==================== uart_rx_fsm
File: src/rtl/uart_rx_fsm.sv
// UART receive frame controller: walks start/data/parity/stop bits on the
// oversampled clock, steers the bit sampler and deserializer, and flags framing errors.
module uart_rx_fsm #(
  parameter int DATA_WIDTH = 8,
  parameter int PRESCALE_W = 6
) (
  input  logic                  CLK,
  input  logic                  RST,
  input  logic                  RX_IN,
  input  logic [PRESCALE_W-1:0] Prescale,
  input  logic                  PAR_EN,
  input  logic                  PAR_TYP,
  input  logic                  sampled_bit,
  output logic                  dat_samp_en,
  output logic [PRESCALE_W-1:0] edge_cnt,
  output logic [3:0]            bit_cnt,
  output logic                  deser_en,
  output logic                  Fill,
  output logic                  data_valid,
  output logic                  par_err,
  output logic                  stp_err
);

  localparam logic [2:0] IDLE   = 3'd0;
  localparam logic [2:0] START  = 3'd1;
  localparam logic [2:0] DATA   = 3'd2;
  localparam logic [2:0] PARITY = 3'd3;
  localparam logic [2:0] STOP   = 3'd4;

  localparam logic [PRESCALE_W-1:0] EDGE_ONE      = PRESCALE_W'(1);
  localparam logic [3:0]            LAST_DATA_BIT = 4'(DATA_WIDTH);

  logic [2:0]            state;
  logic [2:0]            state_nxt;
  logic [PRESCALE_W-1:0] prescale_q;
  logic                  par_en_q;
  logic                  par_typ_q;
  logic                  par_acc;
  logic                  frame_start;
  logic                  bit_done;

  assign frame_start = (state == IDLE) && !RX_IN;
  assign bit_done    = (state != IDLE) && (edge_cnt == (prescale_q - EDGE_ONE));

  assign dat_samp_en = (state != IDLE);
  assign Fill        = (state == DATA);

  // NOTE: every always_comb output gets a default before the case so no path can infer a latch.
  always_comb begin
    state_nxt = state;
    case (state)
      IDLE: begin
        if (!RX_IN) state_nxt = START;
      end
      START: begin
        if (bit_done) state_nxt = sampled_bit ? IDLE : DATA;
      end
      DATA: begin
        if (bit_done && (bit_cnt == LAST_DATA_BIT)) state_nxt = par_en_q ? PARITY : STOP;
      end
      PARITY: begin
        if (bit_done) state_nxt = STOP;
      end
      STOP: begin
        if (bit_done) state_nxt = IDLE;
      end
      default: state_nxt = IDLE;
    endcase
  end

  // NOTE: sequential state uses non-blocking assignments so all registers update together at the edge.
  always_ff @(posedge CLK or negedge RST) begin
    if (!RST) begin
      state <= IDLE;
    end else begin
      state <= state_nxt;
    end
  end

  // The start edge itself is edge 0 of the start bit, so counting resumes at 1.
  always_ff @(posedge CLK or negedge RST) begin
    if (!RST) begin
      edge_cnt <= '0;
      bit_cnt  <= '0;
    end else if (state == IDLE) begin
      edge_cnt <= RX_IN ? '0 : EDGE_ONE;
      bit_cnt  <= '0;
    end else if (state_nxt == IDLE) begin
      edge_cnt <= '0;
      bit_cnt  <= '0;
    end else if (bit_done) begin
      edge_cnt <= '0;
      bit_cnt  <= bit_cnt + 4'd1;
    end else begin
      edge_cnt <= edge_cnt + EDGE_ONE;
    end
  end

  always_ff @(posedge CLK or negedge RST) begin
    if (!RST) begin
      prescale_q <= '0;
      par_en_q   <= 1'b0;
      par_typ_q  <= 1'b0;
    end else if (frame_start) begin
      prescale_q <= Prescale;
      par_en_q   <= PAR_EN;
      par_typ_q  <= PAR_TYP;
    end
  end

  always_ff @(posedge CLK or negedge RST) begin
    if (!RST) begin
      par_acc <= 1'b0;
    end else if (frame_start) begin
      par_acc <= 1'b0;
    end else if ((state == DATA) && bit_done) begin
      par_acc <= par_acc ^ sampled_bit;
    end
  end

  // Error flags persist across IDLE so software can read them after the frame.
  always_ff @(posedge CLK or negedge RST) begin
    if (!RST) begin
      par_err <= 1'b0;
      stp_err <= 1'b0;
    end else if (frame_start) begin
      par_err <= 1'b0;
      stp_err <= 1'b0;
    end else if (bit_done) begin
      if (state == PARITY) par_err <= (sampled_bit != (par_acc ^ par_typ_q));
      if (state == STOP)   stp_err <= ~sampled_bit;
    end
  end

  always_ff @(posedge CLK or negedge RST) begin
    if (!RST) begin
      deser_en   <= 1'b0;
      data_valid <= 1'b0;
    end else begin
      deser_en   <= (state == DATA) && bit_done;
      data_valid <= (state == STOP) && bit_done && sampled_bit && !par_err;
    end
  end

endmodule

File: config.mk
export PLATFORM = sky130hd
export DESIGN_NAME = uart_rx_fsm
export DESIGN_NICKNAME = d
export VERILOG_FILES = /design/src/rtl/uart_rx_fsm.sv
export SDC_FILE = /design/constraint.sdc
export NUM_CORES = 1
export LEC_CHECK = 0
export ABC_CLOCK_PERIOD_IN_PS = 3400
export CORE_UTILIZATION = 40
export CTS_CLUSTER_SIZE = 25
export DETAILED_ROUTE_END_ITERATION = 8
export PLACE_DENSITY = 0.66
export SLEW_MARGIN = 25
export SYNTH_ARGS = -nofsm -noshare
export SYNTH_HDL_FRONTEND = slang
export SYNTH_SLANG_ARGS = --single-unit
File: constraint.sdc
create_clock -name CLK -period 3.4 [get_ports CLK]
set_input_delay 0.68 -clock CLK [delete_from_list [all_inputs] [get_ports CLK]]
set_output_delay 0.68 -clock CLK [all_outputs]
set_load 0.02 [all_outputs]
==> results.sh <==
# flow metrics
export IMPL_status="complete, no violations"
export IMPL_synthCells=142
export IMPL_warnings=27
export IMPL_finalClockPeriodUsage=0.764
export IMPL_cp_depth=4
export IMPL_max_stage_delay_ns=0.63
export IMPL_min_to="data_valid"
export IMPL_r2r_start="prescale_q[0]"
export IMPL_crit_path_max_fanout=8
export IMPL_via_per_inst=5.15
export IMPL_utilization=0.526
export IMPL_drt_total_wl_microns=2850
export IMPL_min_path_cells=1
export IMPL_drtIter0Drc=52
export IMPL_grt_pass1_wl_microns=4530
export IMPL_finalHoldViolCount=0
export IMPL_grt_max_degree=27
export IMPL_clk_pin_slew_worst_paths_ns=0.15
export IMPL_finalPower_uw=1460
export IMPL_critPathRequiredTime_ns=2.72
export IMPL_synthTopLogicFamily="simple AND/OR/NAND/NOR gates"
export IMPL_wire_per_inst_microns=13.2
export IMPL_yosys_cells=142
export IMPL_synth_top_cell_by_count="dfrtp_1"
export IMPL_fp_util=0.420
[cell usage in the layout, fill, tap and decap left out, types with 2 or more instances in the layout]
master,instances
or3_1,3
mux2_2,5
nand2_1,10
inv_1,10
clkbuf_4,3
xor2_1,6
ha_1,4
a21oi_1,7
nor4_1,2
nand2b_1,2
nand4_1,3
and3_1,2
nand3_1,8
mux2i_1,2
o21ai_0,9
dfrtp_1,26
o31ai_1,2
clkdlybuf4s50_1,27
buf_4,2
xnor2_1,7
nor2_1,13
[state kept, by name, indices dropped and copies added, names as in the netlist]
name        count
data_valid      1
stp_err         1
edge_cnt        6
prescale_q      6
deser_en        1
par_acc         1
par_en_q        1
bit_cnt         4
par_typ_q       1
state           3
par_err         1
[layer usage]
layer,vias up,track usage,share of wire
met5,-,0,0
met4,0,0.0390,0.010
met3,4,0.0378,0.023
met2,12,0.267,0.47
met1,540,0.227,0.49
li1,556,-,-
[final cells by class]
cell class	instances	area, sq um
tap	46	57.6
timing repair buffer	29	285
clock buffer	4	36.3
sequential	26	651
multi-input combinational	101	687
inverter	10	37.5
fill	318	1580
[power breakdown]
part           total (uW)  internal, uW  switching [uW]
Combinational         742           343             398
Sequential            562           419             143
Clock                 155          65.6            89.9
Total                1460           828             631
uart_rx_fsm/port_nets.png
Drawn at 6 px/micron.
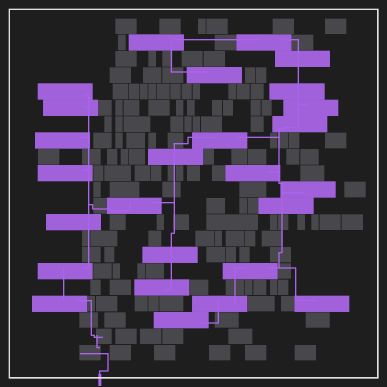
Key: purple = RST [direction input, edge bottom, end cells 26, buffers 2, wire 221 microns]

uart_rx_fsm/pins.png
Drawn at 4 px/micron. Pins as bars across the die edge, other pins in gray.
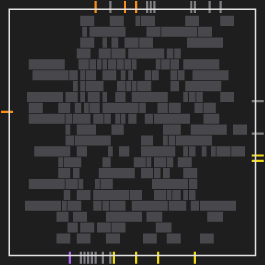
Key: purple = RST [pins 1, direction input, edge bottom]; yellow = Prescale [pins 6, direction input, edge 4 bottom, 2 right]; orange = bit_cnt [pins 4, direction output, edge 3 top, 1 left]
All pins by edge: 12 bottom, 11 top, 4 right, 1 left.

uart_rx_fsm/registers.png
Drawn at 4 px/micron. Other sequential cells in the stronger gray, the rest of the logic in the fainter gray.
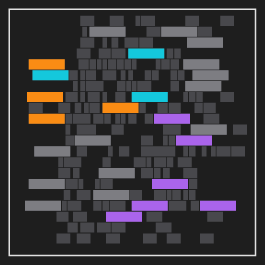
Key: purple = prescale_q [flops 6]; cyan = state [flops 3]; orange = bit_cnt [flops 4]
Another 13 sequential cells are not colored.


==================== mul_iterative_radix
===== src/rtl/mul_iterative_radix.sv =====
// rtl/mul_iterative_radix.sv - iterative RV32M multiplier retiring BITS_PER_CYCLE multiplier bits per cycle
//
// Ports:
//   clk             clock, all state updates on the rising edge
//   rst             asynchronous active-low reset
//   startM          request, sampled only in IDLE or DONE
//   flush           abort the operation in flight; blocks acceptance
//   mul_opcode      00 MUL, 01 MULH, 10 MULHSU, 11 MULHU
//   operand1        rs1, multiplicand
//   operand2        rs2, multiplier
//   result_multiply registered result, held until the next completion
//   done            one-cycle pulse when result_multiply is valid
//   mul_use         busy/stall while CALC/SIGN, or in the cycle a request is accepted
module mul_iterative_radix #(
    parameter int XLEN           = 32,
    parameter int BITS_PER_CYCLE = 1
) (
    input  logic            clk,
    input  logic            rst,
    input  logic            startM,
    input  logic            flush,
    input  logic [1:0]      mul_opcode,
    input  logic [XLEN-1:0] operand1,
    input  logic [XLEN-1:0] operand2,
    output logic [XLEN-1:0] result_multiply,
    output logic            done,
    output logic            mul_use
);

    localparam int STEPS = XLEN / BITS_PER_CYCLE;
    localparam int SW    = $clog2(STEPS) + 1;
    localparam logic [SW-1:0] LAST_STEP = SW'(STEPS - 1);

    typedef enum logic [1:0] {
        S_IDLE,
        S_CALC,
        S_SIGN,
        S_DONE
    } state_t;

    state_t          state;
    logic [1:0]      opcode_q;
    logic [2*XLEN-1:0] mcand_q;   // |op1| pre-shifted to the weight of the current digit
    logic [XLEN-1:0] mplier_q;    // |op2|, consumed from the LSB end
    logic            neg_q;
    logic [2*XLEN-1:0] acc_q;
    logic [SW-1:0]   step_q;

    logic            accept;
    logic            op1_neg;
    logic            op2_neg;
    logic [XLEN-1:0] abs1;
    logic [XLEN-1:0] abs2;
    logic [2*XLEN-1:0] pp;

    assign accept  = startM && !flush && (state == S_IDLE || state == S_DONE);
    assign mul_use = (state == S_CALC) || (state == S_SIGN) || accept;

    // op1 is signed for MULH/MULHSU, op2 only for MULH. Negating the most
    // negative value yields the same bit pattern, which read unsigned is the
    // correct magnitude 2^(XLEN-1).
    assign op1_neg = ((mul_opcode == 2'b01) || (mul_opcode == 2'b10)) && operand1[XLEN-1];
    assign op2_neg = (mul_opcode == 2'b01) && operand2[XLEN-1];
    assign abs1    = op1_neg ? -operand1 : operand1;
    assign abs2    = op2_neg ? -operand2 : operand2;

    // Partial product of the multiplicand with the current multiplier digit.
    always_comb begin
        pp = '0;
        for (int i = 0; i < BITS_PER_CYCLE; i++) begin
            if (mplier_q[i]) begin
                pp = pp + (mcand_q << i);
            end
        end
    end

    always_ff @(posedge clk or negedge rst) begin
        if (!rst) begin
            state           <= S_IDLE;
            opcode_q        <= '0;
            mcand_q         <= '0;
            mplier_q        <= '0;
            neg_q           <= 1'b0;
            acc_q           <= '0;
            step_q          <= '0;
            result_multiply <= '0;
            done            <= 1'b0;
        end else begin
            done <= 1'b0;
            case (state)
                S_CALC: begin
                    if (flush) begin
                        state <= S_IDLE;
                    end else begin
                        acc_q    <= acc_q + pp;
                        mcand_q  <= mcand_q << BITS_PER_CYCLE;
                        mplier_q <= mplier_q >> BITS_PER_CYCLE;
                        step_q   <= step_q + SW'(1);
                        if (step_q == LAST_STEP) begin
                            state <= S_SIGN;
                        end
                    end
                end
                S_SIGN: begin
                    if (flush) begin
                        state <= S_IDLE;
                    end else begin
                        if (neg_q) begin
                            acc_q <= -acc_q;
                        end
                        state <= S_DONE;
                    end
                end
                S_DONE: begin
                    result_multiply <= (opcode_q == 2'b00) ? acc_q[XLEN-1:0] : acc_q[2*XLEN-1:XLEN];
                    done            <= 1'b1;
                    state           <= S_IDLE;
                end
                default: state <= S_IDLE;
            endcase

            // Acceptance overrides the DONE->IDLE transition for back-to-back use;
            // the DONE branch above already captured the old accumulator.
            if (accept) begin
                opcode_q <= mul_opcode;
                mcand_q  <= {{XLEN{1'b0}}, abs1};
                mplier_q <= abs2;
                neg_q    <= op1_neg ^ op2_neg;
                acc_q    <= '0;
                step_q   <= '0;
                state    <= ((operand1 == '0) || (operand2 == '0)) ? S_DONE : S_CALC;
            end
        end
    end

endmodule


===== config.mk =====
export PLATFORM = sky130hd
export DESIGN_NAME = mul_iterative_radix
export DESIGN_NICKNAME = d
export VERILOG_FILES = /design/src/rtl/mul_iterative_radix.sv
export SDC_FILE = /design/constraint.sdc
export NUM_CORES = 1
export LEC_CHECK = 0
export ABC_AREA = 1
export CORE_ASPECT_RATIO = 2
export CORE_UTILIZATION = 40
export DETAILED_ROUTE_END_ITERATION = 12
export GPL_TIMING_DRIVEN = 1
export HOLD_SLACK_MARGIN = 0.1
export SYNTH_ARGS = -nofsm -noshare
export SYNTH_HDL_FRONTEND = slang
export SYNTH_SLANG_ARGS = --single-unit

===== constraint.sdc =====
create_clock -name clk -period 6.99 [get_ports clk]
set_input_delay 0.699 -clock clk [delete_from_list [all_inputs] [get_ports clk]]
set_output_delay 0.699 -clock clk [all_outputs]
set_load 0.02 [all_outputs]

mul_iterative_radix/metal_stack.png
Drawn at 1.5 px/micron.
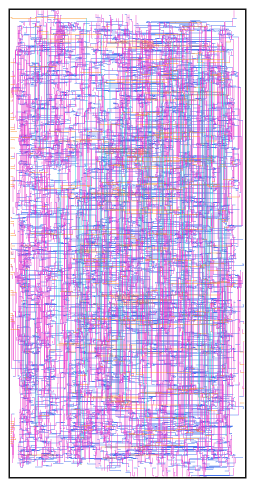
Key: blue = met1 [wire length 29.0 mm]; magenta = met2 [wire length 44.6 mm]; orange = met3 [wire length 4080 microns]; cyan = met4 [wire length 10200 microns]

==> results.sh <==
# flow metrics
export IMPL_status="complete, no violations"
export IMPL_synthCells=3310
export IMPL_coreArea_sq_um=47400
export IMPL_layout_setup_ws_ns=3.22
export IMPL_fmax_mhz=265
export IMPL_crit_path_max_fanout=34
export IMPL_numSynthFlops=204
export IMPL_dp_cells=3975
export IMPL_floorplan_nets=3452
export IMPL_tightestPinTransition_ns=1.03
export IMPL_drc=0
export IMPL_cts_root_buf="clkbuf_16"
export IMPL_comb_cells=2393
export IMPL_xor_share=0.0229
export IMPL_flops=204
export IMPL_peakVddDrop_v=0.000164
export IMPL_crit_start="mplier_q[0]"
export IMPL_synthTopLogicFamily="simple AND/OR/NAND/NOR gates"
export IMPL_post_cts_setup_buffers=0
export IMPL_reg2reg_slack_ns=3.22
export IMPL_seqPwrFrac=0.306
export IMPL_cts_sinks=204
export IMPL_first_global_vias=21258
export IMPL_cp_start_kind="register"
export IMPL_mux_share=0
export IMPL_seq_area_sq_um=5110
export IMPL_yosysChipArea_sq_um=19100
export IMPL_cts_buffers=23
export IMPL_finClkSkew_ns=0.0347
export IMPL_via_per_inst=5.33
==> power groups by stage <==
| stage | logic (uW) | clock network, uW | registers [uW] |
|---|---|---|---|
| after floorplan | 1400 | 0 | 1610 |
| after global placement | 2290 | 0 | 1640 |
| after detailed placement | 2290 | 0 | 1640 |
| after CTS | 2300 | 1370 | 1620 |
| after global routing | 2550 | 1410 | 1650 |
| final | 2330 | 1350 | 1620 |
==> through the flow <==
stage	power, uW	cell area [sq um]	utilization	hold WS [ns]
after floorplan	3010	19100	-	0.403
after global placement	3930	20800	0.438	0.470
after detailed placement	3940	20800	0.438	0.474
after CTS	5300	21600	0.455	0.143
after global routing	5610	21600	0.455	0.166
final	5300	21600	0.455	0.114
==> per-layer routing <==
metal / wire, microns / vias up / share of wire
li1: - / 10422 / -
met3: 4080 / 331 / 0.047
met1: 29000 / 9870 / 0.33
met4: 10200 / 0 / 0.12
met2: 44600 / 779 / 0.51
met5: 0 / - / 0
==> state kept, by name, indices dropped and copies added, names as in the netlist, 2 cells and up <==
| name | cells |
|---|---|
| step_q | 6 |
| mplier_q | 32 |
| opcode_q | 2 |
| result_multiply | 32 |
| mcand_q | 64 |
| acc_q | 64 |
| state | 2 |

==================== hw_enc_driver
`src/rtl/hw_enc_driver.sv`:
```
// Avalon-MM master for the hw_imp encryptor: writes one plaintext/key job as
// eight 32-bit words, reads back four ciphertext words, streams the result out.
module hw_enc_driver #(
   parameter int   DATA_W         = 32,
   parameter logic WR_ADDR        = 1'b1,
   parameter logic RD_ADDR        = 1'b0,
   parameter int   TIMEOUT_CYCLES = 1024
) (
   input  logic              clk,
   input  logic              reset,
   input  logic              in_valid,
   output logic              in_ready,
   input  logic [127:0]      in_block,
   input  logic [127:0]      in_key,
   output logic              m_address,
   output logic              m_write,
   output logic [DATA_W-1:0] m_writedata,
   output logic              m_read,
   input  logic [DATA_W-1:0] m_readdata,
   input  logic              m_waitrequest,
   output logic              out_valid,
   input  logic              out_ready,
   output logic [127:0]      out_block,
   output logic              busy,
   output logic              timeout_err
);

   localparam logic [2:0] IDLE   = 3'd0;
   localparam logic [2:0] WR_PT  = 3'd1;
   localparam logic [2:0] WR_KEY = 3'd2;
   localparam logic [2:0] RD_CT  = 3'd3;
   localparam logic [2:0] OUT    = 3'd4;

   localparam int                TCNT_W    = $clog2(TIMEOUT_CYCLES);
   localparam logic [TCNT_W-1:0] TCNT_LAST = TCNT_W'(TIMEOUT_CYCLES - 1);

   logic [2:0]             state;
   logic [1:0]             idx;
   logic [TCNT_W-1:0]      tcnt;
   logic [7:0][DATA_W-1:0] job_q;
   logic [3:0][DATA_W-1:0] ct_q;
   logic [2:0]             word_sel;
   logic [2:0]             next_sel;
   logic                   stalled;
   logic                   timed_out;

   // Plaintext words are job words 0-3 and key words are 4-7, so one counter walks both.
   assign word_sel  = {state == WR_KEY, idx};
   assign next_sel  = word_sel + 3'd1;
   assign stalled   = (m_write | m_read) & m_waitrequest;
   assign timed_out = stalled && (tcnt == TCNT_LAST);

   assign in_ready  = reset && (state == IDLE);
   assign busy      = (state != IDLE);
   assign out_block = ct_q;

   always_ff @(posedge clk or negedge reset) begin
      if (!reset) begin
         state       <= IDLE;
         idx         <= '0;
         tcnt        <= '0;
         job_q       <= '0;
         ct_q        <= '0;
         m_address   <= 1'b0;
         m_write     <= 1'b0;
         m_writedata <= '0;
         m_read      <= 1'b0;
         out_valid   <= 1'b0;
         timeout_err <= 1'b0;
      end else if (timed_out) begin
         state       <= IDLE;
         idx         <= '0;
         tcnt        <= '0;
         m_write     <= 1'b0;
         m_read      <= 1'b0;
         m_writedata <= '0;
         timeout_err <= 1'b1;
      end else if (stalled) begin
         tcnt <= tcnt + 1'b1;
      end else begin
         case (state)
            IDLE: begin
               if (in_valid) begin
                  job_q <= {in_key, in_block};
                  idx   <= '0;
                  tcnt  <= '0;
                  state <= WR_PT;
               end
            end
            WR_PT, WR_KEY: begin
               // Strobe held across word boundaries so completed words go out back to back.
               if (!m_write) begin
                  m_write     <= 1'b1;
                  m_address   <= WR_ADDR;
                  m_writedata <= job_q[word_sel];
               end else begin
                  tcnt <= '0;
                  idx  <= idx + 1'b1;
                  if (word_sel == 3'd7) begin
                     state       <= RD_CT;
                     m_write     <= 1'b0;
                     m_writedata <= '0;
                  end else begin
                     m_writedata <= job_q[next_sel];
                     if (idx == 2'd3) begin
                        state <= WR_KEY;
                     end
                  end
               end
            end
            RD_CT: begin
               if (!m_read) begin
                  m_read    <= 1'b1;
                  m_address <= RD_ADDR;
               end else begin
                  ct_q[idx] <= m_readdata;
                  idx       <= idx + 1'b1;
                  tcnt      <= '0;
                  if (idx == 2'd3) begin
                     m_read    <= 1'b0;
                     state     <= OUT;
                     out_valid <= 1'b1;
                  end
               end
            end
            OUT: begin
               if (out_ready) begin
                  out_valid <= 1'b0;
                  state     <= IDLE;
               end
            end
            default: state <= IDLE;
         endcase
      end
   end

endmodule

```
`config.mk`:
```
export PLATFORM = sky130hd
export DESIGN_NAME = hw_enc_driver
export DESIGN_NICKNAME = d
export VERILOG_FILES = /design/src/rtl/hw_enc_driver.sv
export SDC_FILE = /design/constraint.sdc
export NUM_CORES = 1
export LEC_CHECK = 0
export CAP_MARGIN = 30
export CORE_ASPECT_RATIO = 1.25
export CORE_MARGIN = 2
export CORE_UTILIZATION = 55
export DETAILED_ROUTE_END_ITERATION = 7
export GPL_TIMING_DRIVEN = 0
export PLACE_DENSITY = 0.91
export SLEW_MARGIN = 10
export SYNTH_ARGS = -nofsm -noshare
export SYNTH_HDL_FRONTEND = slang
export SYNTH_SLANG_ARGS = --single-unit
```
`constraint.sdc`:
```
create_clock -name clk -period 8 [get_ports clk]
set_clock_uncertainty 0.15 [all_clocks]
set_input_delay 0.8 -clock clk [delete_from_list [all_inputs] [get_ports clk]]
set_output_delay 0.8 -clock clk [all_outputs]
set_load 0.05 [all_outputs]
```
hw_enc_driver/registers.png
Drawn at 1 px/micron. Other sequential cells in the stronger gray, the rest of the logic in the fainter gray.
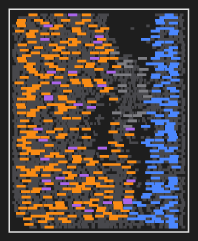
Key: orange = job_q [flops 256]; purple = m_writedata [flops 32]; blue = out_block [flops 128, where a vertical strip on the right]
Another 20 sequential cells are not colored.

==> results.sh <==
# flow metrics
export IMPL_clkPwrFrac=0.154
export IMPL_p_switching_uw=5330
export IMPL_fp_util=0.558
export IMPL_lay_top_count="clkdlybuf4s50_1"
export IMPL_inverters=5
export IMPL_synthCells=1293
export IMPL_status="complete, no violations"
export IMPL_fillers=2271
export IMPL_crit_path_max_fanout=101
export IMPL_combinationalPowerShare=0.526
export IMPL_buf_share=0.198
export IMPL_seq_share=0.397
export IMPL_post_route_min_period_ns=4.65
export IMPL_mi_logic_area_sq_um=9140
export IMPL_first_global_vias=15760
export IMPL_ys_flop_type="dfrtp_1"
export IMPL_r2r_start="idx[0]"
export IMPL_yosysTopAreaCellShare=0.526
export IMPL_place_area_sq_um=26100
hw_enc_driver/final_congestion.png
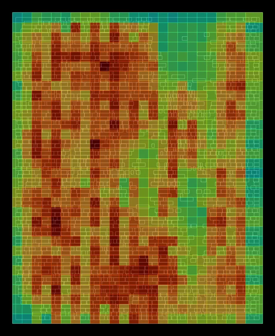
met2 Usage GRT: 0.568
GR peak layer: met2
M1 GR Usage: 0.395

[how the worst min path moves through the flow]
stage / endpoint / start / slack (ns) / cells past startpoint
after floorplan: tcnt[9] / tcnt[9] / 0.30 / 1
after global placement: m_writedata[3] / m_writedata[3] / 0.31 / 1
after detailed placement: timeout_err / timeout_err / 0.32 / 1
after CTS: m_writedata[26] / m_writedata[26] / 0.33 / 1
after global routing: m_writedata[2] / m_writedata[2] / 0.36 / 1
final: timeout_err / timeout_err / 0.33 / 1
[kinds of logic after synthesis]
kind of cell	count (synthesis)	share of synthesized area
and+or+nand+nor	64	0.0177
AOI/OAI and AO/OA	137	0.0469
adders and majority gates	7	0.00422
muxes	548	0.371
DFF	436	0.526
xor gates and xnor gates	1	0.000422
buffers and inverters	100	0.0334
[state kept, by name, summed over array words and instances (netlist names)]
register,flops
job_q,256
out_block,128
m_writedata,32
tcnt,10
state,3
idx,2
m_address,1
m_read,1
m_write,1
out_valid,1
timeout_err,1
[worst max-delay path: cells and delay by family]
family	cells	cell delay, ns
buffers and inverters	5	2.48
AND/OR/NAND/NOR	1	0.27
[what timing repair did]
action	4_1_cts	5_1_grt
hold endpoints to repair	28	0
hold buffers	1	0
endpoints found under the setup margin	0	0

==================== ex_muldiv_flat
===== src/rtl/ex_muldiv_pkg.sv =====
// Shared constants, FSM encoding and decode helpers for the iterative RV32M unit.
// Pure definitions: no logic, no latency, no flow control.
package ex_muldiv_pkg;

    localparam int MD_XLEN        = 32;
    localparam int MD_CNT_W       = 5;
    localparam int REG_ADDR_WIDTH = 5;

    localparam logic [2:0] FUNCT3_MUL    = 3'b000;
    localparam logic [2:0] FUNCT3_MULH   = 3'b001;
    localparam logic [2:0] FUNCT3_MULHSU = 3'b010;
    localparam logic [2:0] FUNCT3_MULHU  = 3'b011;
    localparam logic [2:0] FUNCT3_DIV    = 3'b100;
    localparam logic [2:0] FUNCT3_DIVU   = 3'b101;
    localparam logic [2:0] FUNCT3_REM    = 3'b110;
    localparam logic [2:0] FUNCT3_REMU   = 3'b111;

    localparam logic [6:0] OPCODE_OP     = 7'b0110011;
    localparam logic [6:0] FUNCT7_MULDIV = 7'b0000001;

    typedef enum logic [1:0] {
        MD_IDLE = 2'd0,
        MD_CALC = 2'd1,
        MD_DONE = 2'd2
    } md_state_e;

    // Decode used by EX to form the start level from the ID/EX instruction word.
    function automatic logic is_m_op(input logic [6:0] opcode, input logic [6:0] funct7);
        return (opcode == OPCODE_OP) && (funct7 == FUNCT7_MULDIV);
    endfunction

endpackage


===== src/rtl/ex_muldiv_if.sv =====
// EX-stage request/response bundle between the pipeline (master) and the M unit (slave).
// Wires only; stall_req is the backpressure path back into PC, IF/ID and ID/EX.
interface ex_muldiv_if;

    logic                                      start;
    logic [2:0]                                funct3;
    logic [ex_muldiv_pkg::MD_XLEN-1:0]         rs1_data;
    logic [ex_muldiv_pkg::MD_XLEN-1:0]         rs2_data;
    logic [ex_muldiv_pkg::REG_ADDR_WIDTH-1:0]  rd_in;
    logic                                      flush;
    logic                                      stall_req;
    logic                                      busy;
    logic                                      done;
    logic [ex_muldiv_pkg::MD_XLEN-1:0]         result;
    logic [ex_muldiv_pkg::REG_ADDR_WIDTH-1:0]  rd_out;

    modport master (
        output start, funct3, rs1_data, rs2_data, rd_in, flush,
        input  stall_req, busy, done, result, rd_out
    );

    modport slave (
        input  start, funct3, rs1_data, rs2_data, rd_in, flush,
        output stall_req, busy, done, result, rd_out
    );

endinterface


===== src/rtl/ex_divstep.sv =====
// One restoring-division step: shift in the next dividend bit, trial-subtract, keep or restore.
// Purely combinational (zero latency); no flow control.
module ex_divstep #(
    parameter int XLEN = 32
) (
    input  logic [XLEN:0]   rem_i,
    input  logic [XLEN-1:0] quo_i,
    input  logic [XLEN-1:0] dvsr_i,
    output logic [XLEN:0]   rem_o,
    output logic [XLEN-1:0] quo_o
);

    logic [XLEN+1:0] shifted;
    logic [XLEN+1:0] diff;

    always_comb begin
        shifted = {rem_i, quo_i[XLEN-1]};
        diff    = shifted - {2'b00, dvsr_i};
        // Quotient register doubles as the dividend shifter: its MSB feeds the remainder.
        if (!diff[XLEN+1]) begin
            rem_o = diff[XLEN:0];
            quo_o = {quo_i[XLEN-2:0], 1'b1};
        end else begin
            rem_o = shifted[XLEN:0];
            quo_o = {quo_i[XLEN-2:0], 1'b0};
        end
    end

endmodule


===== src/rtl/ex_muldiv.sv =====
// Iterative RV32M multiply/divide: 33 cycles accept-to-done (1 for div-by-zero/overflow).
// Holds the pipeline through stall_req while accepting and computing; done is a one-cycle pulse.
module ex_muldiv
    import ex_muldiv_pkg::*;
#(
    parameter int XLEN  = MD_XLEN,
    parameter int CNT_W = MD_CNT_W
) (
    input  logic       clk,
    input  logic       rst,
    ex_muldiv_if.slave md
);

    md_state_e                 state_q, state_d;
    logic [CNT_W-1:0]          cnt_q, cnt_d;
    logic [2:0]                op_q, op_d;
    logic [REG_ADDR_WIDTH-1:0] rd_q, rd_d;
    logic [XLEN-1:0]           opa_q, opa_d;
    logic [2*XLEN-1:0]         prod_q, prod_d;
    logic [XLEN:0]             rem_q, rem_d;
    logic [XLEN-1:0]           quo_q, quo_d;
    logic                      qneg_q, qneg_d;
    logic                      rneg_q, rneg_d;
    logic [XLEN-1:0]           result_q, result_d;
    logic                      done_q, done_d;

    logic            sgn1, sgn2, neg1, neg2;
    logic [XLEN-1:0] mag1, mag2;
    logic            accept, div_zero, div_ovf;
    logic [XLEN:0]   mul_sum;
    logic [2*XLEN-1:0] prod_step, prod_fin;
    logic [XLEN:0]   rem_step;
    logic [XLEN-1:0] quo_step, quo_fin, rem_fin;

    ex_divstep #(.XLEN(XLEN)) u_divstep (
        .rem_i  (rem_q),
        .quo_i  (quo_q),
        .dvsr_i (opa_q),
        .rem_o  (rem_step),
        .quo_o  (quo_step)
    );

    always_comb begin
        sgn1 = (md.funct3 == FUNCT3_MULH) || (md.funct3 == FUNCT3_MULHSU) ||
               (md.funct3 == FUNCT3_DIV)  || (md.funct3 == FUNCT3_REM);
        sgn2 = (md.funct3 == FUNCT3_MULH) || (md.funct3 == FUNCT3_DIV) ||
               (md.funct3 == FUNCT3_REM);
        neg1 = sgn1 & md.rs1_data[XLEN-1];
        neg2 = sgn2 & md.rs2_data[XLEN-1];
        mag1 = neg1 ? -md.rs1_data : md.rs1_data;
        mag2 = neg2 ? -md.rs2_data : md.rs2_data;
        div_zero = (md.rs2_data == '0);
        div_ovf  = ((md.funct3 == FUNCT3_DIV) || (md.funct3 == FUNCT3_REM)) &&
                   (md.rs1_data == {1'b1, {(XLEN-1){1'b0}}}) && (md.rs2_data == '1);
        accept   = (state_q == MD_IDLE) && md.start && !md.flush;
    end

    always_comb begin
        // Shift-add: the low half of prod_q starts as the multiplier and drains out the bottom.
        mul_sum   = {1'b0, prod_q[2*XLEN-1:XLEN]} + {1'b0, opa_q};
        prod_step = prod_q[0] ? {mul_sum, prod_q[XLEN-1:1]} : {1'b0, prod_q[2*XLEN-1:1]};
        prod_fin  = qneg_q ? -prod_step : prod_step;
        quo_fin   = qneg_q ? -quo_step : quo_step;
        rem_fin   = rneg_q ? -rem_step[XLEN-1:0] : rem_step[XLEN-1:0];
    end

    always_comb begin
        state_d  = state_q;
        cnt_d    = cnt_q;
        op_d     = op_q;
        rd_d     = rd_q;
        opa_d    = opa_q;
        prod_d   = prod_q;
        rem_d    = rem_q;
        quo_d    = quo_q;
        qneg_d   = qneg_q;
        rneg_d   = rneg_q;
        result_d = result_q;
        done_d   = 1'b0;

        unique case (state_q)
            MD_IDLE: begin
                if (accept) begin
                    op_d = md.funct3;
                    rd_d = md.rd_in;
                    if (md.funct3[2] && (div_zero || div_ovf)) begin
                        if (div_zero)
                            result_d = md.funct3[1] ? md.rs1_data : '1;
                        else
                            result_d = md.funct3[1] ? '0 : {1'b1, {(XLEN-1){1'b0}}};
                        done_d  = 1'b1;
                        state_d = MD_DONE;
                    end else begin
                        cnt_d   = '0;
                        opa_d   = md.funct3[2] ? mag2 : mag1;
                        prod_d  = {{XLEN{1'b0}}, mag2};
                        rem_d   = '0;
                        quo_d   = mag1;
                        qneg_d  = neg1 ^ neg2;
                        rneg_d  = neg1;
                        state_d = MD_CALC;
                    end
                end
            end
            MD_CALC: begin
                if (md.flush) begin
                    state_d = MD_IDLE;
                end else begin
                    cnt_d = cnt_q + 1'b1;
                    if (op_q[2]) begin
                        rem_d = rem_step;
                        quo_d = quo_step;
                    end else begin
                        prod_d = prod_step;
                    end
                    if (cnt_q == CNT_W'(XLEN-1)) begin
                        if (op_q[2])
                            result_d = op_q[1] ? rem_fin : quo_fin;
                        else
                            result_d = (op_q == FUNCT3_MUL) ? prod_fin[XLEN-1:0]
                                                            : prod_fin[2*XLEN-1:XLEN];
                        done_d  = 1'b1;
                        state_d = MD_DONE;
                    end
                end
            end
            MD_DONE: begin
                state_d = MD_IDLE;
            end
            default: begin
                state_d = MD_IDLE;
            end
        endcase
    end

    always_ff @(posedge clk or posedge rst) begin
        if (rst) begin
            state_q  <= MD_IDLE;
            cnt_q    <= '0;
            op_q     <= '0;
            rd_q     <= '0;
            opa_q    <= '0;
            prod_q   <= '0;
            rem_q    <= '0;
            quo_q    <= '0;
            qneg_q   <= 1'b0;
            rneg_q   <= 1'b0;
            result_q <= '0;
            done_q   <= 1'b0;
        end else begin
            state_q  <= state_d;
            cnt_q    <= cnt_d;
            op_q     <= op_d;
            rd_q     <= rd_d;
            opa_q    <= opa_d;
            prod_q   <= prod_d;
            rem_q    <= rem_d;
            quo_q    <= quo_d;
            qneg_q   <= qneg_d;
            rneg_q   <= rneg_d;
            result_q <= result_d;
            done_q   <= done_d;
        end
    end

    assign md.stall_req = accept || (state_q == MD_CALC);
    assign md.busy      = (state_q != MD_IDLE);
    assign md.done      = done_q;
    assign md.result    = result_q;
    assign md.rd_out    = rd_q;

endmodule


===== src/flat_wrapper.sv =====
// flat-port wrapper written by rule: the top's interface ports become plain ports
module ex_muldiv_flat import ex_muldiv_pkg::*;
#(
    parameter int XLEN  = MD_XLEN,
    parameter int CNT_W = MD_CNT_W
)
  (clk, rst, md_start, md_funct3, md_rs1_data, md_rs2_data, md_rd_in, md_flush, md_stall_req, md_busy, md_done, md_result, md_rd_out);
  ex_muldiv_if md_i ();
  input  logic clk;
  input  logic rst;
  input wire logic [$bits(md_i.start)-1:0] md_start;
  input wire logic [$bits(md_i.funct3)-1:0] md_funct3;
  input wire logic [$bits(md_i.rs1_data)-1:0] md_rs1_data;
  input wire logic [$bits(md_i.rs2_data)-1:0] md_rs2_data;
  input wire logic [$bits(md_i.rd_in)-1:0] md_rd_in;
  input wire logic [$bits(md_i.flush)-1:0] md_flush;
  output wire logic [$bits(md_i.stall_req)-1:0] md_stall_req;
  output wire logic [$bits(md_i.busy)-1:0] md_busy;
  output wire logic [$bits(md_i.done)-1:0] md_done;
  output wire logic [$bits(md_i.result)-1:0] md_result;
  output wire logic [$bits(md_i.rd_out)-1:0] md_rd_out;
  assign md_i.start = md_start;
  assign md_i.funct3 = md_funct3;
  assign md_i.rs1_data = md_rs1_data;
  assign md_i.rs2_data = md_rs2_data;
  assign md_i.rd_in = md_rd_in;
  assign md_i.flush = md_flush;
  assign md_stall_req = md_i.stall_req;
  assign md_busy = md_i.busy;
  assign md_done = md_i.done;
  assign md_result = md_i.result;
  assign md_rd_out = md_i.rd_out;
  ex_muldiv #(.XLEN(XLEN), .CNT_W(CNT_W)) u_core (.clk(clk), .rst(rst), .md(md_i));
endmodule

===== config.mk =====
export PLATFORM = sky130hd
export DESIGN_NAME = ex_muldiv_flat
export DESIGN_NICKNAME = d
export VERILOG_FILES = /design/src/rtl/ex_muldiv_pkg.sv /design/src/rtl/ex_muldiv_if.sv /design/src/rtl/ex_divstep.sv /design/src/rtl/ex_muldiv.sv /design/src/flat_wrapper.sv
export SDC_FILE = /design/constraint.sdc
export NUM_CORES = 1
export LEC_CHECK = 0
export ABC_AREA = 1
export CAP_MARGIN = 20
export CORE_ASPECT_RATIO = 0.6
export CORE_MARGIN = 2
export CORE_UTILIZATION = 46
export DETAILED_ROUTE_END_ITERATION = 10
export HOLD_SLACK_MARGIN = 0.1
export PLACE_DENSITY = 0.65
export SLEW_MARGIN = 20
export SYNTH_ARGS = -nofsm -noshare
export SYNTH_HDL_FRONTEND = slang
export SYNTH_SLANG_ARGS = --single-unit

===== constraint.sdc =====
create_clock -name clk -period 7.6 [get_ports clk]
set_clock_uncertainty 0.15 [all_clocks]
set_input_delay 2.28 -clock clk [delete_from_list [all_inputs] [get_ports clk]]
set_output_delay 2.28 -clock clk [all_outputs]
set_load 0.03 [all_outputs]

ex_muldiv_flat/registers.png
Drawn at 1 px/micron. Other sequential cells in the stronger gray, the rest of the logic in the fainter gray.
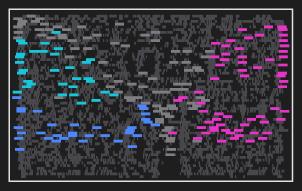
Key: blue = u_core.rem_q [flops 33]; magenta = u_core.prod_q [flops 64]; cyan = u_core.quo_q [flops 32]

==> results.sh <==
# flow metrics
export IMPL_aoi_share=0.173
export IMPL_first_global_vias=22131
export IMPL_synthCells=3500
export IMPL_relSlewSlack=0.250
export IMPL_cp_end_kind="output pin"
export IMPL_ys_types=61
export IMPL_topRoutingLayerUsed="met5"
export IMPL_netlist_area_sq_um=21300
export IMPL_die_x_microns=282
export IMPL_gp_congestion=1.03
export IMPL_cts_resized_gates=0
export IMPL_place_area_sq_um=22800
export IMPL_largest_reg_flops=64
export IMPL_rsz0062_at_grt="no"
export IMPL_warnings=30
export IMPL_rows=60
export IMPL_postRouteAntennaNets=0
export IMPL_max_cap_violations=0
export IMPL_r2r_start="u_core.opa_q[16]"
export IMPL_reg_top3="u_core.prod_q x64, u_core.rem_q x33"
export IMPL_grt_overflow_total=0
export IMPL_p_per_area_nw_per_um2=407
export IMPL_tritoncts="yes"
export IMPL_simple_gate_share=0.382
export IMPL_syn_avg_cell_area_sq_um=6.08
export IMPL_synthTopLogicFamily="simple AND/OR/NAND/NOR gates"
export IMPL_yosysChipArea_sq_um=21300
export IMPL_wl_met1_microns=43200
export IMPL_status="complete, no violations"
export IMPL_die_height_microns=171
export IMPL_final_nets=3693
export IMPL_cp_start_kind="input port"
export IMPL_min_to="u_core.md.rd_out[3]"
export IMPL_hp_start="u_core.md.rd_out[3]"
export IMPL_finalHoldViolCount=0
export IMPL_r2r_cells=29
export IMPL_yosysTopAreaCellShare=0.248
ex_muldiv_flat/final_congestion.png
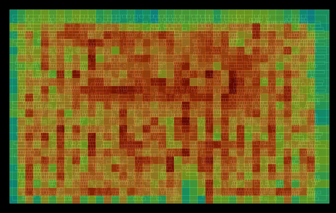
gr usage total: 0.394
GR peak layer: met1
met2 Usage GRT: 0.545
Core Util, Final: 0.521
routed len/inst: 23.1 microns

-- worst max-delay path by stage --
stage | start | to | cells after the start
floorplan | md_flush | md_stall_req | 4
global placement | md_funct3[1] | u_core.quo_q[5] | 14
detailed placement | md_funct3[1] | u_core.quo_q[3] | 14
CTS | md_flush | md_stall_req | 5
global route | md_rs1_data[0] | u_core.md.result[13] | 19
finish | md_flush | md_stall_req | 5
-- through the flow --
step / instances / worst slack, ns
6_report: 4177 / 1.50
2_1_floorplan: 3500 / 2.20
4_1_cts: 4172 / 1.51
3_5_place_dp: 4137 / 1.19
3_3_place_gp: 4137 / 1.30
5_1_grt: 4173 / 1.28
-- cell type report --
class                      count  area, sq um
inverter                     454         1710
clock inverter                 5          100
timing repair buffer         144         1390
sequential                   211         5280
fill                        4664        21600
multi-input combinational   2709        13600
antenna                        4         10.0
tap                          620          776
clock buffer                  30          642
-- critical path: stages --
cell,delay (ns)
clkdlybuf4s50_1,0.43
inv_1,0.10
nand3_1,0.10
nand2_1,0.09
clkdlybuf4s50_1,0.67
-- power by group --
group	internal, uW	leakage, uW	switching (uW)
clock network	688	0.000366	525
logic	1800	0.00899	4460
registers	1560	0.00268	551

==================== i2s_rx_10xe_deserializer
$ cat config.mk
export PLATFORM = sky130hd
export DESIGN_NAME = i2s_rx_10xe_deserializer
export DESIGN_NICKNAME = d
export VERILOG_FILES = /design/src/rtl/i2s_rx_10xe_deserializer.sv
export SDC_FILE = /design/constraint.sdc
export NUM_CORES = 1
export LEC_CHECK = 0
export CAP_MARGIN = 10
export CORE_MARGIN = 2
export CORE_UTILIZATION = 25
export CTS_BUF_LIST = sky130_fd_sc_hd__clkbuf_4
export CTS_CLUSTER_SIZE = 24
export DETAILED_ROUTE_END_ITERATION = 7
export HOLD_SLACK_MARGIN = 0.1
export PLACE_DENSITY = 0.37
export SLEW_MARGIN = 20
export SYNTH_ARGS = -nofsm -noshare
export SYNTH_HDL_FRONTEND = slang
export SYNTH_SLANG_ARGS = --single-unit
export TNS_END_PERCENT = 50
$ cat constraint.sdc
create_clock -name aud_mclk -period 2 [get_ports aud_mclk]
set_input_delay 0.2 -clock aud_mclk [delete_from_list [all_inputs] [get_ports aud_mclk]]
set_output_delay 0.2 -clock aud_mclk [all_outputs]
set_load 0.01 [all_outputs]
$ cat src/rtl/i2s_rx_10xe_deserializer.sv
// I2S (Philips timing) receiver: oversamples sclk/lrclk/sdata on aud_mclk, recovers
// left/right words MSB first and queues them into a small FIFO behind an AXI-Stream master.
module i2s_rx_10xe_deserializer #(
   parameter int DATA_WIDTH = 24,
   parameter int FIFO_DEPTH = 4
) (
   input  logic                          aud_mclk,
   input  logic                          aud_mrst_n,
   input  logic                          en,
   input  logic                          sclk_in,
   input  logic                          lrclk_in,
   input  logic                          sdata_in,
   output logic [DATA_WIDTH-1:0]         m_axis_aud_tdata,
   output logic                          m_axis_aud_tid,
   output logic                          m_axis_aud_tvalid,
   input  logic                          m_axis_aud_tready,
   input  logic                          sts_clr,
   output logic                          ovf_err,
   output logic                          frame_err,
   output logic                          irq,
   output logic [$clog2(FIFO_DEPTH):0]   fifo_level
);
   localparam int CW = $clog2(DATA_WIDTH + 1);
   localparam int AW = $clog2(FIFO_DEPTH);
   localparam logic [CW-1:0] FULL_CNT = CW'(DATA_WIDTH);
   localparam logic [CW-1:0] LAST_CNT = CW'(DATA_WIDTH - 1);
   localparam logic [AW:0]   DEPTH    = (AW + 1)'(FIFO_DEPTH);

   typedef enum logic [1:0] {IDLE, ARM, RUN} state_t;

   state_t                  state, state_nxt;
   logic [2:0]              sclk_sync;
   logic [1:0]              lr_sync, sd_sync;
   logic                    rise, lr, sd, prev_lr, boundary, frame_set, ovf_set;
   logic [CW-1:0]           bit_cnt;
   logic [DATA_WIDTH-1:0]   shreg, shift_word;
   logic                    push_vld, push_tid;
   logic [DATA_WIDTH-1:0]   push_data;
   logic [DATA_WIDTH:0]     mem [FIFO_DEPTH];
   logic [AW-1:0]           wr_ptr, rd_ptr;
   logic [AW:0]             count;
   logic                    full, pop, wr;

   assign rise       = sclk_sync[1] & ~sclk_sync[2];
   assign lr         = lr_sync[1];
   assign sd         = sd_sync[1];
   assign boundary   = rise & (lr != prev_lr);
   assign shift_word = {shreg[DATA_WIDTH-2:0], sd};

   always_ff @(posedge aud_mclk or negedge aud_mrst_n) begin
      if (!aud_mrst_n) begin
         sclk_sync <= '0;
         lr_sync   <= '0;
         sd_sync   <= '0;
         state     <= IDLE;
      end else begin
         sclk_sync <= {sclk_sync[1:0], sclk_in};
         lr_sync   <= {lr_sync[0], lrclk_in};
         sd_sync   <= {sd_sync[0], sdata_in};
         state     <= state_nxt;
      end
   end

   always_comb begin
      state_nxt = state;
      frame_set = 1'b0;
      if (!en) begin
         state_nxt = IDLE;
      end else begin
         case (state)
            IDLE:    state_nxt = ARM;
            ARM:     if (boundary) state_nxt = RUN;
            RUN:     frame_set = boundary && (bit_cnt < LAST_CNT);
            default: state_nxt = IDLE;
         endcase
      end
   end

   // Slot assembly: the boundary edge carries the LSB of the slot that is finishing.
   always_ff @(posedge aud_mclk or negedge aud_mrst_n) begin
      if (!aud_mrst_n) begin
         prev_lr   <= 1'b0;
         bit_cnt   <= '0;
         shreg     <= '0;
         push_vld  <= 1'b0;
         push_tid  <= 1'b0;
         push_data <= '0;
      end else begin
         push_vld <= 1'b0;
         if (rise) prev_lr <= lr;
         if (state == RUN && en) begin
            if (boundary) begin
               if (bit_cnt >= LAST_CNT) begin
                  push_vld  <= 1'b1;
                  push_tid  <= prev_lr;
                  push_data <= (bit_cnt < FULL_CNT) ? shift_word : shreg;
               end
               bit_cnt <= '0;
               shreg   <= '0;
            end else if (rise && bit_cnt < FULL_CNT) begin
               shreg   <= shift_word;
               bit_cnt <= bit_cnt + CW'(1);
            end
         end else begin
            bit_cnt <= '0;
            shreg   <= '0;
         end
      end
   end

   assign full    = (count == DEPTH);
   assign pop     = m_axis_aud_tvalid & m_axis_aud_tready;
   assign wr      = en & push_vld & (~full | pop);
   assign ovf_set = en & push_vld & full & ~pop;

   always_ff @(posedge aud_mclk or negedge aud_mrst_n) begin
      if (!aud_mrst_n) begin
         for (int i = 0; i < FIFO_DEPTH; i++) mem[i] <= '0;
         wr_ptr <= '0;
         rd_ptr <= '0;
         count  <= '0;
      end else if (!en) begin
         wr_ptr <= '0;
         rd_ptr <= '0;
         count  <= '0;
      end else begin
         if (wr) begin
            mem[wr_ptr] <= {push_tid, push_data};
            wr_ptr      <= wr_ptr + AW'(1);
         end
         if (pop) rd_ptr <= rd_ptr + AW'(1);
         case ({wr, pop})
            2'b10:   count <= count + (AW + 1)'(1);
            2'b01:   count <= count - (AW + 1)'(1);
            default: count <= count;
         endcase
      end
   end

   // Setting a flag wins over a same-cycle clear.
   always_ff @(posedge aud_mclk or negedge aud_mrst_n) begin
      if (!aud_mrst_n) begin
         ovf_err   <= 1'b0;
         frame_err <= 1'b0;
      end else begin
         ovf_err   <= ovf_set | (ovf_err & ~sts_clr);
         frame_err <= frame_set | (frame_err & ~sts_clr);
      end
   end

   assign {m_axis_aud_tid, m_axis_aud_tdata} = mem[rd_ptr];
   assign m_axis_aud_tvalid = (count != '0);
   assign fifo_level        = count;
   assign irq               = ovf_err | frame_err;
endmodule

i2s_rx_10xe_deserializer/registers.png
Drawn at 1.5 px/micron. Other sequential cells in the stronger gray, the rest of the logic in the fainter gray.
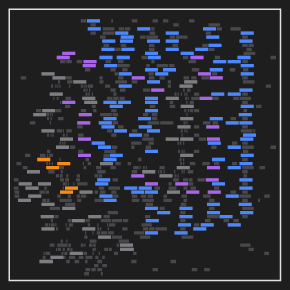
Key: blue = mem [flops 100]; orange = bit_cnt [flops 5, where middle left]; purple = push_data [flops 24]
Another 45 sequential cells are not colored.

i2s_rx_10xe_deserializer/final_congestion.png
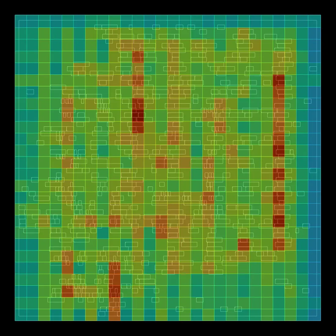
met3 GRT Util: 0.0239
M1 GR Usage: 0.145
Core Util, Final: 0.304
gr usage total: 0.112
routed len/inst: 17.0 microns

i2s_rx_10xe_deserializer/port_nets.png
Drawn at 2 px/micron.
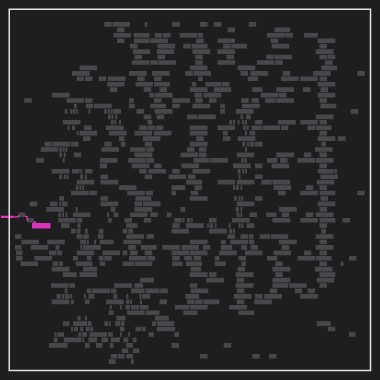
Key: magenta = sdata_in [direction input, edge left, end cells 1, buffers 2, wire 10.7 microns]

==> results.sh <==
# flow metrics
export IMPL_status="finished, violations left"
export IMPL_violations="setup timing"
export IMPL_sh_comb_area=0.343
export IMPL_switching_share=0.271
export IMPL_setup_viol=25
export IMPL_wl_met3_microns=343
export IMPL_diodes=1
export IMPL_antenna_found_initial=2
export IMPL_design_area_sq_um=9290
export IMPL_simple_gate_share=0.0650
export IMPL_die_height_microns=180
export IMPL_layout_setup_ws_ns=-0.209
export IMPL_peakVddDrop_v=0.000255
export IMPL_power_leader="registers"
export IMPL_dp_cells=961
export IMPL_busiest_layer="met2"
export IMPL_mux_share=0.299
export IMPL_adder_share=0.0107
export IMPL_via_per_inst=4.41
export IMPL_hold_slack_ns=0.146
export IMPL_fillers=3032
export IMPL_cts_buffer_depth=2
export IMPL_crit_start="rd_ptr[0]"
## cell usage after synthesis, types with 5 or more instances
cell type	instances	area, sq um
inv_1	5	18.8
clkbuf_1	12	45.0
dfrtp_1	174	4350
mux2_4	10	150
buf_6	11	124
mux4_2	25	563
nand2_1	61	229
nor2_1	6	22.5
a21oi_1	28	140
ha_1	5	62.6
mux2_2	136	1530
## state kept, by name (all words and copies together) (netlist names), 2 cells and up
name and flops:
push_data 24, fifo_level 3, shreg 24, rd_ptr 2, bit_cnt 5, wr_ptr 2, sd_sync 2, mem 100
state 2, lr_sync 2, sclk_sync 3
## worst max path at each step
stage | end | slack (ns)
after global routing | m_axis_aud_tdata[12] | -0.34
after global placement | mem[48] | -0.17
after floorplan | mem[29] | 0.02
final | m_axis_aud_tdata[12] | -0.21
after detailed placement | mem[45] | -0.18
after CTS | m_axis_aud_tdata[21] | -0.34
## critical path, cell delays in order, from the launching register on
cell     delay, ns
dfrtp_2       0.45
buf_12        0.12
buf_12        0.13
buf_6         0.10
mux4_2        0.52
buf_6         0.14

==================== tx_frame_sched
### config.mk
export PLATFORM = sky130hd
export DESIGN_NAME = tx_frame_sched
export DESIGN_NICKNAME = d
export VERILOG_FILES = /design/src/rtl/tx_sched_pkg.sv /design/src/rtl/tx_req_slot.sv /design/src/rtl/tx_frame_sched.sv
export SDC_FILE = /design/constraint.sdc
export NUM_CORES = 1
export LEC_CHECK = 0
export CORE_MARGIN = 2
export CORE_UTILIZATION = 34
export DETAILED_ROUTE_END_ITERATION = 8
export SLEW_MARGIN = 20
export SYNTH_ARGS = -nofsm -noshare
export SYNTH_HDL_FRONTEND = slang
export SYNTH_SLANG_ARGS = --single-unit
### constraint.sdc
create_clock -name clk -period 4.17 [get_ports clk]
set_input_delay 1.0425 -clock clk [delete_from_list [all_inputs] [get_ports clk]]
set_output_delay 1.0425 -clock clk [all_outputs]
set_load 0.005 [all_outputs]
### src/rtl/tx_sched_pkg.sv
// Shared types and constants for the UART frame scheduler.
package tx_sched_pkg;

  typedef enum logic [1:0] {
    IDLE,
    SEND,
    GAP
  } state_t;

  typedef enum logic {
    SRC_ALU = 1'b0,
    SRC_RD  = 1'b1
  } src_t;

  localparam logic [1:0] FRAME_LEN_ALU = 2'd2;
  localparam logic [1:0] FRAME_LEN_RD  = 2'd1;

endpackage

### src/rtl/tx_req_slot.sv
// One-deep pending result slot with grant-clear/reload and sticky overflow.
module tx_req_slot #(
  parameter int WIDTH = 8
) (
  input  logic             clk,
  input  logic             rst,
  input  logic             load,
  input  logic [WIDTH-1:0] din,
  input  logic             grant,
  input  logic             ovf_clr,
  output logic             full,
  output logic [WIDTH-1:0] data,
  output logic             ovf
);

  logic take;
  logic drop;

  // A slot being granted this cycle frees up, so it can accept the new pulse.
  assign take = load && (!full || grant);
  assign drop = load && full && !grant;

  // NOTE: state registers use non-blocking assignments so every flop samples pre-edge values.
  always_ff @(posedge clk) begin
    if (rst) begin
      full <= 1'b0;
      ovf  <= 1'b0;
    end else begin
      if (take)       full <= 1'b1;
      else if (grant) full <= 1'b0;

      if (drop)         ovf <= 1'b1;
      else if (ovf_clr) ovf <= 1'b0;
    end
  end

  // NOTE: the payload is not reset; it is only ever consumed while full is set.
  always_ff @(posedge clk) begin
    if (take) data <= din;
  end

endmodule

### src/rtl/tx_frame_sched.sv
// Round-robin scheduler serializing ALU (2-byte) and register-file (1-byte) frames to the UART TX.
module tx_frame_sched
  import tx_sched_pkg::*;
#(
  parameter int DATA_WIDTH = 8
) (
  input  logic                    clk,
  input  logic                    rst,
  input  logic [2*DATA_WIDTH-1:0] ALU_OUT,
  input  logic                    ALU_OUT_VALID,
  input  logic [DATA_WIDTH-1:0]   Rd_DATA,
  input  logic                    Rd_DATA_Valid,
  input  logic                    Busy,
  output logic [DATA_WIDTH-1:0]   TX_P_DATA,
  output logic                    TX_D_VLD,
  output logic                    OVF_ALU,
  output logic                    OVF_RD,
  input  logic                    OVF_CLR,
  output logic                    SCHED_BUSY
);

  state_t                  state_q, state_d;
  src_t                    last_grant_q;
  logic [2*DATA_WIDTH-1:0] frame_q;
  logic [1:0]              len_q;
  logic                    idx_q;

  logic                    alu_full, rd_full;
  logic [2*DATA_WIDTH-1:0] alu_data;
  logic [DATA_WIDTH-1:0]   rd_data;
  logic                    grant_alu, grant_rd;
  logic                    more_bytes;

  tx_req_slot #(.WIDTH(2*DATA_WIDTH)) u_alu_slot (
    .clk     (clk),
    .rst     (rst),
    .load    (ALU_OUT_VALID),
    .din     (ALU_OUT),
    .grant   (grant_alu),
    .ovf_clr (OVF_CLR),
    .full    (alu_full),
    .data    (alu_data),
    .ovf     (OVF_ALU)
  );

  tx_req_slot #(.WIDTH(DATA_WIDTH)) u_rd_slot (
    .clk     (clk),
    .rst     (rst),
    .load    (Rd_DATA_Valid),
    .din     (Rd_DATA),
    .grant   (grant_rd),
    .ovf_clr (OVF_CLR),
    .full    (rd_full),
    .data    (rd_data),
    .ovf     (OVF_RD)
  );

  assign more_bytes = ({1'b0, idx_q} + 2'd1) < len_q;

  // NOTE: every signal written here gets a default first so no latch is inferred.
  always_comb begin
    state_d   = state_q;
    grant_alu = 1'b0;
    grant_rd  = 1'b0;
    case (state_q)
      IDLE: begin
        if (alu_full || rd_full) begin
          state_d = SEND;
          // On a tie the source not served last wins.
          if (alu_full && (!rd_full || last_grant_q == SRC_RD)) grant_alu = 1'b1;
          else                                                 grant_rd  = 1'b1;
        end
      end
      SEND:    if (!Busy) state_d = GAP;
      GAP:     state_d = more_bytes ? SEND : IDLE;
      default: state_d = IDLE;
    endcase
  end

  always_ff @(posedge clk) begin
    if (rst) begin
      state_q      <= IDLE;
      last_grant_q <= SRC_RD;
      idx_q        <= 1'b0;
      len_q        <= FRAME_LEN_RD;
    end else begin
      state_q <= state_d;
      if (grant_alu) begin
        last_grant_q <= SRC_ALU;
        len_q        <= FRAME_LEN_ALU;
        idx_q        <= 1'b0;
      end else if (grant_rd) begin
        last_grant_q <= SRC_RD;
        len_q        <= FRAME_LEN_RD;
        idx_q        <= 1'b0;
      end else if (state_q == GAP && more_bytes) begin
        idx_q <= 1'b1;
      end
    end
  end

  always_ff @(posedge clk) begin
    if (grant_alu)     frame_q <= alu_data;
    else if (grant_rd) frame_q <= {{DATA_WIDTH{1'b0}}, rd_data};
  end

  assign TX_D_VLD   = (state_q == SEND);
  assign TX_P_DATA  = !TX_D_VLD ? '0 :
                      (idx_q ? frame_q[2*DATA_WIDTH-1:DATA_WIDTH] : frame_q[DATA_WIDTH-1:0]);
  assign SCHED_BUSY = alu_full || rd_full || (state_q != IDLE);

endmodule

tx_frame_sched/port_nets.png
Drawn at 4 px/micron.
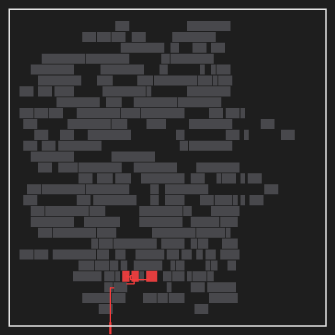
Key: red = Rd_DATA_Valid [direction input, edge bottom, end cells 3, buffers 1, wire 20.5 microns]

tx_frame_sched/metal_stack.png
Drawn at 4 px/micron.
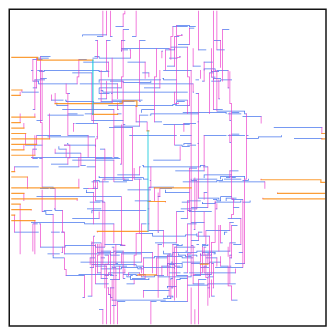
Key: blue = met1 [wire length 1370 microns]; cyan = met4 [wire length 38.8 microns]; orange = met3 [wire length 225 microns]; magenta = met2 [wire length 1510 microns]

==> results.sh <==
# flow metrics
export IMPL_synthCells=121
export IMPL_finalHoldViolCount=0
export IMPL_busiest_layer="met2"
export IMPL_slew_violations=0
export IMPL_fp_util=0.350
export IMPL_wl_met2_microns=1510
export IMPL_hold_slack_ns=0.495
export IMPL_fmax_mhz=354
export IMPL_p_leak_uw=0.000864
export IMPL_arrival_ns=1.78
export IMPL_critPathRequiredTime_ns=3.13
export IMPL_yosysTopAreaCellShare=0.631
export IMPL_cts_root_buf="clkbuf_8"
export IMPL_finClkSkew_ns=0.00735
export IMPL_yosys_stat_seqShare=0.726
export IMPL_ys_flop_type="edfxtp_1"
export IMPL_status="complete, no violations"
export IMPL_die_height_microns=78.8
export IMPL_area_growth_pct=31.4
export IMPL_drive_gt1_frac=0.138
export IMPL_top_cells_by_count="edfxtp_1 (40), nor2_1 (11), and2_1 (9), dfxtp_1 (9)"
export IMPL_gp_congestion=0.716
export IMPL_warnings=26
export IMPL_seqPwrFrac=0.581
export IMPL_tritoncts="yes"
export IMPL_ys_types=30
export IMPL_critPathKind="reg -> out"
export IMPL_min_to="u_rd_slot.ovf"
export IMPL_yosysTopAreaCell="edfxtp_1"
export IMPL_cts_resized_gates=0
export IMPL_finalClockPeriodUsage=0.677
export IMPL_first_global_vias=1112
export IMPL_synthArstFlopShare=0
export IMPL_cts_buffer_depth=2
export IMPL_combinationalPowerShare=0.112
export IMPL_dp_cells=231
export IMPL_coreArea_sq_um=5440
export IMPL_mostFrequentLayoutCells="clkdlybuf4s50_1 (41), edfxtp_1 (40), nor2_1 (11)"
export IMPL_dr_total_vias=1066
export IMPL_drc=0
## critical path, stage by stage (launching register included)
cell and delay [ns]:
dfxtp_1 0.49, nand2b_1 0.28, nor2_1 0.19, clkdlybuf4s50_1 0.52
## flip-flops by register name (all words and copies together) (netlist names)
| register | count |
|---|---|
| u_rd_slot.ovf | 1 |
| idx_q | 1 |
| frame_q | 16 |
| u_alu_slot.data | 16 |
| len_q | 2 |
| u_alu_slot.ovf | 1 |
| u_alu_slot.full | 1 |
| u_rd_slot.full | 1 |
| state_q | 2 |
| u_rd_slot.data | 8 |
## power by group through the flow
stage                     registers [uW]  logic, uW  clock network, uW
after floorplan                      596       56.9                  0
after global placement               599        112                  0
after detailed placement             602        115                  0
after CTS                            591        116                324
after global routing                 595        125                342
final                                590        114                313
## final cells by class
type | instances | area (sq um)
fill | 467 | 2940
sequential | 49 | 1380
multi-input combinational | 64 | 485
timing repair buffer | 42 | 418
clock buffer | 8 | 111
tap | 72 | 90.1
inverter | 4 | 15.0
## cells by family after synthesis
logic type | count (synthesis) | synth area share
mux | 16 | 0.0894
buf+inv | 8 | 0.0250
flops | 49 | 0.726
fa+ha+maj | 1 | 0.00657
simple gates | 32 | 0.0966
compound gates | 15 | 0.0565

==================== pipe_if_fetch
<file path="src/rtl/pipe_pkg.sv">
// Shared definitions for the pipeline fetch stage: fetch FSM states,
// pcsource encodings and the NOP word used for bubbles.
package pipe_pkg;

    typedef enum logic [1:0] {
        REQ  = 2'd0,
        FULL = 2'd1,
        DROP = 2'd2
    } fetch_state_e;

    localparam logic [1:0]  PCS_SEQ = 2'b00;
    localparam logic [1:0]  PCS_BR  = 2'b01;
    localparam logic [1:0]  PCS_JR  = 2'b10;
    localparam logic [1:0]  PCS_J   = 2'b11;

    localparam logic [31:0] NOP = 32'h0000_0000;

endpackage

</file>
<file path="src/rtl/pipe_npc_mux.sv">
// Next-PC select: sequential PC+4 or one of the three redirect targets
// supplied by decode.
module pipe_npc_mux
    import pipe_pkg::*;
(
    input  logic [1:0]  pcsource,
    input  logic [31:0] pc4,
    input  logic [31:0] bpc,
    input  logic [31:0] rpc,
    input  logic [31:0] jpc,
    output logic [31:0] npc
);

    // 4:1 target select keyed on the decode stage's pcsource
    always_comb begin
        npc = pc4;
        unique case (pcsource)
            PCS_SEQ: npc = pc4;
            PCS_BR:  npc = bpc;
            PCS_JR:  npc = rpc;
            PCS_J:   npc = jpc;
            default: npc = pc4;
        endcase
    end

endmodule

</file>
<file path="src/rtl/pipe_if_fetch.sv">
// Instruction-fetch stage with IF/ID pipeline register. One outstanding
// imem request at a time; words fetched while decode is stalled are parked
// in fetch_buf_p0, and requests in flight when a redirect arrives are
// drained (DROP) so the address stays stable until the memory acks.
module pipe_if_fetch
    import pipe_pkg::*;
#(
    parameter logic [31:0] RESET_PC = 32'h0000_0000
)
(
    input  logic        clock,
    input  logic        reset,
    input  logic        wpcir,
    input  logic [1:0]  pcsource,
    input  logic [31:0] bpc,
    input  logic [31:0] rpc,
    input  logic [31:0] jpc,
    output logic        imem_req,
    output logic [31:0] imem_addr,
    input  logic        imem_ack,
    input  logic [31:0] imem_rdata,
    output logic [31:0] dpc4,
    output logic [31:0] dinst,
    output logic        dvalid,
    output logic [31:0] pc
);

    fetch_state_e state_q, state_n;

    logic [31:0] pc_p0, pc_n;
    logic [31:0] fetch_buf_p0, fetch_buf_n;
    logic [31:0] tgt_p0, tgt_n;

    logic [31:0] dpc4_p1, dpc4_n;
    logic [31:0] dinst_p1, dinst_n;
    logic        vld_p1, vld_n;

    logic [31:0] pc4;
    logic [31:0] npc;
    logic        redir;

    assign pc4   = pc_p0 + 32'd4;
    assign redir = wpcir & (pcsource != PCS_SEQ);

    pipe_npc_mux u_npc_mux (
        .pcsource (pcsource),
        .pc4      (pc4),
        .bpc      (bpc),
        .rpc      (rpc),
        .jpc      (jpc),
        .npc      (npc)
    );

    // Request side depends only on registered state, never on ack or decode inputs
    assign imem_req  = (state_q != FULL);
    assign imem_addr = pc_p0;
    assign pc        = pc_p0;

    assign dpc4   = dpc4_p1;
    assign dinst  = dinst_p1;
    assign dvalid = vld_p1;

    // Fetch FSM next-state, PC update and IF/ID load decisions
    always_comb begin
        state_n     = state_q;
        pc_n        = pc_p0;
        fetch_buf_n = fetch_buf_p0;
        tgt_n       = tgt_p0;
        dpc4_n      = dpc4_p1;
        dinst_n     = dinst_p1;
        vld_n       = vld_p1;

        unique case (state_q)
            REQ: begin
                if (imem_ack) begin
                    if (wpcir) begin
                        // npc is pc+4 when not redirecting, the target otherwise
                        pc_n = npc;
                        if (redir) begin
                            dinst_n = NOP;
                            vld_n   = 1'b0;
                        end else begin
                            dpc4_n  = pc4;
                            dinst_n = imem_rdata;
                            vld_n   = 1'b1;
                        end
                    end else begin
                        fetch_buf_n = imem_rdata;
                        state_n     = FULL;
                    end
                end else if (redir) begin
                    // keep pc (and thus imem_addr) stable until the ack drains
                    dinst_n = NOP;
                    vld_n   = 1'b0;
                    tgt_n   = npc;
                    state_n = DROP;
                end else if (wpcir) begin
                    dinst_n = NOP;
                    vld_n   = 1'b0;
                end
            end

            FULL: begin
                if (wpcir) begin
                    pc_n    = npc;
                    state_n = REQ;
                    if (redir) begin
                        dinst_n = NOP;
                        vld_n   = 1'b0;
                    end else begin
                        dpc4_n  = pc4;
                        dinst_n = fetch_buf_p0;
                        vld_n   = 1'b1;
                    end
                end
            end

            DROP: begin
                // redirects are ignored here; the first one already won
                if (wpcir) begin
                    dinst_n = NOP;
                    vld_n   = 1'b0;
                end
                if (imem_ack) begin
                    pc_n    = tgt_p0;
                    state_n = REQ;
                end
            end

            default: begin
                state_n = REQ;
            end
        endcase
    end

    // State, PC and IF/ID registers; reset takes effect immediately
    always_ff @(posedge clock or posedge reset) begin
        if (reset) begin
            state_q      <= REQ;
            pc_p0        <= RESET_PC;
            fetch_buf_p0 <= 32'h0;
            tgt_p0       <= 32'h0;
            dpc4_p1      <= 32'h0;
            dinst_p1     <= NOP;
            vld_p1       <= 1'b0;
        end else begin
            state_q      <= state_n;
            pc_p0        <= pc_n;
            fetch_buf_p0 <= fetch_buf_n;
            tgt_p0       <= tgt_n;
            dpc4_p1      <= dpc4_n;
            dinst_p1     <= dinst_n;
            vld_p1       <= vld_n;
        end
    end

endmodule
</file>
<file path="config.mk">
export PLATFORM = sky130hd
export DESIGN_NAME = pipe_if_fetch
export DESIGN_NICKNAME = d
export VERILOG_FILES = /design/src/rtl/pipe_pkg.sv /design/src/rtl/pipe_npc_mux.sv /design/src/rtl/pipe_if_fetch.sv
export SDC_FILE = /design/constraint.sdc
export NUM_CORES = 1
export LEC_CHECK = 0
export CAP_MARGIN = 40
export CORE_MARGIN = 3
export CORE_UTILIZATION = 47
export DETAILED_ROUTE_END_ITERATION = 10
export PLACE_DENSITY_LB_ADDON = 0.08
export SLEW_MARGIN = 20
export SYNTH_ARGS = -nofsm -noshare
export SYNTH_HDL_FRONTEND = slang
export SYNTH_HIERARCHICAL = 1
export SYNTH_SLANG_ARGS = --single-unit
</file>
<file path="constraint.sdc">
create_clock -name clock -period 7.1 [get_ports clock]
set_input_delay 1.42 -clock clock [delete_from_list [all_inputs] [get_ports clock]]
set_output_delay 1.42 -clock clock [all_outputs]
set_load 0.03 [all_outputs]
</file>
==> results.sh <==
# flow metrics
export IMPL_inverters=18
export IMPL_synthCells=730
export IMPL_max_stage_delay_ns=0.72
export IMPL_p_per_area_nw_per_um2=459
export IMPL_post_cts_setup_buffers=0
export IMPL_cts_sinks=163
export IMPL_xor_share=0.0144
export IMPL_p_int_uw=3080
export IMPL_p_switching_uw=2290
export IMPL_drtIter0Drc=377
export IMPL_finalClockPeriodUsage=0.498
export IMPL_die_x_microns=141
export IMPL_tns_ns=0
export IMPL_critPathMostFrequentCell="inv_1"
export IMPL_clkbuf_count=18
export IMPL_power_leader="combinational cells"
export IMPL_seq_share=0.348
export IMPL_status="complete, no violations"
export IMPL_switching_share=0.426
export IMPL_buf_share=0.239
export IMPL_r2r_start="imem_addr[2]"
export IMPL_fillers=1311
export IMPL_aoi_share=0.120
export IMPL_drive_gt1_frac=0.172
export IMPL_synthTopLogicFamily="multiplexers"
export IMPL_seq_area_sq_um=4080
export IMPL_port_buffers=263
## tightest hold or removal path, delay by kind of cell, from the launching register on
family | cells | cell delay (ns)
flops | 1 | 0.34
simple gates | 2 | 0.11
## placed cells by master, fill, tap and decap left out, types with 15 or more instances in the layout
| cell type | Yosys | layout |
|---|---|---|
| a22oi_1 | 32 | 32 |
| inv_1 | 18 | 17 |
| mux2i_1 | 33 | 33 |
| clkdlybuf4s50_1 | 0 | 261 |
| a31oi_1 | 15 | 15 |
| nand2_1 | 80 | 80 |
| mux2_2 | 72 | 72 |
| mux4_2 | 30 | 30 |
| o2bb2ai_1 | 34 | 34 |
| dfrtp_1 | 163 | 163 |
| o21ai_0 | 40 | 40 |
| nand3_1 | 17 | 17 |
| nor2_1 | 22 | 21 |
| clkbuf_16 | 0 | 17 |
## per-stage QoR
stage          utilization  cell area [sq um]  std cells  total power (uW)
6_report             0.668              11700       1178              5370
5_1_grt              0.668              11700       1178              5670
4_1_cts              0.668              11700       1178              5410
3_5_place_dp         0.635              11100       1146              4500
3_3_place_gp         0.628              11000       1142              4390
2_1_floorplan            -               8530        730              3450
pipe_if_fetch/port_nets.png
Drawn at 3 px/micron.
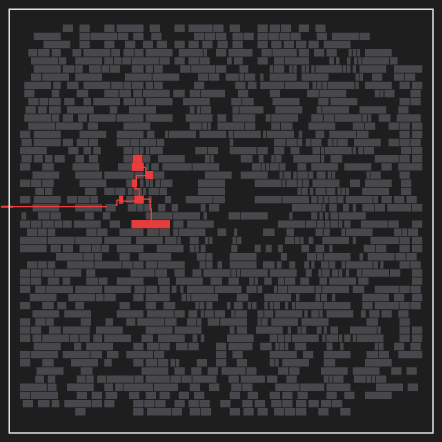
Key: red = wpcir [direction input, edge left, end cells 9, buffers 1, wire 77.3 microns]

pipe_if_fetch/final_congestion.png
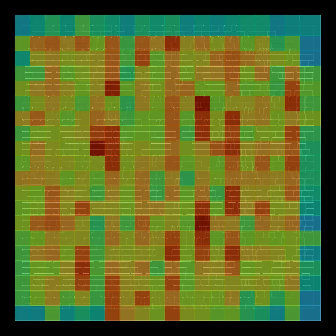
gr usage total: 0.240
Core Util, Final: 0.668


==================== win_evaluator_flat
win_evaluator_flat/port_nets.png
Drawn at 3 px/micron.
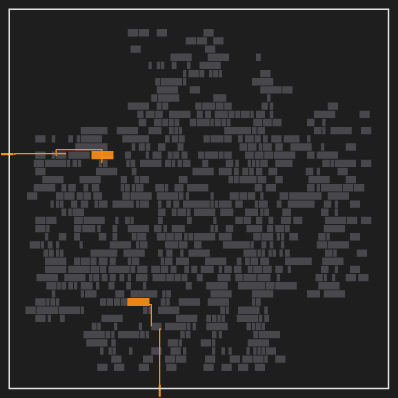
win_evaluator_flat/pins.png
Drawn at 2 px/micron. Pins as bars across the die edge, other pins in gray.
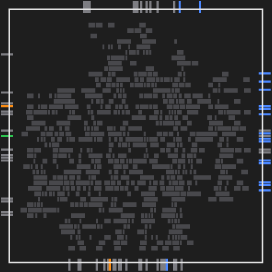
[src/rtl/win_evaluator_if.sv]
// Spin request / result bundle between the spin stage, the win evaluator and the score stage.
interface win_evaluator_if #(
  parameter int unsigned NUM_REELS = 3,
  parameter int unsigned SYM_W     = 4,
  parameter int unsigned SCORE_W   = 17
);
  logic                         Start;
  logic [NUM_REELS*SYM_W-1:0]   PlayerSpin;
  logic [SCORE_W-1:0]           PlayerIn;
  logic                         PlayerBet;
  logic                         Busy;
  logic                         Done;
  logic [SCORE_W-1:0]           PlayerOut;
  logic [1:0]                   SpinType;
  logic [SCORE_W-1:0]           JackpotValue;

  modport master (
    output Start, PlayerSpin, PlayerIn, PlayerBet,
    input  Busy, Done, PlayerOut, SpinType, JackpotValue
  );

  modport slave (
    input  Start, PlayerSpin, PlayerIn, PlayerBet,
    output Busy, Done, PlayerOut, SpinType, JackpotValue
  );
endinterface

[src/rtl/win_evaluator.sv]
// Sequential win/payout evaluator: compares one reel per cycle against reel 0, pays out with
// saturation and owns the progressive jackpot register.
module win_evaluator #(
  parameter int unsigned NUM_REELS      = 3,
  parameter int unsigned SYM_W          = 4,
  parameter int unsigned SCORE_W        = 17,
  parameter int unsigned JACKPOT_SYM    = 7,
  parameter int unsigned PAY_SINGLE     = 200,
  parameter int unsigned PAY_MAX        = 1000,
  parameter int unsigned JACKPOT_SEED   = 5000,
  parameter int unsigned CONTRIB_SINGLE = 10,
  parameter int unsigned CONTRIB_MAX    = 50
) (
  input logic            Clock,
  input logic            Reset,
  win_evaluator_if.slave bus
);

  localparam int unsigned     SPIN_W    = NUM_REELS * SYM_W;
  localparam int unsigned     CNT_W     = $clog2(NUM_REELS);
  localparam longint unsigned SCORE_MAX = (64'd1 << SCORE_W) - 64'd1;
  localparam longint unsigned SYM_MAX   = (64'd1 << SYM_W) - 64'd1;

  // Configuration sanity: constants must fit the datapath they feed.
  if (NUM_REELS < 2) begin : gBadReels
    $error("win_evaluator: NUM_REELS must be at least 2");
  end
  if (longint'(JACKPOT_SYM) > SYM_MAX) begin : gBadSym
    $error("win_evaluator: JACKPOT_SYM does not fit in SYM_W bits");
  end
  if (longint'(PAY_SINGLE) > SCORE_MAX || longint'(PAY_MAX) > SCORE_MAX ||
      longint'(JACKPOT_SEED) > SCORE_MAX || longint'(CONTRIB_SINGLE) > SCORE_MAX ||
      longint'(CONTRIB_MAX) > SCORE_MAX) begin : gBadPay
    $error("win_evaluator: payout constants wider than SCORE_W");
  end

  localparam logic [SYM_W-1:0]   JACKPOT_SYM_V    = SYM_W'(JACKPOT_SYM);
  localparam logic [SCORE_W-1:0] PAY_SINGLE_V     = SCORE_W'(PAY_SINGLE);
  localparam logic [SCORE_W-1:0] PAY_MAX_V        = SCORE_W'(PAY_MAX);
  localparam logic [SCORE_W-1:0] JACKPOT_SEED_V   = SCORE_W'(JACKPOT_SEED);
  localparam logic [SCORE_W-1:0] CONTRIB_SINGLE_V = SCORE_W'(CONTRIB_SINGLE);
  localparam logic [SCORE_W-1:0] CONTRIB_MAX_V    = SCORE_W'(CONTRIB_MAX);
  localparam logic [CNT_W-1:0]   LAST_REEL        = CNT_W'(NUM_REELS - 1);

  typedef enum logic [1:0] {
    IDLE    = 2'd0,
    COMPARE = 2'd1,
    PAYOUT  = 2'd2,
    DONE    = 2'd3
  } stateType;

  stateType           state, stateNext;
  logic [CNT_W-1:0]   reelCnt, reelCntNext;
  logic [SPIN_W-1:0]  spinQ, spinNext;
  logic [SCORE_W-1:0] inQ, inNext;
  logic               betQ, betNext;
  logic               matchQ, matchNext;
  logic               busyQ, doneQ;
  logic [SCORE_W-1:0] outQ, outNext;
  logic [1:0]         typeQ, typeNext;
  logic [SCORE_W-1:0] jackQ, jackNext;
  logic [SCORE_W-1:0] addAmount;
  logic [SYM_W-1:0]   reels [NUM_REELS];

  // Saturating add: clamps at all-ones instead of wrapping.
  function automatic logic [SCORE_W-1:0] satAdd(input logic [SCORE_W-1:0] a,
                                                input logic [SCORE_W-1:0] b);
    logic [SCORE_W:0] sum;
    sum = {1'b0, a} + {1'b0, b};
    return sum[SCORE_W] ? {SCORE_W{1'b1}} : sum[SCORE_W-1:0];
  endfunction

  // Reel 0 sits at the MSBs of the captured spin.
  for (genvar g = 0; g < NUM_REELS; g++) begin : gReel
    assign reels[g] = spinQ[(NUM_REELS-g)*SYM_W-1 -: SYM_W];
  end

  always_comb begin
    stateNext   = state;
    reelCntNext = reelCnt;
    spinNext    = spinQ;
    inNext      = inQ;
    betNext     = betQ;
    matchNext   = matchQ;
    outNext     = outQ;
    typeNext    = typeQ;
    jackNext    = jackQ;
    addAmount   = '0;

    case (state)
      IDLE: begin
        if (bus.Start) begin
          spinNext    = bus.PlayerSpin;
          inNext      = bus.PlayerIn;
          betNext     = bus.PlayerBet;
          matchNext   = 1'b1;
          reelCntNext = CNT_W'(1);
          stateNext   = COMPARE;
        end
      end
      COMPARE: begin
        matchNext = matchQ & (reels[reelCnt] == reels[0]);
        if (reelCnt == LAST_REEL) begin
          stateNext = PAYOUT;
        end else begin
          reelCntNext = reelCnt + CNT_W'(1);
        end
      end
      PAYOUT: begin
        if (matchQ && (reels[0] == JACKPOT_SYM_V)) begin
          addAmount = jackQ;
          jackNext  = JACKPOT_SEED_V;
          typeNext  = 2'b11;
        end else begin
          if (matchQ) begin
            addAmount = betQ ? PAY_MAX_V : PAY_SINGLE_V;
            typeNext  = 2'b01;
          end else begin
            typeNext  = 2'b00;
          end
          jackNext = satAdd(jackQ, betQ ? CONTRIB_MAX_V : CONTRIB_SINGLE_V);
        end
        outNext   = satAdd(inQ, addAmount);
        stateNext = DONE;
      end
      DONE: begin
        stateNext = IDLE;
      end
      default: begin
        stateNext = IDLE;
      end
    endcase
  end

  // Busy/Done are registered from the next state so they line up with the state register.
  always_ff @(posedge Clock) begin
    if (Reset) begin
      state   <= IDLE;
      reelCnt <= '0;
      spinQ   <= '0;
      inQ     <= '0;
      betQ    <= 1'b0;
      matchQ  <= 1'b0;
      busyQ   <= 1'b0;
      doneQ   <= 1'b0;
      outQ    <= '0;
      typeQ   <= 2'b00;
      jackQ   <= JACKPOT_SEED_V;
    end else begin
      state   <= stateNext;
      reelCnt <= reelCntNext;
      spinQ   <= spinNext;
      inQ     <= inNext;
      betQ    <= betNext;
      matchQ  <= matchNext;
      busyQ   <= (stateNext != IDLE);
      doneQ   <= (stateNext == DONE);
      outQ    <= outNext;
      typeQ   <= typeNext;
      jackQ   <= jackNext;
    end
  end

  assign bus.Busy         = busyQ;
  assign bus.Done         = doneQ;
  assign bus.PlayerOut    = outQ;
  assign bus.SpinType     = typeQ;
  assign bus.JackpotValue = jackQ;

endmodule

[src/flat_wrapper.sv]
// flat-port wrapper written by rule: the top's interface ports become plain ports
module win_evaluator_flat 
#(
  parameter int unsigned NUM_REELS      = 3,
  parameter int unsigned SYM_W          = 4,
  parameter int unsigned SCORE_W        = 17,
  parameter int unsigned JACKPOT_SYM    = 7,
  parameter int unsigned PAY_SINGLE     = 200,
  parameter int unsigned PAY_MAX        = 1000,
  parameter int unsigned JACKPOT_SEED   = 5000,
  parameter int unsigned CONTRIB_SINGLE = 10,
  parameter int unsigned CONTRIB_MAX    = 50
)
  (Clock, Reset, bus_Start, bus_PlayerSpin, bus_PlayerIn, bus_PlayerBet, bus_Busy, bus_Done, bus_PlayerOut, bus_SpinType, bus_JackpotValue);
  win_evaluator_if #(.NUM_REELS(NUM_REELS), .SYM_W(SYM_W), .SCORE_W(SCORE_W)) bus_i ();
  input logic Clock;
  input logic Reset;
  input wire logic [$bits(bus_i.Start)-1:0] bus_Start;
  input wire logic [$bits(bus_i.PlayerSpin)-1:0] bus_PlayerSpin;
  input wire logic [$bits(bus_i.PlayerIn)-1:0] bus_PlayerIn;
  input wire logic [$bits(bus_i.PlayerBet)-1:0] bus_PlayerBet;
  output wire logic [$bits(bus_i.Busy)-1:0] bus_Busy;
  output wire logic [$bits(bus_i.Done)-1:0] bus_Done;
  output wire logic [$bits(bus_i.PlayerOut)-1:0] bus_PlayerOut;
  output wire logic [$bits(bus_i.SpinType)-1:0] bus_SpinType;
  output wire logic [$bits(bus_i.JackpotValue)-1:0] bus_JackpotValue;
  assign bus_i.Start = bus_Start;
  assign bus_i.PlayerSpin = bus_PlayerSpin;
  assign bus_i.PlayerIn = bus_PlayerIn;
  assign bus_i.PlayerBet = bus_PlayerBet;
  assign bus_Busy = bus_i.Busy;
  assign bus_Done = bus_i.Done;
  assign bus_PlayerOut = bus_i.PlayerOut;
  assign bus_SpinType = bus_i.SpinType;
  assign bus_JackpotValue = bus_i.JackpotValue;
  win_evaluator #(.NUM_REELS(NUM_REELS), .SYM_W(SYM_W), .SCORE_W(SCORE_W), .JACKPOT_SYM(JACKPOT_SYM), .PAY_SINGLE(PAY_SINGLE), .PAY_MAX(PAY_MAX), .JACKPOT_SEED(JACKPOT_SEED), .CONTRIB_SINGLE(CONTRIB_SINGLE), .CONTRIB_MAX(CONTRIB_MAX)) u_core (.Clock(Clock), .Reset(Reset), .bus(bus_i));
endmodule
[config.mk]
export PLATFORM = sky130hd
export DESIGN_NAME = win_evaluator_flat
export DESIGN_NICKNAME = d
export VERILOG_FILES = /design/src/rtl/win_evaluator_if.sv /design/src/rtl/win_evaluator.sv /design/src/flat_wrapper.sv
export SDC_FILE = /design/constraint.sdc
export NUM_CORES = 1
export LEC_CHECK = 0
export CORE_MARGIN = 5
export CORE_UTILIZATION = 30
export DETAILED_ROUTE_END_ITERATION = 10
export MAX_ROUTING_LAYER = met4
export SLEW_MARGIN = 30
export SYNTH_ARGS = -nofsm -noshare
export SYNTH_HDL_FRONTEND = slang
export SYNTH_SLANG_ARGS = --single-unit
[constraint.sdc]
create_clock -name Clock -period 3.1 [get_ports Clock]
set_input_delay 0.62 -clock Clock [delete_from_list [all_inputs] [get_ports Clock]]
set_output_delay 0.62 -clock Clock [all_outputs]
set_load 0.02 [all_outputs]
==> results.sh <==
# flow metrics
export IMPL_peakVddDrop_v=0.000294
export IMPL_holdBufCountCts=0
export IMPL_relSlewSlack=0.516
export IMPL_die_x_microns=126
export IMPL_wire_per_inst_microns=14.4
export IMPL_synthCells=500
export IMPL_worst_path_dominant_cell_family="AND-OR/OR-AND gates"
export IMPL_hold_class="reg -> reg"
export IMPL_lay_top_count="nand2_1"
export IMPL_via_per_inst=4.95
export IMPL_first_pass_iters=4
export IMPL_ys_types=56
export IMPL_status="complete, no violations"
export IMPL_ys_flop_type="dfxtp_1"
export IMPL_min_to="u_core.reels[1]"
export IMPL_top_cells_by_count="nand2_1 (96), dfxtp_1 (73), a21oi_1 (56)"
export IMPL_dp_hpwl_microns=8200
export IMPL_cts_resized_gates=0
export IMPL_crit_path_max_fanout=6
export IMPL_mostFrequentLayoutCells="nand2_1 (96), dfxtp_1 (73), clkdlybuf4s50_1 (69)"
export IMPL_tns_ns=0
export IMPL_fp_util=0.306
export IMPL_critPathRequiredTime_ns=3.35
export IMPL_pre_cts_ws_ns=0.0593
export IMPL_coreArea_sq_um=13200
export IMPL_r2r_end="u_core.bus.PlayerOut[14]"
export IMPL_synthArstFlopShare=0
export IMPL_tightestPinTransition_ns=0.726
export IMPL_yosys_cells=500
export IMPL_yosys_stat_seqShare=0.363
export IMPL_setup_viol=0
export IMPL_slew_violations=0
Notes on win_evaluator_flat/port_nets.png above:
Key: orange = bus_SpinType [direction output, edge 1 bottom, 1 left, end cells 2, buffers 2, wire 71.4 microns]

Notes on win_evaluator_flat/pins.png above:
Key: blue = bus_PlayerOut [pins 17, direction output, edge 14 right, 2 top, 1 bottom]; orange = bus_SpinType [pins 2, direction output, edge 1 bottom, 1 left]; green = bus_Start [pins 1, direction input, edge left]

-- worst min-delay path: cells and delay by family (launching register included) --
kind / cells / cell delay [ns]
and+or+nand+nor: 1 / 0.05
DFF: 1 / 0.30
AOI/OAI and AO/OA: 1 / 0.05
-- power by group --
group,internal (uW),switching (uW),total (uW)
Combinational,133,150,283
Sequential,974,34.6,1010
Clock,700,391,1090
Total,1810,576,2380
-- layout make-up --
cell class,instances,area [sq um]
clock inverters,6,82.6
inverters,10,37.5
repair buffers,81,791
multi-input cells,389,2430
well taps,176,220
clock buffers,10,229
fillers,1349,7940
flip-flops and latches,73,1460
-- metal layers --
layer	vias to the layer above	GRT usage	wire, microns
met2	72	0.228	5150
met1	1711	0.173	4990
met3	10	0.0360	431
li1	1894	-	-
met5	-	-	0
met4	0	0.0397	137
-- kinds of logic (layout without fill, tap and decap cells) --
kind of cell,Yosys count,after routing,share of synthesized area
muxes,1,1,0.00279
adders and majority gates,23,23,0.0733
AOI/OAI and AO/OA,147,147,0.249
and+or+nand+nor,199,199,0.228
DFF,73,73,0.363
xor gates and xnor gates,19,19,0.0413
buffers and inverters,38,107,0.0432

==================== uart_rx_deserializer_flat
uart_rx_deserializer_flat/pins.png
Drawn at 3 px/micron. Pins as bars across the die edge, other pins in gray.
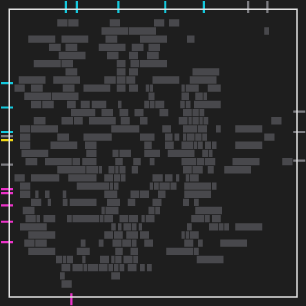
uart_rx_deserializer_flat/port_nets.png
Drawn at 4 px/micron.
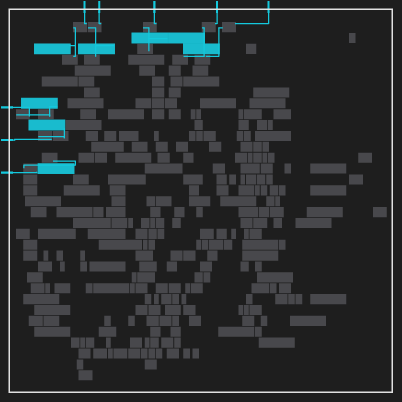
uart_rx_deserializer_flat/registers.png
Drawn at 3 px/micron. Other sequential cells in the stronger gray, the rest of the logic in the fainter gray.
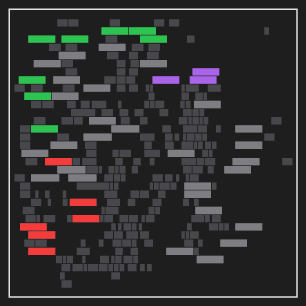
--- src/rtl/uart_rx_deserializer_if.sv ---
// UART receive bus: serial line and frame configuration in, parallel word and status strobes out.
// Ports: rx_in, prescale, par_en, par_typ (master->slave); p_data, data_valid, par_err, stp_err (slave->master).
interface uart_rx_deserializer_if #(
    parameter int DWIDTH     = 8,
    parameter int PRESCALE_W = 6
);
    logic                  rx_in;
    logic [PRESCALE_W-1:0] prescale;
    logic                  par_en;
    logic                  par_typ;
    logic [DWIDTH-1:0]     p_data;
    logic                  data_valid;
    logic                  par_err;
    logic                  stp_err;

    modport master (
        output rx_in, prescale, par_en, par_typ,
        input  p_data, data_valid, par_err, stp_err
    );

    modport slave (
        input  rx_in, prescale, par_en, par_typ,
        output p_data, data_valid, par_err, stp_err
    );
endinterface

--- src/rtl/uart_rx_deserializer.sv ---
// UART receive deserializer: oversampled start detect, 3-point majority bit sampling, LSB-first shift,
// optional parity and stop check. Ports: clk, rst (async active-low), bus (slave modport of uart_rx_deserializer_if).
module uart_rx_deserializer #(
    parameter int DWIDTH     = 8,
    parameter int PRESCALE_W = 6
) (
    input logic                   clk,
    input logic                   rst,
    uart_rx_deserializer_if.slave bus
);
    localparam int BW = (DWIDTH > 1) ? $clog2(DWIDTH) : 1;
    localparam logic [PRESCALE_W-1:0] ONE = 1;
    localparam logic [BW-1:0] LAST = BW'(DWIDTH - 1);

    typedef enum logic [2:0] {IDLE, START, DATA, PARITY, STOP} state_t;

    state_t                state, state_nx;
    logic                  rx_meta, rx_s;
    logic [PRESCALE_W-1:0] pre_r, edge_cnt, half;
    logic                  par_en_r, par_typ_r;
    logic [BW-1:0]         bit_cnt;
    logic [DWIDTH-1:0]     shift_reg, p_data_r;
    logic                  samp_a, samp_b, sample, par_bad;
    logic                  dv_r, pe_r, se_r;
    logic                  bit_end, last_bit;
    logic                  cfg_load, shift_en, par_chk, frame_end;

    assign half     = pre_r >> 1;
    assign bit_end  = (state != IDLE) && (edge_cnt == pre_r - ONE);
    assign last_bit = (bit_cnt == LAST);

    always_ff @(posedge clk or negedge rst) begin
        if (!rst) begin
            state <= IDLE;
        end else begin
            state <= state_nx;
        end
    end

    always_comb begin
        state_nx = state;
        unique case (state)
            IDLE:   if (!rx_s) state_nx = START;
            START:  if (bit_end) state_nx = sample ? IDLE : DATA;
            DATA:   if (bit_end && last_bit) state_nx = par_en_r ? PARITY : STOP;
            PARITY: if (bit_end) state_nx = STOP;
            STOP:   if (bit_end) state_nx = IDLE;
            default: state_nx = IDLE;
        endcase
    end

    always_comb begin
        cfg_load  = (state == IDLE) && !rx_s;
        shift_en  = (state == DATA) && bit_end;
        par_chk   = (state == PARITY) && bit_end;
        frame_end = (state == STOP) && bit_end;
    end

    always_ff @(posedge clk or negedge rst) begin
        if (!rst) begin
            rx_meta   <= 1'b1;
            rx_s      <= 1'b1;
            pre_r     <= '0;
            par_en_r  <= 1'b0;
            par_typ_r <= 1'b0;
            edge_cnt  <= '0;
            bit_cnt   <= '0;
            samp_a    <= 1'b1;
            samp_b    <= 1'b1;
            sample    <= 1'b1;
            shift_reg <= '0;
            par_bad   <= 1'b0;
            p_data_r  <= '0;
            dv_r      <= 1'b0;
            pe_r      <= 1'b0;
            se_r      <= 1'b0;
        end else begin
            rx_meta <= bus.rx_in;
            rx_s    <= rx_meta;
            dv_r    <= 1'b0;
            pe_r    <= 1'b0;
            se_r    <= 1'b0;

            if (cfg_load) begin
                pre_r     <= bus.prescale;
                par_en_r  <= bus.par_en;
                par_typ_r <= bus.par_typ;
            end

            if (state == IDLE || bit_end) begin
                edge_cnt <= '0;
            end else begin
                edge_cnt <= edge_cnt + ONE;
            end

            // Three taps straddling mid-bit; the vote lands well before bit end.
            if (state != IDLE) begin
                if (edge_cnt == half - ONE) samp_a <= rx_s;
                if (edge_cnt == half) samp_b <= rx_s;
                if (edge_cnt == half + ONE) begin
                    sample <= (samp_a & samp_b) | (samp_a & rx_s) | (samp_b & rx_s);
                end
            end

            if (state == START) begin
                bit_cnt <= '0;
                par_bad <= 1'b0;
            end else if (shift_en) begin
                shift_reg[bit_cnt] <= sample;
                bit_cnt            <= bit_cnt + 1'b1;
            end

            if (par_chk) begin
                par_bad <= sample != (^shift_reg ^ par_typ_r);
            end

            if (frame_end) begin
                se_r <= ~sample;
                pe_r <= par_en_r & par_bad;
                if (sample && !(par_en_r && par_bad)) begin
                    p_data_r <= shift_reg;
                    dv_r     <= 1'b1;
                end
            end
        end
    end

    assign bus.p_data     = p_data_r;
    assign bus.data_valid = dv_r;
    assign bus.par_err    = pe_r;
    assign bus.stp_err    = se_r;
endmodule
--- src/flat_wrapper.sv ---
// flat-port wrapper written by rule: the top's interface ports become plain ports
module uart_rx_deserializer_flat 
#(
    parameter int DWIDTH     = 8,
    parameter int PRESCALE_W = 6
)
  (clk, rst, bus_rx_in, bus_prescale, bus_par_en, bus_par_typ, bus_p_data, bus_data_valid, bus_par_err, bus_stp_err);
  uart_rx_deserializer_if #(.DWIDTH(DWIDTH), .PRESCALE_W(PRESCALE_W)) bus_i ();
  input logic clk;
  input logic rst;
  input wire logic [$bits(bus_i.rx_in)-1:0] bus_rx_in;
  input wire logic [$bits(bus_i.prescale)-1:0] bus_prescale;
  input wire logic [$bits(bus_i.par_en)-1:0] bus_par_en;
  input wire logic [$bits(bus_i.par_typ)-1:0] bus_par_typ;
  output wire logic [$bits(bus_i.p_data)-1:0] bus_p_data;
  output wire logic [$bits(bus_i.data_valid)-1:0] bus_data_valid;
  output wire logic [$bits(bus_i.par_err)-1:0] bus_par_err;
  output wire logic [$bits(bus_i.stp_err)-1:0] bus_stp_err;
  assign bus_i.rx_in = bus_rx_in;
  assign bus_i.prescale = bus_prescale;
  assign bus_i.par_en = bus_par_en;
  assign bus_i.par_typ = bus_par_typ;
  assign bus_p_data = bus_i.p_data;
  assign bus_data_valid = bus_i.data_valid;
  assign bus_par_err = bus_i.par_err;
  assign bus_stp_err = bus_i.stp_err;
  uart_rx_deserializer #(.DWIDTH(DWIDTH), .PRESCALE_W(PRESCALE_W)) u_core (.clk(clk), .rst(rst), .bus(bus_i));
endmodule
--- config.mk ---
export PLATFORM = sky130hd
export DESIGN_NAME = uart_rx_deserializer_flat
export DESIGN_NICKNAME = d
export VERILOG_FILES = /design/src/rtl/uart_rx_deserializer_if.sv /design/src/rtl/uart_rx_deserializer.sv /design/src/flat_wrapper.sv
export SDC_FILE = /design/constraint.sdc
export NUM_CORES = 1
export LEC_CHECK = 0
export CAP_MARGIN = 15
export CORE_UTILIZATION = 30
export CTS_CLUSTER_SIZE = 14
export DETAILED_ROUTE_END_ITERATION = 12
export PLACE_DENSITY = 0.47
export SYNTH_ARGS = -nofsm -noshare
export SYNTH_HDL_FRONTEND = slang
export SYNTH_SLANG_ARGS = --single-unit
--- constraint.sdc ---
create_clock -name clk -period 3 [get_ports clk]
set_input_delay 0.6 -clock clk [delete_from_list [all_inputs] [get_ports clk]]
set_output_delay 0.6 -clock clk [all_outputs]
set_load 0.005 [all_outputs]
==> results.sh <==
# flow metrics
export IMPL_status="complete, no violations"
export IMPL_warnings=28
export IMPL_mux_share=0.107
export IMPL_mi_logic_area_sq_um=1390
export IMPL_postRouteAntennaNets=0
export IMPL_netlist_area_sq_um=2620
export IMPL_cp_start_kind="register"
export IMPL_p_per_area_nw_per_um2=889
export IMPL_synthTopLogicFamily="simple AND/OR/NAND/NOR gates"
export IMPL_busiest_layer="met2"
export IMPL_combinationalPowerShare=0.429
export IMPL_crit_slowest_cell="dfrtp_1"
export IMPL_p_switching_uw=1150
export IMPL_flops=45
export IMPL_dp_hpwl_microns=4120
export IMPL_top_cells_by_count="dfrtp_1 (40), mux2_2 (23), xnor2_1 (19)"
export IMPL_pre_cts_ws_ns=0.387
export IMPL_combinationalPower_uw=1150
export IMPL_grtUsageMet3=0.0239
export IMPL_max_cap_violations=0
Notes on uart_rx_deserializer_flat/pins.png above:
Key: yellow = bus_par_en [pins 1, direction input, edge left]; cyan = bus_p_data [pins 8, direction output, edge 5 top, 3 left]; magenta = bus_prescale [pins 6, direction input, edge 5 left, 1 bottom]

Notes on uart_rx_deserializer_flat/port_nets.png above:
Key: cyan = bus_p_data [direction output, edge 5 top, 3 left, end cells 8, buffers 8, wire 150 microns]

Notes on uart_rx_deserializer_flat/registers.png above:
Key: red = u_core.pre_r [flops 6, where lower left]; purple = u_core.bit_cnt [flops 3]; green = u_core.bus.p_data [flops 8, where upper left]
Another 28 sequential cells are not colored.

## path summary, 6_finish.rpt
check / depth (start not counted) / to / slack (ns)
max in group asynchronous: 2 / u_core.rx_s / 2.05
worst max-delay path: 7 / u_core.state[0] / 0.38
worst min register to register: 0 / u_core.rx_s / 0.36
min in group clk: 0 / u_core.rx_s / 0.36
worst min-delay path: 1 / u_core.state[1] / 0.20
worst max register to register: 7 / u_core.state[0] / 0.38
## worst reg2reg max path, stage by stage (launching register included)
cell	delay [ns]
dfrtp_1	0.52
inv_1	0.16
ha_1	0.25
a21boi_0	0.37
xnor2_1	0.23
o211ai_1	0.24
or4_1	0.51
a221oi_1	0.24
## logic make-up after synthesis
group,Yosys count
and+or+nand+nor,75
AOI/OAI and AO/OA,47
DFF,45
xor gates and xnor gates,28
muxes,25
buffers and inverters,22
adders and majority gates,8
## per-stage QoR
step | cell area [sq um] | hold WS [ns]
after detailed placement | 2910 | 0.349
final | 3030 | 0.198
after global routing | 3030 | 0.213
after floorplan | 2620 | 0.304
after CTS | 3030 | 0.210
after global placement | 2910 | 0.346

==================== vend_ctrl
vend_ctrl/final_congestion.png
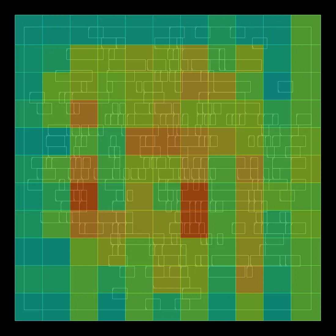
===== src/rtl/vend_pkg.sv =====
// Shared types, default price table and price lookup helper for the vending controller.
package vend_pkg;

  typedef enum logic [1:0] {
    COLLECT = 2'd0,
    VEND    = 2'd1,
    CHANGE  = 2'd2
  } vend_state_e;

  localparam int DEF_NUM_PROD = 4;
  localparam int DEF_CREDIT_W = 6;
  localparam logic [DEF_NUM_PROD*DEF_CREDIT_W-1:0] DEF_PRICES = {6'd9, 6'd8, 6'd6, 6'd5};

  // Widest table the helper handles: 16 products of up to 32 bits each.
  localparam int PRICE_TBL_W = 512;

  function automatic logic [31:0] price_of(input logic [PRICE_TBL_W-1:0] tbl,
                                           input int width, input int id);
    logic [31:0] p;
    logic [8:0]  idx;
    p = '0;
    for (int b = 0; b < 32; b++) begin
      if (b < width && (id * width + b) < PRICE_TBL_W) begin
        idx  = 9'(id * width + b);
        p[b] = tbl[idx];
      end
    end
    return p;
  endfunction

endpackage


===== src/rtl/vend_price_lut.sv =====
// Combinational price lookup; valid drops for product ids beyond the table.
module vend_price_lut
  import vend_pkg::*;
#(
  parameter int NUM_PROD = DEF_NUM_PROD,
  parameter int CREDIT_W = DEF_CREDIT_W,
  parameter logic [NUM_PROD*CREDIT_W-1:0] PRICES = DEF_PRICES
) (
  input  logic [$clog2(NUM_PROD)-1:0] sel_id,
  output logic [CREDIT_W-1:0]         price,
  output logic                        valid
);

  always_comb begin
    price = CREDIT_W'(price_of(PRICE_TBL_W'(PRICES), CREDIT_W, int'(sel_id)));
    valid = (int'(sel_id) < NUM_PROD);
  end

endmodule


===== src/rtl/vend_ctrl.sv =====
// Multi-product vending FSM: collects coin credit, vends via ready/valid and
// refunds residual credit as change pulses, reusing the credit register as counter.
module vend_ctrl
  import vend_pkg::*;
#(
  parameter int NUM_PROD   = DEF_NUM_PROD,
  parameter int CREDIT_W   = DEF_CREDIT_W,
  parameter logic [NUM_PROD*CREDIT_W-1:0] PRICES = DEF_PRICES,
  parameter int MAX_CREDIT = 31,
  parameter bit MULTI_VEND = 1'b0
) (
  input  logic                        clk,
  input  logic                        rst,
  input  logic                        coin_valid,
  input  logic [CREDIT_W-1:0]         coin_value,
  input  logic                        sel_valid,
  input  logic [$clog2(NUM_PROD)-1:0] sel_id,
  input  logic                        cancel,
  input  logic                        vend_ready,
  output logic                        vend_valid,
  output logic [$clog2(NUM_PROD)-1:0] vend_id,
  output logic                        change_pulse,
  output logic [CREDIT_W-1:0]         credit,
  output logic                        coin_reject,
  output logic                        err_sel
);

  localparam logic [1:0] ST_COLLECT = COLLECT;
  localparam logic [1:0] ST_VEND    = VEND;
  localparam logic [1:0] ST_CHANGE  = CHANGE;
  localparam logic [CREDIT_W:0]   MAX_SUM = (CREDIT_W+1)'(MAX_CREDIT);
  localparam logic [CREDIT_W-1:0] ONE     = CREDIT_W'(1);

  logic [1:0]                  state_reg, state_next;
  logic [CREDIT_W-1:0]         credit_reg, credit_next;
  logic [$clog2(NUM_PROD)-1:0] vend_id_reg, vend_id_next;
  logic                        vend_valid_reg, vend_valid_next;
  logic                        change_pulse_reg, change_pulse_next;
  logic                        coin_reject_reg, coin_reject_next;
  logic                        err_sel_reg, err_sel_next;

  logic [CREDIT_W-1:0] lut_price;
  logic                lut_valid;
  logic [CREDIT_W:0]   coin_sum;

  vend_price_lut #(
    .NUM_PROD(NUM_PROD),
    .CREDIT_W(CREDIT_W),
    .PRICES  (PRICES)
  ) u_price_lut (
    .sel_id(sel_id),
    .price (lut_price),
    .valid (lut_valid)
  );

  // One extra bit so an overflowing coin is detected rather than wrapped.
  assign coin_sum = {1'b0, credit_reg} + {1'b0, coin_value};

  always_comb begin
    state_next       = state_reg;
    credit_next      = credit_reg;
    vend_id_next     = vend_id_reg;
    coin_reject_next = 1'b0;
    err_sel_next     = 1'b0;
    case (state_reg)
      ST_COLLECT: begin
        if (cancel && credit_reg != '0) begin
          state_next       = ST_CHANGE;
          coin_reject_next = coin_valid;
        end else if (sel_valid) begin
          coin_reject_next = coin_valid;
          if (lut_valid && credit_reg >= lut_price) begin
            credit_next  = credit_reg - lut_price;
            vend_id_next = sel_id;
            state_next   = ST_VEND;
          end else begin
            err_sel_next = 1'b1;
          end
        end else if (coin_valid) begin
          if (coin_sum <= MAX_SUM) credit_next = coin_sum[CREDIT_W-1:0];
          else                     coin_reject_next = 1'b1;
        end
      end
      ST_VEND: begin
        coin_reject_next = coin_valid;
        if (vend_ready)
          state_next = (credit_reg == '0 || MULTI_VEND) ? ST_COLLECT : ST_CHANGE;
      end
      ST_CHANGE: begin
        coin_reject_next = coin_valid;
        if (credit_reg != '0) credit_next = credit_reg - ONE;
        if (credit_reg <= ONE) state_next = ST_COLLECT;
      end
      default: state_next = ST_COLLECT;
    endcase
    vend_valid_next   = (state_next == ST_VEND);
    change_pulse_next = (state_next == ST_CHANGE);
  end

  always_ff @(posedge clk or posedge rst) begin
    if (rst) begin
      state_reg        <= ST_COLLECT;
      credit_reg       <= '0;
      vend_id_reg      <= '0;
      vend_valid_reg   <= 1'b0;
      change_pulse_reg <= 1'b0;
      coin_reject_reg  <= 1'b0;
      err_sel_reg      <= 1'b0;
    end else begin
      state_reg        <= state_next;
      credit_reg       <= credit_next;
      vend_id_reg      <= vend_id_next;
      vend_valid_reg   <= vend_valid_next;
      change_pulse_reg <= change_pulse_next;
      coin_reject_reg  <= coin_reject_next;
      err_sel_reg      <= err_sel_next;
    end
  end

  assign vend_valid   = vend_valid_reg;
  assign vend_id      = vend_id_reg;
  assign change_pulse = change_pulse_reg;
  assign credit       = credit_reg;
  assign coin_reject  = coin_reject_reg;
  assign err_sel      = err_sel_reg;

endmodule


===== config.mk =====
export PLATFORM = sky130hd
export DESIGN_NAME = vend_ctrl
export DESIGN_NICKNAME = d
export VERILOG_FILES = /design/src/rtl/vend_pkg.sv /design/src/rtl/vend_price_lut.sv /design/src/rtl/vend_ctrl.sv
export SDC_FILE = /design/constraint.sdc
export NUM_CORES = 1
export LEC_CHECK = 0
export ABC_AREA = 1
export CORE_MARGIN = 2
export CORE_UTILIZATION = 30
export DETAILED_ROUTE_END_ITERATION = 10
export GPL_ROUTABILITY_DRIVEN = 0
export PLACE_DENSITY = 0.49
export SLEW_MARGIN = 20
export SYNTH_ARGS = -nofsm -noshare
export SYNTH_HDL_FRONTEND = slang
export SYNTH_SLANG_ARGS = --single-unit

===== constraint.sdc =====
create_clock -name clk -period 6 [get_ports clk]
set_input_delay 0.9 -clock clk [delete_from_list [all_inputs] [get_ports clk]]
set_output_delay 0.9 -clock clk [all_outputs]
set_load 0.02 [all_outputs]

==> results.sh <==
# flow metrics
export IMPL_wl_met2_microns=1740
export IMPL_design_area_sq_um=1960
export IMPL_status="complete, no violations"
export IMPL_cp_depth=15
export IMPL_fillers=563
export IMPL_synth_warnings=0
export IMPL_critPathRequiredTime_ns=6.13
export IMPL_post_route_min_period_ns=3.34
export IMPL_r2r_cells=12
export IMPL_wire_per_inst_microns=11.7
export IMPL_h_tree_depth=1
export IMPL_finalHoldViolCount=0
export IMPL_drc=0
export IMPL_chipArea_sq_um=5840
export IMPL_clkLatencyLatePin_ns=0.24
export IMPL_dr_total_vias=1438
export IMPL_layout_setup_ws_ns=2.66
export IMPL_finClkSkew_ns=0.00292
export IMPL_coreArea_sq_um=5070
export IMPL_largest_reg_flops=6
export IMPL_fp_util=0.310
export IMPL_diodes=0
export IMPL_grtUsageTotal=0.136
export IMPL_relSlewSlack=0.615
export IMPL_setup_viol=0
export IMPL_cts_root_buf="clkbuf_8"
export IMPL_post_cts_setup_buffers=0
export IMPL_via_per_inst=4.48
export IMPL_hold_class="reg -> reg"
export IMPL_wl_met3_microns=86
export IMPL_arrival_ns=3.47
export IMPL_finalClockPeriodUsage=0.557
export IMPL_fmax_mhz=299
export IMPL_port_buffers=25
export IMPL_rows=26
export IMPL_cts_sinks=14
export IMPL_antenna_found_initial=0
About vend_ctrl/final_congestion.png:
met3 GRT Util: 0.0154
M1 GR Usage: 0.187
GR peak layer: met2
Core Util, Final: 0.386

## final timing paths
path	from	endpoint	slack (ns)
worst max-delay path	sel_id[0]	vend_valid	2.66
worst min-delay path	vend_id[1]	vend_id[1]	0.50
worst max register to register	credit[0]	vend_valid	3.77
worst min register to register	vend_id[1]	vend_id[1]	0.50
max in group asynchronous	rst	credit[5]	4.60
min in group asynchronous	rst	vend_valid	1.02
## placed cells by master, fill, tap and decap left out, drive strengths merged, types with 2 or more instances in the layout
cell and instances:
a21oi 12, xnor2 3, nand2 56, xor2 3
inv 35, nor2 15, o21ai 18, o211ai 2
ha 25, clkdlybuf4s50 25, dfrtp 14, nand3 24
fa 2, clkbuf 4, nand4 7
## cell type report
cell class | count | area share
timing repair buffer | 25 | 0.128
inverter | 36 | 0.0690
multi-input combinational | 172 | 0.552
sequential | 14 | 0.179
clock buffer | 4 | 0.0281
tap | 70 | 0.0447
## cell families after synthesis
logic type	synth area share
compound gates	0.121
xor+xnor	0.0334
simple gates	0.308
buf+inv	0.0906
flops	0.223
fa+ha+maj	0.224
## power by group
part           switching, uW  internal, uW
registers               53.5           138
clock network           35.0          58.1
logic                    391           274

==================== seg7_scan_8digit
## config.mk

```make
export PLATFORM = sky130hd
export DESIGN_NAME = seg7_scan_8digit
export DESIGN_NICKNAME = d
export VERILOG_FILES = /design/src/rtl/seg7_scan_8digit.sv
export SDC_FILE = /design/constraint.sdc
export NUM_CORES = 1
export LEC_CHECK = 0
export CORE_MARGIN = 1.5
export CORE_UTILIZATION = 32
export DETAILED_ROUTE_END_ITERATION = 7
export PLACE_DENSITY_LB_ADDON = 0.05
export SLEW_MARGIN = 30
export SYNTH_ARGS = -nofsm -noshare
export SYNTH_HDL_FRONTEND = slang
export SYNTH_SLANG_ARGS = --single-unit
```

## constraint.sdc

```tcl
create_clock -name clk -period 2.18 [get_ports clk]
set_clock_uncertainty 0.15 [all_clocks]
set_input_delay 0.545 -clock clk [delete_from_list [all_inputs] [get_ports clk]]
set_output_delay 0.545 -clock clk [all_outputs]
set_load 0.02 [all_outputs]
```

## src/rtl/seg7_scan_8digit.sv

```systemverilog
// Eight-digit multiplexed 7-segment scanner: buffers eight nibbles and time-slices them onto
// active-low anodes/cathodes, REFRESH_DIV clocks per digit. Optional macro: LEADING_ZERO_BLANK_EN.
module seg7_scan_8digit #(
    parameter int REFRESH_DIV = 100000
) (
    input  logic       clk,
    input  logic       rst,
    input  logic       en,
    input  logic       load,
    input  logic [3:0] D [7:0],
    output logic [7:0] an,
    output logic [6:0] seg,
    output logic       scanning
);
    localparam int             PW      = $clog2(REFRESH_DIV);
    localparam logic [PW-1:0]  PRE_MAX = PW'(REFRESH_DIV - 1);

    typedef enum logic {IDLE, SCAN} state_t;

    state_t        r_state;
    state_t        w_state_nxt;
    logic [3:0]    r_buf [7:0];
    logic [PW-1:0] r_pre;
    logic [2:0]    r_idx;
    logic [7:0]    r_an;
    logic [6:0]    r_seg;
    logic          w_tick;
    logic          w_blank;
    logic [3:0]    w_digit;
    logic [7:0]    w_an_nxt;
    logic [6:0]    w_seg_nxt;

    function automatic logic [6:0] hex7(input logic [3:0] v);
        case (v)
            4'h0: hex7 = 7'h40;  4'h1: hex7 = 7'h79;
            4'h2: hex7 = 7'h24;  4'h3: hex7 = 7'h30;
            4'h4: hex7 = 7'h19;  4'h5: hex7 = 7'h12;
            4'h6: hex7 = 7'h02;  4'h7: hex7 = 7'h78;
            4'h8: hex7 = 7'h00;  4'h9: hex7 = 7'h10;
            4'hA: hex7 = 7'h08;  4'hB: hex7 = 7'h03;
            4'hC: hex7 = 7'h46;  4'hD: hex7 = 7'h21;
            4'hE: hex7 = 7'h06;  default: hex7 = 7'h0E;
        endcase
    endfunction

    always_ff @(posedge clk) begin
        if (rst) r_state <= IDLE;
        else     r_state <= w_state_nxt;
    end

    // SCAN is only left through reset
    always_comb begin
        w_state_nxt = r_state;
        if (r_state == IDLE && load) w_state_nxt = SCAN;
    end

    assign w_tick = (r_state == SCAN) && en && (r_pre == PRE_MAX);

    always_ff @(posedge clk) begin
        if (rst) begin
            for (int k = 0; k < 8; k++) r_buf[k] <= 4'd0;
            r_pre <= '0;
            r_idx <= 3'd0;
        end else begin
            if (load) begin
                for (int k = 0; k < 8; k++) r_buf[k] <= D[k];
            end
            if (r_state == IDLE) begin
                r_pre <= '0;
                r_idx <= 3'd0;
            end else if (w_tick) begin
                r_pre <= '0;
                r_idx <= r_idx + 3'd1;
            end else if (en) begin
                r_pre <= r_pre + 1'b1;
            end
        end
    end

`ifdef LEADING_ZERO_BLANK_EN
    logic [7:0] w_zero;
    logic [7:0] w_below;
    always_comb begin
        for (int k = 0; k < 8; k++) w_zero[k] = (r_buf[k] == 4'd0);
    end
    // digit idx is a leading zero when it and every higher digit are zero
    assign w_below = (8'd1 << r_idx) - 8'd1;
    assign w_blank = (r_idx != 3'd0) && ((w_zero | w_below) == 8'hFF);
`else
    assign w_blank = 1'b0;
`endif

    assign w_digit = r_buf[r_idx];

    always_comb begin
        w_an_nxt  = 8'hFF;
        w_seg_nxt = 7'h7F;
        if (r_state == SCAN && en && !w_blank) begin
            w_an_nxt  = ~(8'd1 << r_idx);
            w_seg_nxt = hex7(w_digit);
        end
    end

    always_ff @(posedge clk) begin
        if (rst) begin
            r_an  <= 8'hFF;
            r_seg <= 7'h7F;
        end else begin
            r_an  <= w_an_nxt;
            r_seg <= w_seg_nxt;
        end
    end

    assign an       = r_an;
    assign seg      = r_seg;
    assign scanning = (r_state == SCAN);
endmodule

```

seg7_scan_8digit/final_congestion.png
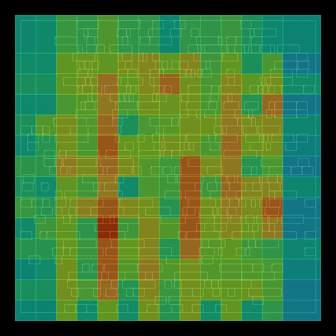
met3 GRT Util: 0.0287
M1 GR Usage: 0.185
gr usage total: 0.130

==> results.sh <==
# flow metrics
export IMPL_final_cells=484
export IMPL_p_per_area_nw_per_um2=663
export IMPL_finalClockPeriodUsage=0.974
export IMPL_hp_start="r_idx[2]"
export IMPL_final_nets=394
export IMPL_worstPathCellList="mux4_2 -> mux2_4 -> buf_4 -> a21oi_2 -> a31oi_1 -> a221o_1"
export IMPL_synth_top_cell_by_count="dfxtp_1"
export IMPL_drt_total_wl_microns=6120
export IMPL_antenna_found_initial=0
export IMPL_wl_met2_microns=2680
export IMPL_status="complete, no violations"
export IMPL_seqPwrFrac=0.521
export IMPL_grt_overflow_total=0
export IMPL_clkLatencyLatePin_ns=0.35
export IMPL_cts_root_buf="clkbuf_8"
export IMPL_chipArea_sq_um=10500
export IMPL_cts_buffers=9
export IMPL_first_pass_iters=4
export IMPL_r2r_cells=6
export IMPL_cp_depth=6
export IMPL_synthArstFlopShare=0
export IMPL_clkPwrFrac=0.378
export IMPL_tritoncts="yes"
export IMPL_lay_top_count="clkdlybuf4s50_1"
export IMPL_post_route_min_period_ns=2.12
export IMPL_rsz0062_at_grt="yes"
export IMPL_numSynthFlops=71
seg7_scan_8digit/port_nets.png
Drawn at 4 px/micron.
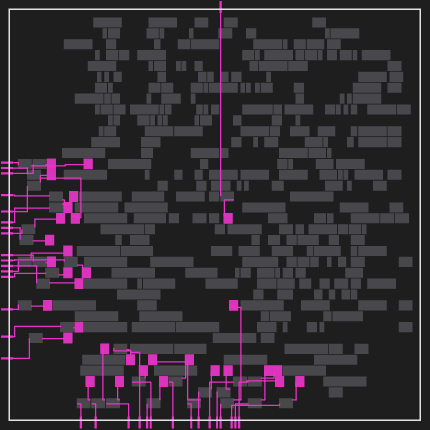
Key: magenta = D [direction input, edge 16 left, 15 bottom, 1 top, end cells 32, buffers 32, wire 533 microns]

[final cells by class]
cell class              instances  area, sq um
clock inverters                 5         57.6
inverters                       8         32.5
multi-input cells             177         1370
fillers                       918         5430
well taps                     133          166
clock buffers                  11          141
flip-flops and latches         71         1750
repair buffers                 79          746
[routing by layer]
metal  up-vias  global-route usage
met1       944               0.185
met4         0              0.0695
met2        40               0.184
met3         7              0.0287
met5         -                   0
li1       1083                   -
[per-stage QoR]
| stage | hold slack, ns | util | cell area (sq um) |
|---|---|---|---|
| 2_1_floorplan | 0.285 | - | 3170 |
| 3_3_place_gp | 0.332 | 0.414 | 4010 |
| 3_5_place_dp | 0.324 | 0.414 | 4010 |
| 4_1_cts | 0.337 | 0.436 | 4220 |
| 5_1_grt | 0.368 | 0.439 | 4260 |
| 6_report | 0.332 | 0.439 | 4260 |
[state kept, by name, indices dropped and copies added (netlist names), named ones only]
| register | cells |
|---|---|
| an | 8 |
| r_idx | 3 |
| r_buf | 32 |
| seg | 7 |
| r_pre | 17 |
| scanning | 1 |

==================== parking_gate_controller_flat
<file path="src/rtl/parking_gate_controller_if.sv">
// Sensor, gate and status signals between the parking gate controller and its environment.
// The master drives the sensor levels. The slave is the controller, which returns gate state and pulses.
interface parking_gate_controller_if;
  logic       entry_req;
  logic       exit_req;
  logic       door_open;
  logic       full_parking;
  logic       entry_grant;
  logic       exit_grant;
  logic       entry_reject;
  logic [3:0] occupancy;

  modport master (
    output entry_req,
    output exit_req,
    input  door_open,
    input  full_parking,
    input  entry_grant,
    input  exit_grant,
    input  entry_reject,
    input  occupancy
  );

  modport slave (
    input  entry_req,
    input  exit_req,
    output door_open,
    output full_parking,
    output entry_grant,
    output exit_grant,
    output entry_reject,
    output occupancy
  );
endinterface

</file>
<file path="src/rtl/parking_gate_controller.sv">
// Single-gate parking controller: edge-detected entry/exit requests, IDLE/OPEN/CLOSING timing,
// fair arbitration and a saturating occupancy count. All outputs are registered.
module parking_gate_controller #(
  parameter int CAPACITY     = 8,
  parameter int OPEN_CYCLES  = 400_000_000,
  parameter int CLOSE_CYCLES = 40_000_000
) (
  input  logic                      clk,
  input  logic                      reset_n,
  parking_gate_controller_if.slave  gate
);

  localparam logic [3:0]  CAP        = 4'(CAPACITY);
  localparam logic [31:0] OPEN_LAST  = 32'(OPEN_CYCLES - 1);
  localparam logic [31:0] CLOSE_LAST = 32'(CLOSE_CYCLES - 1);
  localparam logic        DIR_ENTRY  = 1'b0;
  localparam logic        DIR_EXIT   = 1'b1;

  typedef enum logic [1:0] {
    IDLE    = 2'd0,
    OPEN    = 2'd1,
    CLOSING = 2'd2
  } state_t;

  state_t      state, state_nx;
  logic [31:0] timer, timer_nx;
  logic        hist_vld;
  logic        entry_prev, exit_prev;
  logic        entry_rise, exit_rise;
  logic        entry_pend, exit_pend;
  logic        entry_pend_nx, exit_pend_nx;
  logic        entry_clr, exit_clr;
  logic        serve_entry, serve_exit;
  logic        last_dir, last_dir_nx;
  logic        is_full, is_empty;
  logic [3:0]  occ, occ_nx;
  logic        door_q, door_nx;
  logic        full_q, full_nx;
  logic        egrant_q, egrant_nx;
  logic        xgrant_q, xgrant_nx;
  logic        reject_q, reject_nx;

  function automatic logic [3:0] sat_inc(input logic [3:0] v);
    return (v >= CAP) ? CAP : v + 4'd1;
  endfunction

  function automatic logic [3:0] sat_dec(input logic [3:0] v);
    return (v == 4'd0) ? 4'd0 : v - 4'd1;
  endfunction

  // The first clock after reset only loads the edge history. This stops a level that is held
  // high through reset release from being taken as a fresh request.
  assign entry_rise = hist_vld & gate.entry_req & ~entry_prev;
  assign exit_rise  = hist_vld & gate.exit_req  & ~exit_prev;

  assign is_full  = (occ == CAP);
  assign is_empty = (occ == 4'd0);

  always_comb begin
    state_nx    = state;
    timer_nx    = timer;
    entry_clr   = 1'b0;
    exit_clr    = 1'b0;
    serve_entry = 1'b0;
    serve_exit  = 1'b0;
    last_dir_nx = last_dir;
    occ_nx      = occ;
    door_nx     = door_q;
    egrant_nx   = 1'b0;
    xgrant_nx   = 1'b0;
    reject_nx   = 1'b0;

    case (state)
      IDLE: begin
        if (exit_pend && is_empty) begin
          exit_clr = 1'b1;
        end
        // When both are pending, a full lot forces exit; otherwise alternate against last_dir
        if (entry_pend && exit_pend && !is_empty) begin
          if (is_full || last_dir == DIR_ENTRY) serve_exit  = 1'b1;
          else                                  serve_entry = 1'b1;
        end else if (entry_pend) begin
          if (is_full) begin
            entry_clr = 1'b1;
            reject_nx = 1'b1;
          end else begin
            serve_entry = 1'b1;
          end
        end else if (exit_pend && !is_empty) begin
          serve_exit = 1'b1;
        end

        if (serve_entry) begin
          entry_clr   = 1'b1;
          egrant_nx   = 1'b1;
          occ_nx      = sat_inc(occ);
          last_dir_nx = DIR_ENTRY;
        end
        if (serve_exit) begin
          exit_clr    = 1'b1;
          xgrant_nx   = 1'b1;
          occ_nx      = sat_dec(occ);
          last_dir_nx = DIR_EXIT;
        end
        if (serve_entry || serve_exit) begin
          state_nx = OPEN;
          timer_nx = 32'd0;
          door_nx  = 1'b1;
        end
      end

      OPEN: begin
        if (timer == OPEN_LAST) begin
          state_nx = CLOSING;
          timer_nx = 32'd0;
          door_nx  = 1'b0;
        end else begin
          timer_nx = timer + 32'd1;
        end
      end

      CLOSING: begin
        if (timer == CLOSE_LAST) begin
          state_nx = IDLE;
          timer_nx = 32'd0;
        end else begin
          timer_nx = timer + 32'd1;
        end
      end

      default: begin
        state_nx = IDLE;
        timer_nx = 32'd0;
        door_nx  = 1'b0;
      end
    endcase

    full_nx       = (occ_nx == CAP);
    entry_pend_nx = (entry_pend & ~entry_clr) | entry_rise;
    exit_pend_nx  = (exit_pend  & ~exit_clr)  | exit_rise;
  end

  always_ff @(posedge clk or negedge reset_n) begin
    if (!reset_n) begin
      state      <= IDLE;
      timer      <= 32'd0;
      hist_vld   <= 1'b0;
      entry_prev <= 1'b0;
      exit_prev  <= 1'b0;
      entry_pend <= 1'b0;
      exit_pend  <= 1'b0;
      last_dir   <= DIR_EXIT;
      occ        <= 4'd0;
      door_q     <= 1'b0;
      full_q     <= 1'b0;
      egrant_q   <= 1'b0;
      xgrant_q   <= 1'b0;
      reject_q   <= 1'b0;
    end else begin
      state      <= state_nx;
      timer      <= timer_nx;
      hist_vld   <= 1'b1;
      entry_prev <= gate.entry_req;
      exit_prev  <= gate.exit_req;
      entry_pend <= entry_pend_nx;
      exit_pend  <= exit_pend_nx;
      last_dir   <= last_dir_nx;
      occ        <= occ_nx;
      door_q     <= door_nx;
      full_q     <= full_nx;
      egrant_q   <= egrant_nx;
      xgrant_q   <= xgrant_nx;
      reject_q   <= reject_nx;
    end
  end

  assign gate.door_open    = door_q;
  assign gate.full_parking = full_q;
  assign gate.entry_grant  = egrant_q;
  assign gate.exit_grant   = xgrant_q;
  assign gate.entry_reject = reject_q;
  assign gate.occupancy    = occ;

endmodule

</file>
<file path="src/flat_wrapper.sv">
// flat-port wrapper written by rule: the top's interface ports become plain ports
module parking_gate_controller_flat 
#(
  parameter int CAPACITY     = 8,
  parameter int OPEN_CYCLES  = 400_000_000,
  parameter int CLOSE_CYCLES = 40_000_000
)
  (clk, reset_n, gate_entry_req, gate_exit_req, gate_door_open, gate_full_parking, gate_entry_grant, gate_exit_grant, gate_entry_reject, gate_occupancy);
  parking_gate_controller_if gate_i ();
  input  logic clk;
  input  logic reset_n;
  input wire logic [$bits(gate_i.entry_req)-1:0] gate_entry_req;
  input wire logic [$bits(gate_i.exit_req)-1:0] gate_exit_req;
  output wire logic [$bits(gate_i.door_open)-1:0] gate_door_open;
  output wire logic [$bits(gate_i.full_parking)-1:0] gate_full_parking;
  output wire logic [$bits(gate_i.entry_grant)-1:0] gate_entry_grant;
  output wire logic [$bits(gate_i.exit_grant)-1:0] gate_exit_grant;
  output wire logic [$bits(gate_i.entry_reject)-1:0] gate_entry_reject;
  output wire logic [$bits(gate_i.occupancy)-1:0] gate_occupancy;
  assign gate_i.entry_req = gate_entry_req;
  assign gate_i.exit_req = gate_exit_req;
  assign gate_door_open = gate_i.door_open;
  assign gate_full_parking = gate_i.full_parking;
  assign gate_entry_grant = gate_i.entry_grant;
  assign gate_exit_grant = gate_i.exit_grant;
  assign gate_entry_reject = gate_i.entry_reject;
  assign gate_occupancy = gate_i.occupancy;
  parking_gate_controller #(.CAPACITY(CAPACITY), .OPEN_CYCLES(OPEN_CYCLES), .CLOSE_CYCLES(CLOSE_CYCLES)) u_core (.clk(clk), .reset_n(reset_n), .gate(gate_i));
endmodule
</file>
<file path="config.mk">
export PLATFORM = sky130hd
export DESIGN_NAME = parking_gate_controller_flat
export DESIGN_NICKNAME = d
export VERILOG_FILES = /design/src/rtl/parking_gate_controller_if.sv /design/src/rtl/parking_gate_controller.sv /design/src/flat_wrapper.sv
export SDC_FILE = /design/constraint.sdc
export NUM_CORES = 1
export LEC_CHECK = 0
export ABC_AREA = 1
export CAP_MARGIN = 10
export CORE_UTILIZATION = 60
export CTS_BUF_LIST = sky130_fd_sc_hd__clkbuf_8
export CTS_CLUSTER_SIZE = 10
export DETAILED_ROUTE_END_ITERATION = 16
export GPL_TIMING_DRIVEN = 0
export PLACE_DENSITY = 0.76
export RECOVER_POWER = 25
export SYNTH_ARGS = -nofsm -noshare
export SYNTH_HDL_FRONTEND = slang
export SYNTH_SLANG_ARGS = --single-unit
</file>
<file path="constraint.sdc">
create_clock -name clk -period 2.02 [get_ports clk]
set_clock_uncertainty 0.05 [all_clocks]
set_input_delay 0.202 -clock clk [delete_from_list [all_inputs] [get_ports clk]]
set_output_delay 0.202 -clock clk [all_outputs]
set_load 0.02 [all_outputs]
</file>
parking_gate_controller_flat/port_nets.png
Drawn at 4 px/micron.
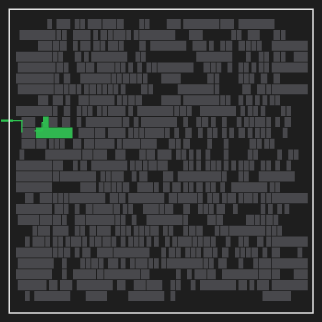
Key: green = gate_exit_req [direction input, edge left, end cells 2, buffers 1, wire 9.80 microns]

parking_gate_controller_flat/registers.png
Drawn at 4 px/micron. Other sequential cells in the stronger gray, the rest of the logic in the fainter gray.
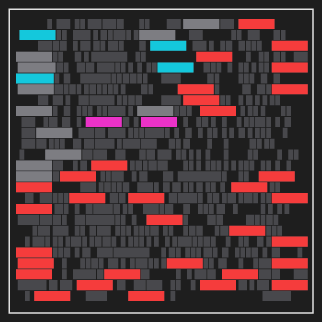
Key: magenta = u_core.state [flops 2]; cyan = u_core.gate.occupancy [flops 4]; red = u_core.timer [flops 32, where spread over the die]
Another 11 sequential cells are not colored.

==> results.sh <==
# flow metrics
export IMPL_status="complete, no violations"
export IMPL_tightestPinTransition_ns=1.00
export IMPL_r2r_start="u_core.timer[0]"
export IMPL_final_cells=576
export IMPL_chipArea_sq_um=5710
export IMPL_mi_logic_area_sq_um=1820
export IMPL_slew_violations=0
export IMPL_finalClockPeriodUsage=0.963
export IMPL_cp_depth=13
export IMPL_seq_area_sq_um=1230
export IMPL_area_dominant_class="multi-input combinational cells"
export IMPL_setup_viol=0
export IMPL_cts_sinks=49
export IMPL_r2r_end="u_core.timer[6]"
export IMPL_critPathRequiredTime_ns=2.17
export IMPL_synthTopLogicFamily="simple AND/OR/NAND/NOR gates"
export IMPL_grtUsageTotal=0.291
export IMPL_yosys_stat_seqShare=0.378
export IMPL_cp_end_kind="register"
export IMPL_cp_num_buf_inv=2
export IMPL_layout_setup_ws_ns=0.0740
export IMPL_max_stage_delay_ns=0.41
export IMPL_cts_root_buf="clkbuf_8"
export IMPL_cts_buffer_depth=2
export IMPL_xor_share=0.0377
export IMPL_h_tree_depth=2
export IMPL_relSlewSlack=0.331
export IMPL_busiest_layer="met2"
export IMPL_hold_slack_ns=0.423
export IMPL_adder_share=0.0270
export IMPL_arrival_ns=2.09
export IMPL_buf_share=0.0786
## Yosys cell counts
master	n	area [sq um]
a21boi_0	1	7.51
and2_1	2	12.5
inv_1	53	199
o22ai_1	1	6.26
nand2_4	4	45.0
buf_4	2	15.0
nand3_2	1	10.0
buf_6	1	11.3
nor2_1	73	274
nor3_2	1	10.0
nor4_1	1	6.26
nand2_2	3	18.8
nor3_1	6	30.0
a21oi_1	5	25.0
buf_12	1	20.0
nand3b_1	1	7.51
nor3b_1	1	7.51
o21ai_0	16	80.1
nand2_1	154	578
inv_2	5	18.8
inv_4	1	6.26
ha_1	7	87.6
dfstp_2	1	26.3
nor2_4	1	11.3
and3_1	2	12.5
nor2_2	12	75.1
conb_1	1	3.75
o31ai_1	1	7.51
xor2_1	14	123
buf_8	1	15.0
dfrtp_1	48	1200
a22oi_4	1	21.3
o21ai_1	5	25.0
nand3_1	34	170
nand4_1	13	81.3
## where the power goes
group          internal, uW  total, uW  switching [uW]
Combinational          9.26       31.0            21.7
Sequential              983        985            1.36
Clock                   403        733             330
Total                  1400       1750             353

==================== imem_loader
<file path="src/rtl/imem_loader.sv">
`default_nettype none
// ============================================================================
// Module   : imem_loader
// Function : Boot loader streaming a word-count header plus big-endian words
//            into instruction memory, holding the core in reset until done.
//            Optional trailing XOR checksum byte: IMEM_LOADER_CHECKSUM_EN.
// Revision : 1.0
// ============================================================================
module imem_loader #(
    parameter int ADDR_W = 8,
    parameter int DEPTH  = 256
) (
    input  logic              clk,
    input  logic              rst,
    input  logic [7:0]        byte_in,
    input  logic              byte_valid,
    output logic              byte_ready,
    output logic              im_we,
    output logic [ADDR_W-1:0] im_waddr,
    output logic [31:0]       im_wdata,
    output logic              cpu_rst,
    output logic              load_done,
    output logic              err
);

    typedef enum logic [2:0] {
        S_HDR_HI,
        S_HDR_LO,
        S_DATA,
        S_FIN,
        S_DONE,
        S_ERR
`ifdef IMEM_LOADER_CHECKSUM_EN
        , S_CHK
`endif
    } state_t;

    localparam logic [16:0] c_depth = 17'(DEPTH);

    state_t      r_state;
    logic [15:0] r_n;
    logic [15:0] r_word_idx;
    logic [1:0]  r_byte_cnt;
    logic [23:0] r_shift;
`ifdef IMEM_LOADER_CHECKSUM_EN
    logic [7:0]  r_xor;
`endif

    logic        w_xfer;
    logic [15:0] w_n;

    assign w_xfer = byte_valid && byte_ready;
    assign w_n    = {r_n[15:8], byte_in};

    always_ff @(posedge clk) begin
        if (rst) begin
            r_state    <= S_HDR_HI;
            r_n        <= '0;
            r_word_idx <= '0;
            r_byte_cnt <= '0;
            r_shift    <= '0;
`ifdef IMEM_LOADER_CHECKSUM_EN
            r_xor      <= '0;
`endif
            byte_ready <= 1'b1;
            im_we      <= 1'b0;
            im_waddr   <= '0;
            im_wdata   <= '0;
            cpu_rst    <= 1'b1;
            load_done  <= 1'b0;
            err        <= 1'b0;
        end else begin
            im_we <= 1'b0;
`ifdef IMEM_LOADER_CHECKSUM_EN
            if (w_xfer && (r_state == S_HDR_HI || r_state == S_HDR_LO || r_state == S_DATA))
                r_xor <= r_xor ^ byte_in;
`endif
            case (r_state)
                S_HDR_HI: begin
                    if (w_xfer) begin
                        r_n[15:8] <= byte_in;
                        r_state   <= S_HDR_LO;
                    end
                end
                S_HDR_LO: begin
                    if (w_xfer) begin
                        r_n[7:0] <= byte_in;
                        if ({1'b0, w_n} > c_depth) begin
                            r_state    <= S_ERR;
                            err        <= 1'b1;
                            byte_ready <= 1'b0;
                        end else if (w_n == 16'd0) begin
`ifdef IMEM_LOADER_CHECKSUM_EN
                            r_state    <= S_CHK;
`else
                            r_state    <= S_DONE;
                            load_done  <= 1'b1;
                            cpu_rst    <= 1'b0;
                            byte_ready <= 1'b0;
`endif
                        end else begin
                            r_state <= S_DATA;
                        end
                    end
                end
                S_DATA: begin
                    if (w_xfer) begin
                        r_byte_cnt <= r_byte_cnt + 2'd1;
                        r_shift    <= {r_shift[15:0], byte_in};
                        if (r_byte_cnt == 2'd3) begin
                            im_we      <= 1'b1;
                            im_wdata   <= {r_shift, byte_in};
                            im_waddr   <= r_word_idx[ADDR_W-1:0];
                            r_word_idx <= r_word_idx + 16'd1;
                            if (r_word_idx == r_n - 16'd1) begin
`ifdef IMEM_LOADER_CHECKSUM_EN
                                r_state    <= S_CHK;
`else
                                r_state    <= S_FIN;
                                byte_ready <= 1'b0;
`endif
                            end
                        end
                    end
                end
                // Final write pulse is in flight; release the core next cycle.
                S_FIN: begin
                    r_state   <= S_DONE;
                    load_done <= 1'b1;
                    cpu_rst   <= 1'b0;
                end
`ifdef IMEM_LOADER_CHECKSUM_EN
                S_CHK: begin
                    if (w_xfer) begin
                        byte_ready <= 1'b0;
                        if (byte_in == r_xor) begin
                            r_state   <= S_DONE;
                            load_done <= 1'b1;
                            cpu_rst   <= 1'b0;
                        end else begin
                            r_state <= S_ERR;
                            err     <= 1'b1;
                        end
                    end
                end
`endif
                S_DONE, S_ERR: begin
                    r_state <= r_state;
                end
                default: begin
                    r_state <= S_HDR_HI;
                end
            endcase
        end
    end

endmodule
`default_nettype wire

</file>
<file path="config.mk">
export PLATFORM = sky130hd
export DESIGN_NAME = imem_loader
export DESIGN_NICKNAME = d
export VERILOG_FILES = /design/src/rtl/imem_loader.sv
export SDC_FILE = /design/constraint.sdc
export NUM_CORES = 1
export LEC_CHECK = 0
export CORE_UTILIZATION = 52
export DETAILED_ROUTE_END_ITERATION = 10
export GPL_ROUTABILITY_DRIVEN = 0
export PLACE_DENSITY_LB_ADDON = 0.15
export SLEW_MARGIN = 0
export SYNTH_ARGS = -nofsm -noshare
export SYNTH_HDL_FRONTEND = slang
export SYNTH_SLANG_ARGS = --single-unit
</file>
<file path="constraint.sdc">
create_clock -name clk -period 2.7 [get_ports clk]
set_input_delay 0.54 -clock clk [delete_from_list [all_inputs] [get_ports clk]]
set_output_delay 0.54 -clock clk [all_outputs]
set_load 0.05 [all_outputs]
</file>
imem_loader/metal_stack.png
Drawn at 4 px/micron.
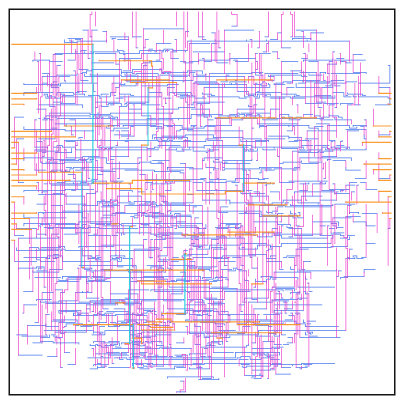
Key: cyan = met4 [wire length 139 microns]; blue = met1 [wire length 4850 microns]; orange = met3 [wire length 569 microns]; magenta = met2 [wire length 5090 microns]

imem_loader/pins.png
Drawn at 3 px/micron. Pins as bars across the die edge, other pins in gray.
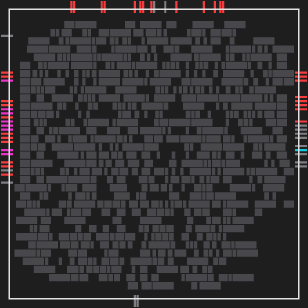
Key: cyan = cpu_rst [pins 1, direction output, edge right]; magenta = byte_in [pins 8, direction input, edge left]; red = im_wdata [pins 32, direction output, edge 13 top, 11 left, 8 right]
All pins by edge: 22 left, 17 right, 15 top, 2 bottom.

imem_loader/final_congestion.png
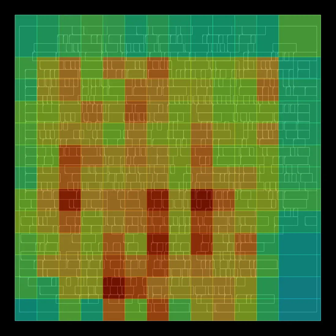
GR peak layer: met2
M1 GR Usage: 0.321
met3 GRT Util: 0.0474
Core Util, Final: 0.653
met2 Usage GRT: 0.409

==> results.sh <==
# flow metrics
export IMPL_worstPathCellList="or4_1 -> or4_1 -> or3b_1 -> nor2b_1 -> o21ai_0 -> a21oi_1"
export IMPL_p_per_area_nw_per_um2=573
export IMPL_switching_share=0.298
export IMPL_status="complete, no violations"
export IMPL_grtUsageTotal=0.248
export IMPL_first_pass_iters=5
export IMPL_largest_reg_flops=32
export IMPL_critPathKind="reg -> reg"
export IMPL_max_stage_delay_ns=0.58
export IMPL_tritoncts="yes"
export IMPL_lay_top_count="nand2_1"
export IMPL_r2r_end="r_state[2]"
export IMPL_netlist_area_sq_um=4590
export IMPL_grt_pass1_wl_microns=17500
export IMPL_antenna_found_initial=0
export IMPL_warnings=26
export IMPL_post_route_min_period_ns=2.44
export IMPL_p_int_uw=2200
export IMPL_fmax_mhz=410
## synthesized netlist by cell type, types with 2 or more instances
library cell	n
ha_1	3
o31a_1	2
o211ai_1	2
nand2b_1	5
inv_1	12
mux2i_1	21
clkbuf_1	33
or4_1	5
nor2_1	48
or2_2	2
a21o_1	2
or4_4	2
nand3_1	7
nor4_1	8
nor3_1	7
o21ai_0	7
dfxtp_1	106
or3_1	8
a21oi_1	76
nand2_1	144
xnor2_1	22
xor2_1	10
nor2b_1	4
and3_1	2
nand3b_1	3
buf_6	2
a31oi_1	3
## area by class of cell
class / count / area (sq um) / area share
multi-input combinational: 415 / 2280 / 0.416
tap: 105 / 131 / 0.0240
inverter: 12 / 45.0 / 0.00822
clock buffer: 10 / 128 / 0.0233
timing repair buffer: 76 / 716 / 0.131
clock inverter: 6 / 57.6 / 0.0105
sequential: 106 / 2120 / 0.387
## tightest hold or removal path, stage by stage (launching register included)
cell	delay, ns
dfxtp_1	0.32
nand2_1	0.05
a21oi_1	0.05
## per-layer routing
layer  GRT usage  vias up  wire length, microns
li1            -     2006                     -
met1       0.321     1844                  4850
met2       0.409      116                  5090
met3      0.0474       15                   569
met4      0.0896        0                   139
met5           0        -                     0

==================== countdown_timer
countdown_timer/registers.png
Drawn at 4 px/micron. Other sequential cells in the stronger gray, the rest of the logic in the fainter gray.
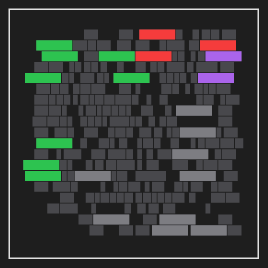
## config.mk

```make
export PLATFORM = sky130hd
export DESIGN_NAME = countdown_timer
export DESIGN_NICKNAME = d
export VERILOG_FILES = /design/src/rtl/countdown_timer.sv
export SDC_FILE = /design/constraint.sdc
export NUM_CORES = 1
export LEC_CHECK = 0
export CAP_MARGIN = 20
export CORE_MARGIN = 3
export CORE_UTILIZATION = 50
export CTS_CLUSTER_SIZE = 8
export DETAILED_ROUTE_END_ITERATION = 12
export HOLD_SLACK_MARGIN = 0.08
export PLACE_DENSITY_LB_ADDON = 0.3
export RECOVER_POWER = 50
export SYNTH_ARGS = -nofsm -noshare
export SYNTH_HDL_FRONTEND = slang
export SYNTH_SLANG_ARGS = --single-unit
```

## constraint.sdc

```tcl
create_clock -name clk -period 4.85 [get_ports clk]
set_input_delay 0.7275 -clock clk [delete_from_list [all_inputs] [get_ports clk]]
set_output_delay 0.7275 -clock clk [all_outputs]
set_load 0.01 [all_outputs]
```

## src/rtl/countdown_timer.sv

```systemverilog
// Loadable minutes:seconds countdown timer with a one-second prescaler,
// pause/resume, expiry flag and a one-cycle done pulse on reaching 00:00.
module countdown_timer #(
  parameter int TICK_DIV = 5,
  parameter int MAX_MIN  = 59
) (
  input  logic       clk,
  input  logic       reset_n,
  input  logic       load,
  input  logic [7:0] load_min,
  input  logic [7:0] load_sec,
  input  logic       start,
  input  logic       stop,
  output logic [7:0] min_out,
  output logic [7:0] sec_out,
  output logic       running,
  output logic       expired,
  output logic       done
);

  localparam int            PW       = (TICK_DIV > 1) ? $clog2(TICK_DIV) : 1;
  localparam logic [PW-1:0] PRE_LAST = PW'(TICK_DIV - 1);
  localparam logic [7:0]    MIN_CAP  = 8'(MAX_MIN);
  localparam logic [7:0]    SEC_CAP  = 8'd59;

  typedef enum logic [1:0] {IDLE, RUN, PAUSE, EXPIRED} state_t;

  state_t        state, state_nxt;
  logic [7:0]    min_q, min_nxt;
  logic [7:0]    sec_q, sec_nxt;
  logic [PW-1:0] pre_q, pre_nxt;
  logic          done_q, done_nxt;
  logic          time_nz;

  assign time_nz = (min_q != 8'd0) || (sec_q != 8'd0);

  always_comb begin
    // NOTE: every signal gets a default first so no path leaves it unassigned (no latches).
    state_nxt = state;
    min_nxt   = min_q;
    sec_nxt   = sec_q;
    pre_nxt   = pre_q;

    if (load) begin
      min_nxt   = (load_min > MIN_CAP) ? MIN_CAP : load_min;
      sec_nxt   = (load_sec > SEC_CAP) ? SEC_CAP : load_sec;
      pre_nxt   = '0;
      state_nxt = IDLE;
    end else begin
      case (state)
        IDLE: begin
          if (!stop && start && time_nz) begin
            state_nxt = RUN;
            pre_nxt   = '0;
          end
        end
        RUN: begin
          // A stop on a due tick swallows that tick; the prescaler holds.
          if (stop) begin
            state_nxt = PAUSE;
          end else if (pre_q == PRE_LAST) begin
            pre_nxt = '0;
            if (sec_q != 8'd0) begin
              sec_nxt = sec_q - 8'd1;
            end else begin
              sec_nxt = SEC_CAP;
              min_nxt = min_q - 8'd1;
            end
            if (min_q == 8'd0 && sec_q <= 8'd1) begin
              min_nxt   = 8'd0;
              sec_nxt   = 8'd0;
              state_nxt = EXPIRED;
            end
          end else begin
            pre_nxt = pre_q + PW'(1);
          end
        end
        PAUSE: begin
          if (!stop && start) state_nxt = RUN;
        end
        EXPIRED: begin
          if (stop) state_nxt = IDLE;
        end
        default: state_nxt = IDLE;
      endcase
    end

    done_nxt = (state_nxt == EXPIRED) && (state != EXPIRED);
  end

  always_ff @(posedge clk or negedge reset_n) begin
    if (!reset_n) begin
      state  <= IDLE;
      min_q  <= 8'd0;
      sec_q  <= 8'd0;
      pre_q  <= '0;
      done_q <= 1'b0;
    end else begin
      // NOTE: sequential state uses non-blocking assignments so all registers update together.
      state  <= state_nxt;
      min_q  <= min_nxt;
      sec_q  <= sec_nxt;
      pre_q  <= pre_nxt;
      done_q <= done_nxt;
    end
  end

  assign min_out = min_q;
  assign sec_out = sec_q;
  assign running = (state == RUN);
  assign expired = (state == EXPIRED);
  assign done    = done_q;

endmodule

```

==> results.sh <==
# flow metrics
export IMPL_status="complete, no violations"
export IMPL_cts_resized_gates=0
export IMPL_post_cts_setup_buffers=0
export IMPL_grt_overflow_total=0
export IMPL_crit_start="load"
export IMPL_p_per_area_nw_per_um2=217
export IMPL_antenna_found_initial=0
export IMPL_grtUsageTotal=0.248
export IMPL_crit_path_max_fanout=20
export IMPL_cp_start_kind="input port"
export IMPL_max_cap_violations=0
export IMPL_chipArea_sq_um=3830
export IMPL_floorplan_nets=219
export IMPL_die_height_microns=61.9
export IMPL_holdBufCountCts=0
export IMPL_wire_per_inst_microns=16.5
export IMPL_final_nets=256
export IMPL_numSynthFlops=22
export IMPL_hold_class="reg -> reg"
export IMPL_aoi_share=0.285
export IMPL_wl_met3_microns=380
export IMPL_rows=19
export IMPL_via_per_inst=6.17
export IMPL_topRoutingLayerUsed="met4"
export IMPL_synth_warnings=0
export IMPL_mux_share=0
export IMPL_xor_share=0
export IMPL_min_path_cells=2
export IMPL_finClkSkew_ns=0.00938
export IMPL_enable_flop_cells=0
export IMPL_arrival_ns=2.75
export IMPL_drc=0
export IMPL_grtUsageMet1=0.325
export IMPL_first_global_vias=1629
export IMPL_hp_start="pre_q[1]"
export IMPL_critPathRequiredTime_ns=5.13
export IMPL_synthTopLogicFamily="AND-OR/OR-AND gates"
export IMPL_cts_buffers=3
export IMPL_clkLatencyLatePin_ns=0.33
export IMPL_wl_met2_microns=2130
export IMPL_rsz0062_at_grt="no"
export IMPL_adder_share=0.0561
About countdown_timer/registers.png:
Key: green = sec_out [flops 8]; red = pre_q [flops 3]; purple = state [flops 2]
Another 9 sequential cells are not colored.

==> layout make-up <==
cell class              count  area, sq um  share of cell area
flip-flops and latches     22          551               0.273
inverters                  11         41.3              0.0205
well taps                  42         52.6              0.0261
clock buffers               4         36.3              0.0180
repair buffers             41          402               0.199
multi-input cells         149          935               0.463
==> through the flow <==
stage / hold WS (ns) / instance area (sq um) / cells / total power [uW]
finish: 0.577 / 2020 / 269 / 438
global route: 0.592 / 2020 / 269 / 459
CTS: 0.576 / 2010 / 268 / 436
detailed placement: 0.556 / 1980 / 264 / 331
global placement: 0.565 / 1980 / 264 / 328
floorplan: 0.432 / 1560 / 191 / 272
==> power by group <==
group	switching [uW]	internal, uW	total [uW]
sequential	21.4	194	216
combinational	56.1	57.4	113
clock	62.1	46.0	108
==> placed cells by master (no fill, tap or decap), drive strengths merged, types with 4 or more instances in the layout <==
cell type      count
a21oi             19
clkbuf             5
clkdlybuf4s50     32
dfrtp             22
dlygate4sd3        7
ha                 7
inv               11
nand2             14
nand3             10
nor2              13
nor3              13
nor4               4
o21ai             21
or2                4
or3                4
==> critical path, stage by stage <==
cell	delay, ns
clkdlybuf4s50_1	0.92
inv_1	0.28
and2_1	0.34
nor4b_1	0.34
a211o_1	0.14

==================== fp_a_entero
### src/rtl/fp_a_entero.sv
// Multi-cycle IEEE-754 single to signed integer converter, one shift bit per clock.
// Optional macro ROUND_NEAREST_EN selects round-to-nearest-even (default: truncate toward zero).
`timescale 1ns/1ps
module fp_a_entero #(
  parameter int OUT_W = 32
) (
  input  logic             clk,
  input  logic             rst_n,
  input  logic             start,
  input  logic [31:0]      A,
  output logic             busy,
  output logic             done,
  output logic [OUT_W-1:0] Y,
  output logic             invalid,
  output logic             inexact
);
  // state    | meaning
  // S_IDLE   | waiting for start; operand captured and classified on accept
  // S_SHIFT  | one-bit denormalizing shift per clock until cnt reaches 0
  // S_FINISH | round, negate, saturate; write result and pulse done
  typedef enum logic [1:0] {S_IDLE, S_SHIFT, S_FINISH} state_t;

  localparam int               MW      = ((OUT_W > 24) ? OUT_W : 24) + 1;
  localparam logic [OUT_W-1:0] Y_MIN   = {1'b1, {(OUT_W-1){1'b0}}};
  localparam logic [OUT_W-1:0] Y_MAX   = {1'b0, {(OUT_W-1){1'b1}}};
  localparam logic [MW-1:0]    MAG_LIM = MW'(1) << (OUT_W-1);
  localparam logic [7:0]       E_SAT   = 8'(126 + OUT_W);

  state_t           r_state, w_next;
  logic             r_sign, r_left, r_spec, r_spec_inv, r_spec_inx;
  logic [OUT_W-1:0] r_spec_y;
  logic [MW-1:0]    r_mag;
  logic             r_guard, r_sticky;
  logic [4:0]       r_cnt;
  logic             r_done, r_inv, r_inx;
  logic [OUT_W-1:0] r_y;

  logic [7:0]       w_exp;
  logic [22:0]      w_frac;
  logic             w_left;
  logic [4:0]       w_cnt;
  logic             w_spec, w_spec_inv, w_spec_inx;
  logic [OUT_W-1:0] w_spec_y;
  logic [MW-1:0]    w_mag_fin;
  logic             w_pos_ovf;
  logic [OUT_W-1:0] w_y_norm;

  assign w_exp  = A[30:23];
  assign w_frac = A[22:0];
  assign w_left = (w_exp >= 8'd150);
  // Low five bits of e-150 / 150-e; the normal range keeps the distance below 32.
  assign w_cnt  = w_left ? (w_exp[4:0] - 5'd22) : (5'd22 - w_exp[4:0]);

  always_comb begin
    w_spec     = 1'b1;
    w_spec_y   = '0;
    w_spec_inv = 1'b0;
    w_spec_inx = 1'b0;
    if (w_exp == 8'hFF) begin
      w_spec_inv = 1'b1;
      w_spec_y   = (A[31] || (w_frac != '0)) ? Y_MIN : Y_MAX;
    end else if (w_exp < 8'd127) begin
      w_spec_inx = |A[30:0];
`ifdef ROUND_NEAREST_EN
      if ((w_exp == 8'd126) && (w_frac != '0))
        w_spec_y = A[31] ? '1 : OUT_W'(1);
`endif
    end else if (w_exp >= E_SAT) begin
      if (A[31] && (w_exp == E_SAT) && (w_frac == '0)) begin
        w_spec_y = Y_MIN;
      end else begin
        w_spec_inv = 1'b1;
        w_spec_y   = A[31] ? Y_MIN : Y_MAX;
      end
    end else begin
      w_spec = 1'b0;
    end
  end

`ifdef ROUND_NEAREST_EN
  assign w_mag_fin = r_mag + MW'(r_guard & (r_sticky | r_mag[0]));
`else
  assign w_mag_fin = r_mag;
`endif
  assign w_pos_ovf = !r_sign && (w_mag_fin >= MAG_LIM);
  assign w_y_norm  = r_sign ? -w_mag_fin[OUT_W-1:0] : w_mag_fin[OUT_W-1:0];

  always_ff @(posedge clk or negedge rst_n) begin
    if (!rst_n) r_state <= S_IDLE;
    else        r_state <= w_next;
  end

  always_comb begin
    w_next = r_state;
    case (r_state)
      S_IDLE:   if (start) w_next = S_SHIFT;
      S_SHIFT:  if (r_cnt == 5'd0) w_next = S_FINISH;
      S_FINISH: w_next = S_IDLE;
      default:  w_next = S_IDLE;
    endcase
  end

  always_ff @(posedge clk or negedge rst_n) begin
    if (!rst_n) begin
      r_sign     <= 1'b0;
      r_left     <= 1'b0;
      r_spec     <= 1'b0;
      r_spec_inv <= 1'b0;
      r_spec_inx <= 1'b0;
      r_spec_y   <= '0;
      r_mag      <= '0;
      r_guard    <= 1'b0;
      r_sticky   <= 1'b0;
      r_cnt      <= 5'd0;
      r_done     <= 1'b0;
      r_inv      <= 1'b0;
      r_inx      <= 1'b0;
      r_y        <= '0;
    end else begin
      r_done <= 1'b0;
      case (r_state)
        S_IDLE: begin
          if (start) begin
            r_sign     <= A[31];
            r_left     <= w_left;
            r_spec     <= w_spec;
            r_spec_inv <= w_spec_inv;
            r_spec_inx <= w_spec_inx;
            r_spec_y   <= w_spec_y;
            r_mag      <= MW'({1'b1, w_frac});
            r_guard    <= 1'b0;
            r_sticky   <= 1'b0;
            r_cnt      <= w_spec ? 5'd0 : w_cnt;
          end
        end
        S_SHIFT: begin
          if (r_cnt != 5'd0) begin
            r_cnt <= r_cnt - 5'd1;
            if (r_left) begin
              r_mag <= r_mag << 1;
            end else begin
              r_mag    <= r_mag >> 1;
              r_guard  <= r_mag[0];
              r_sticky <= r_sticky | r_guard;
            end
          end
        end
        S_FINISH: begin
          r_done <= 1'b1;
          if (r_spec) begin
            r_y   <= r_spec_y;
            r_inv <= r_spec_inv;
            r_inx <= r_spec_inx;
          end else begin
            r_y   <= w_pos_ovf ? Y_MAX : w_y_norm;
            r_inv <= w_pos_ovf;
            r_inx <= r_guard | r_sticky;
          end
        end
        default: ;
      endcase
    end
  end

  assign busy    = (r_state != S_IDLE);
  assign done    = r_done;
  assign Y       = r_y;
  assign invalid = r_inv;
  assign inexact = r_inx;

endmodule

### config.mk
export PLATFORM = sky130hd
export DESIGN_NAME = fp_a_entero
export DESIGN_NICKNAME = d
export VERILOG_FILES = /design/src/rtl/fp_a_entero.sv
export SDC_FILE = /design/constraint.sdc
export NUM_CORES = 1
export LEC_CHECK = 0
export CELL_PAD_IN_SITES_DETAIL_PLACEMENT = 1
export CELL_PAD_IN_SITES_GLOBAL_PLACEMENT = 1
export CORE_UTILIZATION = 40
export CTS_CLUSTER_DIAMETER = 60
export DETAILED_ROUTE_END_ITERATION = 16
export PLACE_DENSITY = 0.82
export SYNTH_ARGS = -nofsm -noshare
export SYNTH_HDL_FRONTEND = slang
export SYNTH_SLANG_ARGS = --single-unit
### constraint.sdc
create_clock -name clk -period 3.25 [get_ports clk]
set_clock_uncertainty 0.15 [all_clocks]
set_input_delay 0.4875 -clock clk [delete_from_list [all_inputs] [get_ports clk]]
set_output_delay 0.4875 -clock clk [all_outputs]
set_load 0.05 [all_outputs]
fp_a_entero/final_congestion.png
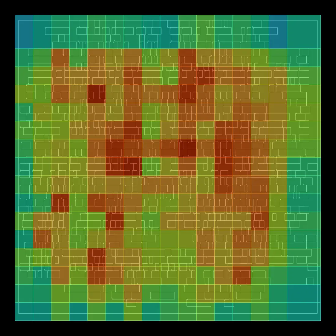
Core Util, Final: 0.504
M1 GR Usage: 0.348

==> results.sh <==
# flow metrics
export IMPL_status="complete, no violations"
export IMPL_area_dominant_class="multi-input combinational cells"
export IMPL_warnings=31
export IMPL_clkLatencyLatePin_ns=0.35
export IMPL_cts_buffer_depth=2
export IMPL_floorplan_nets=662
export IMPL_cp_endpoint="Y[30]"
export IMPL_chipArea_sq_um=13500
export IMPL_p_per_area_nw_per_um2=1030
export IMPL_fillers=1531
export IMPL_aoi_share=0.212
export IMPL_yosys_stat_seqShare=0.402
export IMPL_fmax_mhz=341
export IMPL_coreArea_sq_um=12700
export IMPL_grt_max_degree=51
export IMPL_place_area_sq_um=6070
export IMPL_simple_gate_share=0.217
export IMPL_antenna_found_initial=0
export IMPL_r2r_end="Y[30]"
export IMPL_die_x_microns=116
export IMPL_finalHoldViolCount=0
export IMPL_holdBufCountCts=1
export IMPL_area_growth_pct=22.3
export IMPL_die_height_microns=116
export IMPL_gp_congestion=0.864
export IMPL_cts_buffers=9
export IMPL_ys_flop_type="dfrtp_1"
export IMPL_reg2reg_slack_ns=0.32
export IMPL_first_global_vias=4923
export IMPL_netlist_area_sq_um=5220
export IMPL_fp_util=0.412
export IMPL_yosysChipArea_sq_um=5220
export IMPL_cp_end_kind="register"
export IMPL_numSynthFlops=84
export IMPL_tns_ns=0
export IMPL_finalClockPeriodUsage=0.901
export IMPL_yosys_cells=618
export IMPL_diodes=0
export IMPL_p_leak_uw=0.00260
export IMPL_design_area_sq_um=6380
export IMPL_synthCells=618
export IMPL_crit_path_max_fanout=9
fp_a_entero/port_nets.png
Drawn at 3 px/micron.
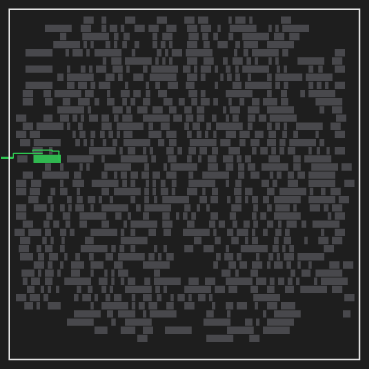
Key: green = invalid [direction output, edge left, end cells 1, buffers 1, wire 24.8 microns]

-- metal layers --
metal / GRT usage / vias up
li1: - / 2342
met1: 0.348 / 2442
met2: 0.393 / 122
met3: 0.0394 / 26
met4: 0.0983 / 0
met5: 0 / -
-- power by group --
group          switching (uW)  leakage [uW]  internal, uW  total [uW]
clock                     420      0.000149           624        1040
combinational            2280       0.00138          1290        3570
sequential                524       0.00108          1470        1990
-- cells in the mapped netlist, drive strengths merged, types with 3 or more instances --
library cell  count  area share
a21oi            43       0.041
inv              11      0.0079
nand3            13       0.012
o21a              6      0.0086
a211oi            8       0.012
nor3             17       0.016
ha                9       0.022
a31oi             6      0.0072
or4              10       0.015
o221ai            4      0.0067
mux2i            36       0.069
a221oi            3      0.0050
mux2              5       0.011
nor3b             4      0.0058
or3              15       0.019
a211o             3      0.0050
clkbuf           44       0.032
nand2            78       0.056
xnor2             5      0.0084
nor4b             4      0.0067
or2               4      0.0048
nor4             13       0.016
dfrtp            84        0.40
o41ai             4      0.0067
and4              3      0.0050
o21ai            58       0.056
buf              11       0.010
o31ai            19       0.027
nand2b            7      0.0084
o211ai            6      0.0086
nor2             49       0.035
o22ai             3      0.0036
and3              3      0.0036
xor2              5      0.0084

==================== mul_rr_arbiter_flat
mul_rr_arbiter_flat/port_nets.png
Drawn at 1 px/micron.
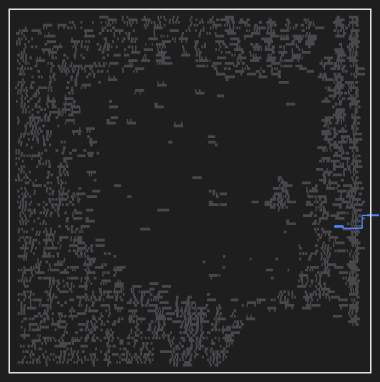
==> config.mk <==
export PLATFORM = sky130hd
export DESIGN_NAME = mul_rr_arbiter_flat
export DESIGN_NICKNAME = d
export VERILOG_FILES = /design/src/rtl/mul_rr_arbiter_if.sv /design/src/rtl/mul_rr_arbiter.sv /design/src/flat_wrapper.sv
export SDC_FILE = /design/constraint.sdc
export NUM_CORES = 1
export LEC_CHECK = 0
export CELL_PAD_IN_SITES_DETAIL_PLACEMENT = 1
export CELL_PAD_IN_SITES_GLOBAL_PLACEMENT = 1
export CORE_AREA = 4 4 356 358
export CTS_CLUSTER_DIAMETER = 80
export DETAILED_ROUTE_END_ITERATION = 6
export DIE_AREA = 0 0 360 362
export DONT_BUFFER_PORTS = 1
export GPL_TIMING_DRIVEN = 1
export PLACE_DENSITY = 0.39
export SETUP_SLACK_MARGIN = 0.5
export SYNTH_ARGS = -nofsm -noshare
export SYNTH_HDL_FRONTEND = slang
export SYNTH_SLANG_ARGS = --single-unit
export TNS_END_PERCENT = 5
==> constraint.sdc <==
create_clock -name clk -period 3.7 [get_ports clk]
set_input_delay 1.11 -clock clk [delete_from_list [all_inputs] [get_ports clk]]
set_output_delay 1.11 -clock clk [all_outputs]
set_load 0.05 [all_outputs]
==> src/rtl/mul_rr_arbiter_if.sv <==
// Bundles the requester-side and multiplier-side signals of the shared-multiplier arbiter.
// The slave modport is the arbiter's view; master is the requesters plus multiplier.
interface mul_rr_arbiter_if #(
    parameter int NREQ = 4
);
    logic [NREQ-1:0]    req;
    logic [NREQ*64-1:0] a_in;
    logic [NREQ*64-1:0] b_in;
    logic               soft_clear;
    logic [NREQ-1:0]    ack;
    logic [127:0]       rsp_result;
    logic               rsp_err;
    logic               busy;
    logic               m_start;
    logic               m_clear;
    logic [63:0]        m_multiplier;
    logic [63:0]        m_multiplicand;
    logic               m_done;
    logic [127:0]       m_result;

    modport slave (
        input  req, a_in, b_in, soft_clear, m_done, m_result,
        output ack, rsp_result, rsp_err, busy, m_start, m_clear, m_multiplier, m_multiplicand
    );

    modport master (
        output req, a_in, b_in, soft_clear, m_done, m_result,
        input  ack, rsp_result, rsp_err, busy, m_start, m_clear, m_multiplier, m_multiplicand
    );
endinterface

==> src/rtl/mul_rr_arbiter.sv <==
// Round-robin arbiter sharing one multi-cycle 64x64 multiplier among NREQ requesters,
// with zero-operand short-circuit, watchdog timeout and soft abort. All outputs registered.
module mul_rr_arbiter #(
    parameter int NREQ    = 4,
    parameter int TIMEOUT = 255
) (
    input  logic            clk,
    input  logic            reset_n,
    mul_rr_arbiter_if.slave bus
);
    localparam int         IDW = (NREQ > 1) ? $clog2(NREQ) : 1;
    localparam logic [7:0] TMO = 8'(TIMEOUT);

    typedef enum logic [1:0] {IDLE, RUN, RESP, CLEAR} state_t;

    state_t           r_state, w_stateNext;
    logic [IDW-1:0]   r_rrPtr, w_rrPtrNext;
    logic [IDW-1:0]   r_grantId, w_grantIdNext;
    logic [7:0]       r_timer, w_timerNext;
    logic [NREQ-1:0]  r_ack, w_ackNext;
    logic [127:0]     r_rspResult, w_rspResultNext;
    logic             r_rspErr, w_rspErrNext;
    logic [63:0]      r_mMult, w_mMultNext;
    logic [63:0]      r_mMcand, w_mMcandNext;
    logic             r_busy, r_mStart, r_mClear;

    logic             w_found;
    logic [IDW-1:0]   w_pick;
    logic [63:0]      w_opA, w_opB;
    logic [7:0]       w_timerInc;

    function automatic logic [IDW-1:0] wrapIdx(input int v);
        return IDW'(v % NREQ);
    endfunction

    // Scan downwards so the requester closest to r_rrPtr is the last (winning) assignment.
    always_comb begin
        w_found = 1'b0;
        w_pick  = r_rrPtr;
        for (int k = NREQ - 1; k >= 0; k--) begin
            if (bus.req[wrapIdx(int'(r_rrPtr) + k)]) begin
                w_found = 1'b1;
                w_pick  = wrapIdx(int'(r_rrPtr) + k);
            end
        end
    end

    assign w_opA      = bus.a_in[int'(w_pick)*64 +: 64];
    assign w_opB      = bus.b_in[int'(w_pick)*64 +: 64];
    assign w_timerInc = r_timer + 8'd1;

    always_comb begin
        w_stateNext     = r_state;
        w_rrPtrNext     = r_rrPtr;
        w_grantIdNext   = r_grantId;
        w_timerNext     = r_timer;
        w_rspResultNext = r_rspResult;
        w_rspErrNext    = r_rspErr;
        w_mMultNext     = r_mMult;
        w_mMcandNext    = r_mMcand;
        w_ackNext       = '0;

        case (r_state)
            IDLE: begin
                if (!bus.soft_clear && w_found) begin
                    w_grantIdNext = w_pick;
                    w_mMultNext   = w_opA;
                    w_mMcandNext  = w_opB;
                    w_rrPtrNext   = wrapIdx(int'(w_pick) + 1);
                    if (w_opA == 64'd0 || w_opB == 64'd0) begin
                        w_rspResultNext = '0;
                        w_rspErrNext    = 1'b0;
                        w_stateNext     = RESP;
                    end else begin
                        w_stateNext = RUN;
                    end
                end
            end
            RUN: begin
                w_timerNext = w_timerInc;
                if (bus.soft_clear) begin
                    w_stateNext = CLEAR;
                end else if (bus.m_done) begin
                    w_rspResultNext = bus.m_result;
                    w_rspErrNext    = 1'b0;
                    w_stateNext     = RESP;
                end else if (w_timerInc == TMO) begin
                    w_rspResultNext = '0;
                    w_rspErrNext    = 1'b1;
                    w_stateNext     = RESP;
                end
            end
            RESP: begin
                w_stateNext = CLEAR;
            end
            CLEAR: begin
                w_timerNext = '0;
                w_stateNext = bus.soft_clear ? CLEAR : IDLE;
            end
            default: begin
                w_stateNext = IDLE;
            end
        endcase

        // Outputs are registered, so they are decoded from the state being entered.
        if (w_stateNext == RESP) begin
            w_ackNext[w_grantIdNext] = 1'b1;
        end
    end

    always_ff @(posedge clk or negedge reset_n) begin
        if (!reset_n) begin
            r_state     <= IDLE;
            r_rrPtr     <= '0;
            r_grantId   <= '0;
            r_timer     <= '0;
            r_ack       <= '0;
            r_rspResult <= '0;
            r_rspErr    <= 1'b0;
            r_mMult     <= '0;
            r_mMcand    <= '0;
            r_busy      <= 1'b0;
            r_mStart    <= 1'b0;
            r_mClear    <= 1'b0;
        end else begin
            r_state     <= w_stateNext;
            r_rrPtr     <= w_rrPtrNext;
            r_grantId   <= w_grantIdNext;
            r_timer     <= w_timerNext;
            r_ack       <= w_ackNext;
            r_rspResult <= w_rspResultNext;
            r_rspErr    <= w_rspErrNext;
            r_mMult     <= w_mMultNext;
            r_mMcand    <= w_mMcandNext;
            r_busy      <= (w_stateNext != IDLE);
            r_mStart    <= (w_stateNext == RUN);
            r_mClear    <= (w_stateNext == CLEAR);
        end
    end

    assign bus.ack            = r_ack;
    assign bus.rsp_result     = r_rspResult;
    assign bus.rsp_err        = r_rspErr;
    assign bus.busy           = r_busy;
    assign bus.m_start        = r_mStart;
    assign bus.m_clear        = r_mClear;
    assign bus.m_multiplier   = r_mMult;
    assign bus.m_multiplicand = r_mMcand;
endmodule

==> src/flat_wrapper.sv <==
// flat-port wrapper written by rule: the top's interface ports become plain ports
module mul_rr_arbiter_flat 
#(
    parameter int NREQ    = 4,
    parameter int TIMEOUT = 255
)
  (clk, reset_n, bus_req, bus_a_in, bus_b_in, bus_soft_clear, bus_m_done, bus_m_result, bus_ack, bus_rsp_result, bus_rsp_err, bus_busy, bus_m_start, bus_m_clear, bus_m_multiplier, bus_m_multiplicand);
  mul_rr_arbiter_if #(.NREQ(NREQ)) bus_i ();
  input  logic clk;
  input  logic reset_n;
  input wire logic [$bits(bus_i.req)-1:0] bus_req;
  input wire logic [$bits(bus_i.a_in)-1:0] bus_a_in;
  input wire logic [$bits(bus_i.b_in)-1:0] bus_b_in;
  input wire logic [$bits(bus_i.soft_clear)-1:0] bus_soft_clear;
  input wire logic [$bits(bus_i.m_done)-1:0] bus_m_done;
  input wire logic [$bits(bus_i.m_result)-1:0] bus_m_result;
  output wire logic [$bits(bus_i.ack)-1:0] bus_ack;
  output wire logic [$bits(bus_i.rsp_result)-1:0] bus_rsp_result;
  output wire logic [$bits(bus_i.rsp_err)-1:0] bus_rsp_err;
  output wire logic [$bits(bus_i.busy)-1:0] bus_busy;
  output wire logic [$bits(bus_i.m_start)-1:0] bus_m_start;
  output wire logic [$bits(bus_i.m_clear)-1:0] bus_m_clear;
  output wire logic [$bits(bus_i.m_multiplier)-1:0] bus_m_multiplier;
  output wire logic [$bits(bus_i.m_multiplicand)-1:0] bus_m_multiplicand;
  assign bus_i.req = bus_req;
  assign bus_i.a_in = bus_a_in;
  assign bus_i.b_in = bus_b_in;
  assign bus_i.soft_clear = bus_soft_clear;
  assign bus_i.m_done = bus_m_done;
  assign bus_i.m_result = bus_m_result;
  assign bus_ack = bus_i.ack;
  assign bus_rsp_result = bus_i.rsp_result;
  assign bus_rsp_err = bus_i.rsp_err;
  assign bus_busy = bus_i.busy;
  assign bus_m_start = bus_i.m_start;
  assign bus_m_clear = bus_i.m_clear;
  assign bus_m_multiplier = bus_i.m_multiplier;
  assign bus_m_multiplicand = bus_i.m_multiplicand;
  mul_rr_arbiter #(.NREQ(NREQ), .TIMEOUT(TIMEOUT)) u_core (.clk(clk), .reset_n(reset_n), .bus(bus_i));
endmodule
==> results.sh <==
# flow metrics
export IMPL_status="finished, violations left"
export IMPL_violations="setup timing"
export IMPL_grt_pass1_wl_microns=175000
export IMPL_synthTopLogicFamily="simple AND/OR/NAND/NOR gates"
export IMPL_setup_viol=138
export IMPL_dp_cells=4029
export IMPL_cp_num_buf_inv=8
export IMPL_netlist_area_sq_um=17100
export IMPL_synthCells=2247
export IMPL_arrival_ns=4.43
export IMPL_rsz0062_at_grt="yes"
export IMPL_critPathKind="in -> reg"
export IMPL_largest_reg_flops=128
export IMPL_crit_start="bus_req[1]"
export IMPL_yosys_stat_seqShare=0.407
export IMPL_post_route_min_period_ns=4.00
export IMPL_worst_path_dominant_cell_family="buffers and inverters"
export IMPL_synth_warnings=0
export IMPL_finalClockPeriodUsage=1.08
export IMPL_layout_setup_ws_ns=-0.299
export IMPL_antenna_found_initial=31
export IMPL_syn_avg_cell_area_sq_um=7.61
export IMPL_first_pass_iters=5
export IMPL_warnings=36
export IMPL_grt_max_degree=279
export IMPL_enable_flop_cells=0
export IMPL_grt_overflow_total=0
export IMPL_max_cap_violations=0
export IMPL_port_buffers=0
export IMPL_cp_start_kind="input port"
export IMPL_numSynthFlops=278
export IMPL_tightestPinTransition_ns=0.967
export IMPL_ys_types=43
export IMPL_wl_met2_microns=63300
export IMPL_topRoutingLayerUsed="met5"
export IMPL_peakVddDrop_v=0.000361
export IMPL_drt_total_wl_microns=129000
export IMPL_reg2reg_slack_ns=-0.27
export IMPL_top_cells_by_count="nand3_1 (648), nand2_1 (392), o21ai_0 (329)"
export IMPL_cp_end_kind="register"
export IMPL_tns_ns=-27.01
About mul_rr_arbiter_flat/port_nets.png:
Key: blue = bus_m_clear [direction output, edge right, end cells 1, buffers 0, wire 40.1 microns]

[timing repair]
action | 4_1_cts | 5_1_grt
gates cloned | 9 | 7
buffers inserted | 43 | 4
endpoints found under the hold margin | 0 | 0
resized | 138 | 66
endpoints found under the setup margin | 136 | 138
pin swaps | 14 | 12
[power by group]
| part | internal, uW | total, uW | leakage (uW) | switching, uW |
|---|---|---|---|---|
| logic | 5170 | 12300 | 0.00640 | 7140 |
| clock network | 2760 | 4460 | 0.000743 | 1700 |
| registers | 4130 | 9600 | 0.00312 | 5470 |
| total | 12100 | 26400 | 0.0103 | 14300 |
[final cells by class]
cell class	count	area, sq um	area share
antenna	14	35.0	0.00142
clock buffer	62	1280	0.0520
clock inverter	16	234	0.00950
inverter	13	48.8	0.00198
multi-input combinational	1710	9670	0.393
sequential	278	6960	0.282
tap	1637	2050	0.0832
timing repair buffer	454	4350	0.177
[cells in the final DEF, fill, tap and decap left out, types with 13 or more instances in the layout]
cell type,n
diode_2,14
buf_4,373
nand3_2,52
nand4_1,18
a22oi_2,24
buf_12,30
a22oi_1,41
a32oi_1,128
dfrtp_1,277
o21ai_2,34
nand2_1,392
clkbuf_16,52
o21ai_0,283
buf_6,27
inv_1,13
nand3_1,587
o21ai_1,71

==================== ir_player_ctrl
ir_player_ctrl/port_nets.png
Drawn at 4 px/micron.
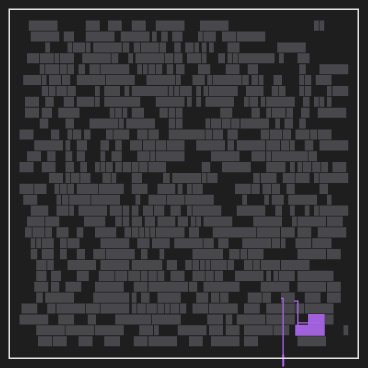
[src/rtl/ir_player_ctrl_pkg.sv]
// Shared definitions for the IR player: controller states, command codes and key
// bit positions. The display and audio blocks import this package as well.
package ir_player_ctrl_pkg;

   localparam int DIGIT_W  = 4;
   localparam int NUM_KEYS = 15;

   // Bit positions in the conditioned key vector {vol+, vol-, play, next, prev, digits[9:0]}
   localparam int K_PREV = 10;
   localparam int K_NEXT = 11;
   localparam int K_PLAY = 12;
   localparam int K_VDN  = 13;
   localparam int K_VUP  = 14;

   typedef enum logic [1:0] {
      ST_STOP  = 2'd0,
      ST_PLAY  = 2'd1,
      ST_PAUSE = 2'd2,
      ST_ENTRY = 2'd3
   } state_t;

   typedef enum logic [2:0] {
      CMD_NONE  = 3'd0,
      CMD_PLAY  = 3'd1,
      CMD_PREV  = 3'd2,
      CMD_NEXT  = 3'd3,
      CMD_VUP   = 3'd4,
      CMD_VDN   = 3'd5,
      CMD_DIGIT = 3'd6
   } cmd_t;

endpackage

[src/rtl/ir_cmd_cond.sv]
// Key conditioning: two-stage register, rising-edge detect and a fixed-priority
// encoder that yields at most one command per cycle.
// Optional macro AUTO_REPEAT_EN adds hold-to-repeat for the volume keys.
module ir_cmd_cond
   import ir_player_ctrl_pkg::*;
#(
   parameter int HOLD_DELAY    = 25_000_000,
   parameter int REPEAT_PERIOD = 10_000_000
) (
   input  logic               clk,
   input  logic               reset,
   input  logic [9:0]         botao,
   input  logic               prev,
   input  logic               next,
   input  logic               play,
   input  logic [1:0]         vol,
   output logic               cmd_valid,
   output cmd_t               cmd_code,
   output logic [DIGIT_W-1:0] cmd_digit
);

   logic [NUM_KEYS-1:0] keys_in, k_q, k_q2, press;

   assign keys_in = {vol, play, next, prev, botao};
   assign press   = k_q & ~k_q2;

   // Key history. Reset loads both stages with the live levels so a key held
   // through reset is not seen as a fresh press afterwards.
   always_ff @(posedge clk) begin
      if (reset) begin
         k_q  <= keys_in;
         k_q2 <= keys_in;
      end else begin
         k_q  <= keys_in;
         k_q2 <= k_q;
      end
   end

`ifdef AUTO_REPEAT_EN
   localparam int RMAX = (HOLD_DELAY > REPEAT_PERIOD) ? HOLD_DELAY : REPEAT_PERIOD;
   localparam int RW   = $clog2(RMAX + 1);

   logic          rep_act, rep_up, rep_ph, rep_held, rep_fire;
   logic [RW-1:0] rep_cnt;

   assign rep_held = rep_up ? k_q[K_VUP] : k_q[K_VDN];
   assign rep_fire = rep_act && rep_held &&
                     (rep_ph ? (rep_cnt == RW'(REPEAT_PERIOD)) : (rep_cnt == RW'(HOLD_DELAY)));

   // Hold timer: armed by a vol command, restarted by any press, dropped on release.
   // rep_cnt equals the number of cycles since the press (or since the last repeat).
   always_ff @(posedge clk) begin
      if (reset) begin
         rep_act <= 1'b0;
         rep_up  <= 1'b0;
         rep_ph  <= 1'b0;
         rep_cnt <= '0;
      end else if (|press) begin
         rep_act <= cmd_valid && (cmd_code == CMD_VUP || cmd_code == CMD_VDN);
         rep_up  <= (cmd_code == CMD_VUP);
         rep_ph  <= 1'b0;
         rep_cnt <= RW'(1);
      end else if (rep_act && !rep_held) begin
         rep_act <= 1'b0;
      end else if (rep_act) begin
         if (rep_fire) begin
            rep_ph  <= 1'b1;
            rep_cnt <= RW'(1);
         end else begin
            rep_cnt <= rep_cnt + 1'b1;
         end
      end
   end
`else
   // Repeat timing parameters only matter when auto-repeat is built.
   logic unused_rep_cfg;
   assign unused_rep_cfg = (HOLD_DELAY == REPEAT_PERIOD);
`endif

   // Priority: play > prev > next > vol+ > vol- > lowest digit; the rest are dropped.
   always_comb begin
      cmd_valid = 1'b0;
      cmd_code  = CMD_NONE;
      cmd_digit = '0;
      if (press[K_PLAY]) begin
         cmd_valid = 1'b1;
         cmd_code  = CMD_PLAY;
      end else if (press[K_PREV]) begin
         cmd_valid = 1'b1;
         cmd_code  = CMD_PREV;
      end else if (press[K_NEXT]) begin
         cmd_valid = 1'b1;
         cmd_code  = CMD_NEXT;
      end else if (press[K_VUP]) begin
         cmd_valid = 1'b1;
         cmd_code  = CMD_VUP;
      end else if (press[K_VDN]) begin
         cmd_valid = 1'b1;
         cmd_code  = CMD_VDN;
      end else if (|press[9:0]) begin
         cmd_valid = 1'b1;
         cmd_code  = CMD_DIGIT;
         for (int i = 9; i >= 0; i--)
            if (press[i]) cmd_digit = DIGIT_W'(i);
      end
`ifdef AUTO_REPEAT_EN
      else if (rep_fire) begin
         cmd_valid = 1'b1;
         cmd_code  = rep_up ? CMD_VUP : CMD_VDN;
      end
`endif
   end

endmodule

[src/rtl/ir_player_ctrl.sv]
// Transport/volume controller: STOP/PLAY/PAUSE/ENTRY state machine, track index,
// volume level and two-digit track entry with timeout.
// Optional macro AUTO_REPEAT_EN (in ir_cmd_cond) enables vol key auto-repeat.
module ir_player_ctrl
   import ir_player_ctrl_pkg::*;
#(
   parameter int NUM_TRACKS    = 16,
   parameter int VOL_MAX       = 15,
   parameter int VOL_RESET     = 8,
   parameter int ENTRY_TIMEOUT = 50_000_000,
   parameter int HOLD_DELAY    = 25_000_000,
   parameter int REPEAT_PERIOD = 10_000_000,
   localparam int TW = (NUM_TRACKS > 1) ? $clog2(NUM_TRACKS) : 1
) (
   input  logic          clk,
   input  logic          reset,
   input  logic [9:0]    botao,
   input  logic          prev,
   input  logic          next,
   input  logic          play,
   input  logic [1:0]    vol,
   output logic [TW-1:0] track,
   output logic [3:0]    vol_level,
   output logic          playing,
   output logic          paused,
   output logic          entry_active,
   output logic [6:0]    entry_value,
   output logic          track_start,
   output logic          entry_err
);

   localparam int TMW = $clog2(ENTRY_TIMEOUT + 1);

   logic               cmd_valid;
   cmd_t               cmd_code;
   logic [DIGIT_W-1:0] cmd_digit;

   state_t         state, state_nx, ret, ret_nx;
   logic [TW-1:0]  track_nx, trk_inc, trk_dec;
   logic [3:0]     vol_nx;
   logic [6:0]     acc, acc_nx, commit_val;
   logic [TMW-1:0] tmr, tmr_nx;
   logic           ts_nx, err_nx, do_commit;

   ir_cmd_cond #(
      .HOLD_DELAY    (HOLD_DELAY),
      .REPEAT_PERIOD (REPEAT_PERIOD)
   ) u_cond (
      .clk       (clk),
      .reset     (reset),
      .botao     (botao),
      .prev      (prev),
      .next      (next),
      .play      (play),
      .vol       (vol),
      .cmd_valid (cmd_valid),
      .cmd_code  (cmd_code),
      .cmd_digit (cmd_digit)
   );

   assign trk_inc = (track == TW'(NUM_TRACKS - 1)) ? '0 : track + 1'b1;
   assign trk_dec = (track == '0) ? TW'(NUM_TRACKS - 1) : track - 1'b1;

   // State and datapath registers; pulses are registered so they last one cycle.
   always_ff @(posedge clk) begin
      if (reset) begin
         state       <= ST_STOP;
         ret         <= ST_STOP;
         track       <= '0;
         vol_level   <= 4'(VOL_RESET);
         acc         <= '0;
         tmr         <= '0;
         track_start <= 1'b0;
         entry_err   <= 1'b0;
      end else begin
         state       <= state_nx;
         ret         <= ret_nx;
         track       <= track_nx;
         vol_level   <= vol_nx;
         acc         <= acc_nx;
         tmr         <= tmr_nx;
         track_start <= ts_nx;
         entry_err   <= err_nx;
      end
   end

   // Next state: transport commands, entry accumulation/commit/abort, volume in any state.
   always_comb begin
      state_nx   = state;
      ret_nx     = ret;
      track_nx   = track;
      vol_nx     = vol_level;
      acc_nx     = acc;
      tmr_nx     = tmr;
      ts_nx      = 1'b0;
      err_nx     = 1'b0;
      do_commit  = 1'b0;
      commit_val = acc;

      if (cmd_valid && cmd_code == CMD_VUP && vol_level < 4'(VOL_MAX)) vol_nx = vol_level + 1'b1;
      if (cmd_valid && cmd_code == CMD_VDN && vol_level != 4'd0)       vol_nx = vol_level - 1'b1;

      if (state == ST_ENTRY) begin
         tmr_nx = tmr + 1'b1;
         if (cmd_valid && cmd_code == CMD_DIGIT) begin
            do_commit  = 1'b1;
            commit_val = acc * 7'd10 + 7'(cmd_digit);
         end else if (cmd_valid && cmd_code == CMD_PLAY) begin
            do_commit = 1'b1;
         end else if (cmd_valid && (cmd_code == CMD_PREV || cmd_code == CMD_NEXT)) begin
            state_nx = ret;
            acc_nx   = '0;
         end else if (tmr == TMW'(ENTRY_TIMEOUT - 1)) begin
            do_commit = 1'b1;
         end
      end else if (cmd_valid) begin
         case (cmd_code)
            CMD_PLAY: begin
               state_nx = (state == ST_PLAY) ? ST_PAUSE : ST_PLAY;
               ts_nx    = (state == ST_STOP);
            end
            CMD_PREV: begin
               track_nx = trk_dec;
               ts_nx    = (state == ST_PLAY);
            end
            CMD_NEXT: begin
               track_nx = trk_inc;
               ts_nx    = (state == ST_PLAY);
            end
            CMD_DIGIT: begin
               ret_nx   = state;
               acc_nx   = 7'(cmd_digit);
               tmr_nx   = '0;
               state_nx = ST_ENTRY;
            end
            default: ;
         endcase
      end

      if (do_commit) begin
         acc_nx = '0;
         if (32'(commit_val) < NUM_TRACKS) begin
            track_nx = TW'(commit_val);
            state_nx = ST_PLAY;
            ts_nx    = 1'b1;
         end else begin
            err_nx   = 1'b1;
            state_nx = ret;
         end
      end
   end

   // Status outputs decoded from the state.
   always_comb begin
      playing      = (state == ST_PLAY);
      paused       = (state == ST_PAUSE);
      entry_active = (state == ST_ENTRY);
      entry_value  = (state == ST_ENTRY) ? acc : 7'd0;
   end

endmodule

[config.mk]
export PLATFORM = sky130hd
export DESIGN_NAME = ir_player_ctrl
export DESIGN_NICKNAME = d
export VERILOG_FILES = /design/src/rtl/ir_player_ctrl_pkg.sv /design/src/rtl/ir_cmd_cond.sv /design/src/rtl/ir_player_ctrl.sv
export SDC_FILE = /design/constraint.sdc
export NUM_CORES = 1
export LEC_CHECK = 0
export CAP_MARGIN = 20
export CORE_MARGIN = 2
export CORE_UTILIZATION = 57
export CTS_BUF_LIST = sky130_fd_sc_hd__clkbuf_16
export CTS_CLUSTER_SIZE = 28
export DETAILED_ROUTE_END_ITERATION = 8
export GPL_ROUTABILITY_DRIVEN = 0
export MAX_ROUTING_LAYER = met4
export PLACE_DENSITY_LB_ADDON = 0.05
export SKIP_CTS_REPAIR_TIMING = 1
export SYNTH_ARGS = -nofsm -noshare
export SYNTH_HDL_FRONTEND = slang
export SYNTH_HIERARCHICAL = 1
export SYNTH_SLANG_ARGS = --single-unit
export TNS_END_PERCENT = 20
[constraint.sdc]
create_clock -name clk -period 3.5 [get_ports clk]
set_input_delay 0.7 -clock clk [delete_from_list [all_inputs] [get_ports clk]]
set_output_delay 0.7 -clock clk [all_outputs]
set_load 0.03 [all_outputs]
==> results.sh <==
# flow metrics
export IMPL_p_switching_uw=628
export IMPL_numSynthFlops=74
export IMPL_r2r_start="u_cond/k_q[7]"
export IMPL_status="complete, no violations"
export IMPL_dp_hpwl_microns=6040
export IMPL_hp_start="tmr[25]"
export IMPL_final_clk_cell_share=0.0671
export IMPL_clkPwrFrac=0.427
export IMPL_synth_warnings=6
export IMPL_rows=30
export IMPL_grtUsageMet1=0.342
export IMPL_tns_ns=0
export IMPL_max_stage_delay_ns=0.62
export IMPL_post_route_min_period_ns=3.12
export IMPL_dp_cells=536
export IMPL_peakVddDrop_v=0.000295
export IMPL_place_area_sq_um=4310
export IMPL_aoi_share=0.145
export IMPL_crit_start="u_cond/k_q[7]"
export IMPL_relSlewSlack=0.464
export IMPL_inverters=14
export IMPL_clkLatencyLatePin_ns=0.34
export IMPL_critPathKind="reg -> reg"
export IMPL_yosys_stat_seqShare=0.378
export IMPL_slew_violations=0
export IMPL_worstPathCellList="or2b_2 -> nand4_4 -> nor3_2 -> a21oi_1 -> nand2_1 -> nor3_1 -> ha_1 -> a21o_1 -> a21oi_1 -> xnor2_1 -> and3_1 -> o21ai_0"
export IMPL_postRouteAntennaNets=0
export IMPL_tapCellCount=80
export IMPL_die_height_microns=86.9
export IMPL_grt_max_degree=37
export IMPL_cts_buffer_depth=2
export IMPL_yosysTopAreaCell="dfxtp_1"
About ir_player_ctrl/port_nets.png:
Key: purple = play [direction input, edge bottom, end cells 2, buffers 1, wire 29.3 microns]

-- per-layer routing --
layer / vias to the layer above / wire, microns
met1: 1521 / 4290
met4: 0 / 127
li1: 1622 / -
met5: - / 0
met2: 75 / 3840
met3: 12 / 414
-- sequential cells by signal (all words and copies together), names as in the netlist, 2 cells and up --
signal and count:
tmr 26, u_cond/k_q2 15, u_cond/k_q 15, acc 4, track 4, vol_level 4, ret 2, state 2
-- cells in the final DEF (no fill, tap or decap), types with 4 or more instances in the layout --
cell type        instances
nand4_1                 10
nor3_1                  12
dfxtp_1                 74
o21ai_0                 19
a22oi_1                  4
and3_1                  11
nand2_1                 31
nand3_1                 14
clkdlybuf4s50_1         32
inv_1                   13
clkbuf_16                9
nor2b_1                  6
a21oi_1                 26
a31oi_1                  4
or2_2                    6
nand3b_1                 4
buf_4                    8
o211ai_1                 4
mux2_4                   4
ha_1                    11
nand2b_1                10
or3_1                    5
mux2_2                  19
xnor2_1                  9
mux2i_1                  8
nor2_1                  44
a21o_1                   5

==================== output_port_scheduler
--- src/rtl/output_port_scheduler_pkg.sv ---
// Shared definitions for the per-output-port scheduler: port codes, channel
// bit indices, scheduler state encoding and a one-hot decode helper.
package output_port_scheduler_pkg;

    typedef enum logic [2:0] {
        PE    = 3'd0,
        X_POS = 3'd1,
        Y_POS = 3'd2,
        X_NEG = 3'd3,
        Y_NEG = 3'd4
    } port_dir_e;

    typedef enum logic {
        SCH_IDLE = 1'b0,
        SCH_BUSY = 1'b1
    } sch_state_e;

    localparam int PACKET_FLITS_DEFAULT = 5;
    localparam int NUM_REQ              = 4;

    // Request bit i of an output is the i-th other port in port-code order.
    localparam int PE_XPOS   = 0;
    localparam int PE_YPOS   = 1;
    localparam int PE_XNEG   = 2;
    localparam int PE_YNEG   = 3;
    localparam int XPOS_PE   = 0;
    localparam int XPOS_YPOS = 1;
    localparam int XPOS_XNEG = 2;
    localparam int XPOS_YNEG = 3;
    localparam int YPOS_PE   = 0;
    localparam int YPOS_XPOS = 1;
    localparam int YPOS_XNEG = 2;
    localparam int YPOS_YNEG = 3;
    localparam int XNEG_PE   = 0;
    localparam int XNEG_XPOS = 1;
    localparam int XNEG_YPOS = 2;
    localparam int XNEG_YNEG = 3;
    localparam int YNEG_PE   = 0;
    localparam int YNEG_XPOS = 1;
    localparam int YNEG_YPOS = 2;
    localparam int YNEG_XNEG = 3;

    function automatic logic [1:0] onehot_to_idx(input logic [NUM_REQ-1:0] onehot);
        logic [1:0] idx;
        idx = 2'd0;
        for (int i = 0; i < NUM_REQ; i++) begin
            if (onehot[i]) idx = 2'(i);
        end
        return idx;
    endfunction

endpackage

--- src/rtl/output_port_scheduler_rr_arbiter.sv ---
// Four-way round-robin pick: rotate requests so rr_ptr lands on bit 0,
// take the lowest set bit, then rotate the one-hot result back.
module rr_arbiter_4
    import output_port_scheduler_pkg::*;
(
    input  logic [NUM_REQ-1:0] request,
    input  logic [1:0]         rr_ptr,
    output logic [NUM_REQ-1:0] grant,
    output logic               any_request
);

    logic [NUM_REQ-1:0] rotated;
    logic [NUM_REQ-1:0] picked;

    always_comb begin
        rotated = '0;
        grant   = '0;
        for (int i = 0; i < NUM_REQ; i++) begin
            rotated[i] = request[2'(i) + rr_ptr];
        end
        // Two's-complement trick isolates the lowest set bit.
        picked = rotated & (~rotated + 4'd1);
        for (int i = 0; i < NUM_REQ; i++) begin
            grant[2'(i) + rr_ptr] = picked[i];
        end
    end

    assign any_request = |request;

endmodule

--- src/rtl/output_port_scheduler.sv ---
// Output-port scheduler: grants one of four requesters round-robin and holds
// the grant for a whole wormhole packet, counting flits up to the tail.
module output_port_scheduler
    import output_port_scheduler_pkg::*;
#(
    parameter port_dir_e PORT_DIR     = X_POS,
    parameter int        PACKET_FLITS = PACKET_FLITS_DEFAULT,
    parameter int        CNT_W        = 4
) (
    input  logic               clk,
    input  logic               reset,
    input  logic [NUM_REQ-1:0] request_din,
    input  logic               flit_valid_din,
    input  logic               output_ready_din,
    output logic [NUM_REQ-1:0] grant_dout,
    output logic               busy_dout,
    output logic               transfer_dout,
    output logic               tail_dout
);

    localparam logic [CNT_W-1:0] LastFlit = CNT_W'(PACKET_FLITS - 1);

    if (PACKET_FLITS < 2 || PACKET_FLITS > 15 || (2 ** CNT_W) <= PACKET_FLITS ||
        PORT_DIR > Y_NEG) begin : g_bad_cfg
        $error("output_port_scheduler: illegal PORT_DIR, PACKET_FLITS or CNT_W");
    end

    sch_state_e         state_q, state_d;
    logic [NUM_REQ-1:0] grant_q, grant_d;
    logic [CNT_W-1:0]   count_q, count_d;
    logic [1:0]         rr_ptr_q, rr_ptr_d;

    logic [NUM_REQ-1:0] arb_grant;
    logic               arb_any;

    rr_arbiter_4 u_arb (
        .request     (request_din),
        .rr_ptr      (rr_ptr_q),
        .grant       (arb_grant),
        .any_request (arb_any)
    );

    assign busy_dout     = (state_q == SCH_BUSY);
    assign grant_dout    = grant_q;
    assign transfer_dout = busy_dout & flit_valid_din & output_ready_din;
    assign tail_dout     = transfer_dout & (count_q == LastFlit);

    always_comb begin
        state_d  = state_q;
        grant_d  = grant_q;
        count_d  = count_q;
        rr_ptr_d = rr_ptr_q;
        case (state_q)
            SCH_IDLE: begin
                if (arb_any) begin
                    grant_d = arb_grant;
                    count_d = '0;
                    state_d = SCH_BUSY;
                end
            end
            SCH_BUSY: begin
                // Requests are ignored here; only flit movement advances the packet.
                if (transfer_dout) begin
                    if (count_q == LastFlit) begin
                        rr_ptr_d = onehot_to_idx(grant_q) + 2'd1;
                        grant_d  = '0;
                        count_d  = '0;
                        state_d  = SCH_IDLE;
                    end else begin
                        count_d = count_q + CNT_W'(1);
                    end
                end
            end
            default: begin
                grant_d = '0;
                count_d = '0;
                state_d = SCH_IDLE;
            end
        endcase
    end

    always_ff @(posedge clk or negedge reset) begin
        if (!reset) begin
            state_q  <= SCH_IDLE;
            grant_q  <= '0;
            count_q  <= '0;
            rr_ptr_q <= 2'd0;
        end else begin
            state_q  <= state_d;
            grant_q  <= grant_d;
            count_q  <= count_d;
            rr_ptr_q <= rr_ptr_d;
        end
    end

endmodule
--- config.mk ---
export PLATFORM = sky130hd
export DESIGN_NAME = output_port_scheduler
export DESIGN_NICKNAME = d
export VERILOG_FILES = /design/src/rtl/output_port_scheduler_pkg.sv /design/src/rtl/output_port_scheduler_rr_arbiter.sv /design/src/rtl/output_port_scheduler.sv
export SDC_FILE = /design/constraint.sdc
export NUM_CORES = 1
export LEC_CHECK = 0
export CAP_MARGIN = 10
export CORE_ASPECT_RATIO = 1.1
export CORE_MARGIN = 3
export CORE_UTILIZATION = 55
export DETAILED_ROUTE_END_ITERATION = 12
export GPL_TIMING_DRIVEN = 0
export PLACE_DENSITY = 0.82
export SLEW_MARGIN = 5
export SYNTH_ARGS = -nofsm -noshare
export SYNTH_HDL_FRONTEND = slang
export SYNTH_SLANG_ARGS = --single-unit
--- constraint.sdc ---
create_clock -name clk -period 6.4 [get_ports clk]
set_input_delay 1.28 -clock clk [delete_from_list [all_inputs] [get_ports clk]]
set_output_delay 1.28 -clock clk [all_outputs]
set_load 0.02 [all_outputs]
==> results.sh <==
# flow metrics
export IMPL_seq_share=0.250
export IMPL_r2r_start="rr_ptr_q[0]"
export IMPL_clkLatencyLatePin_ns=0.27
export IMPL_arrival_ns=3.22
export IMPL_fmax_mhz=222
export IMPL_seq_area_sq_um=275
export IMPL_finClkSkew_ns=0.00141
export IMPL_first_global_vias=806
export IMPL_min_to="count_q[3]"
export IMPL_cts_sinks=11
export IMPL_cts_buffer_depth=2
export IMPL_gp_congestion=0.811
export IMPL_inverters=7
export IMPL_enable_flop_cells=0
export IMPL_hold_class="reg -> reg"
export IMPL_layout_setup_ws_ns=1.90
export IMPL_buf_share=0.144
export IMPL_ys_flop_type="dfrtp_1"
export IMPL_die_x_microns=44.9
export IMPL_drive_gt1_frac=0.0833
export IMPL_h_tree_depth=1
export IMPL_via_per_inst=6.41
export IMPL_yosys_stat_seqShare=0.301
export IMPL_status="complete, no violations"
export IMPL_hold_slack_ns=0.511
export IMPL_cp_end_kind="output pin"
export IMPL_netlist_area_sq_um=913
export IMPL_cp_endpoint="tail_dout"
export IMPL_synth_warnings=0
export IMPL_synthArstFlopShare=1.00
export IMPL_tapCellCount=16
export IMPL_slew_violations=0
export IMPL_min_path_cells=1
export IMPL_drt_total_wl_microns=2010
export IMPL_postRouteAntennaNets=0
export IMPL_clkbuf_count=4
export IMPL_setup_viol=0
export IMPL_diodes=0
-- flip-flops by register name (all words and copies together) (netlist names) --
name        count
busy_dout       1
count_q         4
grant_dout      4
rr_ptr_q        2
-- routing by layer --
layer	up-vias	GRT usage	routed length [microns]
li1	386	-	-
met1	377	0.300	895
met2	28	0.313	981
met3	4	0.0630	103
met4	0	0.0780	29
met5	-	0	0
-- cells by family after synthesis --
family / after synthesis / synth area share
AND/OR/NAND/NOR: 29 / 0.221
AND-OR/OR-AND: 28 / 0.212
flip-flops: 11 / 0.301
buffers and inverters: 10 / 0.0493
adder cells (fa/ha/maj): 8 / 0.110
multiplexers: 4 / 0.107
-- stage by stage --
stage               instances  instance area, sq um  power [uW]
floorplan                  90                   913         362
global placement          120                  1070         438
detailed placement        120                  1070         451
CTS                       124                  1100         500
global route              124                  1100         545
finish                    124                  1100         498
-- worst max-delay path, stage by stage --
cell and delay (ns):
clkdlybuf4s50_1 0.45, and3_1 0.14, clkbuf_1 0.29, nand2_1 0.24, inv_1 0.18, clkdlybuf4s50_1 0.63
-- power by group --
part | internal (uW) | switching, uW | leakage (uW)
Combinational | 151 | 162 | 0.000322
Clock | 24.2 | 22.0 | 0.0000150
Sequential | 98.9 | 38.9 | 0.000139
output_port_scheduler/registers.png
Drawn at 6 px/micron. Other sequential cells in the stronger gray, the rest of the logic in the fainter gray.
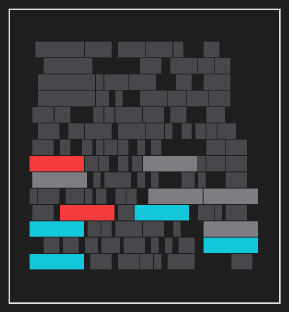
Key: cyan = count_q [flops 4]; red = rr_ptr_q [flops 2]

output_port_scheduler/pins.png
Drawn at 6 px/micron. Pins as bars across the die edge, other pins in gray.
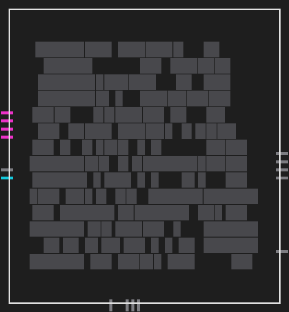
Key: magenta = request_din [pins 4, direction input, edge left]; cyan = tail_dout [pins 1, direction output, edge left]
All pins by edge: 6 left, 5 right, 4 bottom.


==================== cabac_bin_encoder
cabac_bin_encoder/metal_stack.png
Drawn at 3 px/micron.
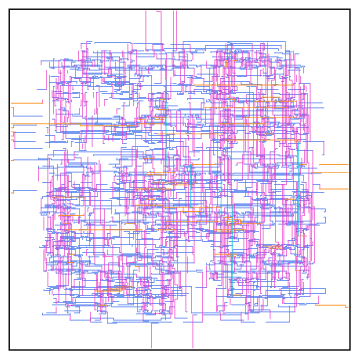
cabac_bin_encoder/final_congestion.png
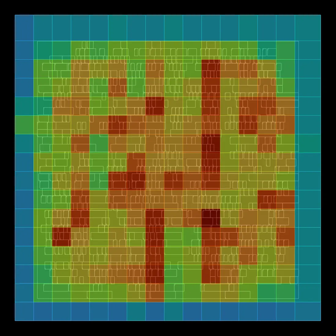
## src/rtl/cabac_pkg.sv

```systemverilog
// Shared types and constants for the CABAC regular-mode bin encoder.
`timescale 1ns/1ps
package cabac_pkg;

   // Encoder control states
   typedef enum logic [1:0] {
      ST_IDLE       = 2'd0,
      ST_RENORM     = 2'd1,
      ST_EMIT       = 2'd2,
      ST_FLUSH_TAIL = 2'd3
   } enc_state_e;

   localparam int RANGE_W = 9;
   localparam int LOW_W   = 10;

   // low thresholds are compared against the 11-bit internal low value
   localparam logic [LOW_W:0]     HALF       = 11'd256;
   localparam logic [LOW_W:0]     ONE        = 11'd512;
   localparam logic [RANGE_W-1:0] RANGE_INIT = 9'd510;

endpackage

```

## src/rtl/cabac_lps_calc.sv

```systemverilog
// LPS sub-range from the probability state and the top four range bits.
// Shared between the encoder and the decoder.
`timescale 1ns/1ps
module cabac_lps_calc (
   input  logic [7:0] pstate_i,
   input  logic [3:0] range_idx_i,
   output logic [7:0] lps_o
);

   logic [6:0]  q_s;
   logic [10:0] prod_s;

   // q mirrors the probability index when the MPS is 1; product fits 11 bits (127*15)
   always_comb begin
      q_s    = pstate_i[7] ? ~pstate_i[6:0] : pstate_i[6:0];
      prod_s = {4'd0, q_s} * {7'd0, range_idx_i};
      lps_o  = prod_s[10:3] + 8'd4;
   end

endmodule

```

## src/rtl/cabac_bin_encoder.sv

```systemverilog
// CABAC regular-mode arithmetic bin encoder with serial bit output.
// Optional feature macro: CABAC_ENC_STATS_EN adds bin_count/bit_count.
`timescale 1ns/1ps
module cabac_bin_encoder
   import cabac_pkg::*;
#(
   parameter int OUTST_W = 16
) (
   input  logic       clk,
   input  logic       rst_n,
   input  logic       bin_valid,
   output logic       bin_ready,
   input  logic       bin_val,
   input  logic [7:0] pState,
   input  logic       flush_req,
   output logic       out_valid,
   input  logic       out_ready,
   output logic       out_bit,
   output logic       flush_done,
   output logic       err_ovf
`ifdef CABAC_ENC_STATS_EN
   ,
   output logic [31:0] bin_count,
   output logic [31:0] bit_count
`endif
);

   localparam logic [OUTST_W-1:0] OUTST_MAX  = {OUTST_W{1'b1}};
   localparam logic [OUTST_W-1:0] OUTST_ZERO = {OUTST_W{1'b0}};
   localparam logic [OUTST_W-1:0] OUTST_ONE  = {{(OUTST_W-1){1'b0}}, 1'b1};

   enc_state_e         state_q, state_d;
   logic [RANGE_W-1:0] range_q, range_d;
   // low keeps one extra bit so that low + rMps never wraps before renorm
   logic [LOW_W:0]     low_q, low_d;
   logic [OUTST_W-1:0] outst_q, outst_d;
   logic               err_ovf_q, err_ovf_d;
   logic               flushing_q, flushing_d;
   logic               put_bit_q, put_bit_d;
   logic               out_valid_q, out_valid_d;
   logic               out_bit_q, out_bit_d;
   logic               flush_done_q, flush_done_d;
   logic [1:0]         tail_q, tail_d;

   logic [7:0]         lps_s;
   logic [RANGE_W-1:0] r_mps_s;
   logic [RANGE_W-1:0] flush_range_s;
   logic [RANGE_W-1:0] new_range_s;
   logic [LOW_W:0]     low_sub_s;
   logic               put_s;
   logic               put_val_s;

   cabac_lps_calc u_lps (
      .pstate_i    (pState),
      .range_idx_i (range_q[RANGE_W-1:RANGE_W-4]),
      .lps_o       (lps_s)
   );

   assign r_mps_s       = range_q - {1'b0, lps_s};
   assign flush_range_s = range_q - 9'd2;

   // Next-state, datapath and output-register update
   always_comb begin
      state_d      = state_q;
      range_d      = range_q;
      low_d        = low_q;
      outst_d      = outst_q;
      err_ovf_d    = err_ovf_q;
      flushing_d   = flushing_q;
      put_bit_d    = put_bit_q;
      out_valid_d  = out_valid_q;
      out_bit_d    = out_bit_q;
      flush_done_d = 1'b0;
      tail_d       = tail_q;
      new_range_s  = range_q;
      low_sub_s    = low_q;
      put_s        = 1'b0;
      put_val_s    = 1'b0;

      case (state_q)
         ST_IDLE: begin
            if (flush_req) begin
               // range - 2 is added to low, leaving a range of 2 to renormalize away
               low_d      = low_q + {2'b00, flush_range_s};
               range_d    = 9'd2;
               flushing_d = 1'b1;
               tail_d     = 2'd0;
               state_d    = ST_RENORM;
            end else if (bin_valid) begin
               if (bin_val == pState[7]) begin
                  new_range_s = r_mps_s;
               end else begin
                  low_d       = low_q + {2'b00, r_mps_s};
                  new_range_s = {1'b0, lps_s};
               end
               range_d = new_range_s;
               if (!new_range_s[RANGE_W-1]) begin
                  state_d = ST_RENORM;
               end else begin
                  state_d = ST_IDLE;
               end
            end else begin
               state_d = ST_IDLE;
            end
         end

         ST_RENORM: begin
            if (low_q < HALF) begin
               put_s     = 1'b1;
               put_val_s = 1'b0;
            end else if (low_q >= ONE) begin
               low_sub_s = low_q - ONE;
               put_s     = 1'b1;
               put_val_s = 1'b1;
            end else begin
               low_sub_s = low_q - HALF;
               if (outst_q == OUTST_MAX) begin
                  err_ovf_d = 1'b1;
               end else begin
                  outst_d = outst_q + OUTST_ONE;
               end
            end
            low_d   = {low_sub_s[LOW_W-1:0], 1'b0};
            range_d = {range_q[RANGE_W-2:0], 1'b0};
            if (put_s) begin
               out_valid_d = 1'b1;
               out_bit_d   = put_val_s;
               put_bit_d   = put_val_s;
               state_d     = ST_EMIT;
            end else if (range_q[RANGE_W-2]) begin
               state_d = flushing_q ? ST_FLUSH_TAIL : ST_IDLE;
            end else begin
               state_d = ST_RENORM;
            end
         end

         ST_EMIT: begin
            // put bit first, then one inverted copy per outstanding count
            if (out_ready) begin
               if (outst_q != OUTST_ZERO) begin
                  out_bit_d = ~put_bit_q;
                  outst_d   = outst_q - OUTST_ONE;
               end else begin
                  out_valid_d = 1'b0;
                  if (!range_q[RANGE_W-1]) begin
                     state_d = ST_RENORM;
                  end else if (flushing_q) begin
                     state_d = ST_FLUSH_TAIL;
                  end else begin
                     state_d = ST_IDLE;
                  end
               end
            end else begin
               state_d = ST_EMIT;
            end
         end

         ST_FLUSH_TAIL: begin
            case (tail_q)
               2'd0: begin
                  out_valid_d = 1'b1;
                  out_bit_d   = low_q[LOW_W-1];
                  put_bit_d   = low_q[LOW_W-1];
                  tail_d      = 2'd1;
                  state_d     = ST_EMIT;
               end
               2'd1: begin
                  out_valid_d = 1'b1;
                  out_bit_d   = low_q[LOW_W-2];
                  tail_d      = 2'd2;
               end
               2'd2: begin
                  if (out_ready) begin
                     out_bit_d = 1'b1;
                     tail_d    = 2'd3;
                  end else begin
                     tail_d = 2'd2;
                  end
               end
               2'd3: begin
                  if (out_ready) begin
                     out_valid_d  = 1'b0;
                     flush_done_d = 1'b1;
                     range_d      = RANGE_INIT;
                     low_d        = 11'd0;
                     outst_d      = OUTST_ZERO;
                     flushing_d   = 1'b0;
                     tail_d       = 2'd0;
                     state_d      = ST_IDLE;
                  end else begin
                     tail_d = 2'd3;
                  end
               end
               default: begin
                  tail_d = 2'd0;
               end
            endcase
         end

         default: begin
            state_d = ST_IDLE;
         end
      endcase
   end

   // State and datapath registers
   always_ff @(posedge clk or negedge rst_n) begin
      if (!rst_n) begin
         state_q      <= ST_IDLE;
         range_q      <= RANGE_INIT;
         low_q        <= 11'd0;
         outst_q      <= OUTST_ZERO;
         err_ovf_q    <= 1'b0;
         flushing_q   <= 1'b0;
         put_bit_q    <= 1'b0;
         out_valid_q  <= 1'b0;
         out_bit_q    <= 1'b0;
         flush_done_q <= 1'b0;
         tail_q       <= 2'd0;
      end else begin
         state_q      <= state_d;
         range_q      <= range_d;
         low_q        <= low_d;
         outst_q      <= outst_d;
         err_ovf_q    <= err_ovf_d;
         flushing_q   <= flushing_d;
         put_bit_q    <= put_bit_d;
         out_valid_q  <= out_valid_d;
         out_bit_q    <= out_bit_d;
         flush_done_q <= flush_done_d;
         tail_q       <= tail_d;
      end
   end

   assign bin_ready  = (state_q == ST_IDLE);
   assign out_valid  = out_valid_q;
   assign out_bit    = out_bit_q;
   assign flush_done = flush_done_q;
   assign err_ovf    = err_ovf_q;

`ifdef CABAC_ENC_STATS_EN
   logic [31:0] bin_count_q;
   logic [31:0] bit_count_q;
   logic        bin_acc_s;

   assign bin_acc_s = (state_q == ST_IDLE) && bin_valid && !flush_req;

   // Accepted-bin and accepted-bit counters, wrapping at 2^32
   always_ff @(posedge clk or negedge rst_n) begin
      if (!rst_n) begin
         bin_count_q <= 32'd0;
         bit_count_q <= 32'd0;
      end else begin
         bin_count_q <= bin_count_q + {31'd0, bin_acc_s};
         bit_count_q <= bit_count_q + {31'd0, (out_valid_q & out_ready)};
      end
   end

   assign bin_count = bin_count_q;
   assign bit_count = bit_count_q;
`endif

endmodule

```

## config.mk

```make
export PLATFORM = sky130hd
export DESIGN_NAME = cabac_bin_encoder
export DESIGN_NICKNAME = d
export VERILOG_FILES = /design/src/rtl/cabac_pkg.sv /design/src/rtl/cabac_lps_calc.sv /design/src/rtl/cabac_bin_encoder.sv
export SDC_FILE = /design/constraint.sdc
export NUM_CORES = 1
export LEC_CHECK = 0
export ABC_AREA = 1
export CAP_MARGIN = 20
export CORE_MARGIN = 8
export CORE_UTILIZATION = 55
export CTS_CLUSTER_DIAMETER = 150
export CTS_CLUSTER_SIZE = 30
export DETAILED_ROUTE_END_ITERATION = 10
export GPL_TIMING_DRIVEN = 0
export PLACE_DENSITY = 0.71
export SETUP_SLACK_MARGIN = 0.1
export SLEW_MARGIN = 30
export SYNTH_ARGS = -nofsm -noshare
export SYNTH_HDL_FRONTEND = slang
export SYNTH_SLANG_ARGS = --single-unit
```

## constraint.sdc

```tcl
create_clock -name clk -period 14.3 [get_ports clk]
set_input_delay 2.145 -clock clk [delete_from_list [all_inputs] [get_ports clk]]
set_output_delay 2.145 -clock clk [all_outputs]
set_load 0.1 [all_outputs]
```

==> results.sh <==
# flow metrics
export IMPL_finalHoldViolCount=0
export IMPL_top_cells_by_count="nand2_1 (135), inv_1 (87), nor2_1 (77)"
export IMPL_area_growth_pct=7.56
export IMPL_yosys_top_cells_area="dfrtp_1 (18%), ha_1 (13%), nand2_1 (9.8%), a21oi_1 (6.4%), inv_1 (6.3%)"
export IMPL_enable_flop_cells=0
export IMPL_synth_top_cell_by_count="nand2_1"
export IMPL_design_area_sq_um=5570
export IMPL_netlist_area_sq_um=5180
export IMPL_mi_logic_area_sq_um=3560
export IMPL_status="complete, no violations"
export IMPL_place_area_sq_um=5480
export IMPL_warnings=31
export IMPL_slew_violations=0
export IMPL_min_to="err_ovf"
export IMPL_cp_depth=30
export IMPL_drt_total_wl_microns=13100
export IMPL_final_cells=874
export IMPL_hold_class="reg -> reg"
export IMPL_io_pins=19
export IMPL_max_stage_delay_ns=0.55
export IMPL_hold_slack_ns=0.499
export IMPL_crit_slowest_cell="fa_1"
export IMPL_max_cap_violations=0
export IMPL_fmax_mhz=123
export IMPL_xor_share=0.0437
export IMPL_synthCells=739
export IMPL_grt_overflow_total=0
export IMPL_gp_congestion=0.892
export IMPL_critPathKind="in -> reg"
export IMPL_r2r_start="range_q[6]"
export IMPL_numSynthFlops=46
export IMPL_lay_top_count="nand2_1"
export IMPL_postRouteAntennaNets=0
export IMPL_pre_cts_ws_ns=5.94
export IMPL_clk_pin_slew_worst_paths_ns=0.10
export IMPL_min_path_cells=1
export IMPL_die_x_microns=113
export IMPL_seq_area_sq_um=1160
export IMPL_post_route_min_period_ns=8.13
export IMPL_first_pass_iters=6
## Picture notes: cabac_bin_encoder/metal_stack.png
Key: cyan = met4 [wire length 223 microns]; magenta = met2 [wire length 6010 microns]; orange = met3 [wire length 574 microns]; blue = met1 [wire length 6330 microns]

## Picture notes: cabac_bin_encoder/final_congestion.png
M1 GR Usage: 0.289
routed len/inst: 15.0 microns
met3 GRT Util: 0.0309

-- state kept, by name (all words and copies together), names as in the netlist --
signal / count
outst_q: 16
low_q: 11
range_q: 9
state_q: 2
tail_q: 2
err_ovf: 1
flush_done: 1
flushing_q: 1
out_bit: 1
out_valid: 1
put_bit_q: 1
-- routing by layer --
| layer | global-route usage | share of wire | vias to the layer above |
|---|---|---|---|
| li1 | - | - | 2529 |
| met1 | 0.289 | 0.48 | 2309 |
| met2 | 0.342 | 0.46 | 130 |
| met3 | 0.0309 | 0.044 | 21 |
| met4 | 0.0631 | 0.017 | 0 |
| met5 | 0 | 0 | - |
-- layout make-up --
cell class | instances | share of cell area
multi-input cells | 577 | 0.639
flip-flops and latches | 46 | 0.208
inverters | 104 | 0.0705
repair buffers | 16 | 0.0283
well taps | 111 | 0.0249
plain buffers | 12 | 0.0126
clock buffers | 5 | 0.0124
clock inverters | 3 | 0.00382

==================== serializador_tx
serializador_tx/final_congestion.png
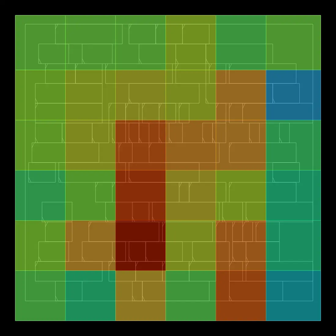
<file path="src/rtl/serializador_tx.sv">
// MSB-first word serializer on reloj_32f; idle frames carry IDLE_SYM so the receiver holds alignment.
// Define SERIAL_PARITY_EN to append an even-parity bit after the LSB of every frame.
module serializador_tx #(
  parameter int unsigned      WIDTH    = 8,
  parameter logic [WIDTH-1:0] IDLE_SYM = 8'hBC
) (
  input  logic             reloj_32f,
  input  logic             rst,
  input  logic [WIDTH-1:0] data_in,
  input  logic             valid_in,
  output logic             ready_out,
  output logic             data_out,
  output logic             active_out,
  output logic             byte_done
);

`ifdef SERIAL_PARITY_EN
  localparam int unsigned FRAME = WIDTH + 1;
`else
  localparam int unsigned FRAME = WIDTH;
`endif
  localparam int unsigned   CW   = $clog2(WIDTH + 1);
  localparam logic [CW-1:0] LAST = CW'(FRAME - 1);

  // Frame image as it sits in the shift register; parity trails the LSB.
  function automatic logic [FRAME-1:0] frame_of(input logic [WIDTH-1:0] w);
`ifdef SERIAL_PARITY_EN
    return {w, ^w};
`else
    return w;
`endif
  endfunction

  logic [FRAME-1:0] shift_q, shift_d;
  logic [CW-1:0]    cnt_q, cnt_d;
  logic [WIDTH-1:0] hold_q, hold_d;
  logic             hold_full_q, hold_full_d;
  logic             active_q, active_d;
  logic             boundary;
  logic             accept;

  always_comb begin
    boundary    = (cnt_q == LAST);
    ready_out   = !hold_full_q || boundary;
    accept      = valid_in && ready_out;
    shift_d     = shift_q << 1;
    cnt_d       = cnt_q + CW'(1);
    hold_d      = hold_q;
    hold_full_d = hold_full_q;
    active_d    = active_q;
    if (boundary) begin
      cnt_d       = '0;
      hold_full_d = 1'b0;
      if (hold_full_q) begin
        shift_d  = frame_of(hold_q);
        active_d = 1'b1;
      end else begin
        shift_d  = frame_of(IDLE_SYM);
        active_d = 1'b0;
      end
    end
    // Accept after the boundary load so a same-cycle word waits for the next frame.
    if (accept) begin
      hold_d      = data_in;
      hold_full_d = 1'b1;
    end
  end

  always_ff @(posedge reloj_32f or posedge rst) begin
    if (rst) begin
      shift_q     <= frame_of(IDLE_SYM);
      cnt_q       <= '0;
      hold_q      <= '0;
      hold_full_q <= 1'b0;
      active_q    <= 1'b0;
    end else begin
      shift_q     <= shift_d;
      cnt_q       <= cnt_d;
      hold_q      <= hold_d;
      hold_full_q <= hold_full_d;
      active_q    <= active_d;
    end
  end

  assign data_out   = shift_q[FRAME-1];
  assign active_out = active_q;
  assign byte_done  = active_q && boundary;

endmodule

</file>
<file path="config.mk">
export PLATFORM = sky130hd
export DESIGN_NAME = serializador_tx
export DESIGN_NICKNAME = d
export VERILOG_FILES = /design/src/rtl/serializador_tx.sv
export SDC_FILE = /design/constraint.sdc
export NUM_CORES = 1
export LEC_CHECK = 0
export CAP_MARGIN = 20
export CORE_UTILIZATION = 55
export CTS_BUF_LIST = sky130_fd_sc_hd__clkbuf_8
export CTS_CLUSTER_DIAMETER = 30
export CTS_CLUSTER_SIZE = 12
export DETAILED_ROUTE_END_ITERATION = 8
export PLACE_DENSITY = 0.84
export RECOVER_POWER = 25
export SYNTH_ARGS = -nofsm -noshare
export SYNTH_HDL_FRONTEND = slang
export SYNTH_SLANG_ARGS = --single-unit
</file>
<file path="constraint.sdc">
create_clock -name reloj_32f -period 3.4 [get_ports reloj_32f]
set_clock_uncertainty 0.05 [all_clocks]
set_input_delay 0.68 -clock reloj_32f [delete_from_list [all_inputs] [get_ports reloj_32f]]
set_output_delay 0.68 -clock reloj_32f [all_outputs]
set_load 0.02 [all_outputs]
</file>
==> results.sh <==
# flow metrics
export IMPL_holdBufCountCts=0
export IMPL_dp_cells=97
export IMPL_r2r_start="cnt_q[0]"
export IMPL_design_area_sq_um=1090
export IMPL_crit_start="cnt_q[0]"
export IMPL_yosys_cells=69
export IMPL_clk_pin_slew_worst_paths_ns=0.07
export IMPL_setup_viol=0
export IMPL_p_int_uw=432
export IMPL_area_dominant_class="flip-flops and latches"
export IMPL_yosys_stat_seqShare=0.632
export IMPL_finalHoldViolCount=0
export IMPL_fp_util=0.585
export IMPL_cp_end_kind="output pin"
export IMPL_cts_root_buf="clkbuf_8"
export IMPL_first_global_vias=613
export IMPL_hp_start="shift_q[6]"
export IMPL_post_cts_setup_buffers=0
export IMPL_buf_share=0.129
export IMPL_synthArstFlopShare=1.00
export IMPL_die_height_microns=42.0
export IMPL_syn_avg_cell_area_sq_um=12.8
export IMPL_combinationalPowerShare=0.105
export IMPL_status="complete, no violations"
export IMPL_min_to="shift_q[7]"
export IMPL_arrival_ns=1.94
## Picture notes: serializador_tx/final_congestion.png
M1 GR Usage: 0.263
gr usage total: 0.223
Core Util, Final: 0.723
routed len/inst: 15.1 microns
met2 Usage GRT: 0.363

[flip-flops by register name, summed over array words and instances, names as in the netlist]
register     flops
shift_q          8
hold_full_q      1
active_out       1
cnt_q            4
hold_q           8
[metal layers]
metal  track usage  part of all wire
met2         0.363              0.51
met5             0                 0
met1         0.263              0.42
met3        0.0431             0.028
met4         0.163             0.038
[cell usage in the layout, fill, tap and decap left out, drive strengths merged]
cell,netlist,routed
clkdlybuf4s50,0,14
nor3,1,1
ha,1,1
o21ai,7,7
nor2,2,2
and3,1,1
nand2b,1,1
a21boi,1,1
xor2,1,1
and2,1,1
dfrtp,17,17
nand2,11,11
nand3b,1,1
dfstp,5,5
nand3,1,1
mux2,9,9
nor2b,5,5
a21o,1,1
clkbuf,2,4
inv,1,1
[logic make-up (layout without fill, tap and decap cells)]
family	Yosys count	count (layout)	share of synthesized area
buf+inv	3	19	0.0128
simple gates	24	24	0.146
mux	9	9	0.115
fa+ha+maj	1	1	0.0142
xor+xnor	1	1	0.00994
flops	22	22	0.632
compound gates	9	9	0.0696
[worst max-delay path, stage by stage, from the launching register on]
cell and delay, ns:
dfrtp_1 0.39, ha_1 0.28, nand2_1 0.07, nor2_1 0.17, and2_1 0.16, clkdlybuf4s50_1 0.60

==================== ps2_rx_reader_flat
**src/rtl/ps2_rx_reader_if.sv**
```systemverilog
// Purpose: bundles the PS/2 line samples, writer ownership flag and decoded-byte outputs of the reader.
// Latency: none, signal container only.
// Backpressure: none; strobes are fire-and-forget, busyRead/busyWrite arbitrate bus ownership.
interface ps2_rx_reader_if;
  logic       ps2c;
  logic       ps2d;
  logic       busyWrite;
  logic [7:0] data;
  logic       dataValid;
  logic       parityErr;
  logic       frameErr;
  logic       busyRead;

  // Environment side: drives the wire samples and writer ownership, observes results.
  modport master (
    output ps2c, ps2d, busyWrite,
    input  data, dataValid, parityErr, frameErr, busyRead
  );

  // Reader side.
  modport slave (
    input  ps2c, ps2d, busyWrite,
    output data, dataValid, parityErr, frameErr, busyRead
  );
endinterface

```
**src/rtl/ps2_rx_reader.sv**
```systemverilog
// Purpose: decodes device-to-host PS/2 frames into bytes with valid / parity / framing strobes.
// Latency: strobes appear 2 ck cycles after the cycle holding the 11th filtered ps2c fall.
// Backpressure: none; the bus is ignored while busyWrite is high and busyRead flags a frame in flight.
module ps2_rx_reader #(
  parameter int FILTER_LEN  = 8,
  parameter int TIMEOUT_CYC = 100000
) (
  input logic           ck,
  input logic           reset,
  ps2_rx_reader_if.slave rx_if
);

  localparam int FW    = (FILTER_LEN > 1) ? $clog2(FILTER_LEN) : 1;
  localparam int TMO_W = $clog2(TIMEOUT_CYC + 1);

  typedef enum logic [1:0] {
    IDLE  = 2'd0,
    RECV  = 2'd1,
    CHECK = 2'd2
  } state_t;

  // Two-flop synchronizers for both wire samples.
  logic c_s1_q, c_s2_q;
  logic d_s1_q, d_s2_q;

  // Filtered levels and their stability counters.
  logic          filt_c_q, filt_c_d;
  logic          filt_d_q, filt_d_d;
  logic [FW-1:0] fcnt_c_q, fcnt_c_d;
  logic [FW-1:0] fcnt_d_q, fcnt_d_d;

  // Previous filtered clock level, used to form the one-cycle fall pulse.
  logic prev_c_q;
  logic fall;

  // Frame reception state.
  state_t             state_q, state_d;
  logic [3:0]         cnt_q, cnt_d;
  logic [10:0]        frame_q, frame_d;
  logic [TMO_W-1:0]   tmo_q, tmo_d;
  logic [TMO_W-1:0]   tmo_inc;

  // Registered outputs.
  logic [7:0] data_q, data_d;
  logic       dv_q, dv_d;
  logic       pe_q, pe_d;
  logic       fe_q, fe_d;

  // Synchronize the asynchronous wire samples into the ck domain; idle level of both lines is 1.
  always_ff @(posedge ck) begin
    if (reset) begin
      c_s1_q <= 1'b1;
      c_s2_q <= 1'b1;
      d_s1_q <= 1'b1;
      d_s2_q <= 1'b1;
    end else begin
      c_s1_q <= rx_if.ps2c;
      c_s2_q <= c_s1_q;
      d_s1_q <= rx_if.ps2d;
      d_s2_q <= d_s1_q;
    end
  end

  // Filter: the level only follows the synchronized input once it has disagreed for FILTER_LEN cycles in a row.
  always_comb begin
    filt_c_d = filt_c_q;
    fcnt_c_d = '0;
    filt_d_d = filt_d_q;
    fcnt_d_d = '0;
    if (c_s2_q != filt_c_q) begin
      if (fcnt_c_q == FW'(FILTER_LEN - 1)) begin
        filt_c_d = c_s2_q;
      end else begin
        fcnt_c_d = fcnt_c_q + 1'b1;
      end
    end
    if (d_s2_q != filt_d_q) begin
      if (fcnt_d_q == FW'(FILTER_LEN - 1)) begin
        filt_d_d = d_s2_q;
      end else begin
        fcnt_d_d = fcnt_d_q + 1'b1;
      end
    end
  end

  // Filter state registers.
  always_ff @(posedge ck) begin
    if (reset) begin
      filt_c_q <= 1'b1;
      filt_d_q <= 1'b1;
      fcnt_c_q <= '0;
      fcnt_d_q <= '0;
      prev_c_q <= 1'b1;
    end else begin
      filt_c_q <= filt_c_d;
      filt_d_q <= filt_d_d;
      fcnt_c_q <= fcnt_c_d;
      fcnt_d_q <= fcnt_d_d;
      prev_c_q <= filt_c_q;
    end
  end

  // A fall is the single cycle in which the filtered clock has just dropped; ps2d is taken from filt_d_q then.
  assign fall    = prev_c_q & ~filt_c_q;
  // The timeout counter holds the number of cycles since the last fall, counting the fall cycle as 1.
  assign tmo_inc = tmo_q + 1'b1;

  // Next-state and strobe decode for frame reception.
  always_comb begin
    state_d = state_q;
    cnt_d   = cnt_q;
    frame_d = frame_q;
    tmo_d   = tmo_q;
    data_d  = data_q;
    dv_d    = 1'b0;
    pe_d    = 1'b0;
    fe_d    = 1'b0;
    case (state_q)
      IDLE: begin
        cnt_d = 4'd0;
        tmo_d = '0;
        if (fall && !rx_if.busyWrite) begin
          // Bits enter at the top and shift down, so the start bit lands in frame[0] after 11 falls.
          frame_d = {filt_d_q, 10'b0};
          cnt_d   = 4'd1;
          tmo_d   = TMO_W'(1);
          state_d = RECV;
        end
      end
      RECV: begin
        if (rx_if.busyWrite) begin
          // Writer took the bus: drop the partial frame silently.
          state_d = IDLE;
          cnt_d   = 4'd0;
          tmo_d   = '0;
        end else if (fall) begin
          frame_d = {filt_d_q, frame_q[10:1]};
          cnt_d   = cnt_q + 4'd1;
          tmo_d   = TMO_W'(1);
          if (cnt_q == 4'd10) begin
            state_d = CHECK;
          end
        end else if (tmo_inc == TMO_W'(TIMEOUT_CYC)) begin
          fe_d    = 1'b1;
          state_d = IDLE;
          cnt_d   = 4'd0;
          tmo_d   = '0;
        end else begin
          tmo_d = tmo_inc;
        end
      end
      CHECK: begin
        state_d = IDLE;
        cnt_d   = 4'd0;
        tmo_d   = '0;
        if (!rx_if.busyWrite) begin
          if (frame_q[0] || !frame_q[10]) begin
            fe_d = 1'b1;
          end else if (!(^frame_q[9:1])) begin
            pe_d = 1'b1;
          end else begin
            data_d = frame_q[8:1];
            dv_d   = 1'b1;
          end
        end
      end
      default: begin
        state_d = IDLE;
        cnt_d   = 4'd0;
        tmo_d   = '0;
      end
    endcase
  end

  // Frame state and output registers.
  always_ff @(posedge ck) begin
    if (reset) begin
      state_q <= IDLE;
      cnt_q   <= 4'd0;
      frame_q <= '0;
      tmo_q   <= '0;
      data_q  <= 8'h00;
      dv_q    <= 1'b0;
      pe_q    <= 1'b0;
      fe_q    <= 1'b0;
    end else begin
      state_q <= state_d;
      cnt_q   <= cnt_d;
      frame_q <= frame_d;
      tmo_q   <= tmo_d;
      data_q  <= data_d;
      dv_q    <= dv_d;
      pe_q    <= pe_d;
      fe_q    <= fe_d;
    end
  end

  assign rx_if.data      = data_q;
  assign rx_if.dataValid = dv_q;
  assign rx_if.parityErr = pe_q;
  assign rx_if.frameErr  = fe_q;
  assign rx_if.busyRead  = (state_q != IDLE);

endmodule

```
**src/flat_wrapper.sv**
```systemverilog
// flat-port wrapper written by rule: the top's interface ports become plain ports
module ps2_rx_reader_flat 
#(
  parameter int FILTER_LEN  = 8,
  parameter int TIMEOUT_CYC = 100000
)
  (ck, reset, rx_if_ps2c, rx_if_ps2d, rx_if_busyWrite, rx_if_data, rx_if_dataValid, rx_if_parityErr, rx_if_frameErr, rx_if_busyRead);
  ps2_rx_reader_if rx_if_i ();
  input logic ck;
  input logic reset;
  input wire logic [$bits(rx_if_i.ps2c)-1:0] rx_if_ps2c;
  input wire logic [$bits(rx_if_i.ps2d)-1:0] rx_if_ps2d;
  input wire logic [$bits(rx_if_i.busyWrite)-1:0] rx_if_busyWrite;
  output wire logic [$bits(rx_if_i.data)-1:0] rx_if_data;
  output wire logic [$bits(rx_if_i.dataValid)-1:0] rx_if_dataValid;
  output wire logic [$bits(rx_if_i.parityErr)-1:0] rx_if_parityErr;
  output wire logic [$bits(rx_if_i.frameErr)-1:0] rx_if_frameErr;
  output wire logic [$bits(rx_if_i.busyRead)-1:0] rx_if_busyRead;
  assign rx_if_i.ps2c = rx_if_ps2c;
  assign rx_if_i.ps2d = rx_if_ps2d;
  assign rx_if_i.busyWrite = rx_if_busyWrite;
  assign rx_if_data = rx_if_i.data;
  assign rx_if_dataValid = rx_if_i.dataValid;
  assign rx_if_parityErr = rx_if_i.parityErr;
  assign rx_if_frameErr = rx_if_i.frameErr;
  assign rx_if_busyRead = rx_if_i.busyRead;
  ps2_rx_reader #(.FILTER_LEN(FILTER_LEN), .TIMEOUT_CYC(TIMEOUT_CYC)) u_core (.ck(ck), .reset(reset), .rx_if(rx_if_i));
endmodule
```
**config.mk**
```make
export PLATFORM = sky130hd
export DESIGN_NAME = ps2_rx_reader_flat
export DESIGN_NICKNAME = d
export VERILOG_FILES = /design/src/rtl/ps2_rx_reader_if.sv /design/src/rtl/ps2_rx_reader.sv /design/src/flat_wrapper.sv
export SDC_FILE = /design/constraint.sdc
export NUM_CORES = 1
export LEC_CHECK = 0
export ABC_AREA = 0
export CORE_ASPECT_RATIO = 1.1
export CORE_MARGIN = 2
export CORE_UTILIZATION = 34
export DETAILED_ROUTE_END_ITERATION = 10
export PLACE_DENSITY = 0.52
export SKIP_LAST_GASP = 1
export SYNTH_ARGS = -nofsm -noshare
export SYNTH_HDL_FRONTEND = slang
export SYNTH_SLANG_ARGS = --single-unit
```
**constraint.sdc**
```tcl
create_clock -name ck -period 2.5 [get_ports ck]
set_input_delay 0.75 -clock ck [delete_from_list [all_inputs] [get_ports ck]]
set_output_delay 0.75 -clock ck [all_outputs]
set_load 0.01 [all_outputs]
```
ps2_rx_reader_flat/registers.png
Drawn at 3 px/micron. Other sequential cells in the stronger gray, the rest of the logic in the fainter gray.
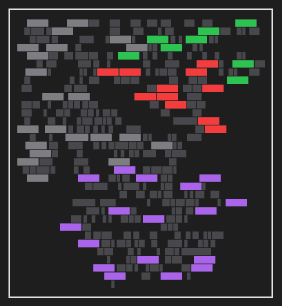
Key: red = u_core.frame_q [flops 11]; green = u_core.rx_if.data [flops 8]; purple = u_core.tmo_q [flops 17]

ps2_rx_reader_flat/metal_stack.png
Drawn at 4 px/micron.
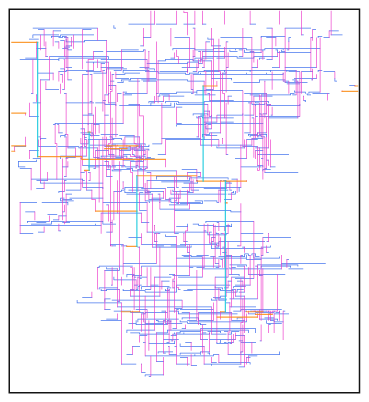
Key: blue = met1 [wire length 2560 microns]; magenta = met2 [wire length 2180 microns]; orange = met3 [wire length 134 microns]; cyan = met4 [wire length 112 microns]

ps2_rx_reader_flat/pins.png
Drawn at 3 px/micron. Pins as bars across the die edge, other pins in gray.
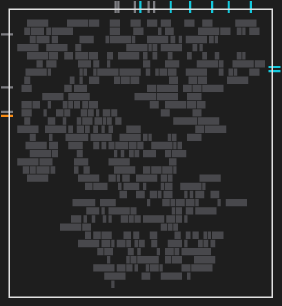
Key: orange = rx_if_ps2c [pins 1, direction input, edge left]; cyan = rx_if_data [pins 8, direction output, edge 6 top, 2 right]
All pins by edge: 11 top, 4 left, 2 right.

==> results.sh <==
# flow metrics
export IMPL_clk_pin_slew_worst_paths_ns=0.06
export IMPL_hold_class="reg -> reg"
export IMPL_yosysTopAreaCell="dfxtp_1"
export IMPL_grt_pass1_wl_microns=8520
export IMPL_synthCells=279
export IMPL_holdBufCountCts=0
export IMPL_seq_share=0.372
export IMPL_finalPower_uw=1720
export IMPL_finalClockPeriodUsage=0.959
export IMPL_critPathKind="reg -> out"
export IMPL_design_area_sq_um=3120
export IMPL_status="complete, no violations"
export IMPL_yosys_cells=279
export IMPL_p_int_uw=1320
export IMPL_max_cap_violations=0
export IMPL_numSynthFlops=58
[path summary, 6_finish.rpt]
kind,slack (ns),from,to,depth (start not counted)
max,0.10,u_core.state_q[1],rx_if_busyRead,4
min,0.41,u_core.c_s1_q,u_core.c_s2_q,1
max reg2reg,0.17,u_core.tmo_q[3],u_core.cnt_q[2],8
min reg2reg,0.41,u_core.c_s1_q,u_core.c_s2_q,1
[cell families (layout without fill, tap and decap cells)]
family,Yosys count,count (layout),share of synthesized area
xor+xnor,23,23,0.0832
compound gates,50,50,0.143
mux,5,5,0.0193
simple gates,111,111,0.222
flops,58,58,0.449
buf+inv,22,63,0.0348
fa+ha+maj,10,10,0.0484
[stage by stage]
step / worst slack (ns) / setup TNS (ns)
after floorplan: 0.0614 / 0
after global placement: 0.183 / 0
after detailed placement: 0.141 / 0
after CTS: 0.0315 / 0
after global routing: -0.00732 / -0.00732
final: 0.101 / 0
[repair_timing]
action | in CTS | in global routing
endpoints found under the setup margin | 0 | 5
resized | 0 | 3
endpoints found under the hold margin | 0 | 0
buffers inserted | 0 | 0

==================== dcache_read_arbiter
===== src/rtl/dcache_read_arbiter.sv =====
`default_nettype none
// ============================================================================
// Module   : dcache_read_arbiter
// Brief    : Round-robin sharing of the single dCache read port among load
//            requesters, skipping requesters whose target block is busy.
// Revision : 1.0 - initial release
// ============================================================================
module dcache_read_arbiter #(
  parameter int NUM_REQ                       = 4,
  parameter int NUM_REQ_LOG                   = 2,
  parameter int NUMBER_OF_BLOCKS_IN_CACHE     = 4,
  parameter int NUMBER_OF_BLOCKS_IN_CACHE_LOG = 2,
  parameter int BLOCK_SIZE_LOG                = 4,
  parameter int TIMEOUT                       = 64
) (
  input  logic                                 clk,
  input  logic                                 reset,
  input  logic [NUM_REQ-1:0]                   req_valid,
  input  logic [NUM_REQ*32-1:0]                req_addr,
  output logic [NUM_REQ-1:0]                   req_ready,
  output logic [NUM_REQ-1:0]                   resp_valid,
  output logic [31:0]                          resp_data,
  output logic                                 resp_err,
  input  logic                                 flush,
  output logic [31:0]                          dCache_readPtr,
  output logic                                 dCache_readReq,
  input  logic [31:0]                          dCache_readValue,
  input  logic                                 dCache_readSuccess,
  input  logic [NUMBER_OF_BLOCKS_IN_CACHE-1:0] dCache_busy
);

  localparam int                    CNT_W    = (TIMEOUT > 1) ? $clog2(TIMEOUT) : 1;
  localparam logic [CNT_W-1:0]      CNT_LAST = CNT_W'(TIMEOUT - 1);
  localparam logic [NUM_REQ_LOG-1:0] LAST_REQ = NUM_REQ_LOG'(NUM_REQ - 1);
  localparam logic [NUM_REQ_LOG:0]  NUM_REQ_W = (NUM_REQ_LOG + 1)'(NUM_REQ);

  typedef enum logic [1:0] {
    ST_IDLE = 2'd0,
    ST_READ = 2'd1,
    ST_RESP = 2'd2
  } state_t;

  state_t                   state_q, state_d;
  logic [NUM_REQ_LOG-1:0]   rr_ptr_q, rr_ptr_d;
  logic [NUM_REQ_LOG-1:0]   owner_q, owner_d;
  logic [CNT_W-1:0]         cnt_q, cnt_d;
  logic                     discard_q, discard_d;
  logic [31:0]              addr_q, addr_d;
  logic [31:0]              data_q, data_d;
  logic                     err_q, err_d;

  logic [NUM_REQ-1:0]       eligible;
  logic                     grant_found;
  logic [NUM_REQ_LOG-1:0]   grant_idx;
  logic [31:0]              grant_addr;
  logic [NUM_REQ_LOG:0]     cand;
  logic                     resp_fire;

  // A requester competes only if the cache block its address maps to is idle.
  generate
    for (genvar gi = 0; gi < NUM_REQ; gi++) begin : g_elig
      logic [NUMBER_OF_BLOCKS_IN_CACHE_LOG-1:0] blk;
      assign blk          = req_addr[32*gi + BLOCK_SIZE_LOG +: NUMBER_OF_BLOCKS_IN_CACHE_LOG];
      assign eligible[gi] = req_valid[gi] && !dCache_busy[blk];
    end
  endgenerate

  // First eligible requester at or after rr_ptr, scanning cyclically.
  always_comb begin
    grant_found = 1'b0;
    grant_idx   = '0;
    cand        = '0;
    for (int k = 0; k < NUM_REQ; k++) begin
      cand = {1'b0, rr_ptr_q} + (NUM_REQ_LOG + 1)'(k);
      if (cand >= NUM_REQ_W) begin
        cand = cand - NUM_REQ_W;
      end
      if (!grant_found && eligible[cand[NUM_REQ_LOG-1:0]]) begin
        grant_found = 1'b1;
        grant_idx   = cand[NUM_REQ_LOG-1:0];
      end
    end
  end

  always_comb begin
    grant_addr = '0;
    for (int i = 0; i < NUM_REQ; i++) begin
      if (grant_idx == NUM_REQ_LOG'(i)) begin
        grant_addr = req_addr[32*i +: 32];
      end
    end
  end

  always_comb begin
    state_d   = state_q;
    rr_ptr_d  = rr_ptr_q;
    owner_d   = owner_q;
    cnt_d     = cnt_q;
    discard_d = discard_q;
    addr_d    = addr_q;
    data_d    = data_q;
    err_d     = err_q;

    case (state_q)
      ST_IDLE: begin
        if (grant_found) begin
          owner_d   = grant_idx;
          addr_d    = grant_addr;
          cnt_d     = '0;
          discard_d = 1'b0;
          err_d     = 1'b0;
          state_d   = ST_READ;
        end
      end
      ST_READ: begin
        cnt_d = cnt_q + 1'b1;
        // A flushed read still runs to completion so the cache never sees an aborted access.
        if (flush) begin
          discard_d = 1'b1;
        end
        if (dCache_readSuccess) begin
          data_d  = dCache_readValue;
          err_d   = 1'b0;
          state_d = ST_RESP;
        end else if (cnt_q == CNT_LAST) begin
          data_d  = '0;
          err_d   = 1'b1;
          state_d = ST_RESP;
        end
      end
      ST_RESP: begin
        rr_ptr_d  = (owner_q == LAST_REQ) ? '0 : owner_q + 1'b1;
        cnt_d     = '0;
        discard_d = 1'b0;
        state_d   = ST_IDLE;
      end
      default: begin
        state_d = ST_IDLE;
      end
    endcase
  end

  assign resp_fire = (state_q == ST_RESP) && !discard_q && !flush;

  always_comb begin
    req_ready      = '0;
    resp_valid     = '0;
    resp_data      = '0;
    resp_err       = 1'b0;
    dCache_readReq = (state_q == ST_READ);
    dCache_readPtr = addr_q;
    if ((state_q == ST_IDLE) && grant_found) begin
      req_ready = NUM_REQ'(1) << grant_idx;
    end
    if (resp_fire) begin
      resp_valid = NUM_REQ'(1) << owner_q;
      resp_data  = data_q;
      resp_err   = err_q;
    end
  end

  always_ff @(posedge clk) begin
    if (reset) begin
      state_q   <= ST_IDLE;
      rr_ptr_q  <= '0;
      owner_q   <= '0;
      cnt_q     <= '0;
      discard_q <= 1'b0;
      addr_q    <= '0;
      data_q    <= '0;
      err_q     <= 1'b0;
    end else begin
      state_q   <= state_d;
      rr_ptr_q  <= rr_ptr_d;
      owner_q   <= owner_d;
      cnt_q     <= cnt_d;
      discard_q <= discard_d;
      addr_q    <= addr_d;
      data_q    <= data_d;
      err_q     <= err_d;
    end
  end

endmodule
`default_nettype wire


===== config.mk =====
export PLATFORM = sky130hd
export DESIGN_NAME = dcache_read_arbiter
export DESIGN_NICKNAME = d
export VERILOG_FILES = /design/src/rtl/dcache_read_arbiter.sv
export SDC_FILE = /design/constraint.sdc
export NUM_CORES = 1
export LEC_CHECK = 0
export CAP_MARGIN = 20
export CORE_MARGIN = 2
export CORE_UTILIZATION = 35
export CTS_BUF_LIST = sky130_fd_sc_hd__clkbuf_8
export CTS_CLUSTER_SIZE = 28
export DETAILED_ROUTE_END_ITERATION = 12
export PLACE_DENSITY = 0.84
export SKIP_CTS_REPAIR_TIMING = 1
export SYNTH_ARGS = -nofsm -noshare
export SYNTH_HDL_FRONTEND = slang
export SYNTH_SLANG_ARGS = --single-unit

===== constraint.sdc =====
create_clock -name clk -period 2.3 [get_ports clk]
set_input_delay 0.23 -clock clk [delete_from_list [all_inputs] [get_ports clk]]
set_output_delay 0.23 -clock clk [all_outputs]
set_load 0.03 [all_outputs]

dcache_read_arbiter/metal_stack.png
Drawn at 3 px/micron.
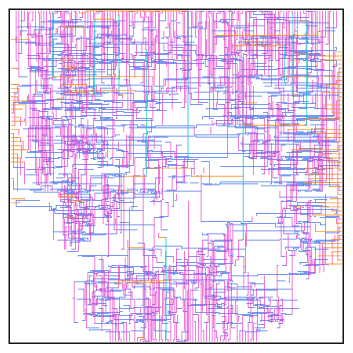
Key: blue = met1 [wire length 5940 microns]; orange = met3 [wire length 706 microns]; magenta = met2 [wire length 7650 microns]; cyan = met4 [wire length 423 microns]

dcache_read_arbiter/final_congestion.png
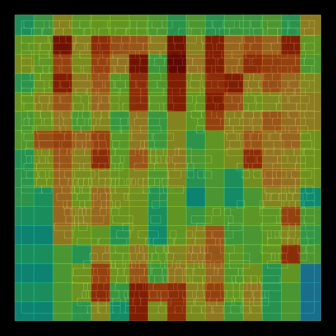
met3 GRT Util: 0.0394
Core Util, Final: 0.633
M1 GR Usage: 0.273
GR peak layer: met2
met2 Usage GRT: 0.392

==> results.sh <==
# flow metrics
export IMPL_status="finished, violations left"
export IMPL_violations="setup timing"
export IMPL_rsz0062_at_grt="yes"
export IMPL_finalClockPeriodUsage=1.01
export IMPL_tapCellCount=143
export IMPL_worstPathCellList="buf_8 -> mux4_2 -> nor3_2 -> a22oi_2 -> o311ai_4 -> buf_4 -> clkbuf_16 -> mux4_2 -> a22o_1"
export IMPL_dp_hpwl_microns=11000
export IMPL_pre_cts_ws_ns=-0.691
export IMPL_die_x_microns=111
export IMPL_adder_share=0.0157
export IMPL_relSlewSlack=0.728
export IMPL_dp_cells=760
export IMPL_tightestPinTransition_ns=0.408
export IMPL_setup_viol=1
export IMPL_sh_comb_area=0.332
export IMPL_critPathKind="in -> reg"
export IMPL_yosysChipArea_sq_um=4000
export IMPL_arrival_ns=2.56
export IMPL_synth_warnings=0
export IMPL_io_pins=246
export IMPL_layout_setup_ws_ns=-0.0115
export IMPL_mi_logic_area_sq_um=2370
export IMPL_crit_path_max_fanout=12
export IMPL_numSynthFlops=78
export IMPL_flops=78
export IMPL_drtIter0Drc=322
export IMPL_yosys_cells=376
export IMPL_drive_gt1_frac=0.238
export IMPL_finalPower_uw=4270
export IMPL_seq_area_sq_um=1560
export IMPL_simple_gate_share=0.157
export IMPL_tritoncts="yes"
export IMPL_antenna_found_initial=0
export IMPL_netlist_area_sq_um=4000
export IMPL_syn_avg_cell_area_sq_um=10.6
export IMPL_max_stage_delay_ns=0.52
export IMPL_xor_share=0
export IMPL_wire_per_inst_microns=18.7
export IMPL_finalHoldViolCount=0
export IMPL_gp_congestion=0.855
dcache_read_arbiter/pins.png
Drawn at 2 px/micron. Pins as bars across the die edge, other pins in gray.
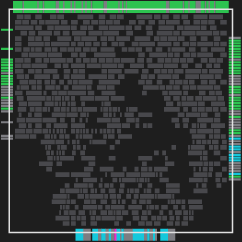
Key: green = req_addr [pins 128, direction input, edge 91 top, 24 right, 13 left]; magenta = flush [pins 1, direction input, edge bottom]; cyan = dCache_readValue [pins 32, direction input, edge 25 bottom, 7 right]
All pins by edge: 117 top, 53 right, 51 bottom, 25 left.

-- cell usage after synthesis (all sizes together) --
library cell	n	area, sq um
a211oi	2	15.0
a21oi	10	53.8
a22o	32	280
a22oi	34	255
a311oi	4	35.0
a41oi	2	17.5
and2	41	257
buf	7	75.1
clkbuf	23	86.3
dfxtp	78	1560
ha	5	62.6
inv	4	15.0
mux2	2	22.5
mux2i	4	40.0
mux4	34	785
nand2	10	37.5
nand2b	6	45.0
nand3	4	20.0
nand3b	1	7.51
nand4b	1	8.76
nor2	48	180
nor2b	5	31.3
nor3	7	35.0
nor3b	1	7.51
o211ai	1	7.51
o21ai	8	40.0
o22ai	1	6.26
o311ai	1	8.76
-- final timing paths --
kind                                    startpoint            endpoint  slack [ns]
worst min-delay path                         reset            cnt_q[1]        0.19
worst min register to register  dCache_readPtr[27]  dCache_readPtr[27]        0.48
worst max-delay path                dCache_busy[3]  dCache_readPtr[18]       -0.01
worst max register to register         rr_ptr_q[0]  dCache_readPtr[18]        0.05
-- report_power, final --
part           total (uW)  internal (uW)  switching [uW]
sequential           1570           1490            86.3
clock                1130            605             529
combinational        1560            871             691
total                4270           2960            1310

==================== cache_mem_if_flat
cache_mem_if_flat/registers.png
Drawn at 2 px/micron. Other sequential cells in the stronger gray, the rest of the logic in the fainter gray.
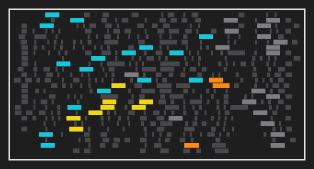
cache_mem_if_flat/metal_stack.png
Drawn at 3 px/micron.
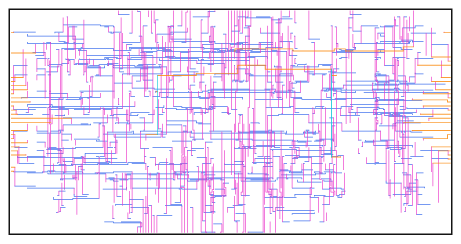
cache_mem_if_flat/final_congestion.png
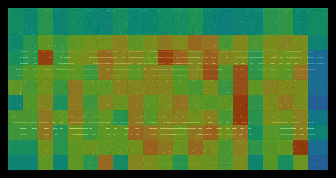
`src/rtl/cache_mem_if_pkg.sv`:
```
// -----------------------------------------------------------------------------
// cache_pkg
// Shared types and widths for the cache memory-side interface stage.
//   state_t     : refill / write-drain FSM states
//   LINE_W      : refill line width (two bytes)
//   BYTE_W      : main-memory data width
//   ADDR_W      : main-memory byte address width
//   LINE_ADDR_W : line address width (byte address [15:1])
// -----------------------------------------------------------------------------
package cache_pkg;

    localparam int LINE_W      = 16;
    localparam int BYTE_W      = 8;
    localparam int ADDR_W      = 16;
    localparam int LINE_ADDR_W = 15;

    typedef enum logic [2:0] {
        ST_IDLE  = 3'd0,
        ST_RD_LO = 3'd1,
        ST_RD_HI = 3'd2,
        ST_DONE  = 3'd3,
        ST_WR    = 3'd4
    } state_t;

endpackage

```
`src/rtl/cache_mem_if_if.sv`:
```
// -----------------------------------------------------------------------------
// cache_mem_if_if
// Byte-wide req/ack bus to main memory.
//   mem_req   : request (held until the ack cycle)
//   mem_we    : 1 = write, 0 = read
//   mem_addr  : byte address
//   mem_wdata : write byte
//   mem_rdata : read byte, valid with mem_ack
//   mem_ack   : one-cycle completion
// master = the interface stage, slave = main memory.
// -----------------------------------------------------------------------------
interface cache_mem_if_if;
    import cache_pkg::*;

    logic              mem_req;
    logic              mem_we;
    logic [ADDR_W-1:0] mem_addr;
    logic [BYTE_W-1:0] mem_wdata;
    logic [BYTE_W-1:0] mem_rdata;
    logic              mem_ack;

    modport master (
        output mem_req, mem_we, mem_addr, mem_wdata,
        input  mem_rdata, mem_ack
    );

    modport slave (
        input  mem_req, mem_we, mem_addr, mem_wdata,
        output mem_rdata, mem_ack
    );

endinterface

```
`src/rtl/cache_mem_if_wbuf.sv`:
```
// -----------------------------------------------------------------------------
// cache_wbuf
// Posted store FIFO (address + byte). DEPTH must be a power of 2, >= 2, so the
// read/write pointers wrap naturally.
//   clk, rst_n          : clock, synchronous active-low reset (empties FIFO)
//   i_push, i_addr/data : enqueue (ignored when full)
//   i_pop               : dequeue head (ignored when empty)
//   o_full, o_empty     : occupancy flags
//   o_head_addr/data    : oldest entry
// -----------------------------------------------------------------------------
module cache_wbuf
    import cache_pkg::*;
#(
    parameter int DEPTH = 4
) (
    input  logic              clk,
    input  logic              rst_n,
    input  logic              i_push,
    input  logic [ADDR_W-1:0] i_addr,
    input  logic [BYTE_W-1:0] i_data,
    input  logic              i_pop,
    output logic              o_full,
    output logic              o_empty,
    output logic [ADDR_W-1:0] o_head_addr,
    output logic [BYTE_W-1:0] o_head_data
);

    localparam int AW = $clog2(DEPTH);

    logic [ADDR_W-1:0] r_addr [DEPTH];
    logic [BYTE_W-1:0] r_data [DEPTH];
    logic [AW-1:0]     r_wp;
    logic [AW-1:0]     r_rp;
    logic [AW:0]       r_cnt;
    logic              w_push;
    logic              w_pop;

    assign o_full      = (r_cnt == (AW+1)'(DEPTH));
    assign o_empty     = (r_cnt == '0);
    assign w_push      = i_push && !o_full;
    assign w_pop       = i_pop && !o_empty;
    assign o_head_addr = r_addr[r_rp];
    assign o_head_data = r_data[r_rp];

    always_ff @(posedge clk) begin
        if (!rst_n) begin
            r_wp  <= '0;
            r_rp  <= '0;
            r_cnt <= '0;
        end else begin
            if (w_push) r_wp <= r_wp + 1'b1;
            if (w_pop)  r_rp <= r_rp + 1'b1;
            r_cnt <= r_cnt + (AW+1)'(w_push) - (AW+1)'(w_pop);
        end
    end

    // Storage needs no reset: occupancy alone decides what is valid.
    always_ff @(posedge clk) begin
        if (w_push) begin
            r_addr[r_wp] <= i_addr;
            r_data[r_wp] <= i_data;
        end
    end

endmodule

```
`src/rtl/cache_mem_if.sv`:
```
// -----------------------------------------------------------------------------
// cache_mem_if
// Memory-side stage below the 2-way cache. Refills a 16-bit line with two byte
// reads and forwards write-through stores to main memory over one byte bus.
//   clk, rst_n        : clock, synchronous active-low reset
//   fill_req/addr     : refill request (held until fill_valid) and line address
//   fill_data/valid   : assembled line, one-cycle valid pulse
//   wr_req/addr/data  : store request; accepted when wr_req && wr_ready
//   wr_ready          : store can be accepted
//   busy              : FSM active (or posted stores pending)
//   mem               : main-memory bus (master side)
// Build option: define CACHE_WBUF_EN for a WBUF_DEPTH-entry posted write
// buffer; without it a store goes straight to the memory registers.
// -----------------------------------------------------------------------------
module cache_mem_if
    import cache_pkg::*;
#(
    parameter int WBUF_DEPTH = 4
) (
    input  logic                   clk,
    input  logic                   rst_n,
    input  logic                   fill_req,
    input  logic [LINE_ADDR_W-1:0] fill_addr,
    output logic [LINE_W-1:0]      fill_data,
    output logic                   fill_valid,
    input  logic                   wr_req,
    input  logic [ADDR_W-1:0]      wr_addr,
    input  logic [BYTE_W-1:0]      wr_data,
    output logic                   wr_ready,
    output logic                   busy,
    cache_mem_if_if.master         mem
);

    state_t            r_state, w_state_nxt;
    logic              r_mem_req,   w_mem_req_nxt;
    logic              r_mem_we,    w_mem_we_nxt;
    logic [ADDR_W-1:0] r_mem_addr,  w_mem_addr_nxt;
    logic [BYTE_W-1:0] r_mem_wdata, w_mem_wdata_nxt;
    logic [LINE_W-1:0] r_fill_data;

    logic              w_ack;      // ack qualified by an outstanding request
    logic              w_accept;   // store handshake this cycle
    logic              w_wr_pend;  // a store is ready to go to memory
    logic [ADDR_W-1:0] w_wr_addr;
    logic [BYTE_W-1:0] w_wr_data;

    assign w_ack    = mem.mem_ack && r_mem_req;
    assign w_accept = wr_req && wr_ready;

`ifdef CACHE_WBUF_EN
    logic              w_full, w_empty, w_pop;
    logic [ADDR_W-1:0] w_head_addr;
    logic [BYTE_W-1:0] w_head_data;

    assign w_pop = (r_state == ST_WR) && w_ack;

    cache_wbuf #(.DEPTH(WBUF_DEPTH)) u_wbuf (
        .clk         (clk),
        .rst_n       (rst_n),
        .i_push      (w_accept),
        .i_addr      (wr_addr),
        .i_data      (wr_data),
        .i_pop       (w_pop),
        .o_full      (w_full),
        .o_empty     (w_empty),
        .o_head_addr (w_head_addr),
        .o_head_data (w_head_data)
    );

    // Refill pending blocks new stores so they cannot starve it.
    assign wr_ready = !w_full && !fill_req;
    assign busy     = (r_state != ST_IDLE) || !w_empty;
    // A store pushed into an empty buffer is also the head: bypass it so the
    // write request goes out on the very next cycle.
    assign w_wr_pend = !w_empty || w_accept;
    assign w_wr_addr = w_empty ? wr_addr : w_head_addr;
    assign w_wr_data = w_empty ? wr_data : w_head_data;
`else
    assign wr_ready  = (r_state == ST_IDLE) && !fill_req;
    assign busy      = (r_state != ST_IDLE);
    assign w_wr_pend = w_accept;
    assign w_wr_addr = wr_addr;
    assign w_wr_data = wr_data;
`endif

    always_ff @(posedge clk) begin
        if (!rst_n) r_state <= ST_IDLE;
        else        r_state <= w_state_nxt;
    end

    // Next state plus next values of the registered memory outputs.
    always_comb begin
        w_state_nxt     = r_state;
        w_mem_req_nxt   = r_mem_req;
        w_mem_we_nxt    = r_mem_we;
        w_mem_addr_nxt  = r_mem_addr;
        w_mem_wdata_nxt = r_mem_wdata;
        case (r_state)
            ST_IDLE: begin
                w_mem_req_nxt = 1'b0;
                // Stores first: a refill must see every earlier store.
                if (w_wr_pend) begin
                    w_state_nxt     = ST_WR;
                    w_mem_req_nxt   = 1'b1;
                    w_mem_we_nxt    = 1'b1;
                    w_mem_addr_nxt  = w_wr_addr;
                    w_mem_wdata_nxt = w_wr_data;
                end else if (fill_req) begin
                    w_state_nxt    = ST_RD_LO;
                    w_mem_req_nxt  = 1'b1;
                    w_mem_we_nxt   = 1'b0;
                    w_mem_addr_nxt = {fill_addr, 1'b0};
                end
            end
            ST_RD_LO: begin
                // Request stays up; only the address steps to the high byte.
                if (w_ack) begin
                    w_state_nxt    = ST_RD_HI;
                    w_mem_addr_nxt = {fill_addr, 1'b1};
                end
            end
            ST_RD_HI: begin
                if (w_ack) begin
                    w_state_nxt   = ST_DONE;
                    w_mem_req_nxt = 1'b0;
                end
            end
            ST_DONE: begin
                w_state_nxt = ST_IDLE;
            end
            ST_WR: begin
                if (w_ack) begin
                    w_state_nxt   = ST_IDLE;
                    w_mem_req_nxt = 1'b0;
                end
            end
            default: begin
                w_state_nxt   = ST_IDLE;
                w_mem_req_nxt = 1'b0;
            end
        endcase
    end

    always_ff @(posedge clk) begin
        if (!rst_n) begin
            r_mem_req   <= 1'b0;
            r_mem_we    <= 1'b0;
            r_mem_addr  <= '0;
            r_mem_wdata <= '0;
            r_fill_data <= '0;
        end else begin
            r_mem_req   <= w_mem_req_nxt;
            r_mem_we    <= w_mem_we_nxt;
            r_mem_addr  <= w_mem_addr_nxt;
            r_mem_wdata <= w_mem_wdata_nxt;
            if (r_state == ST_RD_LO && w_ack) r_fill_data[7:0]  <= mem.mem_rdata;
            if (r_state == ST_RD_HI && w_ack) r_fill_data[15:8] <= mem.mem_rdata;
        end
    end

    assign fill_data     = r_fill_data;
    assign fill_valid    = (r_state == ST_DONE);
    assign mem.mem_req   = r_mem_req;
    assign mem.mem_we    = r_mem_we;
    assign mem.mem_addr  = r_mem_addr;
    assign mem.mem_wdata = r_mem_wdata;

endmodule
```
`src/flat_wrapper.sv`:
```
// flat-port wrapper written by rule: the top's interface ports become plain ports
module cache_mem_if_flat import cache_pkg::*;
#(
    parameter int WBUF_DEPTH = 4
)
  (clk, rst_n, fill_req, fill_addr, fill_data, fill_valid, wr_req, wr_addr, wr_data, wr_ready, busy, mem_mem_req, mem_mem_we, mem_mem_addr, mem_mem_wdata, mem_mem_rdata, mem_mem_ack);
  cache_mem_if_if mem_i ();
  input  logic clk;
  input  logic rst_n;
  input  logic fill_req;
  input  logic [LINE_ADDR_W-1:0] fill_addr;
  output logic [LINE_W-1:0] fill_data;
  output logic fill_valid;
  input  logic wr_req;
  input  logic [ADDR_W-1:0] wr_addr;
  input  logic [BYTE_W-1:0] wr_data;
  output logic wr_ready;
  output logic busy;
  output wire logic [$bits(mem_i.mem_req)-1:0] mem_mem_req;
  output wire logic [$bits(mem_i.mem_we)-1:0] mem_mem_we;
  output wire logic [$bits(mem_i.mem_addr)-1:0] mem_mem_addr;
  output wire logic [$bits(mem_i.mem_wdata)-1:0] mem_mem_wdata;
  input wire logic [$bits(mem_i.mem_rdata)-1:0] mem_mem_rdata;
  input wire logic [$bits(mem_i.mem_ack)-1:0] mem_mem_ack;
  assign mem_mem_req = mem_i.mem_req;
  assign mem_mem_we = mem_i.mem_we;
  assign mem_mem_addr = mem_i.mem_addr;
  assign mem_mem_wdata = mem_i.mem_wdata;
  assign mem_i.mem_rdata = mem_mem_rdata;
  assign mem_i.mem_ack = mem_mem_ack;
  cache_mem_if #(.WBUF_DEPTH(WBUF_DEPTH)) u_core (.clk(clk), .rst_n(rst_n), .fill_req(fill_req), .fill_addr(fill_addr), .fill_data(fill_data), .fill_valid(fill_valid), .wr_req(wr_req), .wr_addr(wr_addr), .wr_data(wr_data), .wr_ready(wr_ready), .busy(busy), .mem(mem_i));
endmodule
```
`config.mk`:
```
export PLATFORM = sky130hd
export DESIGN_NAME = cache_mem_if_flat
export DESIGN_NICKNAME = d
export VERILOG_FILES = /design/src/rtl/cache_mem_if_pkg.sv /design/src/rtl/cache_mem_if_if.sv /design/src/rtl/cache_mem_if_wbuf.sv /design/src/rtl/cache_mem_if.sv /design/src/flat_wrapper.sv
export SDC_FILE = /design/constraint.sdc
export NUM_CORES = 1
export LEC_CHECK = 0
export ABC_AREA = 1
export CELL_PAD_IN_SITES_DETAIL_PLACEMENT = 2
export CELL_PAD_IN_SITES_GLOBAL_PLACEMENT = 2
export CORE_ASPECT_RATIO = 0.5
export CORE_UTILIZATION = 21
export DETAILED_ROUTE_END_ITERATION = 8
export PLACE_DENSITY_LB_ADDON = 0.1
export SKIP_LAST_GASP = 1
export SLEW_MARGIN = 20
export SYNTH_ARGS = -nofsm -noshare
export SYNTH_HDL_FRONTEND = slang
export SYNTH_SLANG_ARGS = --single-unit
```
`constraint.sdc`:
```
create_clock -name clk -period 1.67 [get_ports clk]
set_clock_uncertainty 0.2 [all_clocks]
set_input_delay 0.334 -clock clk [delete_from_list [all_inputs] [get_ports clk]]
set_output_delay 0.334 -clock clk [all_outputs]
set_load 0.01 [all_outputs]
```
==> results.sh <==
# flow metrics
export IMPL_switching_share=0.376
export IMPL_comb_cells=198
export IMPL_post_cts_setup_buffers=2
export IMPL_worstPathCellList="buf_12 -> nor2_8 -> buf_8 -> nand3_4 -> buf_8 -> nand2_8 -> nand3_2 -> nand2_1 -> inv_1"
export IMPL_sh_comb_area=0.281
export IMPL_synth_top_cell_by_count="nand2_1"
export IMPL_netlist_area_sq_um=2210
export IMPL_cts_resized_gates=66
export IMPL_drc=0
export IMPL_final_cells=582
export IMPL_first_global_vias=2592
export IMPL_status="complete, no violations"
export IMPL_cp_end_kind="register"
export IMPL_first_pass_iters=4
export IMPL_yosysChipArea_sq_um=2210
export IMPL_grt_max_degree=21
export IMPL_yosys_top_cells_area="dfxtp_1 (41%), nand2_1 (14%), inv_1 (9.0%), nand3_1 (8.6%), a21oi_1 (4.8%)"
export IMPL_chipArea_sq_um=11000
export IMPL_gp_congestion=0.725
export IMPL_clk_pin_slew_worst_paths_ns=0.06
export IMPL_fp_util=0.216
export IMPL_place_area_sq_um=3480
export IMPL_finalPower_uw=5060
export IMPL_yosys_stat_seqShare=0.408
export IMPL_area_growth_pct=71.9
export IMPL_rows=26
export IMPL_seq_area_sq_um=906
export IMPL_relSlewSlack=0.748
export IMPL_enable_flop_cells=0
export IMPL_cp_num_buf_inv=4
export IMPL_yosysTopAreaCell="dfxtp_1"
export IMPL_holdBufCountCts=0
export IMPL_hp_start="u_core.fill_data[8]"
Notes on cache_mem_if_flat/registers.png above:
Key: cyan = u_core.mem.mem_addr [flops 16]; orange = u_core.r_state [flops 3]; yellow = u_core.mem.mem_wdata [flops 8]
Another 18 sequential cells are not colored.

Notes on cache_mem_if_flat/metal_stack.png above:
Key: cyan = met4 [wire length 49.0 microns]; blue = met1 [wire length 3400 microns]; orange = met3 [wire length 372 microns]; magenta = met2 [wire length 4150 microns]

Notes on cache_mem_if_flat/final_congestion.png above:
GR peak layer: met2
Core Util, Final: 0.372
routed len/inst: 13.7 microns

-- registers in the layout, summed over array words and instances, names as in the netlist --
| register | flops |
|---|---|
| u_core.mem.mem_we | 1 |
| u_core.mem.mem_addr | 16 |
| u_core.mem.mem_req | 1 |
| u_core.r_state | 3 |
| u_core.mem.mem_wdata | 8 |
| u_core.fill_data | 16 |
-- power by group through the flow --
stage	logic [uW]	registers, uW	clock network (uW)
2_1_floorplan	1150	1640	0
3_3_place_gp	2360	1530	0
3_5_place_dp	2440	1550	0
4_1_cts	2450	1530	1030
5_1_grt	2870	1550	1080
6_report	2560	1520	979
-- cells by family after synthesis --
group,count (synthesis)
DFF,45
and+or+nand+nor,159
buffers and inverters,78
AOI/OAI and AO/OA,38
-- layer usage --
metal | wire, microns | vias to the layer above | global-route usage | share of wire
li1 | - | 1218 | - | -
met1 | 3400 | 1206 | 0.169 | 0.43
met2 | 4150 | 52 | 0.292 | 0.52
met3 | 371 | 6 | 0.0405 | 0.047
met4 | 48 | 0 | 0.0309 | 0.0060
met5 | 0 | - | 0 | 0

==================== booth_product_accumulator
booth_product_accumulator/pins.png
Drawn at 4 px/micron. Pins as bars across the die edge, other pins in gray.
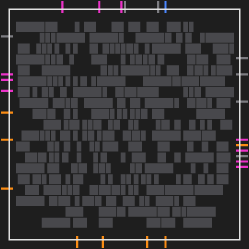
booth_product_accumulator/registers.png
Drawn at 4 px/micron. Other sequential cells in the stronger gray, the rest of the logic in the fainter gray.
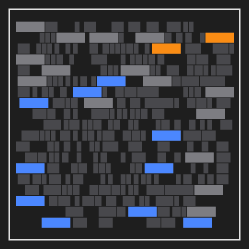
--- config.mk ---
export PLATFORM = sky130hd
export DESIGN_NAME = booth_product_accumulator
export DESIGN_NICKNAME = d
export VERILOG_FILES = /design/src/rtl/booth_product_accumulator.sv
export SDC_FILE = /design/constraint.sdc
export NUM_CORES = 1
export LEC_CHECK = 0
export ABC_AREA = 1
export CAP_MARGIN = 5
export CORE_UTILIZATION = 55
export CTS_BUF_LIST = sky130_fd_sc_hd__clkbuf_2
export DETAILED_ROUTE_END_ITERATION = 8
export GPL_TIMING_DRIVEN = 0
export HOLD_SLACK_MARGIN = 0.02
export PLACE_DENSITY = 0.79
export SYNTH_ARGS = -nofsm -noshare
export SYNTH_HDL_FRONTEND = slang
export SYNTH_SLANG_ARGS = --single-unit
--- constraint.sdc ---
create_clock -name clk -period 2.4 [get_ports clk]
set_clock_uncertainty 0.05 [all_clocks]
set_input_delay 0.48 -clock clk [delete_from_list [all_inputs] [get_ports clk]]
set_output_delay 0.48 -clock clk [all_outputs]
set_load 0.1 [all_outputs]
--- src/rtl/booth_product_accumulator.sv ---
// Accumulates fixed-size batches of signed Booth products into a wider signed sum with valid/ready on both sides.
// Optional macro SATURATE_EN clamps the running sum on signed overflow instead of wrapping.
module booth_product_accumulator #(
  parameter int PROD_W = 8,
  parameter int ACC_W  = 10,
  parameter int BATCH  = 4
) (
  input  logic              clk,
  input  logic              rst_n,
  input  logic              in_valid,
  output logic              in_ready,
  input  logic [PROD_W-1:0] in_product,
  input  logic              clear,
  output logic              out_valid,
  input  logic              out_ready,
  output logic [ACC_W-1:0]  out_sum,
  output logic              out_ovf
);

  // The counter only has to reach BATCH-1; a batch of one keeps it pinned at zero.
  localparam int CNT_W = (BATCH > 1) ? $clog2(BATCH) : 1;
  localparam logic [CNT_W-1:0] LAST_CNT = CNT_W'(BATCH - 1);
  localparam logic [ACC_W-1:0] ACC_MAX  = {1'b0, {(ACC_W-1){1'b1}}};
  localparam logic [ACC_W-1:0] ACC_MIN  = {1'b1, {(ACC_W-1){1'b0}}};

  typedef enum logic [1:0] {
    IDLE  = 2'd0,
    ACCUM = 2'd1,
    HOLD  = 2'd2
  } state_e;

  state_e             state_q, state_d;
  logic [ACC_W-1:0]   acc_q, acc_d;
  logic [CNT_W-1:0]   cnt_q, cnt_d;
  logic               ovfAcc_q, ovfAcc_d;
  logic               outValid_q, outValid_d;
  logic [ACC_W-1:0]   outSum_q, outSum_d;
  logic               outOvf_q, outOvf_d;

  logic [ACC_W-1:0]   prodExt;
  logic [ACC_W-1:0]   sumRaw;
  logic [ACC_W-1:0]   accNext;
  logic               ovfThis;
  logic               accept;
  logic               lastProduct;

  assign prodExt = ACC_W'($signed(in_product));
  assign sumRaw  = acc_q + prodExt;
  assign ovfThis = (acc_q[ACC_W-1] == prodExt[ACC_W-1]) &&
                   (sumRaw[ACC_W-1] != acc_q[ACC_W-1]);

`ifdef SATURATE_EN
  // Both operands share a sign on overflow, so the accumulator sign picks the rail.
  assign accNext = ovfThis ? (acc_q[ACC_W-1] ? ACC_MIN : ACC_MAX) : sumRaw;
`else
  assign accNext = sumRaw;
`endif

  assign in_ready    = (state_q != HOLD) && !clear;
  assign accept      = in_valid && in_ready;
  assign lastProduct = (cnt_q == LAST_CNT);

  assign out_valid = outValid_q;
  assign out_sum   = outSum_q;
  assign out_ovf   = outOvf_q;

  // IDLE and ACCUM share one path: acc is zero in IDLE, so accNext is the plain extended product.
  always_comb begin
    state_d    = state_q;
    acc_d      = acc_q;
    cnt_d      = cnt_q;
    ovfAcc_d   = ovfAcc_q;
    outValid_d = outValid_q;
    outSum_d   = outSum_q;
    outOvf_d   = outOvf_q;
    case (state_q)
      IDLE, ACCUM: begin
        if (clear) begin
          acc_d    = '0;
          cnt_d    = '0;
          ovfAcc_d = 1'b0;
          state_d  = IDLE;
        end else if (accept) begin
          if (lastProduct) begin
            outSum_d   = accNext;
            outOvf_d   = ovfAcc_q | ovfThis;
            outValid_d = 1'b1;
            acc_d      = '0;
            cnt_d      = '0;
            ovfAcc_d   = 1'b0;
            state_d    = HOLD;
          end else begin
            acc_d    = accNext;
            cnt_d    = cnt_q + CNT_W'(1);
            ovfAcc_d = ovfAcc_q | ovfThis;
            state_d  = ACCUM;
          end
        end
      end
      HOLD: begin
        if (out_ready) begin
          outValid_d = 1'b0;
          state_d    = IDLE;
        end
      end
      default: begin
        state_d = IDLE;
      end
    endcase
  end

  always_ff @(posedge clk) begin
    if (!rst_n) begin
      state_q    <= IDLE;
      acc_q      <= '0;
      cnt_q      <= '0;
      ovfAcc_q   <= 1'b0;
      outValid_q <= 1'b0;
      outSum_q   <= '0;
      outOvf_q   <= 1'b0;
    end else begin
      state_q    <= state_d;
      acc_q      <= acc_d;
      cnt_q      <= cnt_d;
      ovfAcc_q   <= ovfAcc_d;
      outValid_q <= outValid_d;
      outSum_q   <= outSum_d;
      outOvf_q   <= outOvf_d;
    end
  end

endmodule
==> results.sh <==
# flow metrics
export IMPL_utilization=0.699
export IMPL_drtIter0Drc=63
export IMPL_first_global_vias=1299
export IMPL_crit_slowest_cell="clkdlybuf4s50_1"
export IMPL_violations="DRC"
export IMPL_netlist_area_sq_um=1680
export IMPL_dr_total_vias=1447
export IMPL_status="finished, violations left"
export IMPL_drc=1
export IMPL_critPathMostFrequentCell="nand2_1"
export IMPL_place_area_sq_um=1970
export IMPL_clkbuf_count=3
export IMPL_h_tree_depth=1
export IMPL_lay_top_count="nand2_1"
export IMPL_hold_class="reg -> reg"
export IMPL_cp_end_kind="register"
Notes on booth_product_accumulator/pins.png above:
Key: magenta = out_sum [pins 10, direction output, edge 4 right, 3 top, 3 left]; blue = out_ready [pins 1, direction input, edge top]; orange = in_product [pins 8, direction input, edge 4 bottom, 3 left, 1 right]

Notes on booth_product_accumulator/registers.png above:
Key: orange = state_q [flops 2]; blue = acc_q [flops 10]

==> metal layers <==
layer / share of wire / vias to the layer above / GRT usage
met5: 0 / - / 0
met4: 0.0052 / 0 / 0.0732
met3: 0.037 / 2 / 0.0295
met2: 0.47 / 24 / 0.382
met1: 0.49 / 640 / 0.265
li1: - / 781 / -
==> worst max-delay path by stage <==
stage / slack (ns) / cells past startpoint / start / endpoint
finish: 0.20 / 9 / in_product[0] / acc_q[4]
global route: 0.14 / 1 / out_sum[4] / out_sum[4]
CTS: 0.20 / 1 / out_sum[4] / out_sum[4]
detailed placement: -0.33 / 3 / clear / in_ready
global placement: -0.33 / 3 / clear / in_ready
floorplan: 0.14 / 1 / clear / in_ready
==> kinds of logic after synthesis <==
group / after synthesis
and+or+nand+nor: 110
AOI/OAI and AO/OA: 38
buffers and inverters: 37
DFF: 27
adders and majority gates: 11
xor gates and xnor gates: 4
==> where the power goes <==
group	internal (uW)	leakage (uW)	switching, uW	total (uW)
sequential	461	0.000219	7.87	469
combinational	75.5	0.000767	118	193
clock	38.6	0.0000126	146	184
total	575	0.000999	272	847
==> timing repair <==
item                       CTS  global route
hold buffers                 0             0
setup endpoints to repair   13             0
resized                     15             0


==> notes/layouts.md <==
Pictures saved along the way, in no particular order.

Sequential cells colored by netlist name.
(a)
Drawn at 3 px/micron. Other sequential cells in the stronger gray, the rest of the logic in the fainter gray.
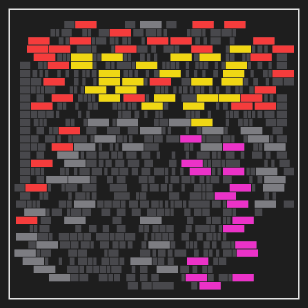
(b)
Drawn at 2 px/micron. Other sequential cells in the stronger gray, the rest of the logic in the fainter gray.
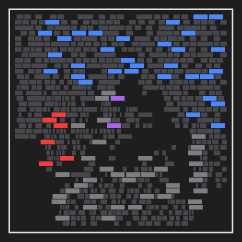
(c)
Drawn at 3 px/micron. Other sequential cells in the stronger gray, the rest of the logic in the fainter gray.
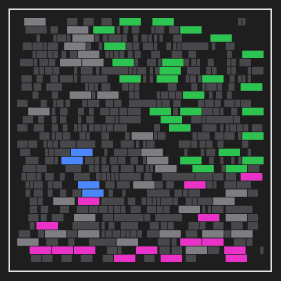
(d)
Drawn at 2 px/micron. Other sequential cells in the stronger gray, the rest of the logic in the fainter gray.
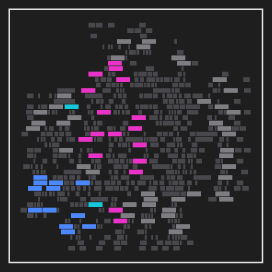
(e)
Drawn at 2 px/micron. Other sequential cells in the stronger gray, the rest of the logic in the fainter gray.
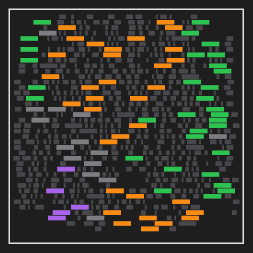
(f)
Drawn at 1 px/micron. Other sequential cells in the stronger gray, the rest of the logic in the fainter gray.
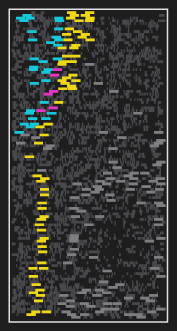
The one with the most sequential cells is (f).
The one with the fewest cells is (c).
ir_player_ctrl is (c).
imem_loader is (a).
fp_a_entero is (e).
dcache_read_arbiter is (b).
mul_iterative_radix is (f).
win_evaluator_flat is (d).


==> gallery <==
Wiring by layer.
Plate I
Drawn at 2 px/micron.
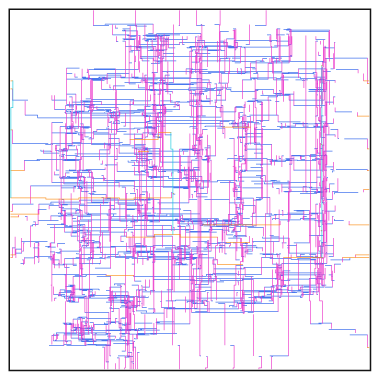
Plate II
Drawn at 4 px/micron.
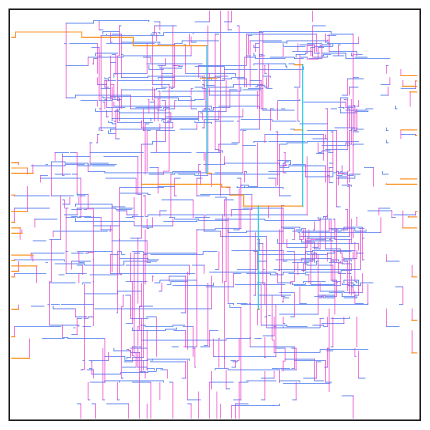
Plate III
Drawn at 1.5 px/micron.
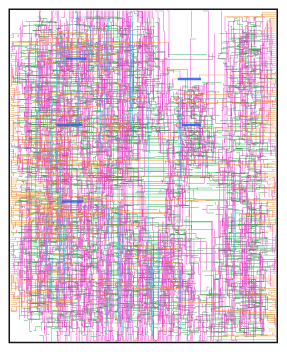
Plate IV
Drawn at 6 px/micron.
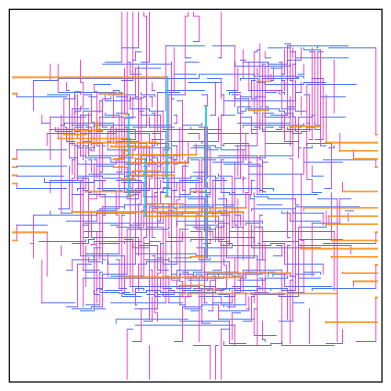
Plate V
Drawn at 4 px/micron.
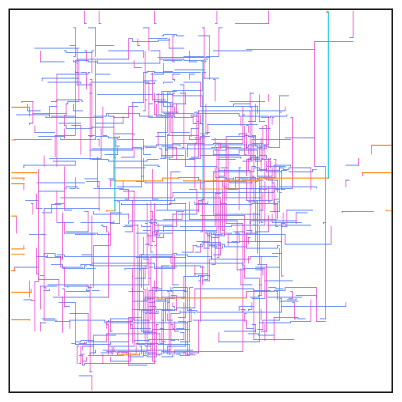
Plate VI
Drawn at 3 px/micron.
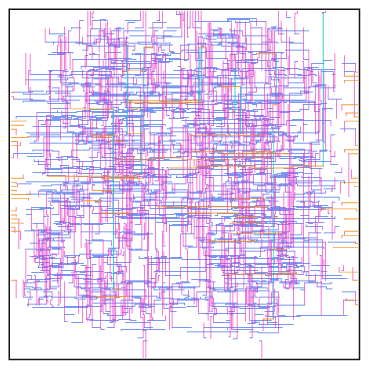
| picture | from |
|---|---|
| Plate VI | fp_a_entero |
| Plate IV | countdown_timer |
| Plate II | seg7_scan_8digit |
| Plate III | hw_enc_driver |
| Plate V | uart_rx_deserializer_flat |
| Plate I | i2s_rx_10xe_deserializer |

Key to Plate I:
Key: cyan = met4 [wire length 207 microns]; blue = met1 [wire length 8180 microns]; magenta = met2 [wire length 8550 microns]; orange = met3 [wire length 344 microns]

Power and IR drop assume default switching activity.
